==================== fetch_unit
### Cell density map, fetch_unit

Scale bar: 50 um. The die is cut into 13 by 13 equal tiles; black is low, pale yellow is high, 0 to 100% covered.
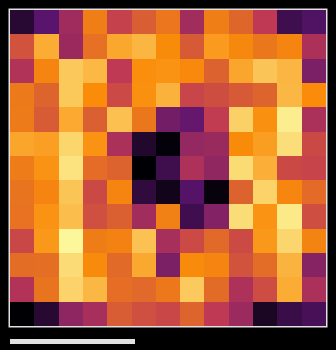

--- src/rtl/fetch_unit.sv ---
// fetch_unit: instruction fetch stage between the PC unit and decode.
// Issues one instruction-memory read at a time and buffers {pc, instr} pairs
// in a DEPTH-entry circular queue. A flush (taken branch) discards the
// queued entries and the outstanding read.
// Optional feature macro: FETCH_BYPASS_EN. When it is defined, a response
// that arrives while the queue is empty goes straight to decode in the
// same cycle.
module fetch_unit #(
  parameter int DATA_WIDTH = 32,
  parameter int DEPTH      = 2
) (
  input  logic                  clk,
  input  logic                  rst,
  input  logic [DATA_WIDTH-1:0] pc_in,
  output logic                  pc_en,
  input  logic                  flush,
  output logic                  imem_req,
  output logic [DATA_WIDTH-1:0] imem_addr,
  input  logic                  imem_rvalid,
  input  logic [DATA_WIDTH-1:0] imem_rdata,
  output logic                  instr_valid,
  output logic [DATA_WIDTH-1:0] instr,
  output logic [DATA_WIDTH-1:0] instr_pc,
  input  logic                  instr_ready
);

  localparam int PTR_W = (DEPTH > 1) ? $clog2(DEPTH) : 1;
  localparam logic [PTR_W:0] FULL_COUNT = (PTR_W + 1)'(DEPTH);

  typedef enum logic [1:0] {
    IDLE    = 2'd0,
    WAIT    = 2'd1,
    DISCARD = 2'd2
  } state_t;

  state_t                  state_reg, state_next;
  logic [DATA_WIDTH-1:0]   req_pc_reg;
  logic [DATA_WIDTH-1:0]   pc_q   [DEPTH];
  logic [DATA_WIDTH-1:0]   data_q [DEPTH];
  logic [PTR_W-1:0]        wr_ptr_reg, rd_ptr_reg;
  logic [PTR_W:0]          count_reg;

  logic issue;
  logic push;
  logic pop;
  logic q_valid;
  logic bypass_hit;
  logic bypass_take;

  // A response arriving while the queue is empty can be handed to decode
  // directly; if decode takes it, the entry never enters the queue.
`ifdef FETCH_BYPASS_EN
  assign bypass_hit = (state_reg == WAIT) && imem_rvalid && !flush && (count_reg == '0);
`else
  assign bypass_hit = 1'b0;
`endif
  assign bypass_take = bypass_hit && instr_ready;

  assign q_valid = (count_reg != '0);
  // Pops are meaningless during a flush because the queue is cleared anyway.
  assign pop     = q_valid && instr_ready && !flush;

  // Next-state and request logic; issue is held off while reset is high so
  // every output reads zero during reset.
  always_comb begin
    state_next = state_reg;
    issue      = 1'b0;
    push       = 1'b0;
    case (state_reg)
      IDLE: begin
        if (!rst && !flush && (count_reg < FULL_COUNT)) begin
          issue      = 1'b1;
          state_next = WAIT;
        end
      end
      WAIT: begin
        if (imem_rvalid) begin
          // Data returned together with a flush belongs to the old path.
          push       = !flush && !bypass_take;
          state_next = IDLE;
        end else if (flush) begin
          state_next = DISCARD;
        end
      end
      DISCARD: begin
        if (imem_rvalid) begin
          state_next = IDLE;
        end
      end
      default: state_next = IDLE;
    endcase
  end

  assign imem_req  = issue;
  assign pc_en     = issue;
  assign imem_addr = issue ? pc_in : '0;

  // Head of queue, or the bypassed response, or zeros when nothing is valid.
  always_comb begin
    instr_valid = q_valid || bypass_hit;
    instr       = '0;
    instr_pc    = '0;
    if (q_valid) begin
      instr    = data_q[rd_ptr_reg];
      instr_pc = pc_q[rd_ptr_reg];
    end else if (bypass_hit) begin
      instr    = imem_rdata;
      instr_pc = req_pc_reg;
    end
  end

  // FSM state and the PC of the outstanding request.
  always_ff @(posedge clk or posedge rst) begin
    if (rst) begin
      state_reg  <= IDLE;
      req_pc_reg <= '0;
    end else begin
      state_reg <= state_next;
      if (issue) begin
        req_pc_reg <= pc_in;
      end
    end
  end

  // Queue pointers and occupancy; a flush empties the queue in one edge.
  always_ff @(posedge clk or posedge rst) begin
    if (rst) begin
      wr_ptr_reg <= '0;
      rd_ptr_reg <= '0;
      count_reg  <= '0;
    end else if (flush) begin
      wr_ptr_reg <= '0;
      rd_ptr_reg <= '0;
      count_reg  <= '0;
    end else begin
      if (push) begin
        wr_ptr_reg <= wr_ptr_reg + 1'b1;
      end
      if (pop) begin
        rd_ptr_reg <= rd_ptr_reg + 1'b1;
      end
      case ({push, pop})
        2'b10:   count_reg <= count_reg + 1'b1;
        2'b01:   count_reg <= count_reg - 1'b1;
        default: count_reg <= count_reg;
      endcase
    end
  end

  // Queue storage; the write slot is always free because issue needs room.
  always_ff @(posedge clk or posedge rst) begin
    if (rst) begin
      for (int i = 0; i < DEPTH; i++) begin
        pc_q[i]   <= '0;
        data_q[i] <= '0;
      end
    end else if (push) begin
      pc_q[wr_ptr_reg]   <= req_pc_reg;
      data_q[wr_ptr_reg] <= imem_rdata;
    end
  end

endmodule

--- config.mk ---
export PLATFORM = sky130hd
export DESIGN_NAME = fetch_unit
export DESIGN_NICKNAME = d
export VERILOG_FILES = /design/src/rtl/fetch_unit.sv
export SDC_FILE = /design/constraint.sdc
export NUM_CORES = 1
export LEC_CHECK = 0
export CORE_UTILIZATION = 50
export DETAILED_ROUTE_END_ITERATION = 10
export PLACE_DENSITY = 0.79
export REMOVE_ABC_BUFFERS = 1
export SYNTH_ARGS = -nofsm -noshare
export SYNTH_HDL_FRONTEND = slang
export SYNTH_SLANG_ARGS = --single-unit
--- constraint.sdc ---
create_clock -name clk -period 6.95 [get_ports clk]
set_clock_uncertainty 0.15 [all_clocks]
set_input_delay 1.0425 -clock clk [delete_from_list [all_inputs] [get_ports clk]]
set_output_delay 1.0425 -clock clk [all_outputs]
set_load 0.03 [all_outputs]
==================== bfsk_demod_flat
`src/rtl/bfsk_pkg.sv`:
```
`default_nettype none
// +----------------------------------------------------------------------+
// | Module : bfsk_pkg                                                    |
// | Shared sample width, byte size and FSM encoding for the demodulator. |
// | Rev    : 1.0                                                         |
// +----------------------------------------------------------------------+
package bfsk_pkg;

  localparam int SAMPLE_W      = 8;
  localparam int MID_DEFAULT   = 128;
  localparam int BITS_PER_BYTE = 8;

  typedef enum logic [0:0] {
    IDLE    = 1'b0,
    CAPTURE = 1'b1
  } state_t;

endpackage
`default_nettype wire

```
`src/rtl/bfsk_demod_if.sv`:
```
`default_nettype none
// +----------------------------------------------------------------------+
// | Module : bfsk_demod_if                                               |
// | Sample stream in, decided bits and reassembled bytes out.            |
// | Rev    : 1.0                                                         |
// +----------------------------------------------------------------------+
interface bfsk_demod_if;
  import bfsk_pkg::*;

  logic [SAMPLE_W-1:0]      sample_in;
  logic                     sample_valid;
  logic                     start;
  logic                     busy;
  logic                     bit_out;
  logic                     bit_valid;
  logic [BITS_PER_BYTE-1:0] byte_out;
  logic                     byte_valid;

  modport master (
    output sample_in, sample_valid, start,
    input  busy, bit_out, bit_valid, byte_out, byte_valid
  );

  modport slave (
    input  sample_in, sample_valid, start,
    output busy, bit_out, bit_valid, byte_out, byte_valid
  );

endinterface
`default_nettype wire

```
`src/rtl/bfsk_demod_crossing_counter.sv`:
```
`default_nettype none
// +----------------------------------------------------------------------+
// | Module : bfsk_crossing_counter                                       |
// | Hysteresis midscale-crossing detector with saturating count.         |
// | Rev    : 1.0                                                         |
// +----------------------------------------------------------------------+
module bfsk_crossing_counter
  import bfsk_pkg::*;
#(
  parameter int MID   = MID_DEFAULT,
  parameter int HYST  = 4,
  parameter int CNT_W = 7
) (
  input  wire logic                clk,
  input  wire logic                reset,
  input  wire logic                clr_all,
  input  wire logic                clr_cnt,
  input  wire logic                en,
  input  wire logic [SAMPLE_W-1:0] sample_in,
  output logic      [CNT_W-1:0]    cnt_next
);

  // Two guard bits keep MID+HYST from wrapping in the comparison.
  localparam logic [SAMPLE_W+1:0] HI_LVL = (SAMPLE_W+2)'(MID + HYST);
  localparam logic [SAMPLE_W+1:0] LO_LVL = (SAMPLE_W+2)'(MID - HYST);

  logic             above_q, above_d;
  logic [CNT_W-1:0] cnt_q, cnt_d;
  logic [SAMPLE_W+1:0] samp_ext;
  logic             flip;

  assign samp_ext = {2'b00, sample_in};

  always_comb begin
    above_d = above_q;
    if (en) begin
      if (samp_ext >= HI_LVL) begin
        above_d = 1'b1;
      end else if (samp_ext <= LO_LVL) begin
        above_d = 1'b0;
      end
    end
    if (clr_all) begin
      above_d = 1'b0;
    end
  end

  assign flip = en && !clr_all && (above_d != above_q);

  // cnt_next includes the current sample so the window's last crossing counts.
  always_comb begin
    cnt_next = cnt_q;
    if (flip && (cnt_q != {CNT_W{1'b1}})) begin
      cnt_next = cnt_q + 1'b1;
    end
    cnt_d = (clr_all || clr_cnt) ? '0 : cnt_next;
  end

  always_ff @(posedge clk or posedge reset) begin
    if (reset) begin
      above_q <= 1'b0;
      cnt_q   <= '0;
    end else begin
      above_q <= above_d;
      cnt_q   <= cnt_d;
    end
  end

endmodule
`default_nettype wire

```
`src/rtl/bfsk_demod.sv`:
```
`default_nettype none
// +----------------------------------------------------------------------+
// | Module : bfsk_demod                                                  |
// | BFSK bit decision by crossing count and MSB-first byte reassembly.   |
// | Rev    : 1.0                                                         |
// +----------------------------------------------------------------------+
module bfsk_demod
  import bfsk_pkg::*;
#(
  parameter int SAMPLES_PER_BIT = 64,
  parameter int MID             = MID_DEFAULT,
  parameter int HYST            = 4,
  parameter int THRESH          = 10
) (
  input  wire logic    clk,
  input  wire logic    reset,
  bfsk_demod_if.slave  bus
);

  localparam int CNT_W = $clog2(SAMPLES_PER_BIT + 1);
  localparam int SC_W  = $clog2(SAMPLES_PER_BIT);
  localparam int BC_W  = $clog2(BITS_PER_BYTE);
  localparam logic [SC_W-1:0] LAST_SAMPLE = SC_W'(SAMPLES_PER_BIT - 1);
  localparam logic [BC_W-1:0] LAST_BIT    = BC_W'(BITS_PER_BYTE - 1);

  state_t state_q, state_d;

  logic [SC_W-1:0]          samp_cnt_q, samp_cnt_d;
  logic [BC_W-1:0]          bit_cnt_q, bit_cnt_d;
  logic [BITS_PER_BYTE-1:0] shift_q, shift_d;
  logic [BITS_PER_BYTE-1:0] byte_out_q, byte_out_d;
  logic                     bit_out_q, bit_out_d;
  logic                     bit_valid_q, bit_valid_d;
  logic                     byte_valid_q, byte_valid_d;

  logic             sample_fire;
  logic             win_end;
  logic             decision;
  logic             clr_all;
  logic             clr_cnt;
  logic [CNT_W-1:0] cnt_next;

  assign sample_fire = (state_q == CAPTURE) && bus.sample_valid;
  assign win_end     = (samp_cnt_q == LAST_SAMPLE);
  assign decision    = int'(cnt_next) >= THRESH;

  bfsk_crossing_counter #(
    .MID   (MID),
    .HYST  (HYST),
    .CNT_W (CNT_W)
  ) u_xcnt (
    .clk       (clk),
    .reset     (reset),
    .clr_all   (clr_all),
    .clr_cnt   (clr_cnt),
    .en        (sample_fire),
    .sample_in (bus.sample_in),
    .cnt_next  (cnt_next)
  );

  always_ff @(posedge clk or posedge reset) begin
    if (reset) begin
      state_q <= IDLE;
    end else begin
      state_q <= state_d;
    end
  end

  always_comb begin
    state_d = state_q;
    case (state_q)
      IDLE: begin
        if (bus.start) begin
          state_d = CAPTURE;
        end
      end
      CAPTURE: begin
        if (sample_fire && win_end && (bit_cnt_q == LAST_BIT)) begin
          state_d = IDLE;
        end
      end
      default: state_d = IDLE;
    endcase
  end

  always_comb begin
    samp_cnt_d   = samp_cnt_q;
    bit_cnt_d    = bit_cnt_q;
    shift_d      = shift_q;
    byte_out_d   = byte_out_q;
    bit_out_d    = bit_out_q;
    bit_valid_d  = 1'b0;
    byte_valid_d = 1'b0;
    clr_all      = 1'b0;
    clr_cnt      = 1'b0;

    if ((state_q == IDLE) && bus.start) begin
      clr_all    = 1'b1;
      samp_cnt_d = '0;
      bit_cnt_d  = '0;
      shift_d    = '0;
    end else if (sample_fire) begin
      if (win_end) begin
        clr_cnt     = 1'b1;
        samp_cnt_d  = '0;
        bit_cnt_d   = bit_cnt_q + 1'b1;
        bit_out_d   = decision;
        bit_valid_d = 1'b1;
        shift_d     = {shift_q[BITS_PER_BYTE-2:0], decision};
        if (bit_cnt_q == LAST_BIT) begin
          byte_out_d   = {shift_q[BITS_PER_BYTE-2:0], decision};
          byte_valid_d = 1'b1;
        end
      end else begin
        samp_cnt_d = samp_cnt_q + 1'b1;
      end
    end
  end

  always_ff @(posedge clk or posedge reset) begin
    if (reset) begin
      samp_cnt_q   <= '0;
      bit_cnt_q    <= '0;
      shift_q      <= '0;
      byte_out_q   <= '0;
      bit_out_q    <= 1'b0;
      bit_valid_q  <= 1'b0;
      byte_valid_q <= 1'b0;
    end else begin
      samp_cnt_q   <= samp_cnt_d;
      bit_cnt_q    <= bit_cnt_d;
      shift_q      <= shift_d;
      byte_out_q   <= byte_out_d;
      bit_out_q    <= bit_out_d;
      bit_valid_q  <= bit_valid_d;
      byte_valid_q <= byte_valid_d;
    end
  end

  // busy drops on the same edge that registers byte_valid.
  assign bus.busy       = (state_q == CAPTURE);
  assign bus.bit_out    = bit_out_q;
  assign bus.bit_valid  = bit_valid_q;
  assign bus.byte_out   = byte_out_q;
  assign bus.byte_valid = byte_valid_q;

endmodule
`default_nettype wire

```
`src/flat_wrapper.sv`:
```
// flat-port wrapper written by rule: the top's interface ports become plain ports
module bfsk_demod_flat import bfsk_pkg::*;
#(
  parameter int SAMPLES_PER_BIT = 64,
  parameter int MID             = MID_DEFAULT,
  parameter int HYST            = 4,
  parameter int THRESH          = 10
)
  (clk, reset, bus_sample_in, bus_sample_valid, bus_start, bus_busy, bus_bit_out, bus_bit_valid, bus_byte_out, bus_byte_valid);
  bfsk_demod_if bus_i ();
  input  wire logic clk;
  input  wire logic reset;
  input wire logic [$bits(bus_i.sample_in)-1:0] bus_sample_in;
  input wire logic [$bits(bus_i.sample_valid)-1:0] bus_sample_valid;
  input wire logic [$bits(bus_i.start)-1:0] bus_start;
  output wire logic [$bits(bus_i.busy)-1:0] bus_busy;
  output wire logic [$bits(bus_i.bit_out)-1:0] bus_bit_out;
  output wire logic [$bits(bus_i.bit_valid)-1:0] bus_bit_valid;
  output wire logic [$bits(bus_i.byte_out)-1:0] bus_byte_out;
  output wire logic [$bits(bus_i.byte_valid)-1:0] bus_byte_valid;
  assign bus_i.sample_in = bus_sample_in;
  assign bus_i.sample_valid = bus_sample_valid;
  assign bus_i.start = bus_start;
  assign bus_busy = bus_i.busy;
  assign bus_bit_out = bus_i.bit_out;
  assign bus_bit_valid = bus_i.bit_valid;
  assign bus_byte_out = bus_i.byte_out;
  assign bus_byte_valid = bus_i.byte_valid;
  bfsk_demod #(.SAMPLES_PER_BIT(SAMPLES_PER_BIT), .MID(MID), .HYST(HYST), .THRESH(THRESH)) u_core (.clk(clk), .reset(reset), .bus(bus_i));
endmodule
```
`config.mk`:
```
export PLATFORM = sky130hd
export DESIGN_NAME = bfsk_demod_flat
export DESIGN_NICKNAME = d
export VERILOG_FILES = /design/src/rtl/bfsk_pkg.sv /design/src/rtl/bfsk_demod_if.sv /design/src/rtl/bfsk_demod_crossing_counter.sv /design/src/rtl/bfsk_demod.sv /design/src/flat_wrapper.sv
export SDC_FILE = /design/constraint.sdc
export NUM_CORES = 1
export LEC_CHECK = 0
export ABC_AREA = 1
export CAP_MARGIN = 5
export CORE_MARGIN = 5
export CORE_UTILIZATION = 40
export DETAILED_ROUTE_END_ITERATION = 12
export PLACE_DENSITY = 0.6
export SKIP_LAST_GASP = 1
export SYNTH_ARGS = -nofsm -noshare
export SYNTH_HDL_FRONTEND = slang
export SYNTH_SLANG_ARGS = --single-unit
export TNS_END_PERCENT = 5
```
`constraint.sdc`:
```
create_clock -name clk -period 4.3 [get_ports clk]
set_input_delay 0.645 -clock clk [delete_from_list [all_inputs] [get_ports clk]]
set_output_delay 0.645 -clock clk [all_outputs]
set_load 0.01 [all_outputs]
```
### Placement by cell class, bfsk_demod_flat

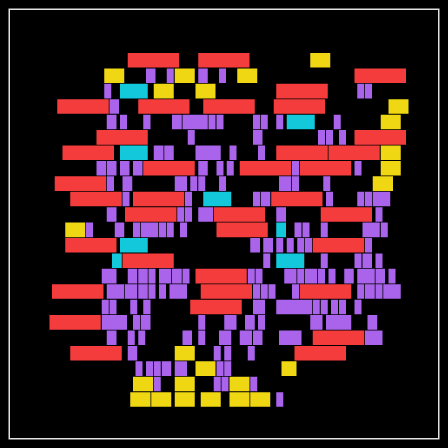
yellow -> remaining buffers and delay cells  # cells 24
cyan -> clock drivers and dummy loads  # cells 8
red -> registers  # cells 36
purple -> remaining logic cells  # cells 164
design area: 2088 um2
FP Rows: 23
Seq area share: 43.14%
post-layout util: 51.10%

==> notes.md, bfsk_demod_flat <==
impl run done, here's what came out: Core Footprint 4086 um2, hpwl dp around 2500 um, Power Density roughly 480 nW/um2, YS chip area roughly 1700 um2, Comb gates 132, unique cell type count in the Yosys netlist 28, fp util between 40% and 50%, met1 Usage GRT 17.91%, status finished, final reports clean, clk pwr ~250 uW, share of power burned in registers between 40% and 50%, Flop Count 36, most used logic cell in the final layout nand2_1, Final Skew between 0.005 and 0.006 ns, largest net degree at the start of global routing 37, DR WL/cell 12.02 um, die span in x approximately 76 um, Die ar. between 5000 and 6000 um2, min-delay src u_core.bit_cnt_q[0], Reg-to-Reg Start u_core.samp_cnt_q[0], sw power ~340 uW, vias in the first global route 1,324, max_slew headroom around two thirds, flop2flop setup slack 2.17 ns, DR vias 1,350, DP Cell Count around 270, buffer share of cell area between 10% and 20%, I/O pin cnt 24, Residual DRC 0
-- bfsk_demod_flat: critical path, cell delays in order --
cell	delay [ns]
clkdlybuf4s50_1	0.47
nand2_2	0.11
nor3_1	0.19
and2_1	0.18
nand2_1	0.12
inv_2	0.19
nand2_1	0.34
inv_1	0.25
nand2_1	0.07
nand2_1	0.06
-- bfsk_demod_flat: metrics by stage --
stage               hold slack [ns]  total power (uW)
floorplan                    0.4401             681.3
global placement             0.4614             751.5
detailed placement           0.4694             753.1
CTS                          0.4803              1003
global route                 0.5174              1075
finish                       0.4832             994.5
### Power grid, fetch_unit

Scale bar: 50 um. Pins as bars on the die edge.
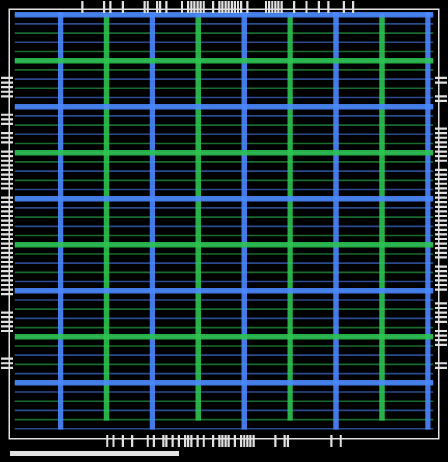
blue -> VSS
green -> VDD
met5 straps = 9
rows = 45
signal pins = 168
met1 rails = 46

About 'Cell density map' of fetch_unit:
tiles over 75% full = 29%
nearly empty tiles = 2.4%
emptiest ninth of the die = middle
Core Footprint: 15,150 um2
fp util: 51.17%
post-layout util: 66.14%

==> notes.md, fetch_unit <==
impl run done, here's what came out: H-tree Lvls 4, most used logic cell in the final layout clkdlybuf4s50_1, Worst Hold End pc_q[53], pre-CTS setup slack ~1.9 ns, AO/OA Area Share less than 1%, Pleak 0.004365 uW, Comb gates between 300 and 400, FP Rows 45, YS chip area ~7700 um2, Cell area leaders dfrtp_1 54%, mux2_2 14%, mux2_4 12%, mux2i_1 8.3%, nor2_1 3.2%, ant diodes 0, Seq area share approximately 42%, DR vias about 4,800, sw frac a little over a quarter, CP Cell Sequence clkdlybuf4s50_1, or4_4, nor2_4, buf_12, and2_1, clkdlybuf4s50_1, hold_ws around 0.33 ns, XORs/XNORs by Area less than 1%, total power ~2900 uW, flops out of synthesis around 170, Synth area leader dfrtp_1, Seq. pwr 1380 uW, vias in the first global route slightly above 5,000, Worst path max stage delay about 0.69 ns, post-synthesis cell count between 500 and 600, grt ovf 0, Power Density between 200 and 300 nW/um2, design area about 10,000 um2, cts bufs inserted 17, data required time of the critical path ~5.8 ns, Via-to-Cell Ratio around 5.2, status finished, final reports clean, clock share of power between 30% and 40%, die span in x 126.5 um, Async S/R FF share, synth 100.0%, crit path DAT ~3.8 ns, critical path type in -> out, largest net degree at the start of global routing slightly below 100, Hold Vio Cnt, Final 0, FF-to-FF End data_q[6], hpwl dp slightly below 10,000 um, Worst Slack Setup Final between 1.5 and 2 ns, Final #Nets 776, Worst Setup End Kind output pin, Mux area share roughly a third, Final Max Tran Viols 0, GPL Wtd Cong roughly 0.7, post-CTS resize count 0, Well Taps about 190
==> fetch_unit: routing by layer <==
metal / vias to the layer above / GRT usage [%] / part of all wire (%)
li1: 2214 / - / -
met1: 2408 / 28.74 / 47
met2: 122 / 33.08 / 48
met3: 9 / 4.850 / 4.6
met4: 0 / 5.528 / 0.50
met5: - / 0 / 0
==> fetch_unit: worst max-delay path: cells and delay by family <==
family                 cells  cell delay (ns)
buffers and inverters      3             1.56
and+or+nand+nor            3             1.19

==> layout pictures side by side <==
Nets reached from selected ports.
panel A
Scale bar: 20 um.
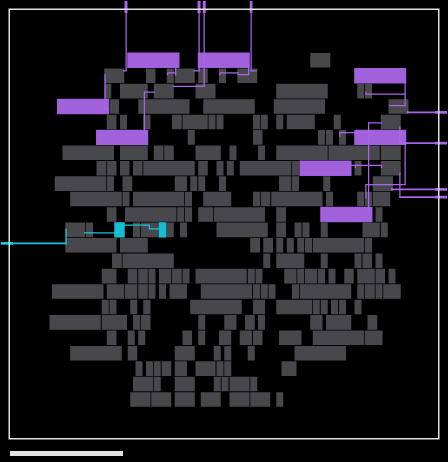
panel B
Scale bar: 50 um.
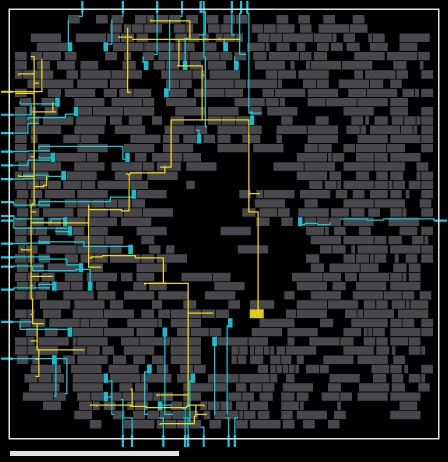
Panel A is bfsk_demod_flat.
Panel B is fetch_unit.

Key to panel B:
cyan -> `instr_pc`  # direction output, end cells 32, buffers 32, wire 785 um
yellow -> `imem_req`  # direction output, end cells 1, buffers 2, wire 626 um


==================== sha256_job_scheduler
**src/rtl/sha256_job_scheduler.sv**
```systemverilog
// Job scheduler for a bank of SHA256 mining nodes: slices the nonce space, dispatches, collects, reports.
// Optional watchdog enabled by defining SHA_SCHED_TIMEOUT_EN.
module sha256_job_scheduler #(
  parameter int num_nodes_p   = 4,
  parameter int timeout_cyc_p = 2**20
) (
  input  logic                       clk_i,
  input  logic                       reset_i,
  input  logic                       job_v_i,
  input  logic [95:0]                job_msg_i,
  input  logic [31:0]                job_target_i,
  output logic                       job_ready_o,
  output logic [num_nodes_p-1:0]     node_v_o,
  input  logic [num_nodes_p-1:0]     node_ready_i,
  output logic [95:0]                node_msg_o,
  output logic [31:0]                node_target_o,
  output logic [31:0]                node_base_o,
  output logic                       node_abort_o,
  input  logic [num_nodes_p-1:0]     node_done_v_i,
  input  logic [num_nodes_p-1:0]     node_found_i,
  input  logic [32*num_nodes_p-1:0]  node_nonce_i,
  output logic [num_nodes_p-1:0]     node_yumi_o,
  output logic                       result_v_o,
  output logic                       result_found_o,
  output logic [31:0]                result_nonce_o,
  input  logic                       result_yumi_i,
  output logic [2:0]                 state_o
);

  // Handshakes: a transfer happens in any cycle where valid and ready are both high;
  // valid and its payload stay stable until that cycle. node_yumi_o accepts same-cycle.

  localparam int LG_N    = $clog2(num_nodes_p);
  localparam int IDX_W   = (LG_N > 0) ? LG_N : 1;
  localparam int BASE_SH = 32 - LG_N;

  if (num_nodes_p < 1 || num_nodes_p > 16 || (num_nodes_p & (num_nodes_p - 1)) != 0
      || timeout_cyc_p < 1) begin : g_bad_params
    $error("sha256_job_scheduler: illegal parameter values");
  end

  typedef enum logic [2:0] {
    S_IDLE, S_DISPATCH, S_RUN, S_ABORT, S_REPORT
  } state_e;

  state_e                 state_q, state_d;
  logic [IDX_W-1:0]       idx_q, idx_d;
  logic [num_nodes_p-1:0] done_mask_q, done_mask_d;
  logic                   found_q, found_d;
  logic [31:0]            nonce_q, nonce_d;
  logic [95:0]            msg_q, msg_d;
  logic [31:0]            target_q, target_d;

  logic [num_nodes_p-1:0] hit_vec;
  logic                   hit_any;
  logic [31:0]            hit_nonce;
  logic                   accept;
  logic                   timeout;

  // Walk downward so the lowest-indexed hitting node wins.
  always_comb begin
    hit_vec   = node_done_v_i & node_found_i;
    hit_any   = |hit_vec;
    hit_nonce = '0;
    for (int k = num_nodes_p - 1; k >= 0; k--) begin
      if (hit_vec[k]) hit_nonce = node_nonce_i[32*k +: 32];
    end
  end

  assign accept = (state_q == S_IDLE) && job_v_i && reset_i;

`ifdef SHA_SCHED_TIMEOUT_EN
  logic [31:0] cyc_q, cyc_d;

  always_comb begin
    cyc_d = cyc_q;
    if (accept) cyc_d = '0;
    else if (state_q == S_DISPATCH || state_q == S_RUN) cyc_d = cyc_q + 32'd1;
  end

  assign timeout = (state_q == S_DISPATCH || state_q == S_RUN)
                   && (cyc_q == 32'(timeout_cyc_p - 1));

  always_ff @(posedge clk_i) begin
    if (!reset_i) cyc_q <= '0;
    else          cyc_q <= cyc_d;
  end
`else
  assign timeout = 1'b0;
`endif

  always_comb begin
    state_d      = state_q;
    idx_d        = idx_q;
    done_mask_d  = done_mask_q;
    found_d      = found_q;
    nonce_d      = nonce_q;
    msg_d        = msg_q;
    target_d     = target_q;
    job_ready_o  = 1'b0;
    node_v_o     = '0;
    node_base_o  = '0;
    node_abort_o = 1'b0;
    node_yumi_o  = '0;
    result_v_o   = 1'b0;
    unique case (state_q)
      S_IDLE: begin
        job_ready_o = reset_i;
        if (accept) begin
          msg_d       = job_msg_i;
          target_d    = job_target_i;
          idx_d       = '0;
          done_mask_d = '0;
          found_d     = 1'b0;
          nonce_d     = '1;
          state_d     = S_DISPATCH;
        end
      end
      S_DISPATCH: begin
        node_v_o[idx_q] = 1'b1;
        node_base_o     = 32'(idx_q) << BASE_SH;
        node_yumi_o     = node_done_v_i;
        done_mask_d     = done_mask_q | node_done_v_i;
        if (hit_any) begin
          found_d = 1'b1;
          nonce_d = hit_nonce;
          state_d = S_ABORT;
        end else if (timeout) begin
          state_d = S_ABORT;
        end else if (node_ready_i[idx_q]) begin
          if (idx_q == IDX_W'(num_nodes_p - 1)) state_d = S_RUN;
          else                                  idx_d   = idx_q + 1'b1;
        end
      end
      S_RUN: begin
        node_yumi_o = node_done_v_i;
        done_mask_d = done_mask_q | node_done_v_i;
        if (hit_any) begin
          found_d = 1'b1;
          nonce_d = hit_nonce;
          state_d = S_ABORT;
        end else if (&done_mask_d) begin
          state_d = S_REPORT;
        end else if (timeout) begin
          state_d = S_ABORT;
        end
      end
      S_ABORT: begin
        node_abort_o = 1'b1;
        node_yumi_o  = node_done_v_i;
        state_d      = S_REPORT;
      end
      S_REPORT: begin
        result_v_o  = 1'b1;
        node_yumi_o = node_done_v_i;
        if (result_yumi_i) state_d = S_IDLE;
      end
      default: state_d = S_IDLE;
    endcase
  end

  always_ff @(posedge clk_i) begin
    if (!reset_i) begin
      state_q     <= S_IDLE;
      idx_q       <= '0;
      done_mask_q <= '0;
      found_q     <= 1'b0;
      nonce_q     <= '1;
      msg_q       <= '0;
      target_q    <= '0;
    end else begin
      state_q     <= state_d;
      idx_q       <= idx_d;
      done_mask_q <= done_mask_d;
      found_q     <= found_d;
      nonce_q     <= nonce_d;
      msg_q       <= msg_d;
      target_q    <= target_d;
    end
  end

  assign node_msg_o     = msg_q;
  assign node_target_o  = target_q;
  assign result_found_o = found_q;
  assign result_nonce_o = nonce_q;
  assign state_o        = state_q;

endmodule

```
**config.mk**
```make
export PLATFORM = sky130hd
export DESIGN_NAME = sha256_job_scheduler
export DESIGN_NICKNAME = d
export VERILOG_FILES = /design/src/rtl/sha256_job_scheduler.sv
export SDC_FILE = /design/constraint.sdc
export NUM_CORES = 1
export LEC_CHECK = 0
export CELL_PAD_IN_SITES_DETAIL_PLACEMENT = 0
export CELL_PAD_IN_SITES_GLOBAL_PLACEMENT = 1
export CORE_AREA = 2 2 184 186
export DETAILED_ROUTE_END_ITERATION = 10
export DIE_AREA = 0 0 186 188
export PLACE_DENSITY_LB_ADDON = 0.1
export SYNTH_ARGS = -nofsm -noshare
export SYNTH_HDL_FRONTEND = slang
export SYNTH_SLANG_ARGS = --single-unit
```
**constraint.sdc**
```tcl
create_clock -name clk_i -period 4.85 [get_ports clk_i]
set_input_delay 0.7275 -clock clk_i [delete_from_list [all_inputs] [get_ports clk_i]]
set_output_delay 0.7275 -clock clk_i [all_outputs]
set_load 0.005 [all_outputs]
```
==================== axi_stream_pkt_arbiter
$ cat src/rtl/axi_stream_pkt_arbiter.sv
// axi_stream_pkt_arbiter: packet-granular round-robin merge of NUM_IN AXI-Stream inputs into one registered stream.
// Define PKT_ARB_HDR_CHECK_EN to count header ID mismatches in hdr_err_cnt.
module axi_stream_pkt_arbiter #(
  parameter int NUM_IN = 4,
  parameter int ID_BASE = 0,
  localparam int SEL_W = (NUM_IN > 1) ? $clog2(NUM_IN) : 1
) (
  input  logic                   clk,
  input  logic                   rst,
  input  logic                   ena,
  input  logic [64*NUM_IN-1:0]   in_tdata,
  input  logic [NUM_IN-1:0]      in_tvalid,
  input  logic [NUM_IN-1:0]      in_tlast,
  output logic [NUM_IN-1:0]      in_tready,
  output logic [63:0]            out_tdata,
  output logic                   out_tlast,
  output logic                   out_tvalid,
  input  logic                   out_tready,
  output logic [SEL_W-1:0]       cur_sel,
  output logic                   busy,
  output logic [31:0]            pkt_cnt,
  output logic [15:0]            hdr_err_cnt
);
  typedef enum logic {ST_IDLE, ST_PASS} state_t;
  state_t state_q, state_d;
  logic [SEL_W-1:0] sel_q, sel_d, last_q, last_d, idx, grant;
  logic [63:0] data_q, data_d;
  logic tlast_q, tlast_d, valid_q, valid_d;
  logic [31:0] pkt_q, pkt_d;
  logic [63:0] words [NUM_IN];
  logic take, cap, found;
  genvar g;
  for (g = 0; g < NUM_IN; g++) begin : g_word
    assign words[g] = in_tdata[64*g +: 64];
  end
  // Round-robin search starting just after the last granted input
  always_comb begin
    grant = '0;
    found = 1'b0;
    idx = '0;
    for (int k = 1; k <= NUM_IN; k++) begin
      idx = SEL_W'((int'(last_q) + k) % NUM_IN);
      if (!found && in_tvalid[idx]) begin
        found = 1'b1;
        grant = idx;
      end
    end
  end
  assign take = !valid_q || out_tready;
  assign cap = (state_q == ST_PASS) && in_tvalid[sel_q] && take;
  assign in_tready = (state_q == ST_PASS && take) ? NUM_IN'(1) << sel_q : '0;
  always_comb begin
    state_d = state_q;
    sel_d = sel_q;
    last_d = last_q;
    pkt_d = pkt_q;
    data_d = (valid_q && out_tready) ? 64'h0 : data_q;
    tlast_d = (valid_q && out_tready) ? 1'b0 : tlast_q;
    valid_d = (valid_q && out_tready) ? 1'b0 : valid_q;
    if (state_q == ST_IDLE && ena && found) begin
      state_d = ST_PASS;
      sel_d = grant;
    end
    if (cap) begin
      data_d = words[sel_q];
      tlast_d = in_tlast[sel_q];
      valid_d = 1'b1;
    end
    if (cap && in_tlast[sel_q]) begin
      state_d = ST_IDLE;
      last_d = sel_q;
      pkt_d = pkt_q + 32'd1;
    end
  end
  always_ff @(posedge clk) begin
    if (rst) begin
      state_q <= ST_IDLE;
      sel_q <= '0;
      last_q <= SEL_W'(NUM_IN - 1);
      pkt_q <= '0;
      data_q <= '0;
      tlast_q <= 1'b0;
      valid_q <= 1'b0;
    end else begin
      state_q <= state_d;
      sel_q <= sel_d;
      last_q <= last_d;
      pkt_q <= pkt_d;
      data_q <= data_d;
      tlast_q <= tlast_d;
      valid_q <= valid_d;
    end
  end
  assign out_tdata = data_q;
  assign out_tlast = tlast_q;
  assign out_tvalid = valid_q;
  assign cur_sel = sel_q;
  assign busy = (state_q == ST_PASS);
  assign pkt_cnt = pkt_q;
`ifdef PKT_ARB_HDR_CHECK_EN
  logic first_q, first_d, hdr_bad;
  logic [15:0] err_q, err_d;
  // The first capture after a grant is the header word
  assign hdr_bad = cap && first_q && (words[sel_q][63:56] != 8'(ID_BASE + int'(sel_q)));
  assign first_d = (state_q == ST_IDLE) ? 1'b1 : (cap ? 1'b0 : first_q);
  assign err_d = (hdr_bad && err_q != 16'hFFFF) ? err_q + 16'd1 : err_q;
  always_ff @(posedge clk) begin
    if (rst) begin
      first_q <= 1'b0;
      err_q <= '0;
    end else begin
      first_q <= first_d;
      err_q <= err_d;
    end
  end
  assign hdr_err_cnt = err_q;
`else
  assign hdr_err_cnt = 16'h0000;
`endif
endmodule

$ cat config.mk
export PLATFORM = sky130hd
export DESIGN_NAME = axi_stream_pkt_arbiter
export DESIGN_NICKNAME = d
export VERILOG_FILES = /design/src/rtl/axi_stream_pkt_arbiter.sv
export SDC_FILE = /design/constraint.sdc
export NUM_CORES = 1
export LEC_CHECK = 0
export CAP_MARGIN = 30
export CORE_AREA = 2 2 150 152
export DETAILED_ROUTE_END_ITERATION = 7
export DIE_AREA = 0 0 152 154
export PLACE_DENSITY = 0.62
export SYNTH_ARGS = -nofsm -noshare
export SYNTH_HDL_FRONTEND = slang
export SYNTH_SLANG_ARGS = --single-unit
$ cat constraint.sdc
create_clock -name clk -period 2.2 [get_ports clk]
set_clock_uncertainty 0.05 [all_clocks]
set_input_delay 0.33 -clock clk [delete_from_list [all_inputs] [get_ports clk]]
set_output_delay 0.33 -clock clk [all_outputs]
set_load 0.05 [all_outputs]
### Nets reached from selected ports, axi_stream_pkt_arbiter

Scale bar: 50 um.
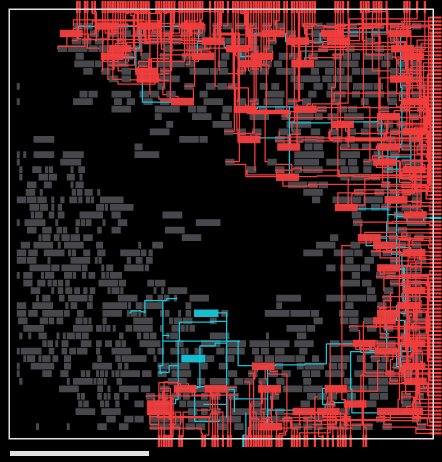
red -> `in_tdata`  # direction input, end cells 64, buffers 256, wire 8,140 um
cyan -> `cur_sel`  # direction output, end cells 2, buffers 4, wire 1,120 um
I/O pin cnt: 389
PortBufs: 372

### Power grid, axi_stream_pkt_arbiter

Scale bar: 50 um. Pins as bars on the die edge.
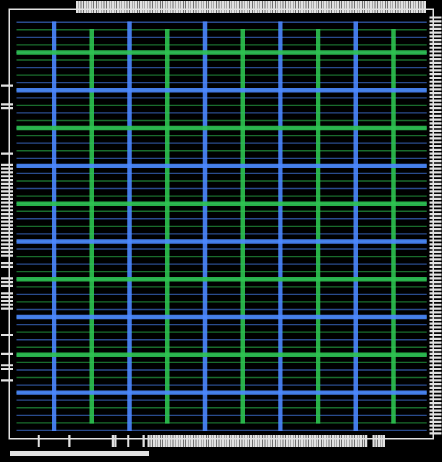
green -> VDD
blue -> VSS
signal pins = 389
met1 rails = 55
met5 straps = 10
met4 straps = 10
VDD IR-drop max: 0.3436 mV
Die H: 154 um
die span in x: 152 um

==> notes.md, axi_stream_pkt_arbiter <==
impl run done, here's what came out: status finished, final reports clean, XORs/XNORs by Area between 3 and 4%, Ys Warns 0, pre-CTS setup slack -0.3086 ns, vias in the first global route about 5,500, GPL Wtd Cong just over 0.8, DR vias roughly 5,500, number of non-clock buffers ~410, Final clock-cell share 2.875%, Well Taps approximately 280, top area contributor share ~38%, ant diodes 0, CP Cell Sequence mux4_2, nand4_4, or4_4, or3_1, a21oi_1, Top logic family multiplexers, post-cts hold-fix buffer tally 0, Residual DRC 0, CTS tree built, top power group registers, Reg-to-Reg Start cur_sel[0], sw frac between 20 and 30%, most numerous logic cells after layout 365 x clkdlybuf4s50_1, 86 x dfxtp_1, 66 x mux4_2, worst skew pair latency approximately 0.34 ns, FP Rows between 50 and 60, Antenna Nets Post-Route 0, top_reg_cell synth dfxtp_1, number of enable flip-flop cells 0, largest net degree at the start of global routing ~60, Via-to-Cell Ratio 4.857, layout cells sized above 1 about 17%, Worst path max stage delay between 0.5 and 0.6 ns, Cell area leaders dfxtp_1 38%, mux4_2 27%, a22o_1 10%, xnor2_1 3.1%, buf_4 2.6%, Power Density around 530 nW/um2, Final Critical Period approximately 2.1 ns, CP Buf/Inv Count 0, Gate power share between 30 and 40%, register share after synthesis between 30 and 40%, hold_ws 0.4284 ns, fp util between 20% and 30%, comb. cell area between 3000 and 4000 um2, RSZ-0062 raised after global routing no, initial antenna violation count 1, simple-gate share of the synthesized area a little under an eighth, GR Util All Layers ~18%, design area just over 10,000 um2, Seq area share between 20% and 30%, DR WL/cell 19.86 um, Biggest Area Class non-clock buffers, data required time of the critical path 2.43 ns, drt initial violations around 290, adder-cell share of the synthesized area less than 1%, Worst Setup End Kind register, Hold Vio Cnt, Final 0, # Cells Yosys 474, fill count 2,049, setup TNS 0 ns, post-CTS resize count 0, delay-heaviest family, CP simple AND/OR/NAND/NOR gates, YS chip area ~5400 um2
-- axi_stream_pkt_arbiter: metal layers --
metal  global-route usage, %  part of all wire [%]  up-vias
met5                       0                 0.057        -
met4                   5.118                   2.0        2
met3                   4.679                   6.4       26
met2                   32.00                    50      223
met1                   22.69                    41     2701
li1                        -                     -     2585
-- axi_stream_pkt_arbiter: registers in the layout, summed over array words and instances (netlist names) --
register / flops
busy: 1
cur_sel: 2
last_q: 2
out_tdata: 64
out_tlast: 1
out_tvalid: 1
pkt_cnt: 32
### Power grid, sha256_job_scheduler

Scale bar: 50 um. Pins as bars on the die edge.
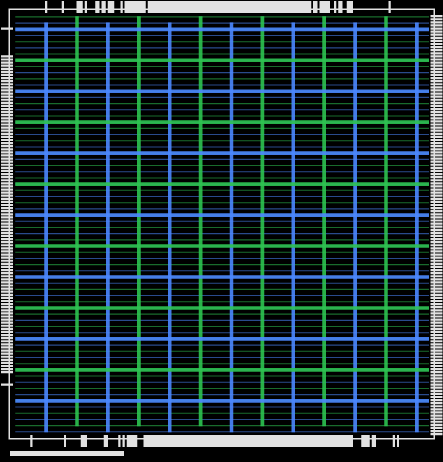
green -> VDD
blue -> VSS
rows = 67
met1 rails = 68
VDD IR-drop max: 0.2572 mV
Die H: 188 um
Core Footprint: 33,110 um2
die span in x: 186 um

==> notes.md, sha256_job_scheduler <==
impl run done, here's what came out: status finished, final reports clean, worst-path fanout max 15, layout cells sized above 1 between 6 and 7%, Async S/R FF share, synth 0%, Cell area leaders dfxtp_1 46%, nand2_1 13%, nand3_1 8.9%, a2bb2oi_2 5.9%, a221o_1 4.3%, Biggest Area Class non-clock buffers, initial antenna violation count 5, Hold Path Class reg -> reg, grt ovf 0, cts bufs inserted 17, YS chip area between 7000 and 8000 um2, FP Rows about 67, Final clock-cell share 4.654%, PortBufs roughly 450, ant diodes 3, CP max-delay cell dfxtp_1, total routed wirelength ~31,000 um, AO/OA Area Share a little under a fifth, Setup-failing EPs final 0, CP endpoint node_yumi_o[3], Area growth, synth to finish 71.78%, vias in the first global route about 7,500, fp util 22.26%, Max Cap Viol 0, most common cell in the netlist nand2_1, Seq area share between 20% and 30%, Metal-1 WL ~12,000 um, post-layout util a little under two fifths, WP depth 4, total power 5408 uW, Post-Synthesis Cell Area 7372 um2, Hold Vio Cnt, Final 0, final instance count without filler cells between 1,500 and 2,000, Final Skew around 0.0094 ns, data required time of the critical path about 4 ns, FF-to-FF End node_target_o[7], RSZ-0062 raised after global routing no, Fmax just over 0.3 GHz, adder-cell share of the synthesized area less than 1%, DR vias 7,514, CP Cell Sequence nor2_1, xnor2_1, and2_1, clkdlybuf4s50_1, simple-gate share of the synthesized area between 20% and 30%, GPL Wtd Cong between 0.7 and 0.8, Final #Nets 1,551, Post-synth top cells 265 x nand2_1, 170 x dfxtp_1, 131 x nand3_1, Well Taps ~450
## sha256_job_scheduler: where the power goes
part	switching [uW]	total, uW	internal [uW]	leakage, uW
registers	205	1940	1740	0.00140
logic	883	2050	1170	0.00347
clock network	636	1410	775	0.000292
total	1720	5410	3680	0.00516
## sha256_job_scheduler: worst min-delay path, cell delays in order, from the launching register on
cell and delay (ns):
dfxtp_1 0.31, nand3_1 0.06, nand2_1 0.04
## sha256_job_scheduler: registers in the layout, summed over array words and instances (netlist names)
signal          count
state_o             3
result_nonce_o     32
node_msg_o         96
node_target_o      32
result_found_o      1
idx_q               2
done_mask_q         4

==================== vga_timing_gen
## config.mk

```make
export PLATFORM = sky130hd
export DESIGN_NAME = vga_timing_gen
export DESIGN_NICKNAME = d
export VERILOG_FILES = /design/src/rtl/vga_timing_gen.sv
export SDC_FILE = /design/constraint.sdc
export NUM_CORES = 1
export LEC_CHECK = 0
export ABC_AREA = 1
export CORE_AREA = 2 2 77 79
export DETAILED_ROUTE_END_ITERATION = 8
export DIE_AREA = 0 0 79 81
export PLACE_DENSITY_LB_ADDON = 0.1
export SYNTH_ARGS = -nofsm -noshare
export SYNTH_HDL_FRONTEND = slang
export SYNTH_SLANG_ARGS = --single-unit
export TNS_END_PERCENT = 50
```

## constraint.sdc

```tcl
create_clock -name vga_clk -period 2.7 [get_ports vga_clk]
set_input_delay 0.405 -clock vga_clk [delete_from_list [all_inputs] [get_ports vga_clk]]
set_output_delay 0.405 -clock vga_clk [all_outputs]
set_load 0.005 [all_outputs]
```

## src/rtl/vga_timing_gen.sv

```systemverilog
// VGA raster timing source: pixel counters, active-video flag, delayed syncs,
// frame-start strobe and a free-running frame counter for game pacing.
module vga_timing_gen #(
  parameter int H_VIS      = 640,
  parameter int H_FP       = 16,
  parameter int H_SYNC     = 96,
  parameter int H_BP       = 48,
  parameter int V_VIS      = 480,
  parameter int V_FP       = 10,
  parameter int V_SYNC     = 2,
  parameter int V_BP       = 33,
  parameter int CLK_DIV    = 1,
  parameter int SYNC_DELAY = 2
) (
  input  logic        vga_clk,
  input  logic        reset,
  output logic [9:0]  DrawX,
  output logic [9:0]  DrawY,
  output logic        blank,
  output logic        pixel_tick,
  output logic        hs,
  output logic        vs,
  output logic        frame_start,
  output logic [15:0] frame_count
);

  localparam int H_TOT = H_VIS + H_FP + H_SYNC + H_BP;
  localparam int V_TOT = V_VIS + V_FP + V_SYNC + V_BP;

  localparam logic [9:0] H_LAST     = 10'(H_TOT - 1);
  localparam logic [9:0] V_LAST     = 10'(V_TOT - 1);
  localparam logic [9:0] H_VIS_C    = 10'(H_VIS);
  localparam logic [9:0] V_VIS_C    = 10'(V_VIS);
  localparam logic [9:0] H_SYNC_ON  = 10'(H_VIS + H_FP);
  localparam logic [9:0] H_SYNC_OFF = 10'(H_VIS + H_FP + H_SYNC);
  localparam logic [9:0] V_SYNC_ON  = 10'(V_VIS + V_FP);
  localparam logic [9:0] V_SYNC_OFF = 10'(V_VIS + V_FP + V_SYNC);

  logic [9:0]  hc;
  logic [9:0]  vc;
  logic [15:0] frame_cnt;
  logic        tick;
  logic        hs_raw;
  logic        vs_raw;

  // With a 2x clock the tick lands on the second cycle after reset release.
  generate
    if (CLK_DIV == 2) begin : g_div2
      logic toggle;
      always_ff @(posedge vga_clk or posedge reset) begin
        if (reset) toggle <= 1'b0;
        else       toggle <= ~toggle;
      end
      assign tick = toggle & ~reset;
    end else begin : g_div1
      assign tick = ~reset;
    end
  endgenerate

  always_ff @(posedge vga_clk or posedge reset) begin
    if (reset) begin
      hc        <= '0;
      vc        <= '0;
      frame_cnt <= '0;
    end else if (tick) begin
      if (hc == H_LAST) begin
        hc <= '0;
        if (vc == V_LAST) begin
          vc        <= '0;
          frame_cnt <= frame_cnt + 16'd1;
        end else begin
          vc <= vc + 10'd1;
        end
      end else begin
        hc <= hc + 10'd1;
      end
    end
  end

  // Coordinates and blank are undelayed; drawers align them with their own pipeline.
  assign DrawX       = hc;
  assign DrawY       = vc;
  assign frame_count = frame_cnt;
  assign pixel_tick  = tick;
  assign blank       = ~reset & (hc < H_VIS_C) & (vc < V_VIS_C);
  assign frame_start = tick & (hc == 10'd0) & (vc == 10'd0) & ~reset;

  assign hs_raw = ~((hc >= H_SYNC_ON) && (hc < H_SYNC_OFF));
  assign vs_raw = ~((vc >= V_SYNC_ON) && (vc < V_SYNC_OFF));

  // Sync delay stage boundary: pipes preload with 1 so no stale pulse survives reset.
  generate
    if (SYNC_DELAY == 0) begin : g_nodly
      assign hs = hs_raw | reset;
      assign vs = vs_raw | reset;
    end else begin : g_dly
      logic [SYNC_DELAY-1:0] hs_pipe;
      logic [SYNC_DELAY-1:0] vs_pipe;
      always_ff @(posedge vga_clk or posedge reset) begin
        if (reset) begin
          hs_pipe <= '1;
          vs_pipe <= '1;
        end else if (tick) begin
          hs_pipe <= (hs_pipe << 1) | SYNC_DELAY'(hs_raw);
          vs_pipe <= (vs_pipe << 1) | SYNC_DELAY'(vs_raw);
        end
      end
      assign hs = hs_pipe[SYNC_DELAY-1];
      assign vs = vs_pipe[SYNC_DELAY-1];
    end
  endgenerate

endmodule

```

==================== muldiv_unit
$ cat src/rtl/muldiv_pkg.sv
// Shared encodings and constants for the iterative multiply/divide unit.
// Signed operation support is selected with the MULDIV_SIGNED_EN macro.
package muldiv_pkg;

  typedef enum logic [1:0] {
    OP_MULTU = 2'b00,
    OP_MULT  = 2'b01,
    OP_DIVU  = 2'b10,
    OP_DIV   = 2'b11
  } op_e;

  typedef enum logic [1:0] {
    IDLE = 2'b00,
    MUL  = 2'b01,
    DIV  = 2'b10,
    FIN  = 2'b11
  } state_e;

  localparam int          ITER_DEFAULT  = 32;
  localparam logic [31:0] DIV_ZERO_QUOT = 32'hFFFF_FFFF;

endpackage

$ cat src/rtl/muldiv_sign_fix.sv
// Operand magnitude extraction and result sign correction for muldiv_unit.
// With MULDIV_SIGNED_EN undefined this is a pure pass-through (no negators built).
module muldiv_sign_fix
  import muldiv_pkg::*;
(
  input  logic        op_signed,
  input  logic [31:0] rs_data,
  input  logic [31:0] rt_data,
  input  logic        neg_res,
  input  logic        neg_rem,
  input  logic [63:0] prod_raw,
  input  logic [31:0] quot_raw,
  input  logic [31:0] rem_raw,
  output logic [31:0] rs_mag,
  output logic [31:0] rt_mag,
  output logic        neg_res_next,
  output logic        neg_rem_next,
  output logic [63:0] prod_fix,
  output logic [31:0] quot_fix,
  output logic [31:0] rem_fix
);

`ifdef MULDIV_SIGNED_EN
  logic rs_neg_s;
  logic rt_neg_s;

  // Magnitudes on the way in, two's-complement correction on the way out
  always_comb begin
    rs_neg_s     = op_signed & rs_data[31];
    rt_neg_s     = op_signed & rt_data[31];
    rs_mag       = rs_neg_s ? (32'd0 - rs_data) : rs_data;
    rt_mag       = rt_neg_s ? (32'd0 - rt_data) : rt_data;
    neg_res_next = rs_neg_s ^ rt_neg_s;
    neg_rem_next = rs_neg_s;
    prod_fix     = neg_res ? (64'd0 - prod_raw) : prod_raw;
    quot_fix     = neg_res ? (32'd0 - quot_raw) : quot_raw;
    rem_fix      = neg_rem ? (32'd0 - rem_raw) : rem_raw;
  end
`else
  logic unused_s;

  assign rs_mag       = rs_data;
  assign rt_mag       = rt_data;
  assign neg_res_next = 1'b0;
  assign neg_rem_next = 1'b0;
  assign prod_fix     = prod_raw;
  assign quot_fix     = quot_raw;
  assign rem_fix      = rem_raw;
  assign unused_s     = ^{op_signed, neg_res, neg_rem};
`endif

endmodule

$ cat src/rtl/muldiv_unit.sv
// Iterative HI/LO multiply/divide unit: shift-add multiply, restoring divide,
// one bit per cycle. MULDIV_SIGNED_EN enables signed MULT/DIV.
module muldiv_unit
  import muldiv_pkg::*;
#(
  parameter int ITER = ITER_DEFAULT
) (
  input  logic        clk,
  input  logic        rst,
  input  logic        start,
  input  logic [1:0]  op,
  input  logic [31:0] rs_data,
  input  logic [31:0] rt_data,
  input  logic        mthi,
  input  logic        mtlo,
  input  logic        hilo_read,
  output logic [31:0] hi,
  output logic [31:0] lo,
  output logic        busy,
  output logic        done,
  output logic        div_zero,
  output logic        stall
);

  localparam logic [5:0] LAST_CNT = 6'(ITER - 1);

  state_e      state_r;
  logic [5:0]  cnt_r;
  logic [63:0] work_r;
  logic [31:0] opb_r;
  logic [31:0] rs_hold_r;
  logic [31:0] hi_r;
  logic [31:0] lo_r;
  logic        is_div_r;
  logic        neg_res_r;
  logic        neg_rem_r;
  logic        busy_r;
  logic        done_r;
  logic        div_zero_r;

  logic        op_div_s;
  logic        op_signed_s;
  logic [31:0] rs_mag_s;
  logic [31:0] rt_mag_s;
  logic        neg_res_s;
  logic        neg_rem_s;
  logic [32:0] mul_sum_s;
  logic [63:0] mul_next_s;
  logic [32:0] div_shift_s;
  logic [31:0] div_diff_s;
  logic [63:0] div_next_s;
  logic [63:0] prod_fix_s;
  logic [31:0] quot_fix_s;
  logic [31:0] rem_fix_s;

  assign op_div_s    = (op == OP_DIVU) || (op == OP_DIV);
  assign op_signed_s = (op == OP_MULT) || (op == OP_DIV);

  muldiv_sign_fix u_sign_fix (
    .op_signed    (op_signed_s),
    .rs_data      (rs_data),
    .rt_data      (rt_data),
    .neg_res      (neg_res_r),
    .neg_rem      (neg_rem_r),
    .prod_raw     (work_r),
    .quot_raw     (work_r[31:0]),
    .rem_raw      (work_r[63:32]),
    .rs_mag       (rs_mag_s),
    .rt_mag       (rt_mag_s),
    .neg_res_next (neg_res_s),
    .neg_rem_next (neg_rem_s),
    .prod_fix     (prod_fix_s),
    .quot_fix     (quot_fix_s),
    .rem_fix      (rem_fix_s)
  );

  // One iteration step; work_r is {acc, multiplier} for MUL and {rem, quot} for DIV
  always_comb begin
    mul_sum_s   = {1'b0, work_r[63:32]} + (work_r[0] ? {1'b0, opb_r} : 33'd0);
    mul_next_s  = {mul_sum_s, work_r[31:1]};
    div_shift_s = work_r[63:31];
    div_diff_s  = 32'(div_shift_s - {1'b0, opb_r});
    if (div_shift_s >= {1'b0, opb_r}) begin
      div_next_s = {div_diff_s, work_r[30:0], 1'b1};
    end else begin
      div_next_s = {div_shift_s[31:0], work_r[30:0], 1'b0};
    end
  end

  // Control FSM, iteration datapath and architectural HI/LO
  always_ff @(posedge clk) begin
    if (rst) begin
      state_r    <= IDLE;
      cnt_r      <= 6'd0;
      work_r     <= 64'd0;
      opb_r      <= 32'd0;
      rs_hold_r  <= 32'd0;
      hi_r       <= 32'd0;
      lo_r       <= 32'd0;
      is_div_r   <= 1'b0;
      neg_res_r  <= 1'b0;
      neg_rem_r  <= 1'b0;
      busy_r     <= 1'b0;
      done_r     <= 1'b0;
      div_zero_r <= 1'b0;
    end else begin
      done_r <= 1'b0;
      case (state_r)
        IDLE: begin
          if (mthi) hi_r <= rs_data;
          if (mtlo) lo_r <= rs_data;
          if (start) begin
            cnt_r      <= 6'd0;
            opb_r      <= op_div_s ? rt_mag_s : rs_mag_s;
            work_r     <= {32'd0, (op_div_s ? rs_mag_s : rt_mag_s)};
            rs_hold_r  <= rs_data;
            is_div_r   <= op_div_s;
            neg_res_r  <= neg_res_s;
            neg_rem_r  <= neg_rem_s;
            div_zero_r <= 1'b0;
            busy_r     <= 1'b1;
            state_r    <= op_div_s ? DIV : MUL;
          end
        end
        MUL, DIV: begin
          work_r <= (state_r == DIV) ? div_next_s : mul_next_s;
          cnt_r  <= cnt_r + 6'd1;
          if (cnt_r == LAST_CNT) state_r <= FIN;
        end
        FIN: begin
          // Divide-by-zero bypasses sign correction: quotient all ones, HI keeps the raw dividend
          if (is_div_r) begin
            if (opb_r == 32'd0) begin
              hi_r       <= rs_hold_r;
              lo_r       <= DIV_ZERO_QUOT;
              div_zero_r <= 1'b1;
            end else begin
              hi_r       <= rem_fix_s;
              lo_r       <= quot_fix_s;
              div_zero_r <= 1'b0;
            end
          end else begin
            {hi_r, lo_r} <= prod_fix_s;
          end
          done_r  <= 1'b1;
          busy_r  <= 1'b0;
          state_r <= IDLE;
        end
        default: begin
          busy_r  <= 1'b0;
          state_r <= IDLE;
        end
      endcase
    end
  end

  assign hi       = hi_r;
  assign lo       = lo_r;
  assign busy     = busy_r;
  assign done     = done_r;
  assign div_zero = div_zero_r;
  assign stall    = busy_r & (hilo_read | start | mthi | mtlo);

endmodule

$ cat config.mk
export PLATFORM = sky130hd
export DESIGN_NAME = muldiv_unit
export DESIGN_NICKNAME = d
export VERILOG_FILES = /design/src/rtl/muldiv_pkg.sv /design/src/rtl/muldiv_sign_fix.sv /design/src/rtl/muldiv_unit.sv
export SDC_FILE = /design/constraint.sdc
export NUM_CORES = 1
export LEC_CHECK = 0
export CAP_MARGIN = 25
export CORE_ASPECT_RATIO = 0.8
export CORE_MARGIN = 3
export CORE_UTILIZATION = 52
export CTS_CLUSTER_DIAMETER = 80
export CTS_CLUSTER_SIZE = 12
export DETAILED_ROUTE_END_ITERATION = 12
export GPL_ROUTABILITY_DRIVEN = 0
export PLACE_DENSITY = 0.83
export SYNTH_ARGS = -nofsm -noshare
export SYNTH_HDL_FRONTEND = slang
export SYNTH_SLANG_ARGS = --single-unit
$ cat constraint.sdc
create_clock -name clk -period 3.3 [get_ports clk]
set_input_delay 0.33 -clock clk [delete_from_list [all_inputs] [get_ports clk]]
set_output_delay 0.33 -clock clk [all_outputs]
set_load 0.02 [all_outputs]
### Nets reached from selected ports, vga_timing_gen

Scale bar: 20 um.
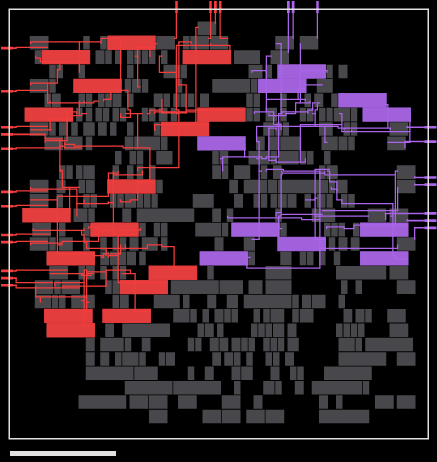
red -> `frame_count`  # direction output, end cells 16, buffers 16, wire 708 um
purple -> `DrawY`  # direction output, end cells 10, buffers 10, wire 516 um

==> notes.md, vga_timing_gen <==
impl run done, here's what came out: top power group registers, total power between 1500 and 2000 uW, design area about 3000 um2, status finished, final reports clean, busiest layer in global routing met2, Hold Vio Cnt, Final 0, Worst R2R Path Depth 8, Async S/R FF share, synth 100.0%, total routed wirelength around 5600 um, register share after synthesis about two fifths, share of power burned in registers between 40% and 50%, CP endpoint frame_start, Power Internal 1227 uW, DR WL/cell about 12 um, Worst Setup End Kind output pin, top area contributor share ~38%
==> vga_timing_gen: layout make-up <==
cell class                 instances  share of cell area (%)
timing repair buffer              46                   14.86
multi-input combinational        248                   40.01
tap                               75                   3.097
sequential                        40                   33.20
inverter                          39                   4.831
clock buffer                       6                   2.725
clock inverter                     2                   1.280
==> vga_timing_gen: flip-flops by register name (all words and copies together) (netlist names) <==
register	count
DrawX	10
DrawY	10
frame_count	16
g_dly.hs_pipe	2
g_dly.vs_pipe	2
### Power grid, muldiv_unit

Scale bar: 50 um. Pins as bars on the die edge.
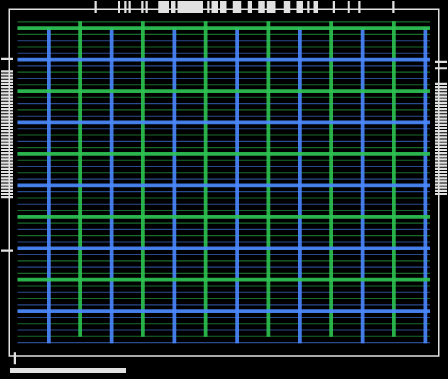
green -> VDD
blue -> VSS
rows = 51
met4 straps = 13
Core Footprint: 24,760 um2
Die H: 149.3 um

==> notes.md, muldiv_unit <==
impl run done, here's what came out: Gate power share a little over half, hpwl dp approximately 31,000 um, status finished, final reports clean, layout cells sized above 1 approximately 8.3%, I/O pin cnt 140, Metal-1 WL between 15,000 and 20,000 um, top_reg_cell synth dfxtp_1, AO/OA Area Share 28.23%, CTS root buf clkbuf_16, Final clock-cell share under 10%, post-CTS resize count 5, most used logic cell in the final layout nand2_1, CP Cell Sequence inv_2, buf_12, nor2_1, ha_1, nand2_1, nor4_1, or2_1, or4_4, a211o_4, a41oi_2, xor2_1, and3_1, a211oi_1, largest net degree at the start of global routing 172, Max Root-Sink Buffers 3, DR vias ~14,000, DR WL/cell around 20 um, Startpoint Class register, Power Density between 700 and 800 nW/um2, CTS tree built, CP Buf/Inv Count 2, post-layout util 64.91%, ant diodes 0, sw power between 5000 and 6000 uW, unique cell type count in the Yosys netlist roughly 70, PortBufs around 140, Fmax just over 0.3 GHz, design area between 15,000 and 20,000 um2, met1 Usage GRT 40.60%, Final period util a little over nine tenths, Power Internal between 6000 and 7000 uW, Die ar. 27,630 um2, total routed wirelength between 40,000 and 50,000 um, DP Cell Count roughly 2,200, logic share of the area between 50% and 60%, busiest layer in global routing met2, die span in x approximately 190 um, Max Cap Viol 0, highest metal used met4, Ys Warns 0, Final Max Tran Viols 0, fp util a little over half, Area growth, synth to finish 20.42%, grt met3 use 5.290%, # Cells Yosys 1,737, post-synthesis cell count about 1,700, Final #Nets 2,006, met2 wire length between 15,000 and 20,000 um, top area contributor share 30.60%, critical path type reg -> reg, cts bufs inserted 20, Post-synth top cells 231 x nand2_1, 206 x nor2_1, 204 x dfxtp_1, Hold Vio Cnt, Final 0, FP Rows just over 50, Mux area share 6.732%, final instance count without filler cells between 2,000 and 2,500
muldiv_unit: power groups by stage:
stage                     clock network [uW]  registers [uW]  logic [uW]
after global placement                     0            3590        6220
after CTS                               2060            3580        6480
after detailed placement                   0            3620        6390
final                                   2060            3600        6700
after global routing                    2140            3670        7220
after floorplan                            0            3680        4230
muldiv_unit: path summary, 6_finish.rpt:
path	to	cells after the start	startpoint	slack (ns)
max	work_r[62]	13	work_r[0]	0.07
min reg2reg	lo[23]	2	lo[23]	0.45
max reg2reg	work_r[62]	13	work_r[0]	0.07
min	work_r[39]	5	rst	0.37

==> notes/layouts.md <==
Pictures saved along the way, in no particular order.

Placement by cell class.
image #1
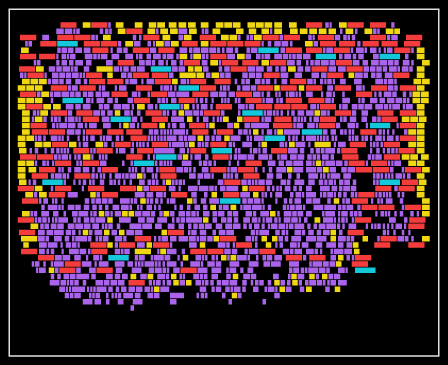
image #2
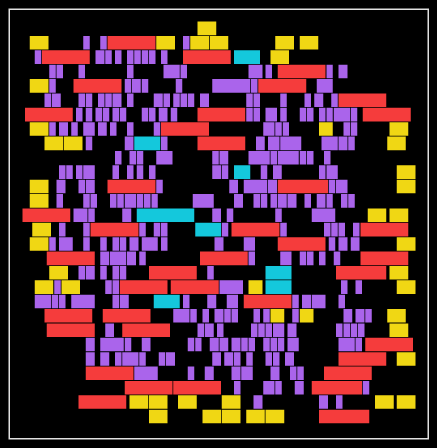
- most sequential cells: image #1
- most cells: image #1
- image #2 = vga_timing_gen
- image #1 = muldiv_unit

Key to image #1:
yellow -> remaining buffers and delay cells  # cells 230
red -> registers  # cells 204
cyan -> clock drivers and dummy loads  # cells 21
purple -> remaining logic cells  # cells 1,407


==================== bcd_seq_decoder
===== src/rtl/bcd_seq_decoder.sv =====
// Sequential binary-to-BCD converter (double dabble, one bit per clock) with registered
// active-low seven-segment outputs. Define BCD_LEADING_ZERO_BLANK_EN to blank leading zeros.
module bcd_seq_decoder #(
    parameter int WIDTH    = 16,
    parameter int DIGITS   = 5,
    parameter int SEGMENTS = 7
) (
    input  logic                         clk,
    input  logic                         rst,
    input  logic                         start,
    input  logic [WIDTH-1:0]             num,
    output logic                         busy,
    output logic                         done,
    output logic [4*DIGITS-1:0]          bcd,
    output logic                         ovf,
    output logic [SEGMENTS*DIGITS-1:0]   Sseg
);

    localparam int              CW      = $clog2(WIDTH + 1);
    localparam logic [CW-1:0]   WIDTH_C = CW'(WIDTH);

    localparam logic [1:0] IDLE  = 2'd0;
    localparam logic [1:0] SHIFT = 2'd1;
    localparam logic [1:0] DONE  = 2'd2;

    localparam logic [6:0] BLANK = 7'h7F;
    localparam logic [6:0] DASH  = 7'h3F;

    if (SEGMENTS != 7) begin : g_seg_check
        $error("bcd_seq_decoder supports SEGMENTS == 7 only");
    end

    logic [1:0]                  state;
    logic [WIDTH-1:0]            shreg;
    logic [4*DIGITS-1:0]         scratch;
    logic                        ovf_s;
    logic [CW-1:0]               cnt;

    logic [4*DIGITS-1:0]         adj;
    logic [4*DIGITS-1:0]         scratch_nx;
    logic [SEGMENTS*DIGITS-1:0]  sseg_nx;
    logic [6:0]                  code;
`ifdef BCD_LEADING_ZERO_BLANK_EN
    logic                        leading;
`endif

    function automatic logic [6:0] seg7(input logic [3:0] d);
        case (d)
            4'd0:    seg7 = 7'h40;
            4'd1:    seg7 = 7'h79;
            4'd2:    seg7 = 7'h24;
            4'd3:    seg7 = 7'h30;
            4'd4:    seg7 = 7'h19;
            4'd5:    seg7 = 7'h12;
            4'd6:    seg7 = 7'h02;
            4'd7:    seg7 = 7'h78;
            4'd8:    seg7 = 7'h00;
            4'd9:    seg7 = 7'h10;
            default: seg7 = BLANK;
        endcase
    endfunction

    // Add-3 correction, then the scratch takes the top bit of the shift register.
    // NOTE: every always_comb output gets a default first so no latch is inferred.
    always_comb begin
        adj = scratch;
        for (int i = 0; i < DIGITS; i++) begin
            if (scratch[4*i +: 4] >= 4'd5)
                adj[4*i +: 4] = scratch[4*i +: 4] + 4'd3;
        end
        scratch_nx = {adj[4*DIGITS-2:0], shreg[WIDTH-1]};
    end

    // Digits scanned from the top so leading-zero state is known on the way down.
    always_comb begin
        sseg_nx = '0;
        code    = BLANK;
`ifdef BCD_LEADING_ZERO_BLANK_EN
        leading = 1'b1;
`endif
        for (int i = DIGITS - 1; i >= 0; i--) begin
            code = seg7(scratch[4*i +: 4]);
`ifdef BCD_LEADING_ZERO_BLANK_EN
            if (scratch[4*i +: 4] != 4'd0 || i == 0)
                leading = 1'b0;
            if (leading)
                code = BLANK;
`endif
            if (ovf_s)
                code = DASH;
            sseg_nx[SEGMENTS*i +: 7] = code;
        end
    end

    // NOTE: sequential state uses non-blocking assignments only, so every flop
    // samples pre-edge values regardless of statement order.
    always_ff @(posedge clk or posedge rst) begin
        if (rst) begin
            state   <= IDLE;
            shreg   <= '0;
            scratch <= '0;
            ovf_s   <= 1'b0;
            cnt     <= '0;
            bcd     <= '0;
            ovf     <= 1'b0;
            Sseg    <= {DIGITS{BLANK}};
            done    <= 1'b0;
        end else begin
            done <= 1'b0;
            case (state)
                IDLE: begin
                    if (start) begin
                        shreg   <= num;
                        scratch <= '0;
                        ovf_s   <= 1'b0;
                        cnt     <= WIDTH_C;
                        state   <= SHIFT;
                    end
                end
                SHIFT: begin
                    shreg   <= shreg << 1;
                    scratch <= scratch_nx;
                    ovf_s   <= ovf_s | adj[4*DIGITS-1];
                    cnt     <= cnt - CW'(1);
                    if (cnt == CW'(1))
                        state <= DONE;
                end
                DONE: begin
                    bcd   <= scratch;
                    ovf   <= ovf_s;
                    Sseg  <= sseg_nx;
                    done  <= 1'b1;
                    state <= IDLE;
                end
                default: state <= IDLE;
            endcase
        end
    end

    assign busy = (state != IDLE);

endmodule


===== config.mk =====
export PLATFORM = sky130hd
export DESIGN_NAME = bcd_seq_decoder
export DESIGN_NICKNAME = d
export VERILOG_FILES = /design/src/rtl/bcd_seq_decoder.sv
export SDC_FILE = /design/constraint.sdc
export NUM_CORES = 1
export LEC_CHECK = 0
export CORE_ASPECT_RATIO = 1.2
export CORE_MARGIN = 2
export CORE_UTILIZATION = 40
export DETAILED_ROUTE_END_ITERATION = 8
export GPL_TIMING_DRIVEN = 0
export PLACE_DENSITY = 0.7
export SLEW_MARGIN = 30
export SYNTH_ARGS = -nofsm -noshare
export SYNTH_HDL_FRONTEND = slang
export SYNTH_SLANG_ARGS = --single-unit

===== constraint.sdc =====
create_clock -name clk -period 3.85 [get_ports clk]
set_input_delay 0.77 -clock clk [delete_from_list [all_inputs] [get_ports clk]]
set_output_delay 0.77 -clock clk [all_outputs]
set_load 0.1 [all_outputs]

==================== stripe_n_flat
$ cat src/rtl/stripe_n_if.sv
// rtl/stripe_n_if.sv - word input stream and lane-group output bundle for stripe_n
interface stripe_n_if #(
    parameter int WIDTH     = 32,
    parameter int NUM_LANES = 4,
    parameter int CNT_W     = $clog2(NUM_LANES + 1)
);
    logic [WIDTH-1:0]           data_in;
    logic                       valid_in;
    logic                       ready_in;
    logic [CNT_W-1:0]           active_lanes;
    logic [NUM_LANES*WIDTH-1:0] lane_data;
    logic [NUM_LANES-1:0]       lane_valid;
    logic                       group_valid;
    logic                       group_ready;
    logic                       group_partial;

    modport master (
        output data_in, valid_in, active_lanes, group_ready,
        input  ready_in, lane_data, lane_valid, group_valid, group_partial
    );

    modport slave (
        input  data_in, valid_in, active_lanes, group_ready,
        output ready_in, lane_data, lane_valid, group_valid, group_partial
    );
endinterface

$ cat src/rtl/stripe_n.sv
// rtl/stripe_n.sv - round-robin word striper onto NUM_LANES registered output lanes
module stripe_n #(
    parameter int WIDTH     = 32,
    parameter int NUM_LANES = 4,
    parameter int CNT_W     = $clog2(NUM_LANES + 1)
) (
    input  logic      clk_2f,
    input  logic      reset,
    stripe_n_if.slave bus
);
    typedef enum logic {FILL, PEND} state_t;

    state_t                     state_q;
    logic                       ready_q;
    logic                       prev_acc_q;
    logic                       pend_partial_q;
    logic [CNT_W-1:0]           ptr_q;
    logic [CNT_W-1:0]           act_q;
    logic [NUM_LANES-1:0]       fill_q;
    logic [WIDTH-1:0]           acc_q [NUM_LANES];
    logic [NUM_LANES*WIDTH-1:0] lane_data_q;
    logic [NUM_LANES-1:0]       lane_valid_q;
    logic                       group_valid_q;
    logic                       group_partial_q;

    logic [CNT_W-1:0]     act_new;
    logic [CNT_W-1:0]     act_d;
    logic [CNT_W-1:0]     ptr_d;
    logic [NUM_LANES-1:0] fill_d;
    logic [WIDTH-1:0]     acc_d [NUM_LANES];
    logic                 accept;
    logic                 complete;
    logic                 flush;
    logic                 close;
    logic                 out_free;
    logic                 load;
    logic                 load_partial;

    always_comb begin
        act_new = (bus.active_lanes == '0 || bus.active_lanes > CNT_W'(NUM_LANES))
                  ? CNT_W'(NUM_LANES) : bus.active_lanes;
        // The lane count only takes effect on the first beat of a group
        act_d        = (ptr_q == '0) ? act_new : act_q;
        accept       = bus.valid_in && ready_q;
        complete     = accept && (ptr_q == act_d - CNT_W'(1));
        flush        = (state_q == FILL) && prev_acc_q && !bus.valid_in && (ptr_q != '0);
        close        = complete || flush;
        out_free     = !group_valid_q || bus.group_ready;
        load         = out_free && ((state_q == FILL && close) || state_q == PEND);
        load_partial = (state_q == PEND) ? pend_partial_q : flush;
        ptr_d        = complete ? '0 : ptr_q + CNT_W'(1);
        for (int k = 0; k < NUM_LANES; k++) begin
            acc_d[k]  = (accept && ptr_q == CNT_W'(k)) ? bus.data_in : acc_q[k];
            fill_d[k] = fill_q[k] | (accept && ptr_q == CNT_W'(k));
        end
    end

    always_ff @(posedge clk_2f or posedge reset) begin
        if (reset) begin
            state_q         <= FILL;
            ready_q         <= 1'b0;
            prev_acc_q      <= 1'b0;
            pend_partial_q  <= 1'b0;
            ptr_q           <= '0;
            act_q           <= CNT_W'(NUM_LANES);
            fill_q          <= '0;
            for (int k = 0; k < NUM_LANES; k++) acc_q[k] <= '0;
            lane_data_q     <= '0;
            lane_valid_q    <= '0;
            group_valid_q   <= 1'b0;
            group_partial_q <= 1'b0;
        end else begin
            prev_acc_q <= accept;

            if (load) begin
                for (int k = 0; k < NUM_LANES; k++)
                    lane_data_q[k*WIDTH +: WIDTH] <= fill_d[k] ? acc_d[k] : '0;
                lane_valid_q    <= fill_d;
                group_valid_q   <= 1'b1;
                group_partial_q <= load_partial;
            end else if (group_valid_q && bus.group_ready) begin
                lane_data_q     <= '0;
                lane_valid_q    <= '0;
                group_valid_q   <= 1'b0;
                group_partial_q <= 1'b0;
            end

            case (state_q)
                FILL: begin
                    ready_q <= 1'b1;
                    if (accept) begin
                        for (int k = 0; k < NUM_LANES; k++) acc_q[k] <= acc_d[k];
                        fill_q <= fill_d;
                        ptr_q  <= ptr_d;
                        if (ptr_q == '0) act_q <= act_new;
                    end
                    // A closed group that cannot reach the output stays parked in the bank
                    if (close) begin
                        ptr_q <= '0;
                        if (out_free) begin
                            fill_q <= '0;
                        end else begin
                            state_q        <= PEND;
                            ready_q        <= 1'b0;
                            pend_partial_q <= flush;
                        end
                    end
                end
                PEND: begin
                    if (out_free) begin
                        state_q <= FILL;
                        ready_q <= 1'b1;
                        fill_q  <= '0;
                        ptr_q   <= '0;
                    end else begin
                        ready_q <= 1'b0;
                    end
                end
                default: state_q <= FILL;
            endcase
        end
    end

    assign bus.ready_in      = ready_q;
    assign bus.lane_data     = lane_data_q;
    assign bus.lane_valid    = lane_valid_q;
    assign bus.group_valid   = group_valid_q;
    assign bus.group_partial = group_partial_q;
endmodule
$ cat src/flat_wrapper.sv
// flat-port wrapper written by rule: the top's interface ports become plain ports
module stripe_n_flat 
#(
    parameter int WIDTH     = 32,
    parameter int NUM_LANES = 4,
    parameter int CNT_W     = $clog2(NUM_LANES + 1)
)
  (clk_2f, reset, bus_data_in, bus_valid_in, bus_active_lanes, bus_group_ready, bus_ready_in, bus_lane_data, bus_lane_valid, bus_group_valid, bus_group_partial);
  stripe_n_if #(.WIDTH(WIDTH), .NUM_LANES(NUM_LANES), .CNT_W(CNT_W)) bus_i ();
  input  logic clk_2f;
  input  logic reset;
  input wire logic [$bits(bus_i.data_in)-1:0] bus_data_in;
  input wire logic [$bits(bus_i.valid_in)-1:0] bus_valid_in;
  input wire logic [$bits(bus_i.active_lanes)-1:0] bus_active_lanes;
  input wire logic [$bits(bus_i.group_ready)-1:0] bus_group_ready;
  output wire logic [$bits(bus_i.ready_in)-1:0] bus_ready_in;
  output wire logic [$bits(bus_i.lane_data)-1:0] bus_lane_data;
  output wire logic [$bits(bus_i.lane_valid)-1:0] bus_lane_valid;
  output wire logic [$bits(bus_i.group_valid)-1:0] bus_group_valid;
  output wire logic [$bits(bus_i.group_partial)-1:0] bus_group_partial;
  assign bus_i.data_in = bus_data_in;
  assign bus_i.valid_in = bus_valid_in;
  assign bus_i.active_lanes = bus_active_lanes;
  assign bus_i.group_ready = bus_group_ready;
  assign bus_ready_in = bus_i.ready_in;
  assign bus_lane_data = bus_i.lane_data;
  assign bus_lane_valid = bus_i.lane_valid;
  assign bus_group_valid = bus_i.group_valid;
  assign bus_group_partial = bus_i.group_partial;
  stripe_n #(.WIDTH(WIDTH), .NUM_LANES(NUM_LANES), .CNT_W(CNT_W)) u_core (.clk_2f(clk_2f), .reset(reset), .bus(bus_i));
endmodule
$ cat config.mk
export PLATFORM = sky130hd
export DESIGN_NAME = stripe_n_flat
export DESIGN_NICKNAME = d
export VERILOG_FILES = /design/src/rtl/stripe_n_if.sv /design/src/rtl/stripe_n.sv /design/src/flat_wrapper.sv
export SDC_FILE = /design/constraint.sdc
export NUM_CORES = 1
export LEC_CHECK = 0
export CAP_MARGIN = 0
export CELL_PAD_IN_SITES_DETAIL_PLACEMENT = 1
export CELL_PAD_IN_SITES_GLOBAL_PLACEMENT = 1
export CORE_MARGIN = 2
export CORE_UTILIZATION = 45
export CTS_CLUSTER_DIAMETER = 120
export DETAILED_ROUTE_END_ITERATION = 8
export GPL_TIMING_DRIVEN = 0
export PLACE_DENSITY = 0.86
export SKIP_LAST_GASP = 1
export SLEW_MARGIN = 25
export SYNTH_ARGS = -nofsm -noshare
export SYNTH_HDL_FRONTEND = slang
export SYNTH_SLANG_ARGS = --single-unit
$ cat constraint.sdc
create_clock -name clk_2f -period 10.8 [get_ports clk_2f]
set_input_delay 1.08 -clock clk_2f [delete_from_list [all_inputs] [get_ports clk_2f]]
set_output_delay 1.08 -clock clk_2f [all_outputs]
set_load 0.005 [all_outputs]
==================== pipe_ctrl
==> src/rtl/pipe_ctrl.sv <==
// Pipeline control for the 5-stage MIPS32 core: stall vector, exception flush/redirect,
// post-flush recovery window, stall/flush statistics and a stall watchdog.
//
// state      | meaning
// -----------+-------------------------------------------------------------
// ST_RUN     | normal operation; exceptions flush, stall requests honoured
// ST_RECOVER | post-flush window; exceptions and stall requests ignored
module pipe_ctrl #(
  parameter logic [31:0] EXC_VECTOR     = 32'h0000_0020,
  parameter int          RECOVER_CYCLES = 1,
  parameter int          WDOG_LIMIT     = 1024
) (
  input  logic        clk,
  input  logic        rst,
  input  logic        stallreq_if,
  input  logic        stallreq_id,
  input  logic        stallreq_ex,
  input  logic        stallreq_mem,
  input  logic [31:0] excepttype_i,
  input  logic [31:0] cp0_epc_i,
  output logic [5:0]  stall_o,
  output logic        flush_o,
  output logic [31:0] new_pc_o,
  output logic [31:0] stall_cycles_o,
  output logic [15:0] flush_count_o,
  output logic        wdog_timeout_o
);

  typedef enum logic {ST_RUN, ST_RECOVER} state_t;

  localparam logic [3:0]  REC_LOAD  = 4'(RECOVER_CYCLES - 1);
  localparam logic [15:0] WDOG_MAX  = 16'(WDOG_LIMIT);
  localparam logic [15:0] WDOG_TRIG = 16'(WDOG_LIMIT - 1);
  localparam logic [31:0] ERET_CODE = 32'h0000_000e;

  state_t      state_q, state_d;
  logic [3:0]  rec_cnt_q, rec_cnt_d;
  logic [15:0] wdog_cnt_q;
  logic        stall_any;

  always_comb begin
    state_d   = state_q;
    rec_cnt_d = rec_cnt_q;
    stall_o   = 6'b000000;
    flush_o   = 1'b0;
    new_pc_o  = 32'h0;
    case (state_q)
      ST_RUN: begin
        if (excepttype_i != 32'h0) begin
          flush_o   = 1'b1;
          new_pc_o  = (excepttype_i == ERET_CODE) ? cp0_epc_i : EXC_VECTOR;
          state_d   = ST_RECOVER;
          rec_cnt_d = REC_LOAD;
        end else if (stallreq_mem) begin
          stall_o = 6'b011111;
        end else if (stallreq_ex) begin
          stall_o = 6'b001111;
        end else if (stallreq_id) begin
          stall_o = 6'b000111;
        end else if (stallreq_if) begin
          stall_o = 6'b000011;
        end
      end
      ST_RECOVER: begin
        if (rec_cnt_q == 4'd0) state_d = ST_RUN;
        else rec_cnt_d = rec_cnt_q - 4'd1;
      end
      default: state_d = ST_RUN;
    endcase
    // Outputs are forced quiet for the whole time reset is held, not just after the edge.
    if (!rst) begin
      stall_o  = 6'b000000;
      flush_o  = 1'b0;
      new_pc_o = 32'h0;
    end
  end

  assign stall_any = |stall_o;

  always_ff @(posedge clk) begin
    if (!rst) begin
      state_q        <= ST_RUN;
      rec_cnt_q      <= 4'd0;
      stall_cycles_o <= 32'h0;
      flush_count_o  <= 16'h0;
      wdog_cnt_q     <= 16'h0;
      wdog_timeout_o <= 1'b0;
    end else begin
      state_q   <= state_d;
      rec_cnt_q <= rec_cnt_d;
      if (stall_any && (stall_cycles_o != 32'hFFFF_FFFF))
        stall_cycles_o <= stall_cycles_o + 32'd1;
      if (flush_o && (flush_count_o != 16'hFFFF))
        flush_count_o <= flush_count_o + 16'd1;
      // Watchdog count saturates at the limit; the flag itself is sticky.
      if (stall_any) begin
        if (wdog_cnt_q != WDOG_MAX) wdog_cnt_q <= wdog_cnt_q + 16'd1;
        if (wdog_cnt_q == WDOG_TRIG) wdog_timeout_o <= 1'b1;
      end else begin
        wdog_cnt_q <= 16'h0;
      end
    end
  end

endmodule

==> config.mk <==
export PLATFORM = sky130hd
export DESIGN_NAME = pipe_ctrl
export DESIGN_NICKNAME = d
export VERILOG_FILES = /design/src/rtl/pipe_ctrl.sv
export SDC_FILE = /design/constraint.sdc
export NUM_CORES = 1
export LEC_CHECK = 0
export CORE_UTILIZATION = 40
export DETAILED_ROUTE_END_ITERATION = 8
export GPL_ROUTABILITY_DRIVEN = 0
export GPL_TIMING_DRIVEN = 0
export HOLD_SLACK_MARGIN = 0.05
export PLACE_DENSITY = 0.78
export SLEW_MARGIN = 20
export SYNTH_ARGS = -nofsm -noshare
export SYNTH_HDL_FRONTEND = slang
export SYNTH_SLANG_ARGS = --single-unit
==> constraint.sdc <==
create_clock -name clk -period 4.6 [get_ports clk]
set_input_delay 1.38 -clock clk [delete_from_list [all_inputs] [get_ports clk]]
set_output_delay 1.38 -clock clk [all_outputs]
set_load 0.01 [all_outputs]

## Gallery

Power grid.
picture 1
Scale bar: 20 um. Pins as bars on the die edge.
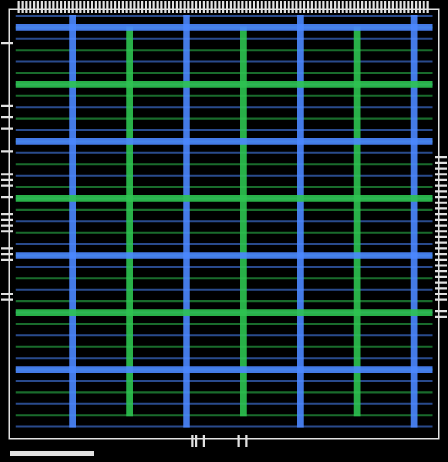
picture 2
Scale bar: 20 um. Pins as bars on the die edge.
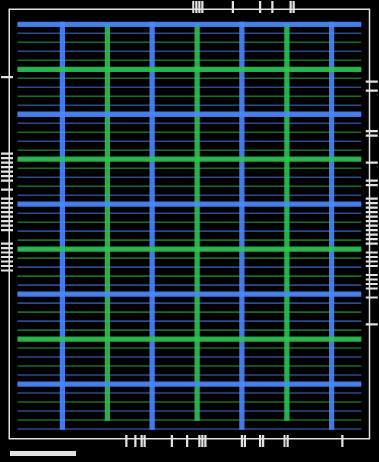
picture 3
Scale bar: 50 um. Pins as bars on the die edge.
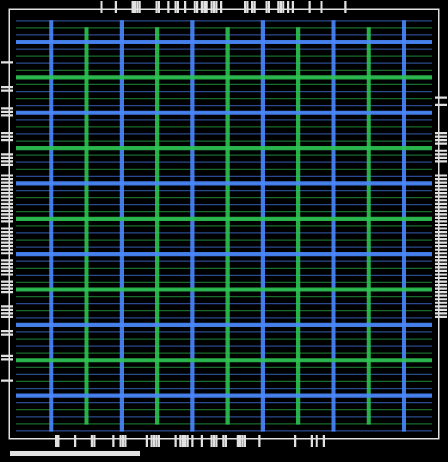
stripe_n_flat is picture 3.
pipe_ctrl is picture 1.
bcd_seq_decoder is picture 2.
Of these, fewest pins: picture 2
Of these, largest die: picture 3

Key to picture 1:
green -> VDD
blue -> VSS
met1 rails = 37
met5 straps = 7
signal pins = 158
met4 straps = 7

### Placement by cell class, stripe_n_flat

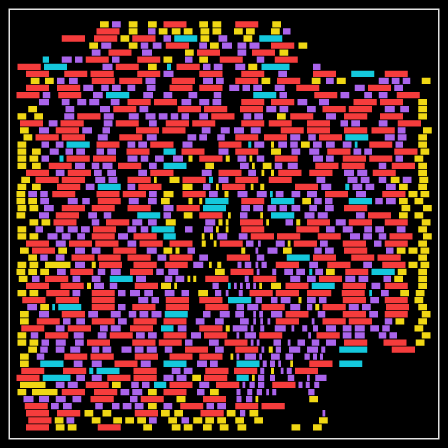
red -> registers  # cells 276
cyan -> clock drivers and dummy loads  # cells 50
yellow -> remaining buffers and delay cells  # cells 231
purple -> remaining logic cells  # cells 474

==> notes.md, stripe_n_flat <==
impl run done, here's what came out: design area roughly 15,000 um2, max_slew headroom 32.20%, met1 Usage GRT roughly a third, FF-to-FF End u_core.bus.lane_data[33], Final Max Tran Viols 0, first-pass iteration count of the detailed router 4, most used cell, CP ha_1, Well Taps ~330, status finished, final reports clean, Final clock-cell share approximately 6.4%, CP max-delay cell buf_1, Post-Synthesis Cell Area roughly 12,000 um2, simple-gate share of the synthesized area under 10%, layout cells sized above 1 around 20%, Final Critical Period a little over 4 ns, Mux area share between 20% and 30%, AO/OA Area Share 11.59%, Storage cell area approximately 6900 um2, top_reg_cell synth dfrtp_1, Setup-failing EPs final 0, post-CTS resize count 0, Die H about 160 um, fill count approximately 2,400, Core Footprint about 25,000 um2, most numerous logic cells after layout 275 x dfrtp_1, 173 x clkdlybuf4s50_1, 128 x mux2_2, 128 x mux2i_1, 128 x o2bb2ai_1, top area contributor share between 50 and 60%, delay-heaviest family, CP buffers and inverters, H-tree Lvls 1, number of enable flip-flop cells 0, worst-path fanout max 10, Via-to-Cell Ratio 5.708, Clock Buffer Count 41, vias in the first global route around 9,000, Metal-1 WL between 10,000 and 15,000 um, register share after synthesis 59.49%, Placed Area 13,850 um2, cts bufs inserted 28, post-cts hold-fix buffer tally 0, post-synthesis cell count around 800, crit path DAT ~4.4 ns, Biggest Area Class registers, grt ovf 0, busiest layer in global routing met2, Log Warnings 29, first-pass GRT wire length 52,050 um, DR vias 7,774, most used logic cell in the final layout dfrtp_1
-- stripe_n_flat: stage by stage --
stage	hold slack (ns)	setup TNS, ns
6_report	0.4889	0
5_1_grt	0.5086	0
3_3_place_gp	0.4671	-349.38
3_5_place_dp	0.4727	0
2_1_floorplan	0.4502	0
4_1_cts	0.4934	0
### Nets reached from selected ports, bcd_seq_decoder

Scale bar: 20 um.
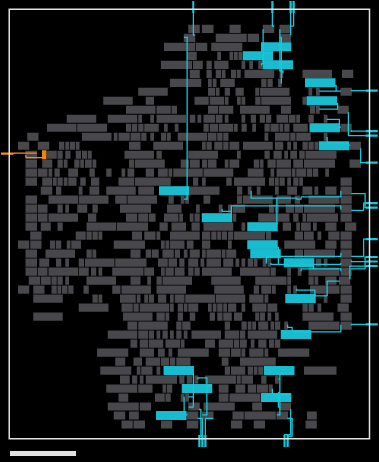
cyan -> `bcd`  # direction output, end cells 20, buffers 20, wire 539 um
orange -> `busy`  # direction output, end cells 1, buffers 1, wire 14.2 um
PortBufs: 76
I/O pin cnt: 77

==> notes.md, bcd_seq_decoder <==
impl run done, here's what came out: status finished, final reports clean, design area 6573 um2, GR Util All Layers about 18%, Placed Area roughly 6200 um2, largest net degree at the start of global routing 61, YS chip area between 5000 and 6000 um2, fp util about two fifths, layout cells sized above 1 between 10% and 20%, Clock Sinks slightly above 100, FP Rows 45, H-tree Lvls 3, Seq area share 39.12%, total routed wirelength around 12,000 um, XORs/XNORs by Area approximately 1.8%, Final Skew between 0.004 and 0.005 ns, Max Cap Viol 0, Antenna Nets Post-Route 0, Final clock-cell share 4.988%, Biggest Area Class registers, DR vias roughly 4,200, data required time of the critical path a little over 3 ns, Worst Setup End Kind output pin, worst slew pin tran 1.002 ns, flops out of synthesis between 100 and 150, Fmax around 0.34 GHz, hpwl dp between 8000 and 9000 um, critical path type reg -> out, RSZ-0062 raised after global routing no, Max Root-Sink Buffers 2
-- bcd_seq_decoder: cell families after synthesis --
family                     after synthesis
buffers and inverters                   62
AOI/OAI and AO/OA                      162
muxes                                    9
DFF                                    101
adders and majority gates               32
and+or+nand+nor                        167
xor gates and xnor gates                11
-- bcd_seq_decoder: layer usage --
layer	part of all wire (%)	global-route usage, %
met5	0	0
met4	2.3	7.391
met3	5.2	3.370
met2	48	28.60
met1	45	23.86
-- bcd_seq_decoder: registers in the layout, summed over array words and instances (netlist names) --
register,cells
ovf,1
done,1
bcd,20
state,2
cnt,5
shreg,16
ovf_s,1
scratch,20
Sseg,35
### Cell density map, pipe_ctrl

Scale bar: 20 um. The die is cut into 10 by 10 equal tiles; black is low, pale yellow is high, 0 to 100% covered.
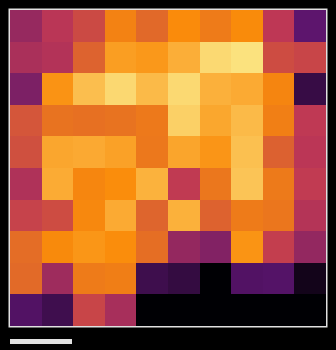
mean over tiles = 58%
fullest tile = 94%
tiles over 75% full = 30%
emptiest ninth of the die = bottom right
densest ninth of the die = top middle

### Nets reached from selected ports, pipe_ctrl

Scale bar: 20 um.
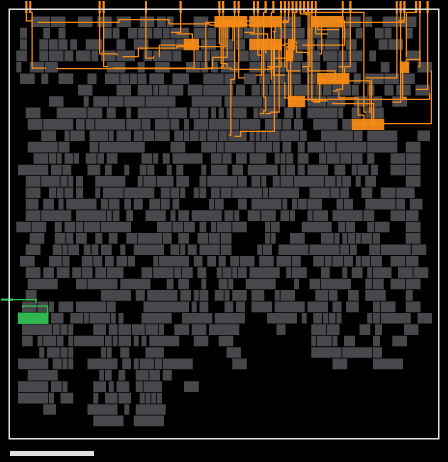
green -> `wdog_timeout_o`  # direction output, end cells 1, buffers 1, wire 15.0 um
orange -> `excepttype_i`  # direction input, end cells 11, buffers 32, wire 1,100 um

==> notes.md, pipe_ctrl <==
impl run done, here's what came out: worst skew pair latency around 0.35 ns, hpwl dp a little under 10,000 um, die span in x about 100 um, DR WL/cell approximately 17 um, largest net degree at the start of global routing 14, post-CTS resize count 183, final instance count without filler cells between 800 and 900, status finished, final reports clean, register share after synthesis 34.99%, first-pass GRT wire length around 21,000 um, post-cts hold-fix buffer tally 0, Post-synth top cells 70 x dfxtp_1, 50 x nand2_1, 32 x and2_1, GR Util All Layers between 20% and 30%, flops out of synthesis around 70, WHS Path Cells 1, Area growth, synth to finish 55.89%, Crit. Startpoint excepttype_i[30], Antenna Nets Post-Route 0, adder-cell share of the synthesized area 1.562%, flop2flop setup slack ~2.0 ns, Worst path max stage delay between 0.3 and 0.4 ns
[pipe_ctrl: cell type report]
class | instances | area [um2]
plain buffers | 27 | 197.7
clock buffers | 9 | 123.9
clock inverters | 7 | 97.59
fillers | 854 | 3486
inverters | 11 | 41.29
multi-input cells | 387 | 2592
flip-flops and latches | 70 | 1401
well taps | 133 | 166.4
repair buffers | 175 | 1623
[pipe_ctrl: registers in the layout (all words and copies together) (netlist names)]
signal          count
state_q             1
rec_cnt_q           4
stall_cycles_o     32
flush_count_o      16
wdog_cnt_q         16
wdog_timeout_o      1

==================== rpl_lock_responder
### Cell density map, rpl_lock_responder

Scale bar: 50 um. The die is cut into 17 by 17 equal tiles; black is low, pale yellow is high, 0 to 100% covered.
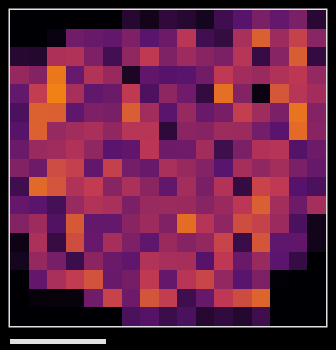

$ cat src/rtl/rpl_lock_responder.sv
// Resource-pool lock responder: grants up to NUM_UNITS interchangeable units to
// requesting ports, oldest issue ID first, and holds each grant until released.
module rpl_lock_responder #(
    parameter int NUM_PORTS = 4,
    parameter int NUM_UNITS = 2,
    parameter int ID_WIDTH  = 16,
    localparam int UW = (NUM_UNITS > 1) ? $clog2(NUM_UNITS) : 1,
    localparam int PW = (NUM_PORTS > 1) ? $clog2(NUM_PORTS) : 1,
    localparam int CW = $clog2(NUM_UNITS) + 1
) (
    input  logic                               clk,
    input  logic                               rst,
    input  logic                               flush,
    input  logic [NUM_PORTS-1:0]               req_valid,
    input  logic [NUM_PORTS-1:0][ID_WIDTH-1:0] req_id,
    output logic [NUM_PORTS-1:0]               grant,
    output logic [NUM_PORTS-1:0][UW-1:0]       grant_unit,
    output logic [NUM_UNITS-1:0]               unit_busy,
    output logic [NUM_UNITS-1:0][PW-1:0]       unit_owner,
    output logic [CW-1:0]                      busy_count
);

    localparam int SW = ((PW > UW) ? PW : UW) + 1;

    logic [NUM_UNITS-1:0]          busy_q, busy_d;
    logic [NUM_UNITS-1:0][PW-1:0]  owner_q, owner_d;
    logic [NUM_PORTS-1:0]          grant_q, grant_d;
    logic [NUM_PORTS-1:0][UW-1:0]  gunit_q, gunit_d;
    logic [CW-1:0]                 count_q, count_d;

    logic [NUM_UNITS-1:0]          keep;
    logic [NUM_PORTS-1:0]          holds;
    logic [NUM_PORTS-1:0]          cand;
    logic [NUM_PORTS-1:0][SW-1:0]  rank;
    logic [ID_WIDTH-1:0]           diff;
    logic [SW-1:0]                 slot;

    always_comb begin : retain_c
        keep  = '0;
        holds = '0;
        for (int u = 0; u < NUM_UNITS; u++) begin
            keep[u] = busy_q[u] & req_valid[owner_q[u]];
            if (keep[u]) begin
                holds[owner_q[u]] = 1'b1;
            end
        end
        cand = req_valid & ~holds;
    end

    // rank[p] = number of waiting candidates older than p (wrap-aware, ties to lower port)
    always_comb begin : rank_c
        rank = '0;
        diff = '0;
        for (int p = 0; p < NUM_PORTS; p++) begin
            for (int q = 0; q < NUM_PORTS; q++) begin
                if (q != p && cand[q]) begin
                    diff = req_id[q] - req_id[p];
                    if (diff[ID_WIDTH-1] || (diff == '0 && q < p)) begin
                        rank[p] = rank[p] + SW'(1);
                    end
                end
            end
        end
    end

    // The k-th free unit (ascending index) goes to the candidate of rank k.
    always_comb begin : alloc_c
        busy_d  = '0;
        owner_d = '0;
        grant_d = '0;
        gunit_d = '0;
        count_d = '0;
        slot    = '0;
        if (!flush) begin
            for (int u = 0; u < NUM_UNITS; u++) begin
                if (keep[u]) begin
                    busy_d[u]  = 1'b1;
                    owner_d[u] = owner_q[u];
                end else begin
                    for (int p = 0; p < NUM_PORTS; p++) begin
                        if (cand[p] && rank[p] == slot) begin
                            busy_d[u]  = 1'b1;
                            owner_d[u] = PW'(p);
                        end
                    end
                    slot = slot + SW'(1);
                end
            end
        end
        for (int u = 0; u < NUM_UNITS; u++) begin
            if (busy_d[u]) begin
                grant_d[owner_d[u]] = 1'b1;
                gunit_d[owner_d[u]] = UW'(u);
                count_d             = count_d + CW'(1);
            end
        end
    end

    always_ff @(posedge clk or posedge rst) begin
        if (rst) begin
            busy_q  <= '0;
            owner_q <= '0;
            grant_q <= '0;
            gunit_q <= '0;
            count_q <= '0;
        end else begin
            busy_q  <= busy_d;
            owner_q <= owner_d;
            grant_q <= grant_d;
            gunit_q <= gunit_d;
            count_q <= count_d;
        end
    end

    assign grant      = grant_q;
    assign grant_unit = gunit_q;
    assign unit_busy  = busy_q;
    assign unit_owner = owner_q;
    assign busy_count = count_q;

endmodule

$ cat config.mk
export PLATFORM = sky130hd
export DESIGN_NAME = rpl_lock_responder
export DESIGN_NICKNAME = d
export VERILOG_FILES = /design/src/rtl/rpl_lock_responder.sv
export SDC_FILE = /design/constraint.sdc
export NUM_CORES = 1
export LEC_CHECK = 0
export CAP_MARGIN = 20
export CORE_UTILIZATION = 30
export CTS_CLUSTER_SIZE = 10
export DETAILED_ROUTE_END_ITERATION = 7
export PLACE_DENSITY_LB_ADDON = 0.05
export SETUP_SLACK_MARGIN = 0.3
export SLEW_MARGIN = 20
export SYNTH_ARGS = -nofsm -noshare
export SYNTH_HDL_FRONTEND = slang
export SYNTH_SLANG_ARGS = --single-unit
$ cat constraint.sdc
create_clock -name clk -period 12.7 [get_ports clk]
set_clock_uncertainty 0.2 [all_clocks]
set_input_delay 1.905 -clock clk [delete_from_list [all_inputs] [get_ports clk]]
set_output_delay 1.905 -clock clk [all_outputs]
set_load 0.02 [all_outputs]
==================== score_counter
## config.mk

```make
export PLATFORM = sky130hd
export DESIGN_NAME = score_counter
export DESIGN_NICKNAME = d
export VERILOG_FILES = /design/src/rtl/score_counter_pkg.sv /design/src/rtl/score_counter_seg_scan.sv /design/src/rtl/score_counter.sv
export SDC_FILE = /design/constraint.sdc
export NUM_CORES = 1
export LEC_CHECK = 0
export CAP_MARGIN = 40
export CORE_MARGIN = 3
export CORE_UTILIZATION = 57
export CTS_CLUSTER_DIAMETER = 120
export DETAILED_ROUTE_END_ITERATION = 16
export PLACE_DENSITY_LB_ADDON = 0.15
export SYNTH_ARGS = -nofsm -noshare
export SYNTH_HDL_FRONTEND = slang
export SYNTH_SLANG_ARGS = --single-unit
export TNS_END_PERCENT = 50
```

## constraint.sdc

```tcl
create_clock -name clk -period 2.35 [get_ports clk]
set_input_delay 0.235 -clock clk [delete_from_list [all_inputs] [get_ports clk]]
set_output_delay 0.235 -clock clk [all_outputs]
set_load 0.1 [all_outputs]
```

## src/rtl/score_counter_pkg.sv

```systemverilog
// Shared types and display constants for the score counter and its display scanner.
// Segment patterns are active-low, ordered {g,f,e,d,c,b,a}.
package score_counter_pkg;

  typedef logic [3:0] bcd_t;

  localparam logic [6:0] SEG_0     = 7'b1000000;
  localparam logic [6:0] SEG_1     = 7'b1111001;
  localparam logic [6:0] SEG_2     = 7'b0100100;
  localparam logic [6:0] SEG_3     = 7'b0110000;
  localparam logic [6:0] SEG_4     = 7'b0011001;
  localparam logic [6:0] SEG_5     = 7'b0010010;
  localparam logic [6:0] SEG_6     = 7'b0000010;
  localparam logic [6:0] SEG_7     = 7'b1111000;
  localparam logic [6:0] SEG_8     = 7'b0000000;
  localparam logic [6:0] SEG_9     = 7'b0010000;
  localparam logic [6:0] SEG_BLANK = 7'b1111111;

  localparam logic [3:0] AN_D0 = 4'b1110;
  localparam logic [3:0] AN_D1 = 4'b1101;
  localparam logic [3:0] AN_D2 = 4'b1011;
  localparam logic [3:0] AN_D3 = 4'b0111;

  // Nibbles outside 0-9 are shown blank rather than as hex letters.
  function automatic logic [6:0] seg_pattern(input bcd_t d);
    case (d)
      4'd0:    return SEG_0;
      4'd1:    return SEG_1;
      4'd2:    return SEG_2;
      4'd3:    return SEG_3;
      4'd4:    return SEG_4;
      4'd5:    return SEG_5;
      4'd6:    return SEG_6;
      4'd7:    return SEG_7;
      4'd8:    return SEG_8;
      4'd9:    return SEG_9;
      default: return SEG_BLANK;
    endcase
  endfunction

endpackage

```

## src/rtl/score_counter_seg_scan.sv

```systemverilog
// Multiplexed 4-digit display driver: rotates the active anode every SCAN_DIV
// cycles, showing ones on digit 0, tens on digit 1 and blanking digits 2/3.
module seg_scan
  import score_counter_pkg::*;
#(
  parameter int SCAN_DIV = 1024
) (
  input  logic       clk,
  input  logic       rst_n,
  input  bcd_t       tens,
  input  bcd_t       ones,
  output logic [3:0] an,
  output logic [6:0] seg
);

  localparam int CW = (SCAN_DIV > 2) ? $clog2(SCAN_DIV) : 1;

  logic [CW-1:0] scan_q, scan_d;
  logic [1:0]    idx_q, idx_d;
  logic [3:0]    an_q, an_d;
  logic [6:0]    seg_q, seg_d;
  logic          wrap;

  // an/seg are derived from the next index so both change on the same edge.
  always_comb begin
    wrap   = (scan_q == CW'(SCAN_DIV - 1));
    scan_d = wrap ? '0 : scan_q + CW'(1);
    idx_d  = wrap ? idx_q + 2'd1 : idx_q;
    an_d   = AN_D0;
    seg_d  = SEG_BLANK;
    case (idx_d)
      2'd0: begin an_d = AN_D0; seg_d = seg_pattern(ones); end
      2'd1: begin an_d = AN_D1; seg_d = seg_pattern(tens); end
      2'd2: begin an_d = AN_D2; seg_d = SEG_BLANK;         end
      default: begin an_d = AN_D3; seg_d = SEG_BLANK;      end
    endcase
  end

  always_ff @(posedge clk or negedge rst_n) begin
    if (!rst_n) begin
      scan_q <= '0;
      idx_q  <= 2'd0;
      an_q   <= AN_D0;
      seg_q  <= SEG_0;
    end else begin
      scan_q <= scan_d;
      idx_q  <= idx_d;
      an_q   <= an_d;
      seg_q  <= seg_d;
    end
  end

  assign an  = an_q;
  assign seg = seg_q;

endmodule

```

## src/rtl/score_counter.sv

```systemverilog
// Button-event consumer: edge detect with lockout, saturating two-digit BCD
// score, and a multiplexed 7-segment display of the score.
module score_counter
  import score_counter_pkg::*;
#(
  parameter int MAX_COUNT   = 99,
  parameter int LOCKOUT_CYC = 16,
  parameter int SCAN_DIV    = 1024
) (
  input  logic       clk,
  input  logic       rst_n,
  input  logic       up,
  input  logic       down,
  input  logic       reset,
  output logic [7:0] count,
  output logic       sat,
  output logic [3:0] an,
  output logic [6:0] seg
);

  localparam int   LW       = $clog2(LOCKOUT_CYC + 1);
  localparam bcd_t MAX_TENS = bcd_t'(MAX_COUNT / 10);
  localparam bcd_t MAX_ONES = bcd_t'(MAX_COUNT % 10);

  logic          up_prev_q, down_prev_q;
  logic          sat_q, sat_d;
  bcd_t          tens_q, tens_d, ones_q, ones_d;
  logic [LW-1:0] lock_q, lock_d;
  logic          up_evt, down_evt, at_max, at_zero;

  always_comb begin
    up_evt   = up & ~up_prev_q;
    down_evt = down & ~down_prev_q;
    at_max   = (tens_q == MAX_TENS) && (ones_q == MAX_ONES);
    at_zero  = (tens_q == 4'd0) && (ones_q == 4'd0);
    tens_d   = tens_q;
    ones_d   = ones_q;
    sat_d    = 1'b0;
    lock_d   = (lock_q != '0) ? lock_q - LW'(1) : '0;
    if (reset) begin
      tens_d = 4'd0;
      ones_d = 4'd0;
      lock_d = '0;
    end else if ((lock_q == '0) && (up_evt ^ down_evt)) begin
      // Saturated events still start the lockout so a held-off press can't retrigger.
      lock_d = LW'(LOCKOUT_CYC);
      if (up_evt) begin
        if (at_max) begin
          sat_d = 1'b1;
        end else if (ones_q == 4'd9) begin
          ones_d = 4'd0;
          tens_d = tens_q + 4'd1;
        end else begin
          ones_d = ones_q + 4'd1;
        end
      end else begin
        if (at_zero) begin
          sat_d = 1'b1;
        end else if (ones_q == 4'd0) begin
          ones_d = 4'd9;
          tens_d = tens_q - 4'd1;
        end else begin
          ones_d = ones_q - 4'd1;
        end
      end
    end
  end

  always_ff @(posedge clk or negedge rst_n) begin
    if (!rst_n) begin
      up_prev_q   <= 1'b0;
      down_prev_q <= 1'b0;
      sat_q       <= 1'b0;
      tens_q      <= 4'd0;
      ones_q      <= 4'd0;
      lock_q      <= '0;
    end else begin
      up_prev_q   <= up;
      down_prev_q <= down;
      sat_q       <= sat_d;
      tens_q      <= tens_d;
      ones_q      <= ones_d;
      lock_q      <= lock_d;
    end
  end

  assign count = {tens_q, ones_q};
  assign sat   = sat_q;

  seg_scan #(
    .SCAN_DIV(SCAN_DIV)
  ) u_seg_scan (
    .clk  (clk),
    .rst_n(rst_n),
    .tens (tens_q),
    .ones (ones_q),
    .an   (an),
    .seg  (seg)
  );

endmodule

```

### Routing congestion map, rpl_lock_responder

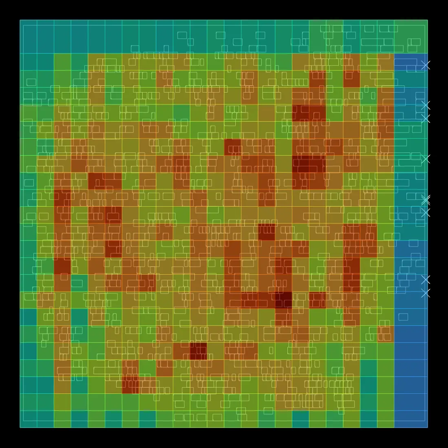
busiest layer in global routing: met2
DR WL/cell: 21.60 um
GR Util All Layers: 23.02%
met2 usage: 42.18%
grt met3 use: 0.5495%

## Picture notes: 'Cell density map' of rpl_lock_responder
fullest tile = 72%
mean over tiles = 32%
nearly empty tiles = 9.7%

==> notes.md, rpl_lock_responder <==
impl run done, here's what came out: critical path type in -> reg, data required time of the critical path roughly 13 ns, status finished, violations left, post-synthesis cell count about 1,100, Core Footprint ~26,000 um2, delay-heaviest family, CP AND-OR/OR-AND gates, flops out of synthesis 16, CP max-delay cell clkdlybuf4s50_1, Setup Fix Bufs, Post-CTS 0, DP Cell Count approximately 1,500, ant diodes 0, FP Rows 59, Max Cap Viol 0, failing checks DRC, VDD IR-drop max roughly 0.048 mV, Hold Path Class reg -> reg, Fmax about 0.12 GHz, Log Warnings about 120, hold_ws 0.6956 ns, AO/OA Area Share between 20% and 30%, total routed wirelength roughly 32,000 um, Residual DRC 18, I/O pin cnt between 80 and 90, Gate power share between 70 and 80%, highest metal used met4, Post-synth top cells 189 x ha_1, 91 x inv_1, 75 x a21oi_1, layout cells sized above 1 just over 4%, post-CTS resize count 0, Setup-failing EPs final 0, pre-CTS setup slack roughly 4.1 ns, most numerous logic cells after layout 189 x ha_1, 91 x inv_1, 86 x clkdlybuf4s50_1, Clock Buffer Count 3, Die H 165.4 um, Antenna Nets Post-Route 0, vias in the first global route around 8,000, design area around 9000 um2, comb. cell area between 7000 and 8000 um2
## rpl_lock_responder: worst max-delay path by stage
stage / slack (ns) / to / startpoint
2_1_floorplan: 5.45 / busy_count[0] / req_id[17]
3_3_place_gp: 4.10 / busy_count[0] / req_id[17]
3_5_place_dp: 4.06 / busy_count[0] / req_id[17]
4_1_cts: 4.27 / busy_count[0] / req_id[17]
5_1_grt: 3.89 / grant[0] / req_id[17]
6_report: 4.27 / busy_count[0] / req_id[17]
### Power grid, score_counter

Scale bar: 20 um. Pins as bars on the die edge.
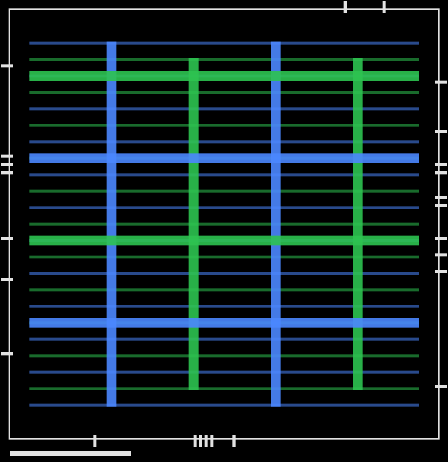
green -> VDD
blue -> VSS
met4 straps = 4
met5 straps = 4
rows = 22
met1 rails = 23

### Cell density map, score_counter

Scale bar: 20 um. The die is cut into 7 by 7 equal tiles; black is low, pale yellow is high, 0 to 100% covered.
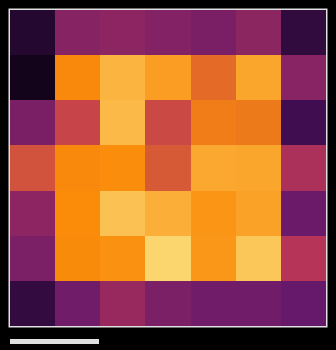
densest ninth of the die = middle
emptiest ninth of the die = top left
fullest tile = 91%

==> notes.md, score_counter <==
impl run done, here's what came out: status finished, final reports clean, Post-Synthesis Cell Area 2390 um2, logic share of the area 46.75%, Setup Fix Bufs, Post-CTS 0, first-pass GRT wire length 7935 um, Setup-failing EPs final 0, max_slew headroom between 60% and 70%, number of non-clock buffers 33, post-cts hold-fix buffer tally 1, Area growth, synth to finish 15.81%, Well Taps 48, Via-to-Cell Ratio approximately 5.7, Power Density about 1400 nW/um2, Die H a little over 70 um, design area around 2800 um2, number of enable flip-flop cells 0, Placed Area 2654 um2, simple-gate share of the synthesized area 20.10%, CP max-delay cell or3b_4, Power Internal about 1800 uW, Antenna Nets Post-Route 0, Seq. pwr approximately 1000 uW, Clock Sinks 39, sw frac a little over half, Fmax 0.5083 GHz, # Cells Yosys about 260, Final clock-cell share under 10%, Hold Vio Cnt, Final 0, Log Warnings 37, DR vias 1,885, Ys Warns 0, Final period util a little over four fifths, Top logic family simple AND/OR/NAND/NOR gates, post-synthesis cell count around 260, Max Cap Viol 0, crit path DAT 2.15 ns, FP Rows 22, top power group combinational logic, buffer share of cell area approximately 9.7%, YS chip area roughly 2400 um2, grt ovf 0, clock share of power 13.2%, Gate power share 60.6%, top area contributor share a little over a third
score_counter: worst paths after layout:
check,startpoint,endpoint,slack (ns),cells past startpoint
setup / recovery,lock_q[0],tens_q[1],0.38,7
hold / removal,rst_n,lock_q[3],0.37,2
setup reg to reg,lock_q[0],tens_q[1],0.38,7
hold reg to reg,lock_q[0],lock_q[0],0.46,1
max in group asynchronous,rst_n,u_seg_scan.an[2],1.47,3
min in group clk,down,down_prev_q,0.41,1
score_counter: per-layer routing:
layer	vias up	wire length [um]	global-route usage (%)
li1	947	-	-
met1	884	2309	28.34
met2	49	2059	29.66
met3	5	244	3.977
met4	0	39	5.428
met5	-	0	0

==> gallery <==
Nets reached from selected ports.
(a)
Scale bar: 50 um.
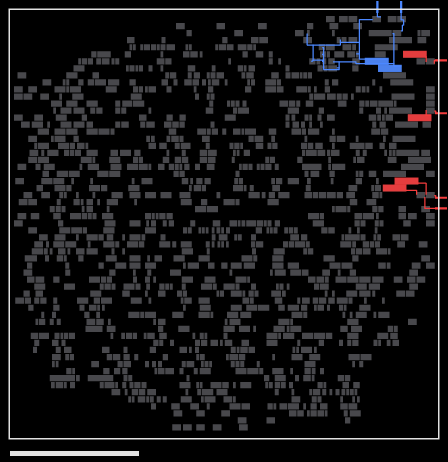
(b)
Scale bar: 20 um.
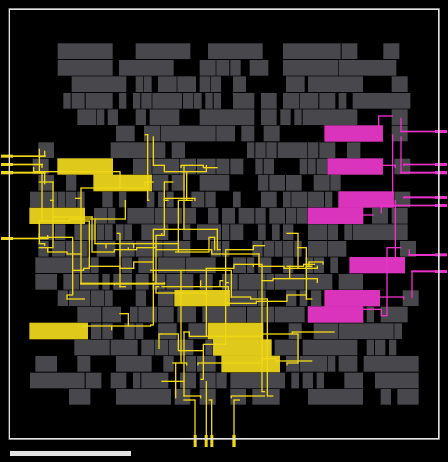
rpl_lock_responder -> (a)
score_counter -> (b)

Key to (a):
red -> `grant_unit`  # direction output, end cells 4, buffers 4, wire 34.8 um
blue -> `unit_busy`  # direction output, end cells 2, buffers 2, wire 144 um


==================== man_sprite_ctrl
**config.mk**
```make
export PLATFORM = sky130hd
export DESIGN_NAME = man_sprite_ctrl
export DESIGN_NICKNAME = d
export VERILOG_FILES = /design/src/rtl/bm_pkg.sv /design/src/rtl/man_motion.sv /design/src/rtl/man_sprite_ctrl.sv
export SDC_FILE = /design/constraint.sdc
export NUM_CORES = 1
export LEC_CHECK = 0
export CAP_MARGIN = 20
export CORE_ASPECT_RATIO = 0.7
export CORE_MARGIN = 1
export CORE_UTILIZATION = 35
export DETAILED_ROUTE_END_ITERATION = 7
export DONT_BUFFER_PORTS = 1
export GPL_TIMING_DRIVEN = 0
export PLACE_DENSITY_LB_ADDON = 0.05
export SLEW_MARGIN = 20
export SYNTH_ARGS = -nofsm -noshare
export SYNTH_HDL_FRONTEND = slang
export SYNTH_HIERARCHICAL = 1
export SYNTH_SLANG_ARGS = --single-unit
```
**constraint.sdc**
```tcl
create_clock -name clk -period 3.99 [get_ports clk]
set_input_delay 0.5985 -clock clk [delete_from_list [all_inputs] [get_ports clk]]
set_output_delay 0.5985 -clock clk [all_outputs]
set_load 0.05 [all_outputs]
```
**src/rtl/bm_pkg.sv**
```systemverilog
// bm_pkg: shared constants, FSM state type and tile-to-pixel helper for the sprite controller.
package bm_pkg;
    localparam int TILE_PX = 16;
    localparam int COL_W = 3;
    localparam logic [1:0] DIR_UP    = 2'd0;
    localparam logic [1:0] DIR_DOWN  = 2'd1;
    localparam logic [1:0] DIR_LEFT  = 2'd2;
    localparam logic [1:0] DIR_RIGHT = 2'd3;
    localparam logic [COL_W-1:0] COL_TRANSPARENT = 3'b000;

    typedef enum logic {IDLE, MOVING} state_t;

    function automatic logic [9:0] tile_px(input int origin, input logic [3:0] t);
        return 10'(origin + TILE_PX * int'(t));
    endfunction
endpackage

```
**src/rtl/man_motion.sv**
```systemverilog
// man_motion: tile-move FSM, pixel position/display registers and bounds check.
// Optional MAN_FACING_EN adds a facing_left register driven by accepted left/right moves.
module man_motion
    import bm_pkg::*;
#(
    parameter int GRID_W    = 15,
    parameter int GRID_H    = 13,
    parameter int ORIGIN_X  = 80,
    parameter int ORIGIN_Y  = 32,
    parameter int START_COL = 1,
    parameter int START_ROW = 1,
    parameter int STEP_PX   = 1
) (
    input  logic       clk,
    input  logic       rst,
    input  logic       frame_tick,
    input  logic       move_req,
    input  logic [1:0] move_dir,
    input  logic       move_blocked,
    output logic       busy,
    output logic [3:0] tile_col,
    output logic [3:0] tile_row,
`ifdef MAN_FACING_EN
    output logic       facing_left,
`endif
    output logic [9:0] disp_x,
    output logic [9:0] disp_y
);
    localparam logic [3:0] START_C = 4'(START_COL);
    localparam logic [3:0] START_R = 4'(START_ROW);
    localparam logic [9:0] START_X = 10'(ORIGIN_X + TILE_PX * START_COL);
    localparam logic [9:0] START_Y = 10'(ORIGIN_Y + TILE_PX * START_ROW);
    localparam logic [9:0] STEP    = 10'(STEP_PX);

    state_t     r_state;
    logic [9:0] r_pos_x, r_pos_y, r_disp_x, r_disp_y, r_tgt_px;
    logic [3:0] r_col, r_row, r_tgt_col, r_tgt_row;
    logic [1:0] r_dir;
    logic [3:0] w_tcol, w_trow;
    logic [9:0] w_cur, w_step, w_nx, w_ny;
    logic       w_ok, w_accept, w_adv, w_arrive;

    always_comb begin
        w_tcol   = move_dir == DIR_LEFT ? r_col - 4'd1 : move_dir == DIR_RIGHT ? r_col + 4'd1 : r_col;
        w_trow   = move_dir == DIR_UP ? r_row - 4'd1 : move_dir == DIR_DOWN ? r_row + 4'd1 : r_row;
        w_ok     = move_dir == DIR_UP   ? r_row != 4'd0 :
                   move_dir == DIR_DOWN ? int'(r_row) + 1 < GRID_H :
                   move_dir == DIR_LEFT ? r_col != 4'd0 : int'(r_col) + 1 < GRID_W;
        w_accept = r_state == IDLE && move_req && !move_blocked && w_ok;
        // dir bit1 selects the x axis, bit0 selects increasing coordinate
        w_cur    = r_dir[1] ? r_pos_x : r_pos_y;
        w_step   = r_dir[0] ? w_cur + STEP : w_cur - STEP;
        w_adv    = r_state == MOVING && frame_tick;
        w_arrive = w_adv && w_step == r_tgt_px;
        w_nx     = w_adv && r_dir[1] ? w_step : r_pos_x;
        w_ny     = w_adv && !r_dir[1] ? w_step : r_pos_y;
    end

    always_ff @(posedge clk) begin
        if (rst) begin
            r_state   <= IDLE;
            r_pos_x   <= START_X;
            r_pos_y   <= START_Y;
            r_disp_x  <= START_X;
            r_disp_y  <= START_Y;
            r_col     <= START_C;
            r_row     <= START_R;
            r_tgt_col <= START_C;
            r_tgt_row <= START_R;
            r_tgt_px  <= START_X;
            r_dir     <= DIR_UP;
        end else begin
            if (w_accept) begin
                r_state   <= MOVING;
                r_dir     <= move_dir;
                r_tgt_col <= w_tcol;
                r_tgt_row <= w_trow;
                r_tgt_px  <= move_dir[1] ? tile_px(ORIGIN_X, w_tcol) : tile_px(ORIGIN_Y, w_trow);
            end
            if (w_arrive) begin
                r_state <= IDLE;
                r_col   <= r_tgt_col;
                r_row   <= r_tgt_row;
            end
            r_pos_x <= w_nx;
            r_pos_y <= w_ny;
            if (frame_tick) begin
                r_disp_x <= w_nx;
                r_disp_y <= w_ny;
            end
        end
    end

`ifdef MAN_FACING_EN
    logic r_facing;
    always_ff @(posedge clk) begin
        if (rst)
            r_facing <= 1'b0;
        else if (w_accept && move_dir[1])
            r_facing <= !move_dir[0];
    end
    assign facing_left = r_facing;
`endif

    assign busy     = r_state == MOVING;
    assign tile_col = r_col;
    assign tile_row = r_row;
    assign disp_x   = r_disp_x;
    assign disp_y   = r_disp_y;
endmodule

```
**src/rtl/man_sprite_ctrl.sv**
```systemverilog
// man_sprite_ctrl: player sprite motion plus 2-stage mask/background compositing pipeline.
// Optional MAN_FACING_EN mirrors mask_px when the player faces left.
module man_sprite_ctrl
    import bm_pkg::*;
#(
    parameter int GRID_W    = 15,
    parameter int GRID_H    = 13,
    parameter int ORIGIN_X  = 80,
    parameter int ORIGIN_Y  = 32,
    parameter int START_COL = 1,
    parameter int START_ROW = 1,
    parameter int STEP_PX   = 1
) (
    input  logic             clk,
    input  logic             rst,
    input  logic             frame_tick,
    input  logic             move_req,
    input  logic [1:0]       move_dir,
    input  logic             move_blocked,
    output logic             busy,
    output logic [3:0]       tile_col,
    output logic [3:0]       tile_row,
    input  logic [9:0]       hcount,
    input  logic [9:0]       vcount,
    input  logic             video_on,
    input  logic [COL_W-1:0] bg_col,
    output logic [9:0]       mask_px,
    output logic [9:0]       mask_py,
    input  logic [COL_W-1:0] mask_col,
    output logic [COL_W-1:0] pix_col,
    output logic             sprite_hit
);
    logic [9:0]       w_disp_x, w_disp_y, w_dx, w_dy, w_px;
    logic             w_in_box, w_draw;
    logic [9:0]       r_mask_px, r_mask_py;
    logic             r_in_box, r_von, r_hit;
    logic [COL_W-1:0] r_bg, r_pix;
`ifdef MAN_FACING_EN
    logic             w_facing;
`endif

    man_motion #(
        .GRID_W(GRID_W), .GRID_H(GRID_H), .ORIGIN_X(ORIGIN_X), .ORIGIN_Y(ORIGIN_Y),
        .START_COL(START_COL), .START_ROW(START_ROW), .STEP_PX(STEP_PX)
    ) u_motion (
        .clk(clk), .rst(rst), .frame_tick(frame_tick), .move_req(move_req),
        .move_dir(move_dir), .move_blocked(move_blocked), .busy(busy),
        .tile_col(tile_col), .tile_row(tile_row),
`ifdef MAN_FACING_EN
        .facing_left(w_facing),
`endif
        .disp_x(w_disp_x), .disp_y(w_disp_y)
    );

    // Wrapping subtraction turns pixels left of / above the sprite into large values
    always_comb begin
        w_dx     = hcount - w_disp_x;
        w_dy     = vcount - w_disp_y;
        w_in_box = video_on && w_dx < 10'(TILE_PX) && w_dy < 10'(TILE_PX);
`ifdef MAN_FACING_EN
        w_px     = w_facing ? 10'd15 - w_dx : w_dx;
`else
        w_px     = w_dx;
`endif
        w_draw   = r_von && r_in_box && mask_col != COL_TRANSPARENT;
    end

    always_ff @(posedge clk) begin
        if (rst) begin
            r_mask_px <= '0;
            r_mask_py <= '0;
            r_in_box  <= 1'b0;
            r_von     <= 1'b0;
            r_bg      <= '0;
            r_pix     <= '0;
            r_hit     <= 1'b0;
        end else begin
            r_mask_px <= w_in_box ? w_px : '0;
            r_mask_py <= w_in_box ? w_dy : '0;
            r_in_box  <= w_in_box;
            r_von     <= video_on;
            r_bg      <= bg_col;
            r_pix     <= !r_von ? '0 : w_draw ? mask_col : r_bg;
            r_hit     <= w_draw;
        end
    end

    assign mask_px    = r_mask_px;
    assign mask_py    = r_mask_py;
    assign pix_col    = r_pix;
    assign sprite_hit = r_hit;
endmodule

```
==================== data_bus_responder_flat
--- config.mk ---
export PLATFORM = sky130hd
export DESIGN_NAME = data_bus_responder_flat
export DESIGN_NICKNAME = d
export VERILOG_FILES = /design/src/rtl/data_bus_responder_if.sv /design/src/rtl/data_bus_responder.sv /design/src/flat_wrapper.sv
export SDC_FILE = /design/constraint.sdc
export NUM_CORES = 2
export LEC_CHECK = 0
export ABC_CLOCK_PERIOD_IN_PS = 3980
export CAP_MARGIN = 20
export CORE_MARGIN = 2
export CORE_UTILIZATION = 53
export CTS_BUF_LIST = sky130_fd_sc_hd__clkbuf_4 sky130_fd_sc_hd__clkbuf_8
export DETAILED_ROUTE_END_ITERATION = 16
export MAX_ROUTING_LAYER = met4
export PLACE_DENSITY = 0.69
export SLEW_MARGIN = 20
export SYNTH_ARGS = -nofsm -noshare
export SYNTH_HDL_FRONTEND = slang
export SYNTH_MEMORY_MAX_BITS = 65536
export SYNTH_SLANG_ARGS = --single-unit
--- constraint.sdc ---
create_clock -name i_clk -period 3.98 [get_ports i_clk]
set_input_delay 0.796 -clock i_clk [delete_from_list [all_inputs] [get_ports i_clk]]
set_output_delay 0.796 -clock i_clk [all_outputs]
set_load 0.01 [all_outputs]
--- src/rtl/data_bus_responder_if.sv ---
// -----------------------------------------------------------------------------
// data_bus_responder_if
// Bundles the CPU data-memory port, the GPIO output and the TX stream port
// between the CPU/system side (master) and the responder (slave).
//   mem_wr_en  : CPU write strobe, qualifies mem_addr/mem_wdata this cycle
//   mem_addr   : CPU data word address
//   mem_wdata  : CPU write data
//   mem_rdata  : registered read data for the previous cycle's address
//   gpio_out   : GPIO output register
//   tx_data    : TX FIFO head word (0 when empty)
//   tx_valid   : TX FIFO non-empty
//   tx_ready   : sink accepts tx_data when tx_valid & tx_ready
// -----------------------------------------------------------------------------
interface data_bus_responder_if;
    logic        mem_wr_en;
    logic [15:0] mem_addr;
    logic [15:0] mem_wdata;
    logic [15:0] mem_rdata;
    logic [15:0] gpio_out;
    logic [15:0] tx_data;
    logic        tx_valid;
    logic        tx_ready;

    // CPU / system side: drives the bus and the stream sink's ready
    modport master (
        output mem_wr_en,
        output mem_addr,
        output mem_wdata,
        output tx_ready,
        input  mem_rdata,
        input  gpio_out,
        input  tx_data,
        input  tx_valid
    );

    // Responder side
    modport slave (
        input  mem_wr_en,
        input  mem_addr,
        input  mem_wdata,
        input  tx_ready,
        output mem_rdata,
        output gpio_out,
        output tx_data,
        output tx_valid
    );
endinterface

--- src/rtl/data_bus_responder.sv ---
// -----------------------------------------------------------------------------
// data_bus_responder
// Serves the CPU data port: a 2^RAM_AW-word read-first data RAM at address 0,
// plus an I/O page at IO_BASE:
//   +0 GPIO (R/W), +1 CNT_LO (RO, captures CNT_HI shadow on read),
//   +2 CNT_HI shadow (RO), +3 STATUS (R/W1C), +4 TXDATA (WO, reads 0).
// Read data is registered (1-cycle latency). Writes to TXDATA push into a
// small circular TX FIFO that drains through a valid/ready stream port.
// STATUS = {8'h00, count[3:0], bad_addr, ovf, full, empty}.
// Ports:
//   i_clk : clock, all state changes on the rising edge
//   i_rst : synchronous active-high reset
//   bus   : data_bus_responder_if.slave (CPU port, GPIO, TX stream)
// FIFO_DEPTH must be a power of 2 in the range 2..8.
// -----------------------------------------------------------------------------
module data_bus_responder #(
    parameter int unsigned RAM_AW     = 8,
    parameter logic [15:0] IO_BASE    = 16'hFF00,
    parameter int unsigned FIFO_DEPTH = 4
) (
    input  logic                 i_clk,
    input  logic                 i_rst,
    data_bus_responder_if.slave  bus
);

    localparam int unsigned RAM_WORDS = 1 << RAM_AW;
    localparam int unsigned PW        = $clog2(FIFO_DEPTH);

    // Storage and registers
    logic [15:0]   r_ram  [RAM_WORDS];
    logic [15:0]   r_fifo [FIFO_DEPTH];
    logic [15:0]   r_rdata;
    logic [15:0]   r_gpio;
    logic [15:0]   r_shadow;
    logic [31:0]   r_cnt;
    logic [PW-1:0] r_wptr;
    logic [PW-1:0] r_rptr;
    logic [3:0]    r_count;
    logic          r_ovf;
    logic          r_bad;

    // Decode
    logic          w_wr;
    logic          w_in_ram;
    logic          w_sel_gpio;
    logic          w_sel_lo;
    logic          w_sel_hi;
    logic          w_sel_stat;
    logic          w_sel_tx;
    logic          w_unmapped;
    logic [RAM_AW-1:0] w_ram_idx;

    // FIFO / status
    logic          w_empty;
    logic          w_full;
    logic          w_push_req;
    logic          w_push;
    logic          w_pop;
    logic          w_ovf_set;
    logic          w_bad_set;
    logic          w_stat_wr;
    logic [15:0]   w_status;
    logic [15:0]   w_rdata_nxt;

    // Address decode, evaluated every cycle since there is no read strobe
    assign w_wr       = bus.mem_wr_en;
    assign w_in_ram   = (bus.mem_addr >> RAM_AW) == 16'h0000;
    assign w_sel_gpio = bus.mem_addr == IO_BASE;
    assign w_sel_lo   = bus.mem_addr == (IO_BASE + 16'd1);
    assign w_sel_hi   = bus.mem_addr == (IO_BASE + 16'd2);
    assign w_sel_stat = bus.mem_addr == (IO_BASE + 16'd3);
    assign w_sel_tx   = bus.mem_addr == (IO_BASE + 16'd4);
    assign w_unmapped = !(w_in_ram | w_sel_gpio | w_sel_lo | w_sel_hi |
                          w_sel_stat | w_sel_tx);
    assign w_ram_idx  = bus.mem_addr[RAM_AW-1:0];

    // FIFO control; full/ovf decisions use the count at cycle start
    assign w_empty    = r_count == 4'd0;
    assign w_full     = r_count == 4'(FIFO_DEPTH);
    assign w_push_req = w_wr & w_sel_tx;
    assign w_push     = w_push_req & ~w_full;
    assign w_ovf_set  = w_push_req & w_full;
    assign w_pop      = ~w_empty & bus.tx_ready;
    assign w_bad_set  = w_wr & w_unmapped;
    assign w_stat_wr  = w_wr & w_sel_stat;

    assign w_status   = {8'h00, r_count, r_bad, r_ovf, w_full, w_empty};

    // Read-data mux; TXDATA and unmapped addresses read as 0
    always_comb begin
        w_rdata_nxt = 16'h0000;
        if (w_in_ram) begin
            w_rdata_nxt = r_ram[w_ram_idx];
        end else if (w_sel_gpio) begin
            w_rdata_nxt = r_gpio;
        end else if (w_sel_lo) begin
            w_rdata_nxt = r_cnt[15:0];
        end else if (w_sel_hi) begin
            w_rdata_nxt = r_shadow;
        end else if (w_sel_stat) begin
            w_rdata_nxt = w_status;
        end
    end

    // Data RAM: not reset, read-first (read path samples pre-edge contents)
    always_ff @(posedge i_clk) begin
        if (!i_rst && w_wr && w_in_ram) begin
            r_ram[w_ram_idx] <= bus.mem_wdata;
        end
    end

    // FIFO storage: not reset, validity is tracked by pointers/count
    always_ff @(posedge i_clk) begin
        if (!i_rst && w_push) begin
            r_fifo[r_wptr] <= bus.mem_wdata;
        end
    end

    // Control and status registers
    always_ff @(posedge i_clk) begin
        if (i_rst) begin
            r_rdata  <= 16'h0000;
            r_gpio   <= 16'h0000;
            r_shadow <= 16'h0000;
            r_cnt    <= 32'h0000_0000;
            r_wptr   <= PW'(0);
            r_rptr   <= PW'(0);
            r_count  <= 4'd0;
            r_ovf    <= 1'b0;
            r_bad    <= 1'b0;
        end else begin
            r_rdata <= w_rdata_nxt;
            r_cnt   <= r_cnt + 32'd1;

            // Reading CNT_LO freezes the high half so a later CNT_HI read is coherent
            if (w_sel_lo && !w_wr) begin
                r_shadow <= r_cnt[31:16];
            end

            if (w_wr && w_sel_gpio) begin
                r_gpio <= bus.mem_wdata;
            end

            if (w_push) begin
                r_wptr <= r_wptr + PW'(1);
            end
            if (w_pop) begin
                r_rptr <= r_rptr + PW'(1);
            end

            case ({w_push, w_pop})
                2'b10:   r_count <= r_count + 4'd1;
                2'b01:   r_count <= r_count - 4'd1;
                default: r_count <= r_count;
            endcase

            // Sticky flags, W1C; a same-cycle set beats the clear
            if (w_ovf_set) begin
                r_ovf <= 1'b1;
            end else if (w_stat_wr && bus.mem_wdata[2]) begin
                r_ovf <= 1'b0;
            end

            if (w_bad_set) begin
                r_bad <= 1'b1;
            end else if (w_stat_wr && bus.mem_wdata[3]) begin
                r_bad <= 1'b0;
            end
        end
    end

    assign bus.mem_rdata = r_rdata;
    assign bus.gpio_out  = r_gpio;
    assign bus.tx_valid  = ~w_empty;
    assign bus.tx_data   = w_empty ? 16'h0000 : r_fifo[r_rptr];

endmodule
--- src/flat_wrapper.sv ---
// flat-port wrapper written by rule: the top's interface ports become plain ports
module data_bus_responder_flat 
#(
    parameter int unsigned RAM_AW     = 8,
    parameter logic [15:0] IO_BASE    = 16'hFF00,
    parameter int unsigned FIFO_DEPTH = 4
)
  (i_clk, i_rst, bus_mem_wr_en, bus_mem_addr, bus_mem_wdata, bus_tx_ready, bus_mem_rdata, bus_gpio_out, bus_tx_data, bus_tx_valid);
  data_bus_responder_if bus_i ();
  input  logic i_clk;
  input  logic i_rst;
  input wire logic [$bits(bus_i.mem_wr_en)-1:0] bus_mem_wr_en;
  input wire logic [$bits(bus_i.mem_addr)-1:0] bus_mem_addr;
  input wire logic [$bits(bus_i.mem_wdata)-1:0] bus_mem_wdata;
  input wire logic [$bits(bus_i.tx_ready)-1:0] bus_tx_ready;
  output wire logic [$bits(bus_i.mem_rdata)-1:0] bus_mem_rdata;
  output wire logic [$bits(bus_i.gpio_out)-1:0] bus_gpio_out;
  output wire logic [$bits(bus_i.tx_data)-1:0] bus_tx_data;
  output wire logic [$bits(bus_i.tx_valid)-1:0] bus_tx_valid;
  assign bus_i.mem_wr_en = bus_mem_wr_en;
  assign bus_i.mem_addr = bus_mem_addr;
  assign bus_i.mem_wdata = bus_mem_wdata;
  assign bus_i.tx_ready = bus_tx_ready;
  assign bus_mem_rdata = bus_i.mem_rdata;
  assign bus_gpio_out = bus_i.gpio_out;
  assign bus_tx_data = bus_i.tx_data;
  assign bus_tx_valid = bus_i.tx_valid;
  data_bus_responder #(.RAM_AW(RAM_AW), .IO_BASE(IO_BASE), .FIFO_DEPTH(FIFO_DEPTH)) u_core (.i_clk(i_clk), .i_rst(i_rst), .bus(bus_i));
endmodule
### Placement by cell class, data_bus_responder_flat

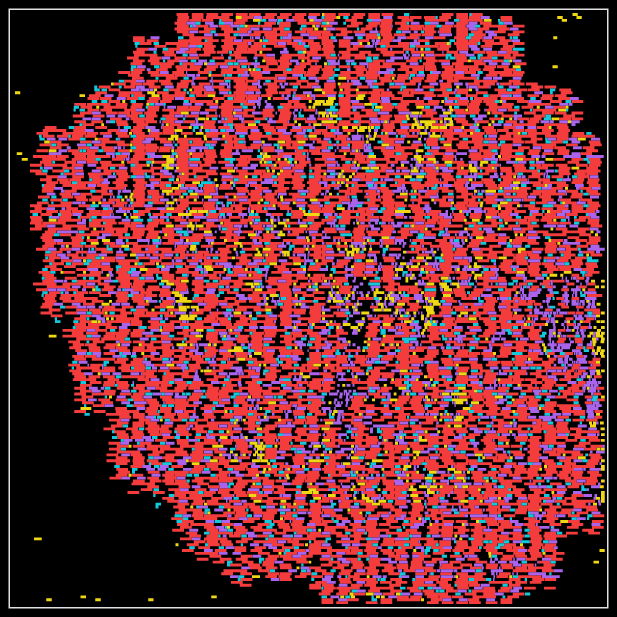
red -> registers  # cells 4,252
cyan -> clock drivers and dummy loads  # cells 1,175
yellow -> remaining buffers and delay cells  # cells 987
purple -> remaining logic cells  # cells 2,790

### Power grid, data_bus_responder_flat

Scale bar: 200 um. Pins as bars on the die edge.
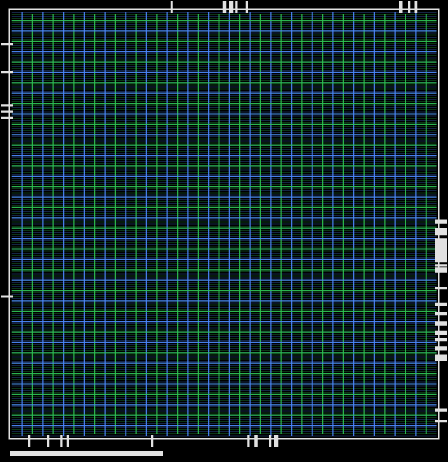
blue -> VSS
green -> VDD
rows = 204
met4 straps = 40
met1 rails = 205
met5 straps = 40
signal pins = 85

==> notes.md, data_bus_responder_flat <==
impl run done, here's what came out: status finished, final reports clean, busiest layer in global routing met2, Startpoint Class register, top power group registers, met2 wire length about 220,000 um, Log Warnings approximately 56, Residual DRC 0, total power between 80,000 and 90,000 uW, Pleak between 0.06 and 0.07 uW, Synth area leader edfxtp_1, top area contributor share about three quarters, AO/OA Area Share 2.152%, RSZ-0062 raised after global routing no, Die ar. around 310,000 um2, Comb gates about 2,800, design area roughly 190,000 um2, post-synthesis cell count 7,477, Well Taps between 4,000 and 5,000, simple-gate share of the synthesized area between 2 and 3%, Reg-to-Reg Start u_core.r_ram[71][0], syn_area_per_cell ~22 um2, number of enable flip-flop cells 4,160, unique cell type count in the Yosys netlist 81, critical path type reg -> out, Final Skew 0.09738 ns, share of power burned in registers approximately 55%, top_reg_cell synth edfxtp_1, buffer share of cell area under 10%, PortBufs 84, worst slew pin tran around 1.3 ns, Area growth, synth to finish 16.31%, I/O pin cnt roughly 85, Worst R2R Path Depth 9, post-cts hold-fix buffer tally 1, YS chip area 164,100 um2
[data_bus_responder_flat: Yosys cell counts, types with 16 or more instances]
library cell / n
a211oi_1: 23
a21oi_1: 97
a221oi_1: 17
a22oi_1: 94
a31oi_1: 16
a32oi_1: 58
and2_1: 32
and3_1: 22
buf_2: 138
buf_4: 98
buf_6: 55
clkbuf_1: 118
dfxtp_1: 92
edfxtp_1: 4160
mux2i_1: 214
mux4_2: 1075
nand2_1: 295
nand3_1: 87
nand4_1: 18
nor2_1: 364
nor2b_1: 19
nor3_1: 25
o21ai_0: 36
o22ai_1: 55
xor2_1: 22
### Placement by cell class, man_sprite_ctrl

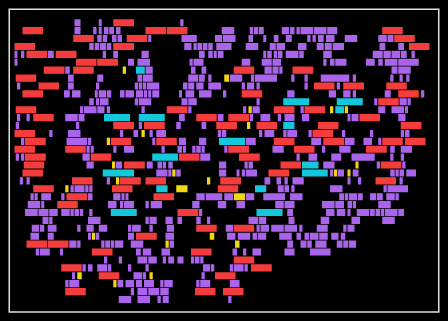
purple -> remaining logic cells  # cells 479
red -> registers  # cells 93
cyan -> clock drivers and dummy loads  # cells 16
yellow -> remaining buffers and delay cells  # cells 25
Core Footprint: 14,140 um2
design area: 5769 um2
post-layout util: 40.79%
Seq area share: 32.27%
FP Rows: 36

==> notes.md, man_sprite_ctrl <==
impl run done, here's what came out: status finished, final reports clean, initial antenna violation count 0, Max Cap Viol 0, unique cell type count in the Yosys netlist between 70 and 80, GPL Wtd Cong 0.8385, Setup Fix Bufs, Post-CTS 0, Worst path max stage delay around 0.52 ns, WHS Path Cells 1, clock share of power around two fifths, data required time of the critical path 4.27 ns, Pleak about 0.0022 uW, Signal inverters 37, YS chip area between 5000 and 6000 um2, crit path DAT approximately 3.9 ns, RSZ-0062 raised after global routing no, adder-cell share of the synthesized area roughly a tenth, Synth area leader dfxtp_1, Clock Buffer Count 9, Top logic family simple AND/OR/NAND/NOR gates, Power Internal ~1700 uW, simple-gate share of the synthesized area 19.88%, grt ovf 0, Final period util around nine tenths, largest net degree at the start of global routing 20, top power group registers, FF-to-FF End u_motion/tile_row[0], Flop Count about 93, Power Density ~420 nW/um2, vias in the first global route 3,985, clk pwr around 920 uW, GR Util All Layers a little under a fifth, Post-Synthesis Cell Area 5167 um2, Residual DRC 0, I/O pin cnt ~67, Worst R2R Path Depth 13, die span in x between 100 and 150 um, Comb gates between 400 and 500, Gate power share approximately a fifth, share of power burned in registers 42.3%, register share after synthesis a little over a third, CP endpoint u_motion/tile_row[0], met2 usage roughly 24%
## man_sprite_ctrl: sequential cells by signal, indices dropped and copies added, names as in the netlist, 3 cells and up
signal,flops
u_motion/r_tgt_row,4
u_motion/r_tgt_px,5
u_motion/r_tgt_col,4
u_motion/disp_y,10
r_bg,3
u_motion/r_pos_y,10
u_motion/disp_x,10
u_motion/tile_row,4
u_motion/tile_col,4
mask_py,10
mask_px,10
u_motion/r_pos_x,10
pix_col,3

==> screenshots <==
Cell density map.
shot_01.png
Scale bar: 50 um. The die is cut into 15 by 10 equal tiles; black is low, pale yellow is high, 0 to 100% covered.
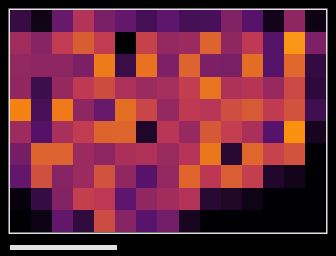
shot_02.png
Scale bar: 200 um. The die is cut into 28 by 28 equal tiles; black is low, pale yellow is high, 0 to 100% covered.
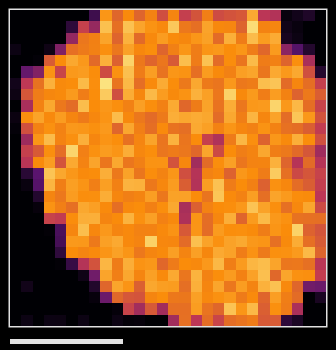
Of these, largest die: shot_02.png
Of these, highest utilization: shot_02.png
man_sprite_ctrl: shot_01.png
data_bus_responder_flat: shot_02.png

Key to shot_02.png:
tiles over 75% full = 36%
fullest tile = 94%
nearly empty tiles = 14%
mean over tiles = 59%



==> layout pictures side by side <==
Placement by cell class.
Plate I
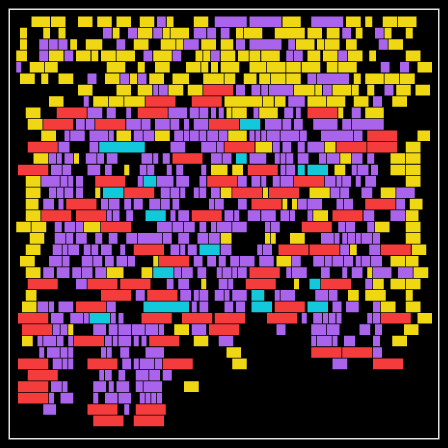
Plate II
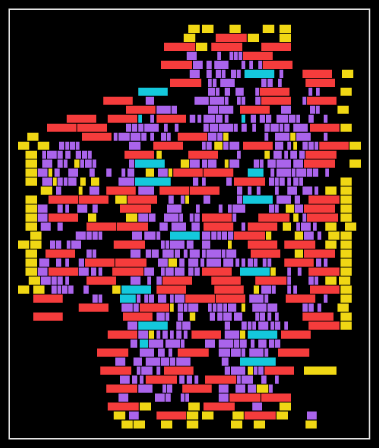
Plate III
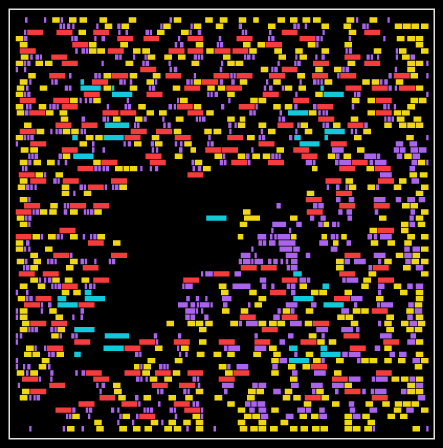
Plate IV
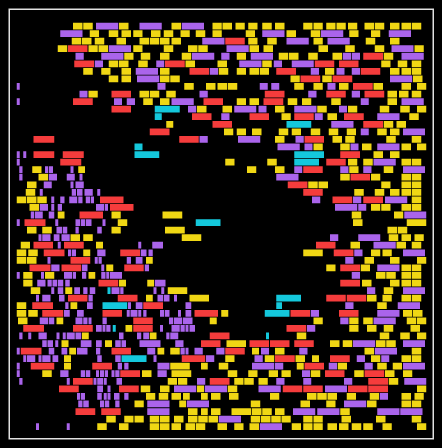
Plate V
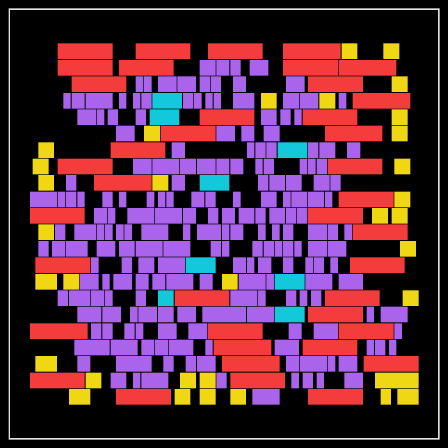
Plate VI
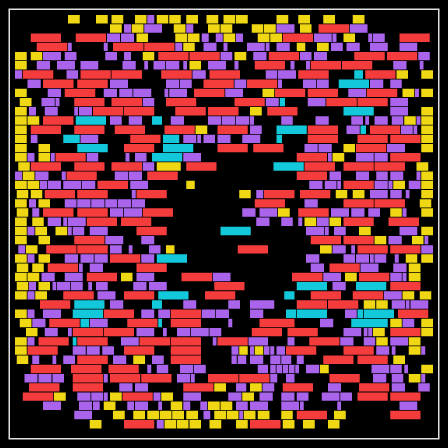
| from | picture |
|---|---|
| bcd_seq_decoder | Plate II |
| sha256_job_scheduler | Plate III |
| score_counter | Plate V |
| pipe_ctrl | Plate I |
| axi_stream_pkt_arbiter | Plate IV |
| fetch_unit | Plate VI |

Key to Plate III:
purple -> remaining logic cells  # cells 626
cyan -> clock drivers and dummy loads  # cells 32
red -> registers  # cells 170
yellow -> remaining buffers and delay cells  # cells 460


==> screenshots <==
Cell density map.
(a)
Scale bar: 20 um. The die is cut into 8 by 8 equal tiles; black is low, pale yellow is high, 0 to 100% covered.
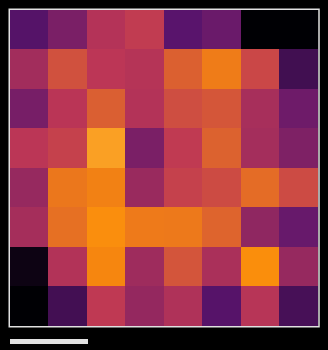
(b)
Scale bar: 20 um. The die is cut into 11 by 13 equal tiles; black is low, pale yellow is high, 0 to 100% covered.
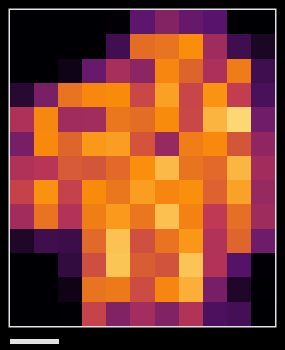
(c)
Scale bar: 50 um. The die is cut into 15 by 15 equal tiles; black is low, pale yellow is high, 0 to 100% covered.
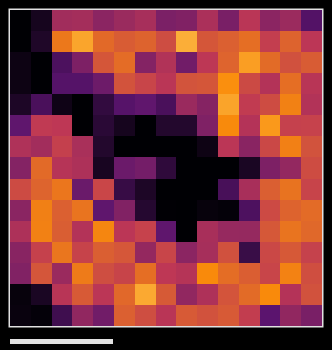
(d)
Scale bar: 50 um. The die is cut into 19 by 19 equal tiles; black is low, pale yellow is high, 0 to 100% covered.
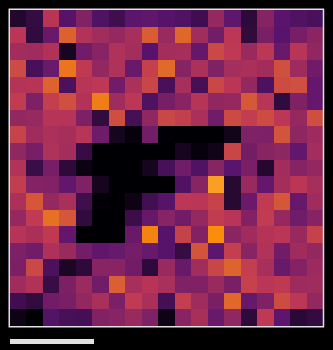
(e)
Scale bar: 20 um. The die is cut into 8 by 8 equal tiles; black is low, pale yellow is high, 0 to 100% covered.
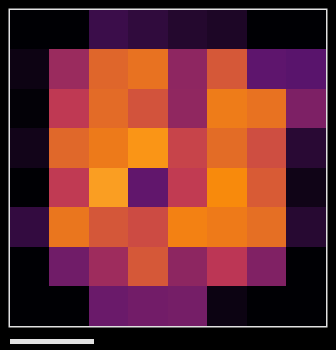
(f)
Scale bar: 50 um. The die is cut into 19 by 15 equal tiles; black is low, pale yellow is high, 0 to 100% covered.
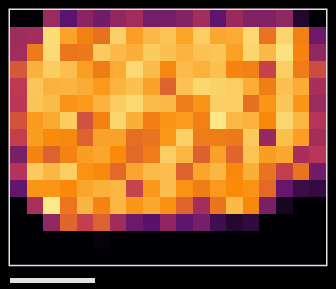
(d): sha256_job_scheduler
(c): axi_stream_pkt_arbiter
(f): muldiv_unit
(a): vga_timing_gen
(b): bcd_seq_decoder
(e): bfsk_demod_flat

Key to (c):
emptiest ninth of the die = middle
tiles over 75% full = 3.1%
mean over tiles = 41%
fullest tile = 82%
nearly empty tiles = 11%

Power is estimated from default activity; no workload was simulated.
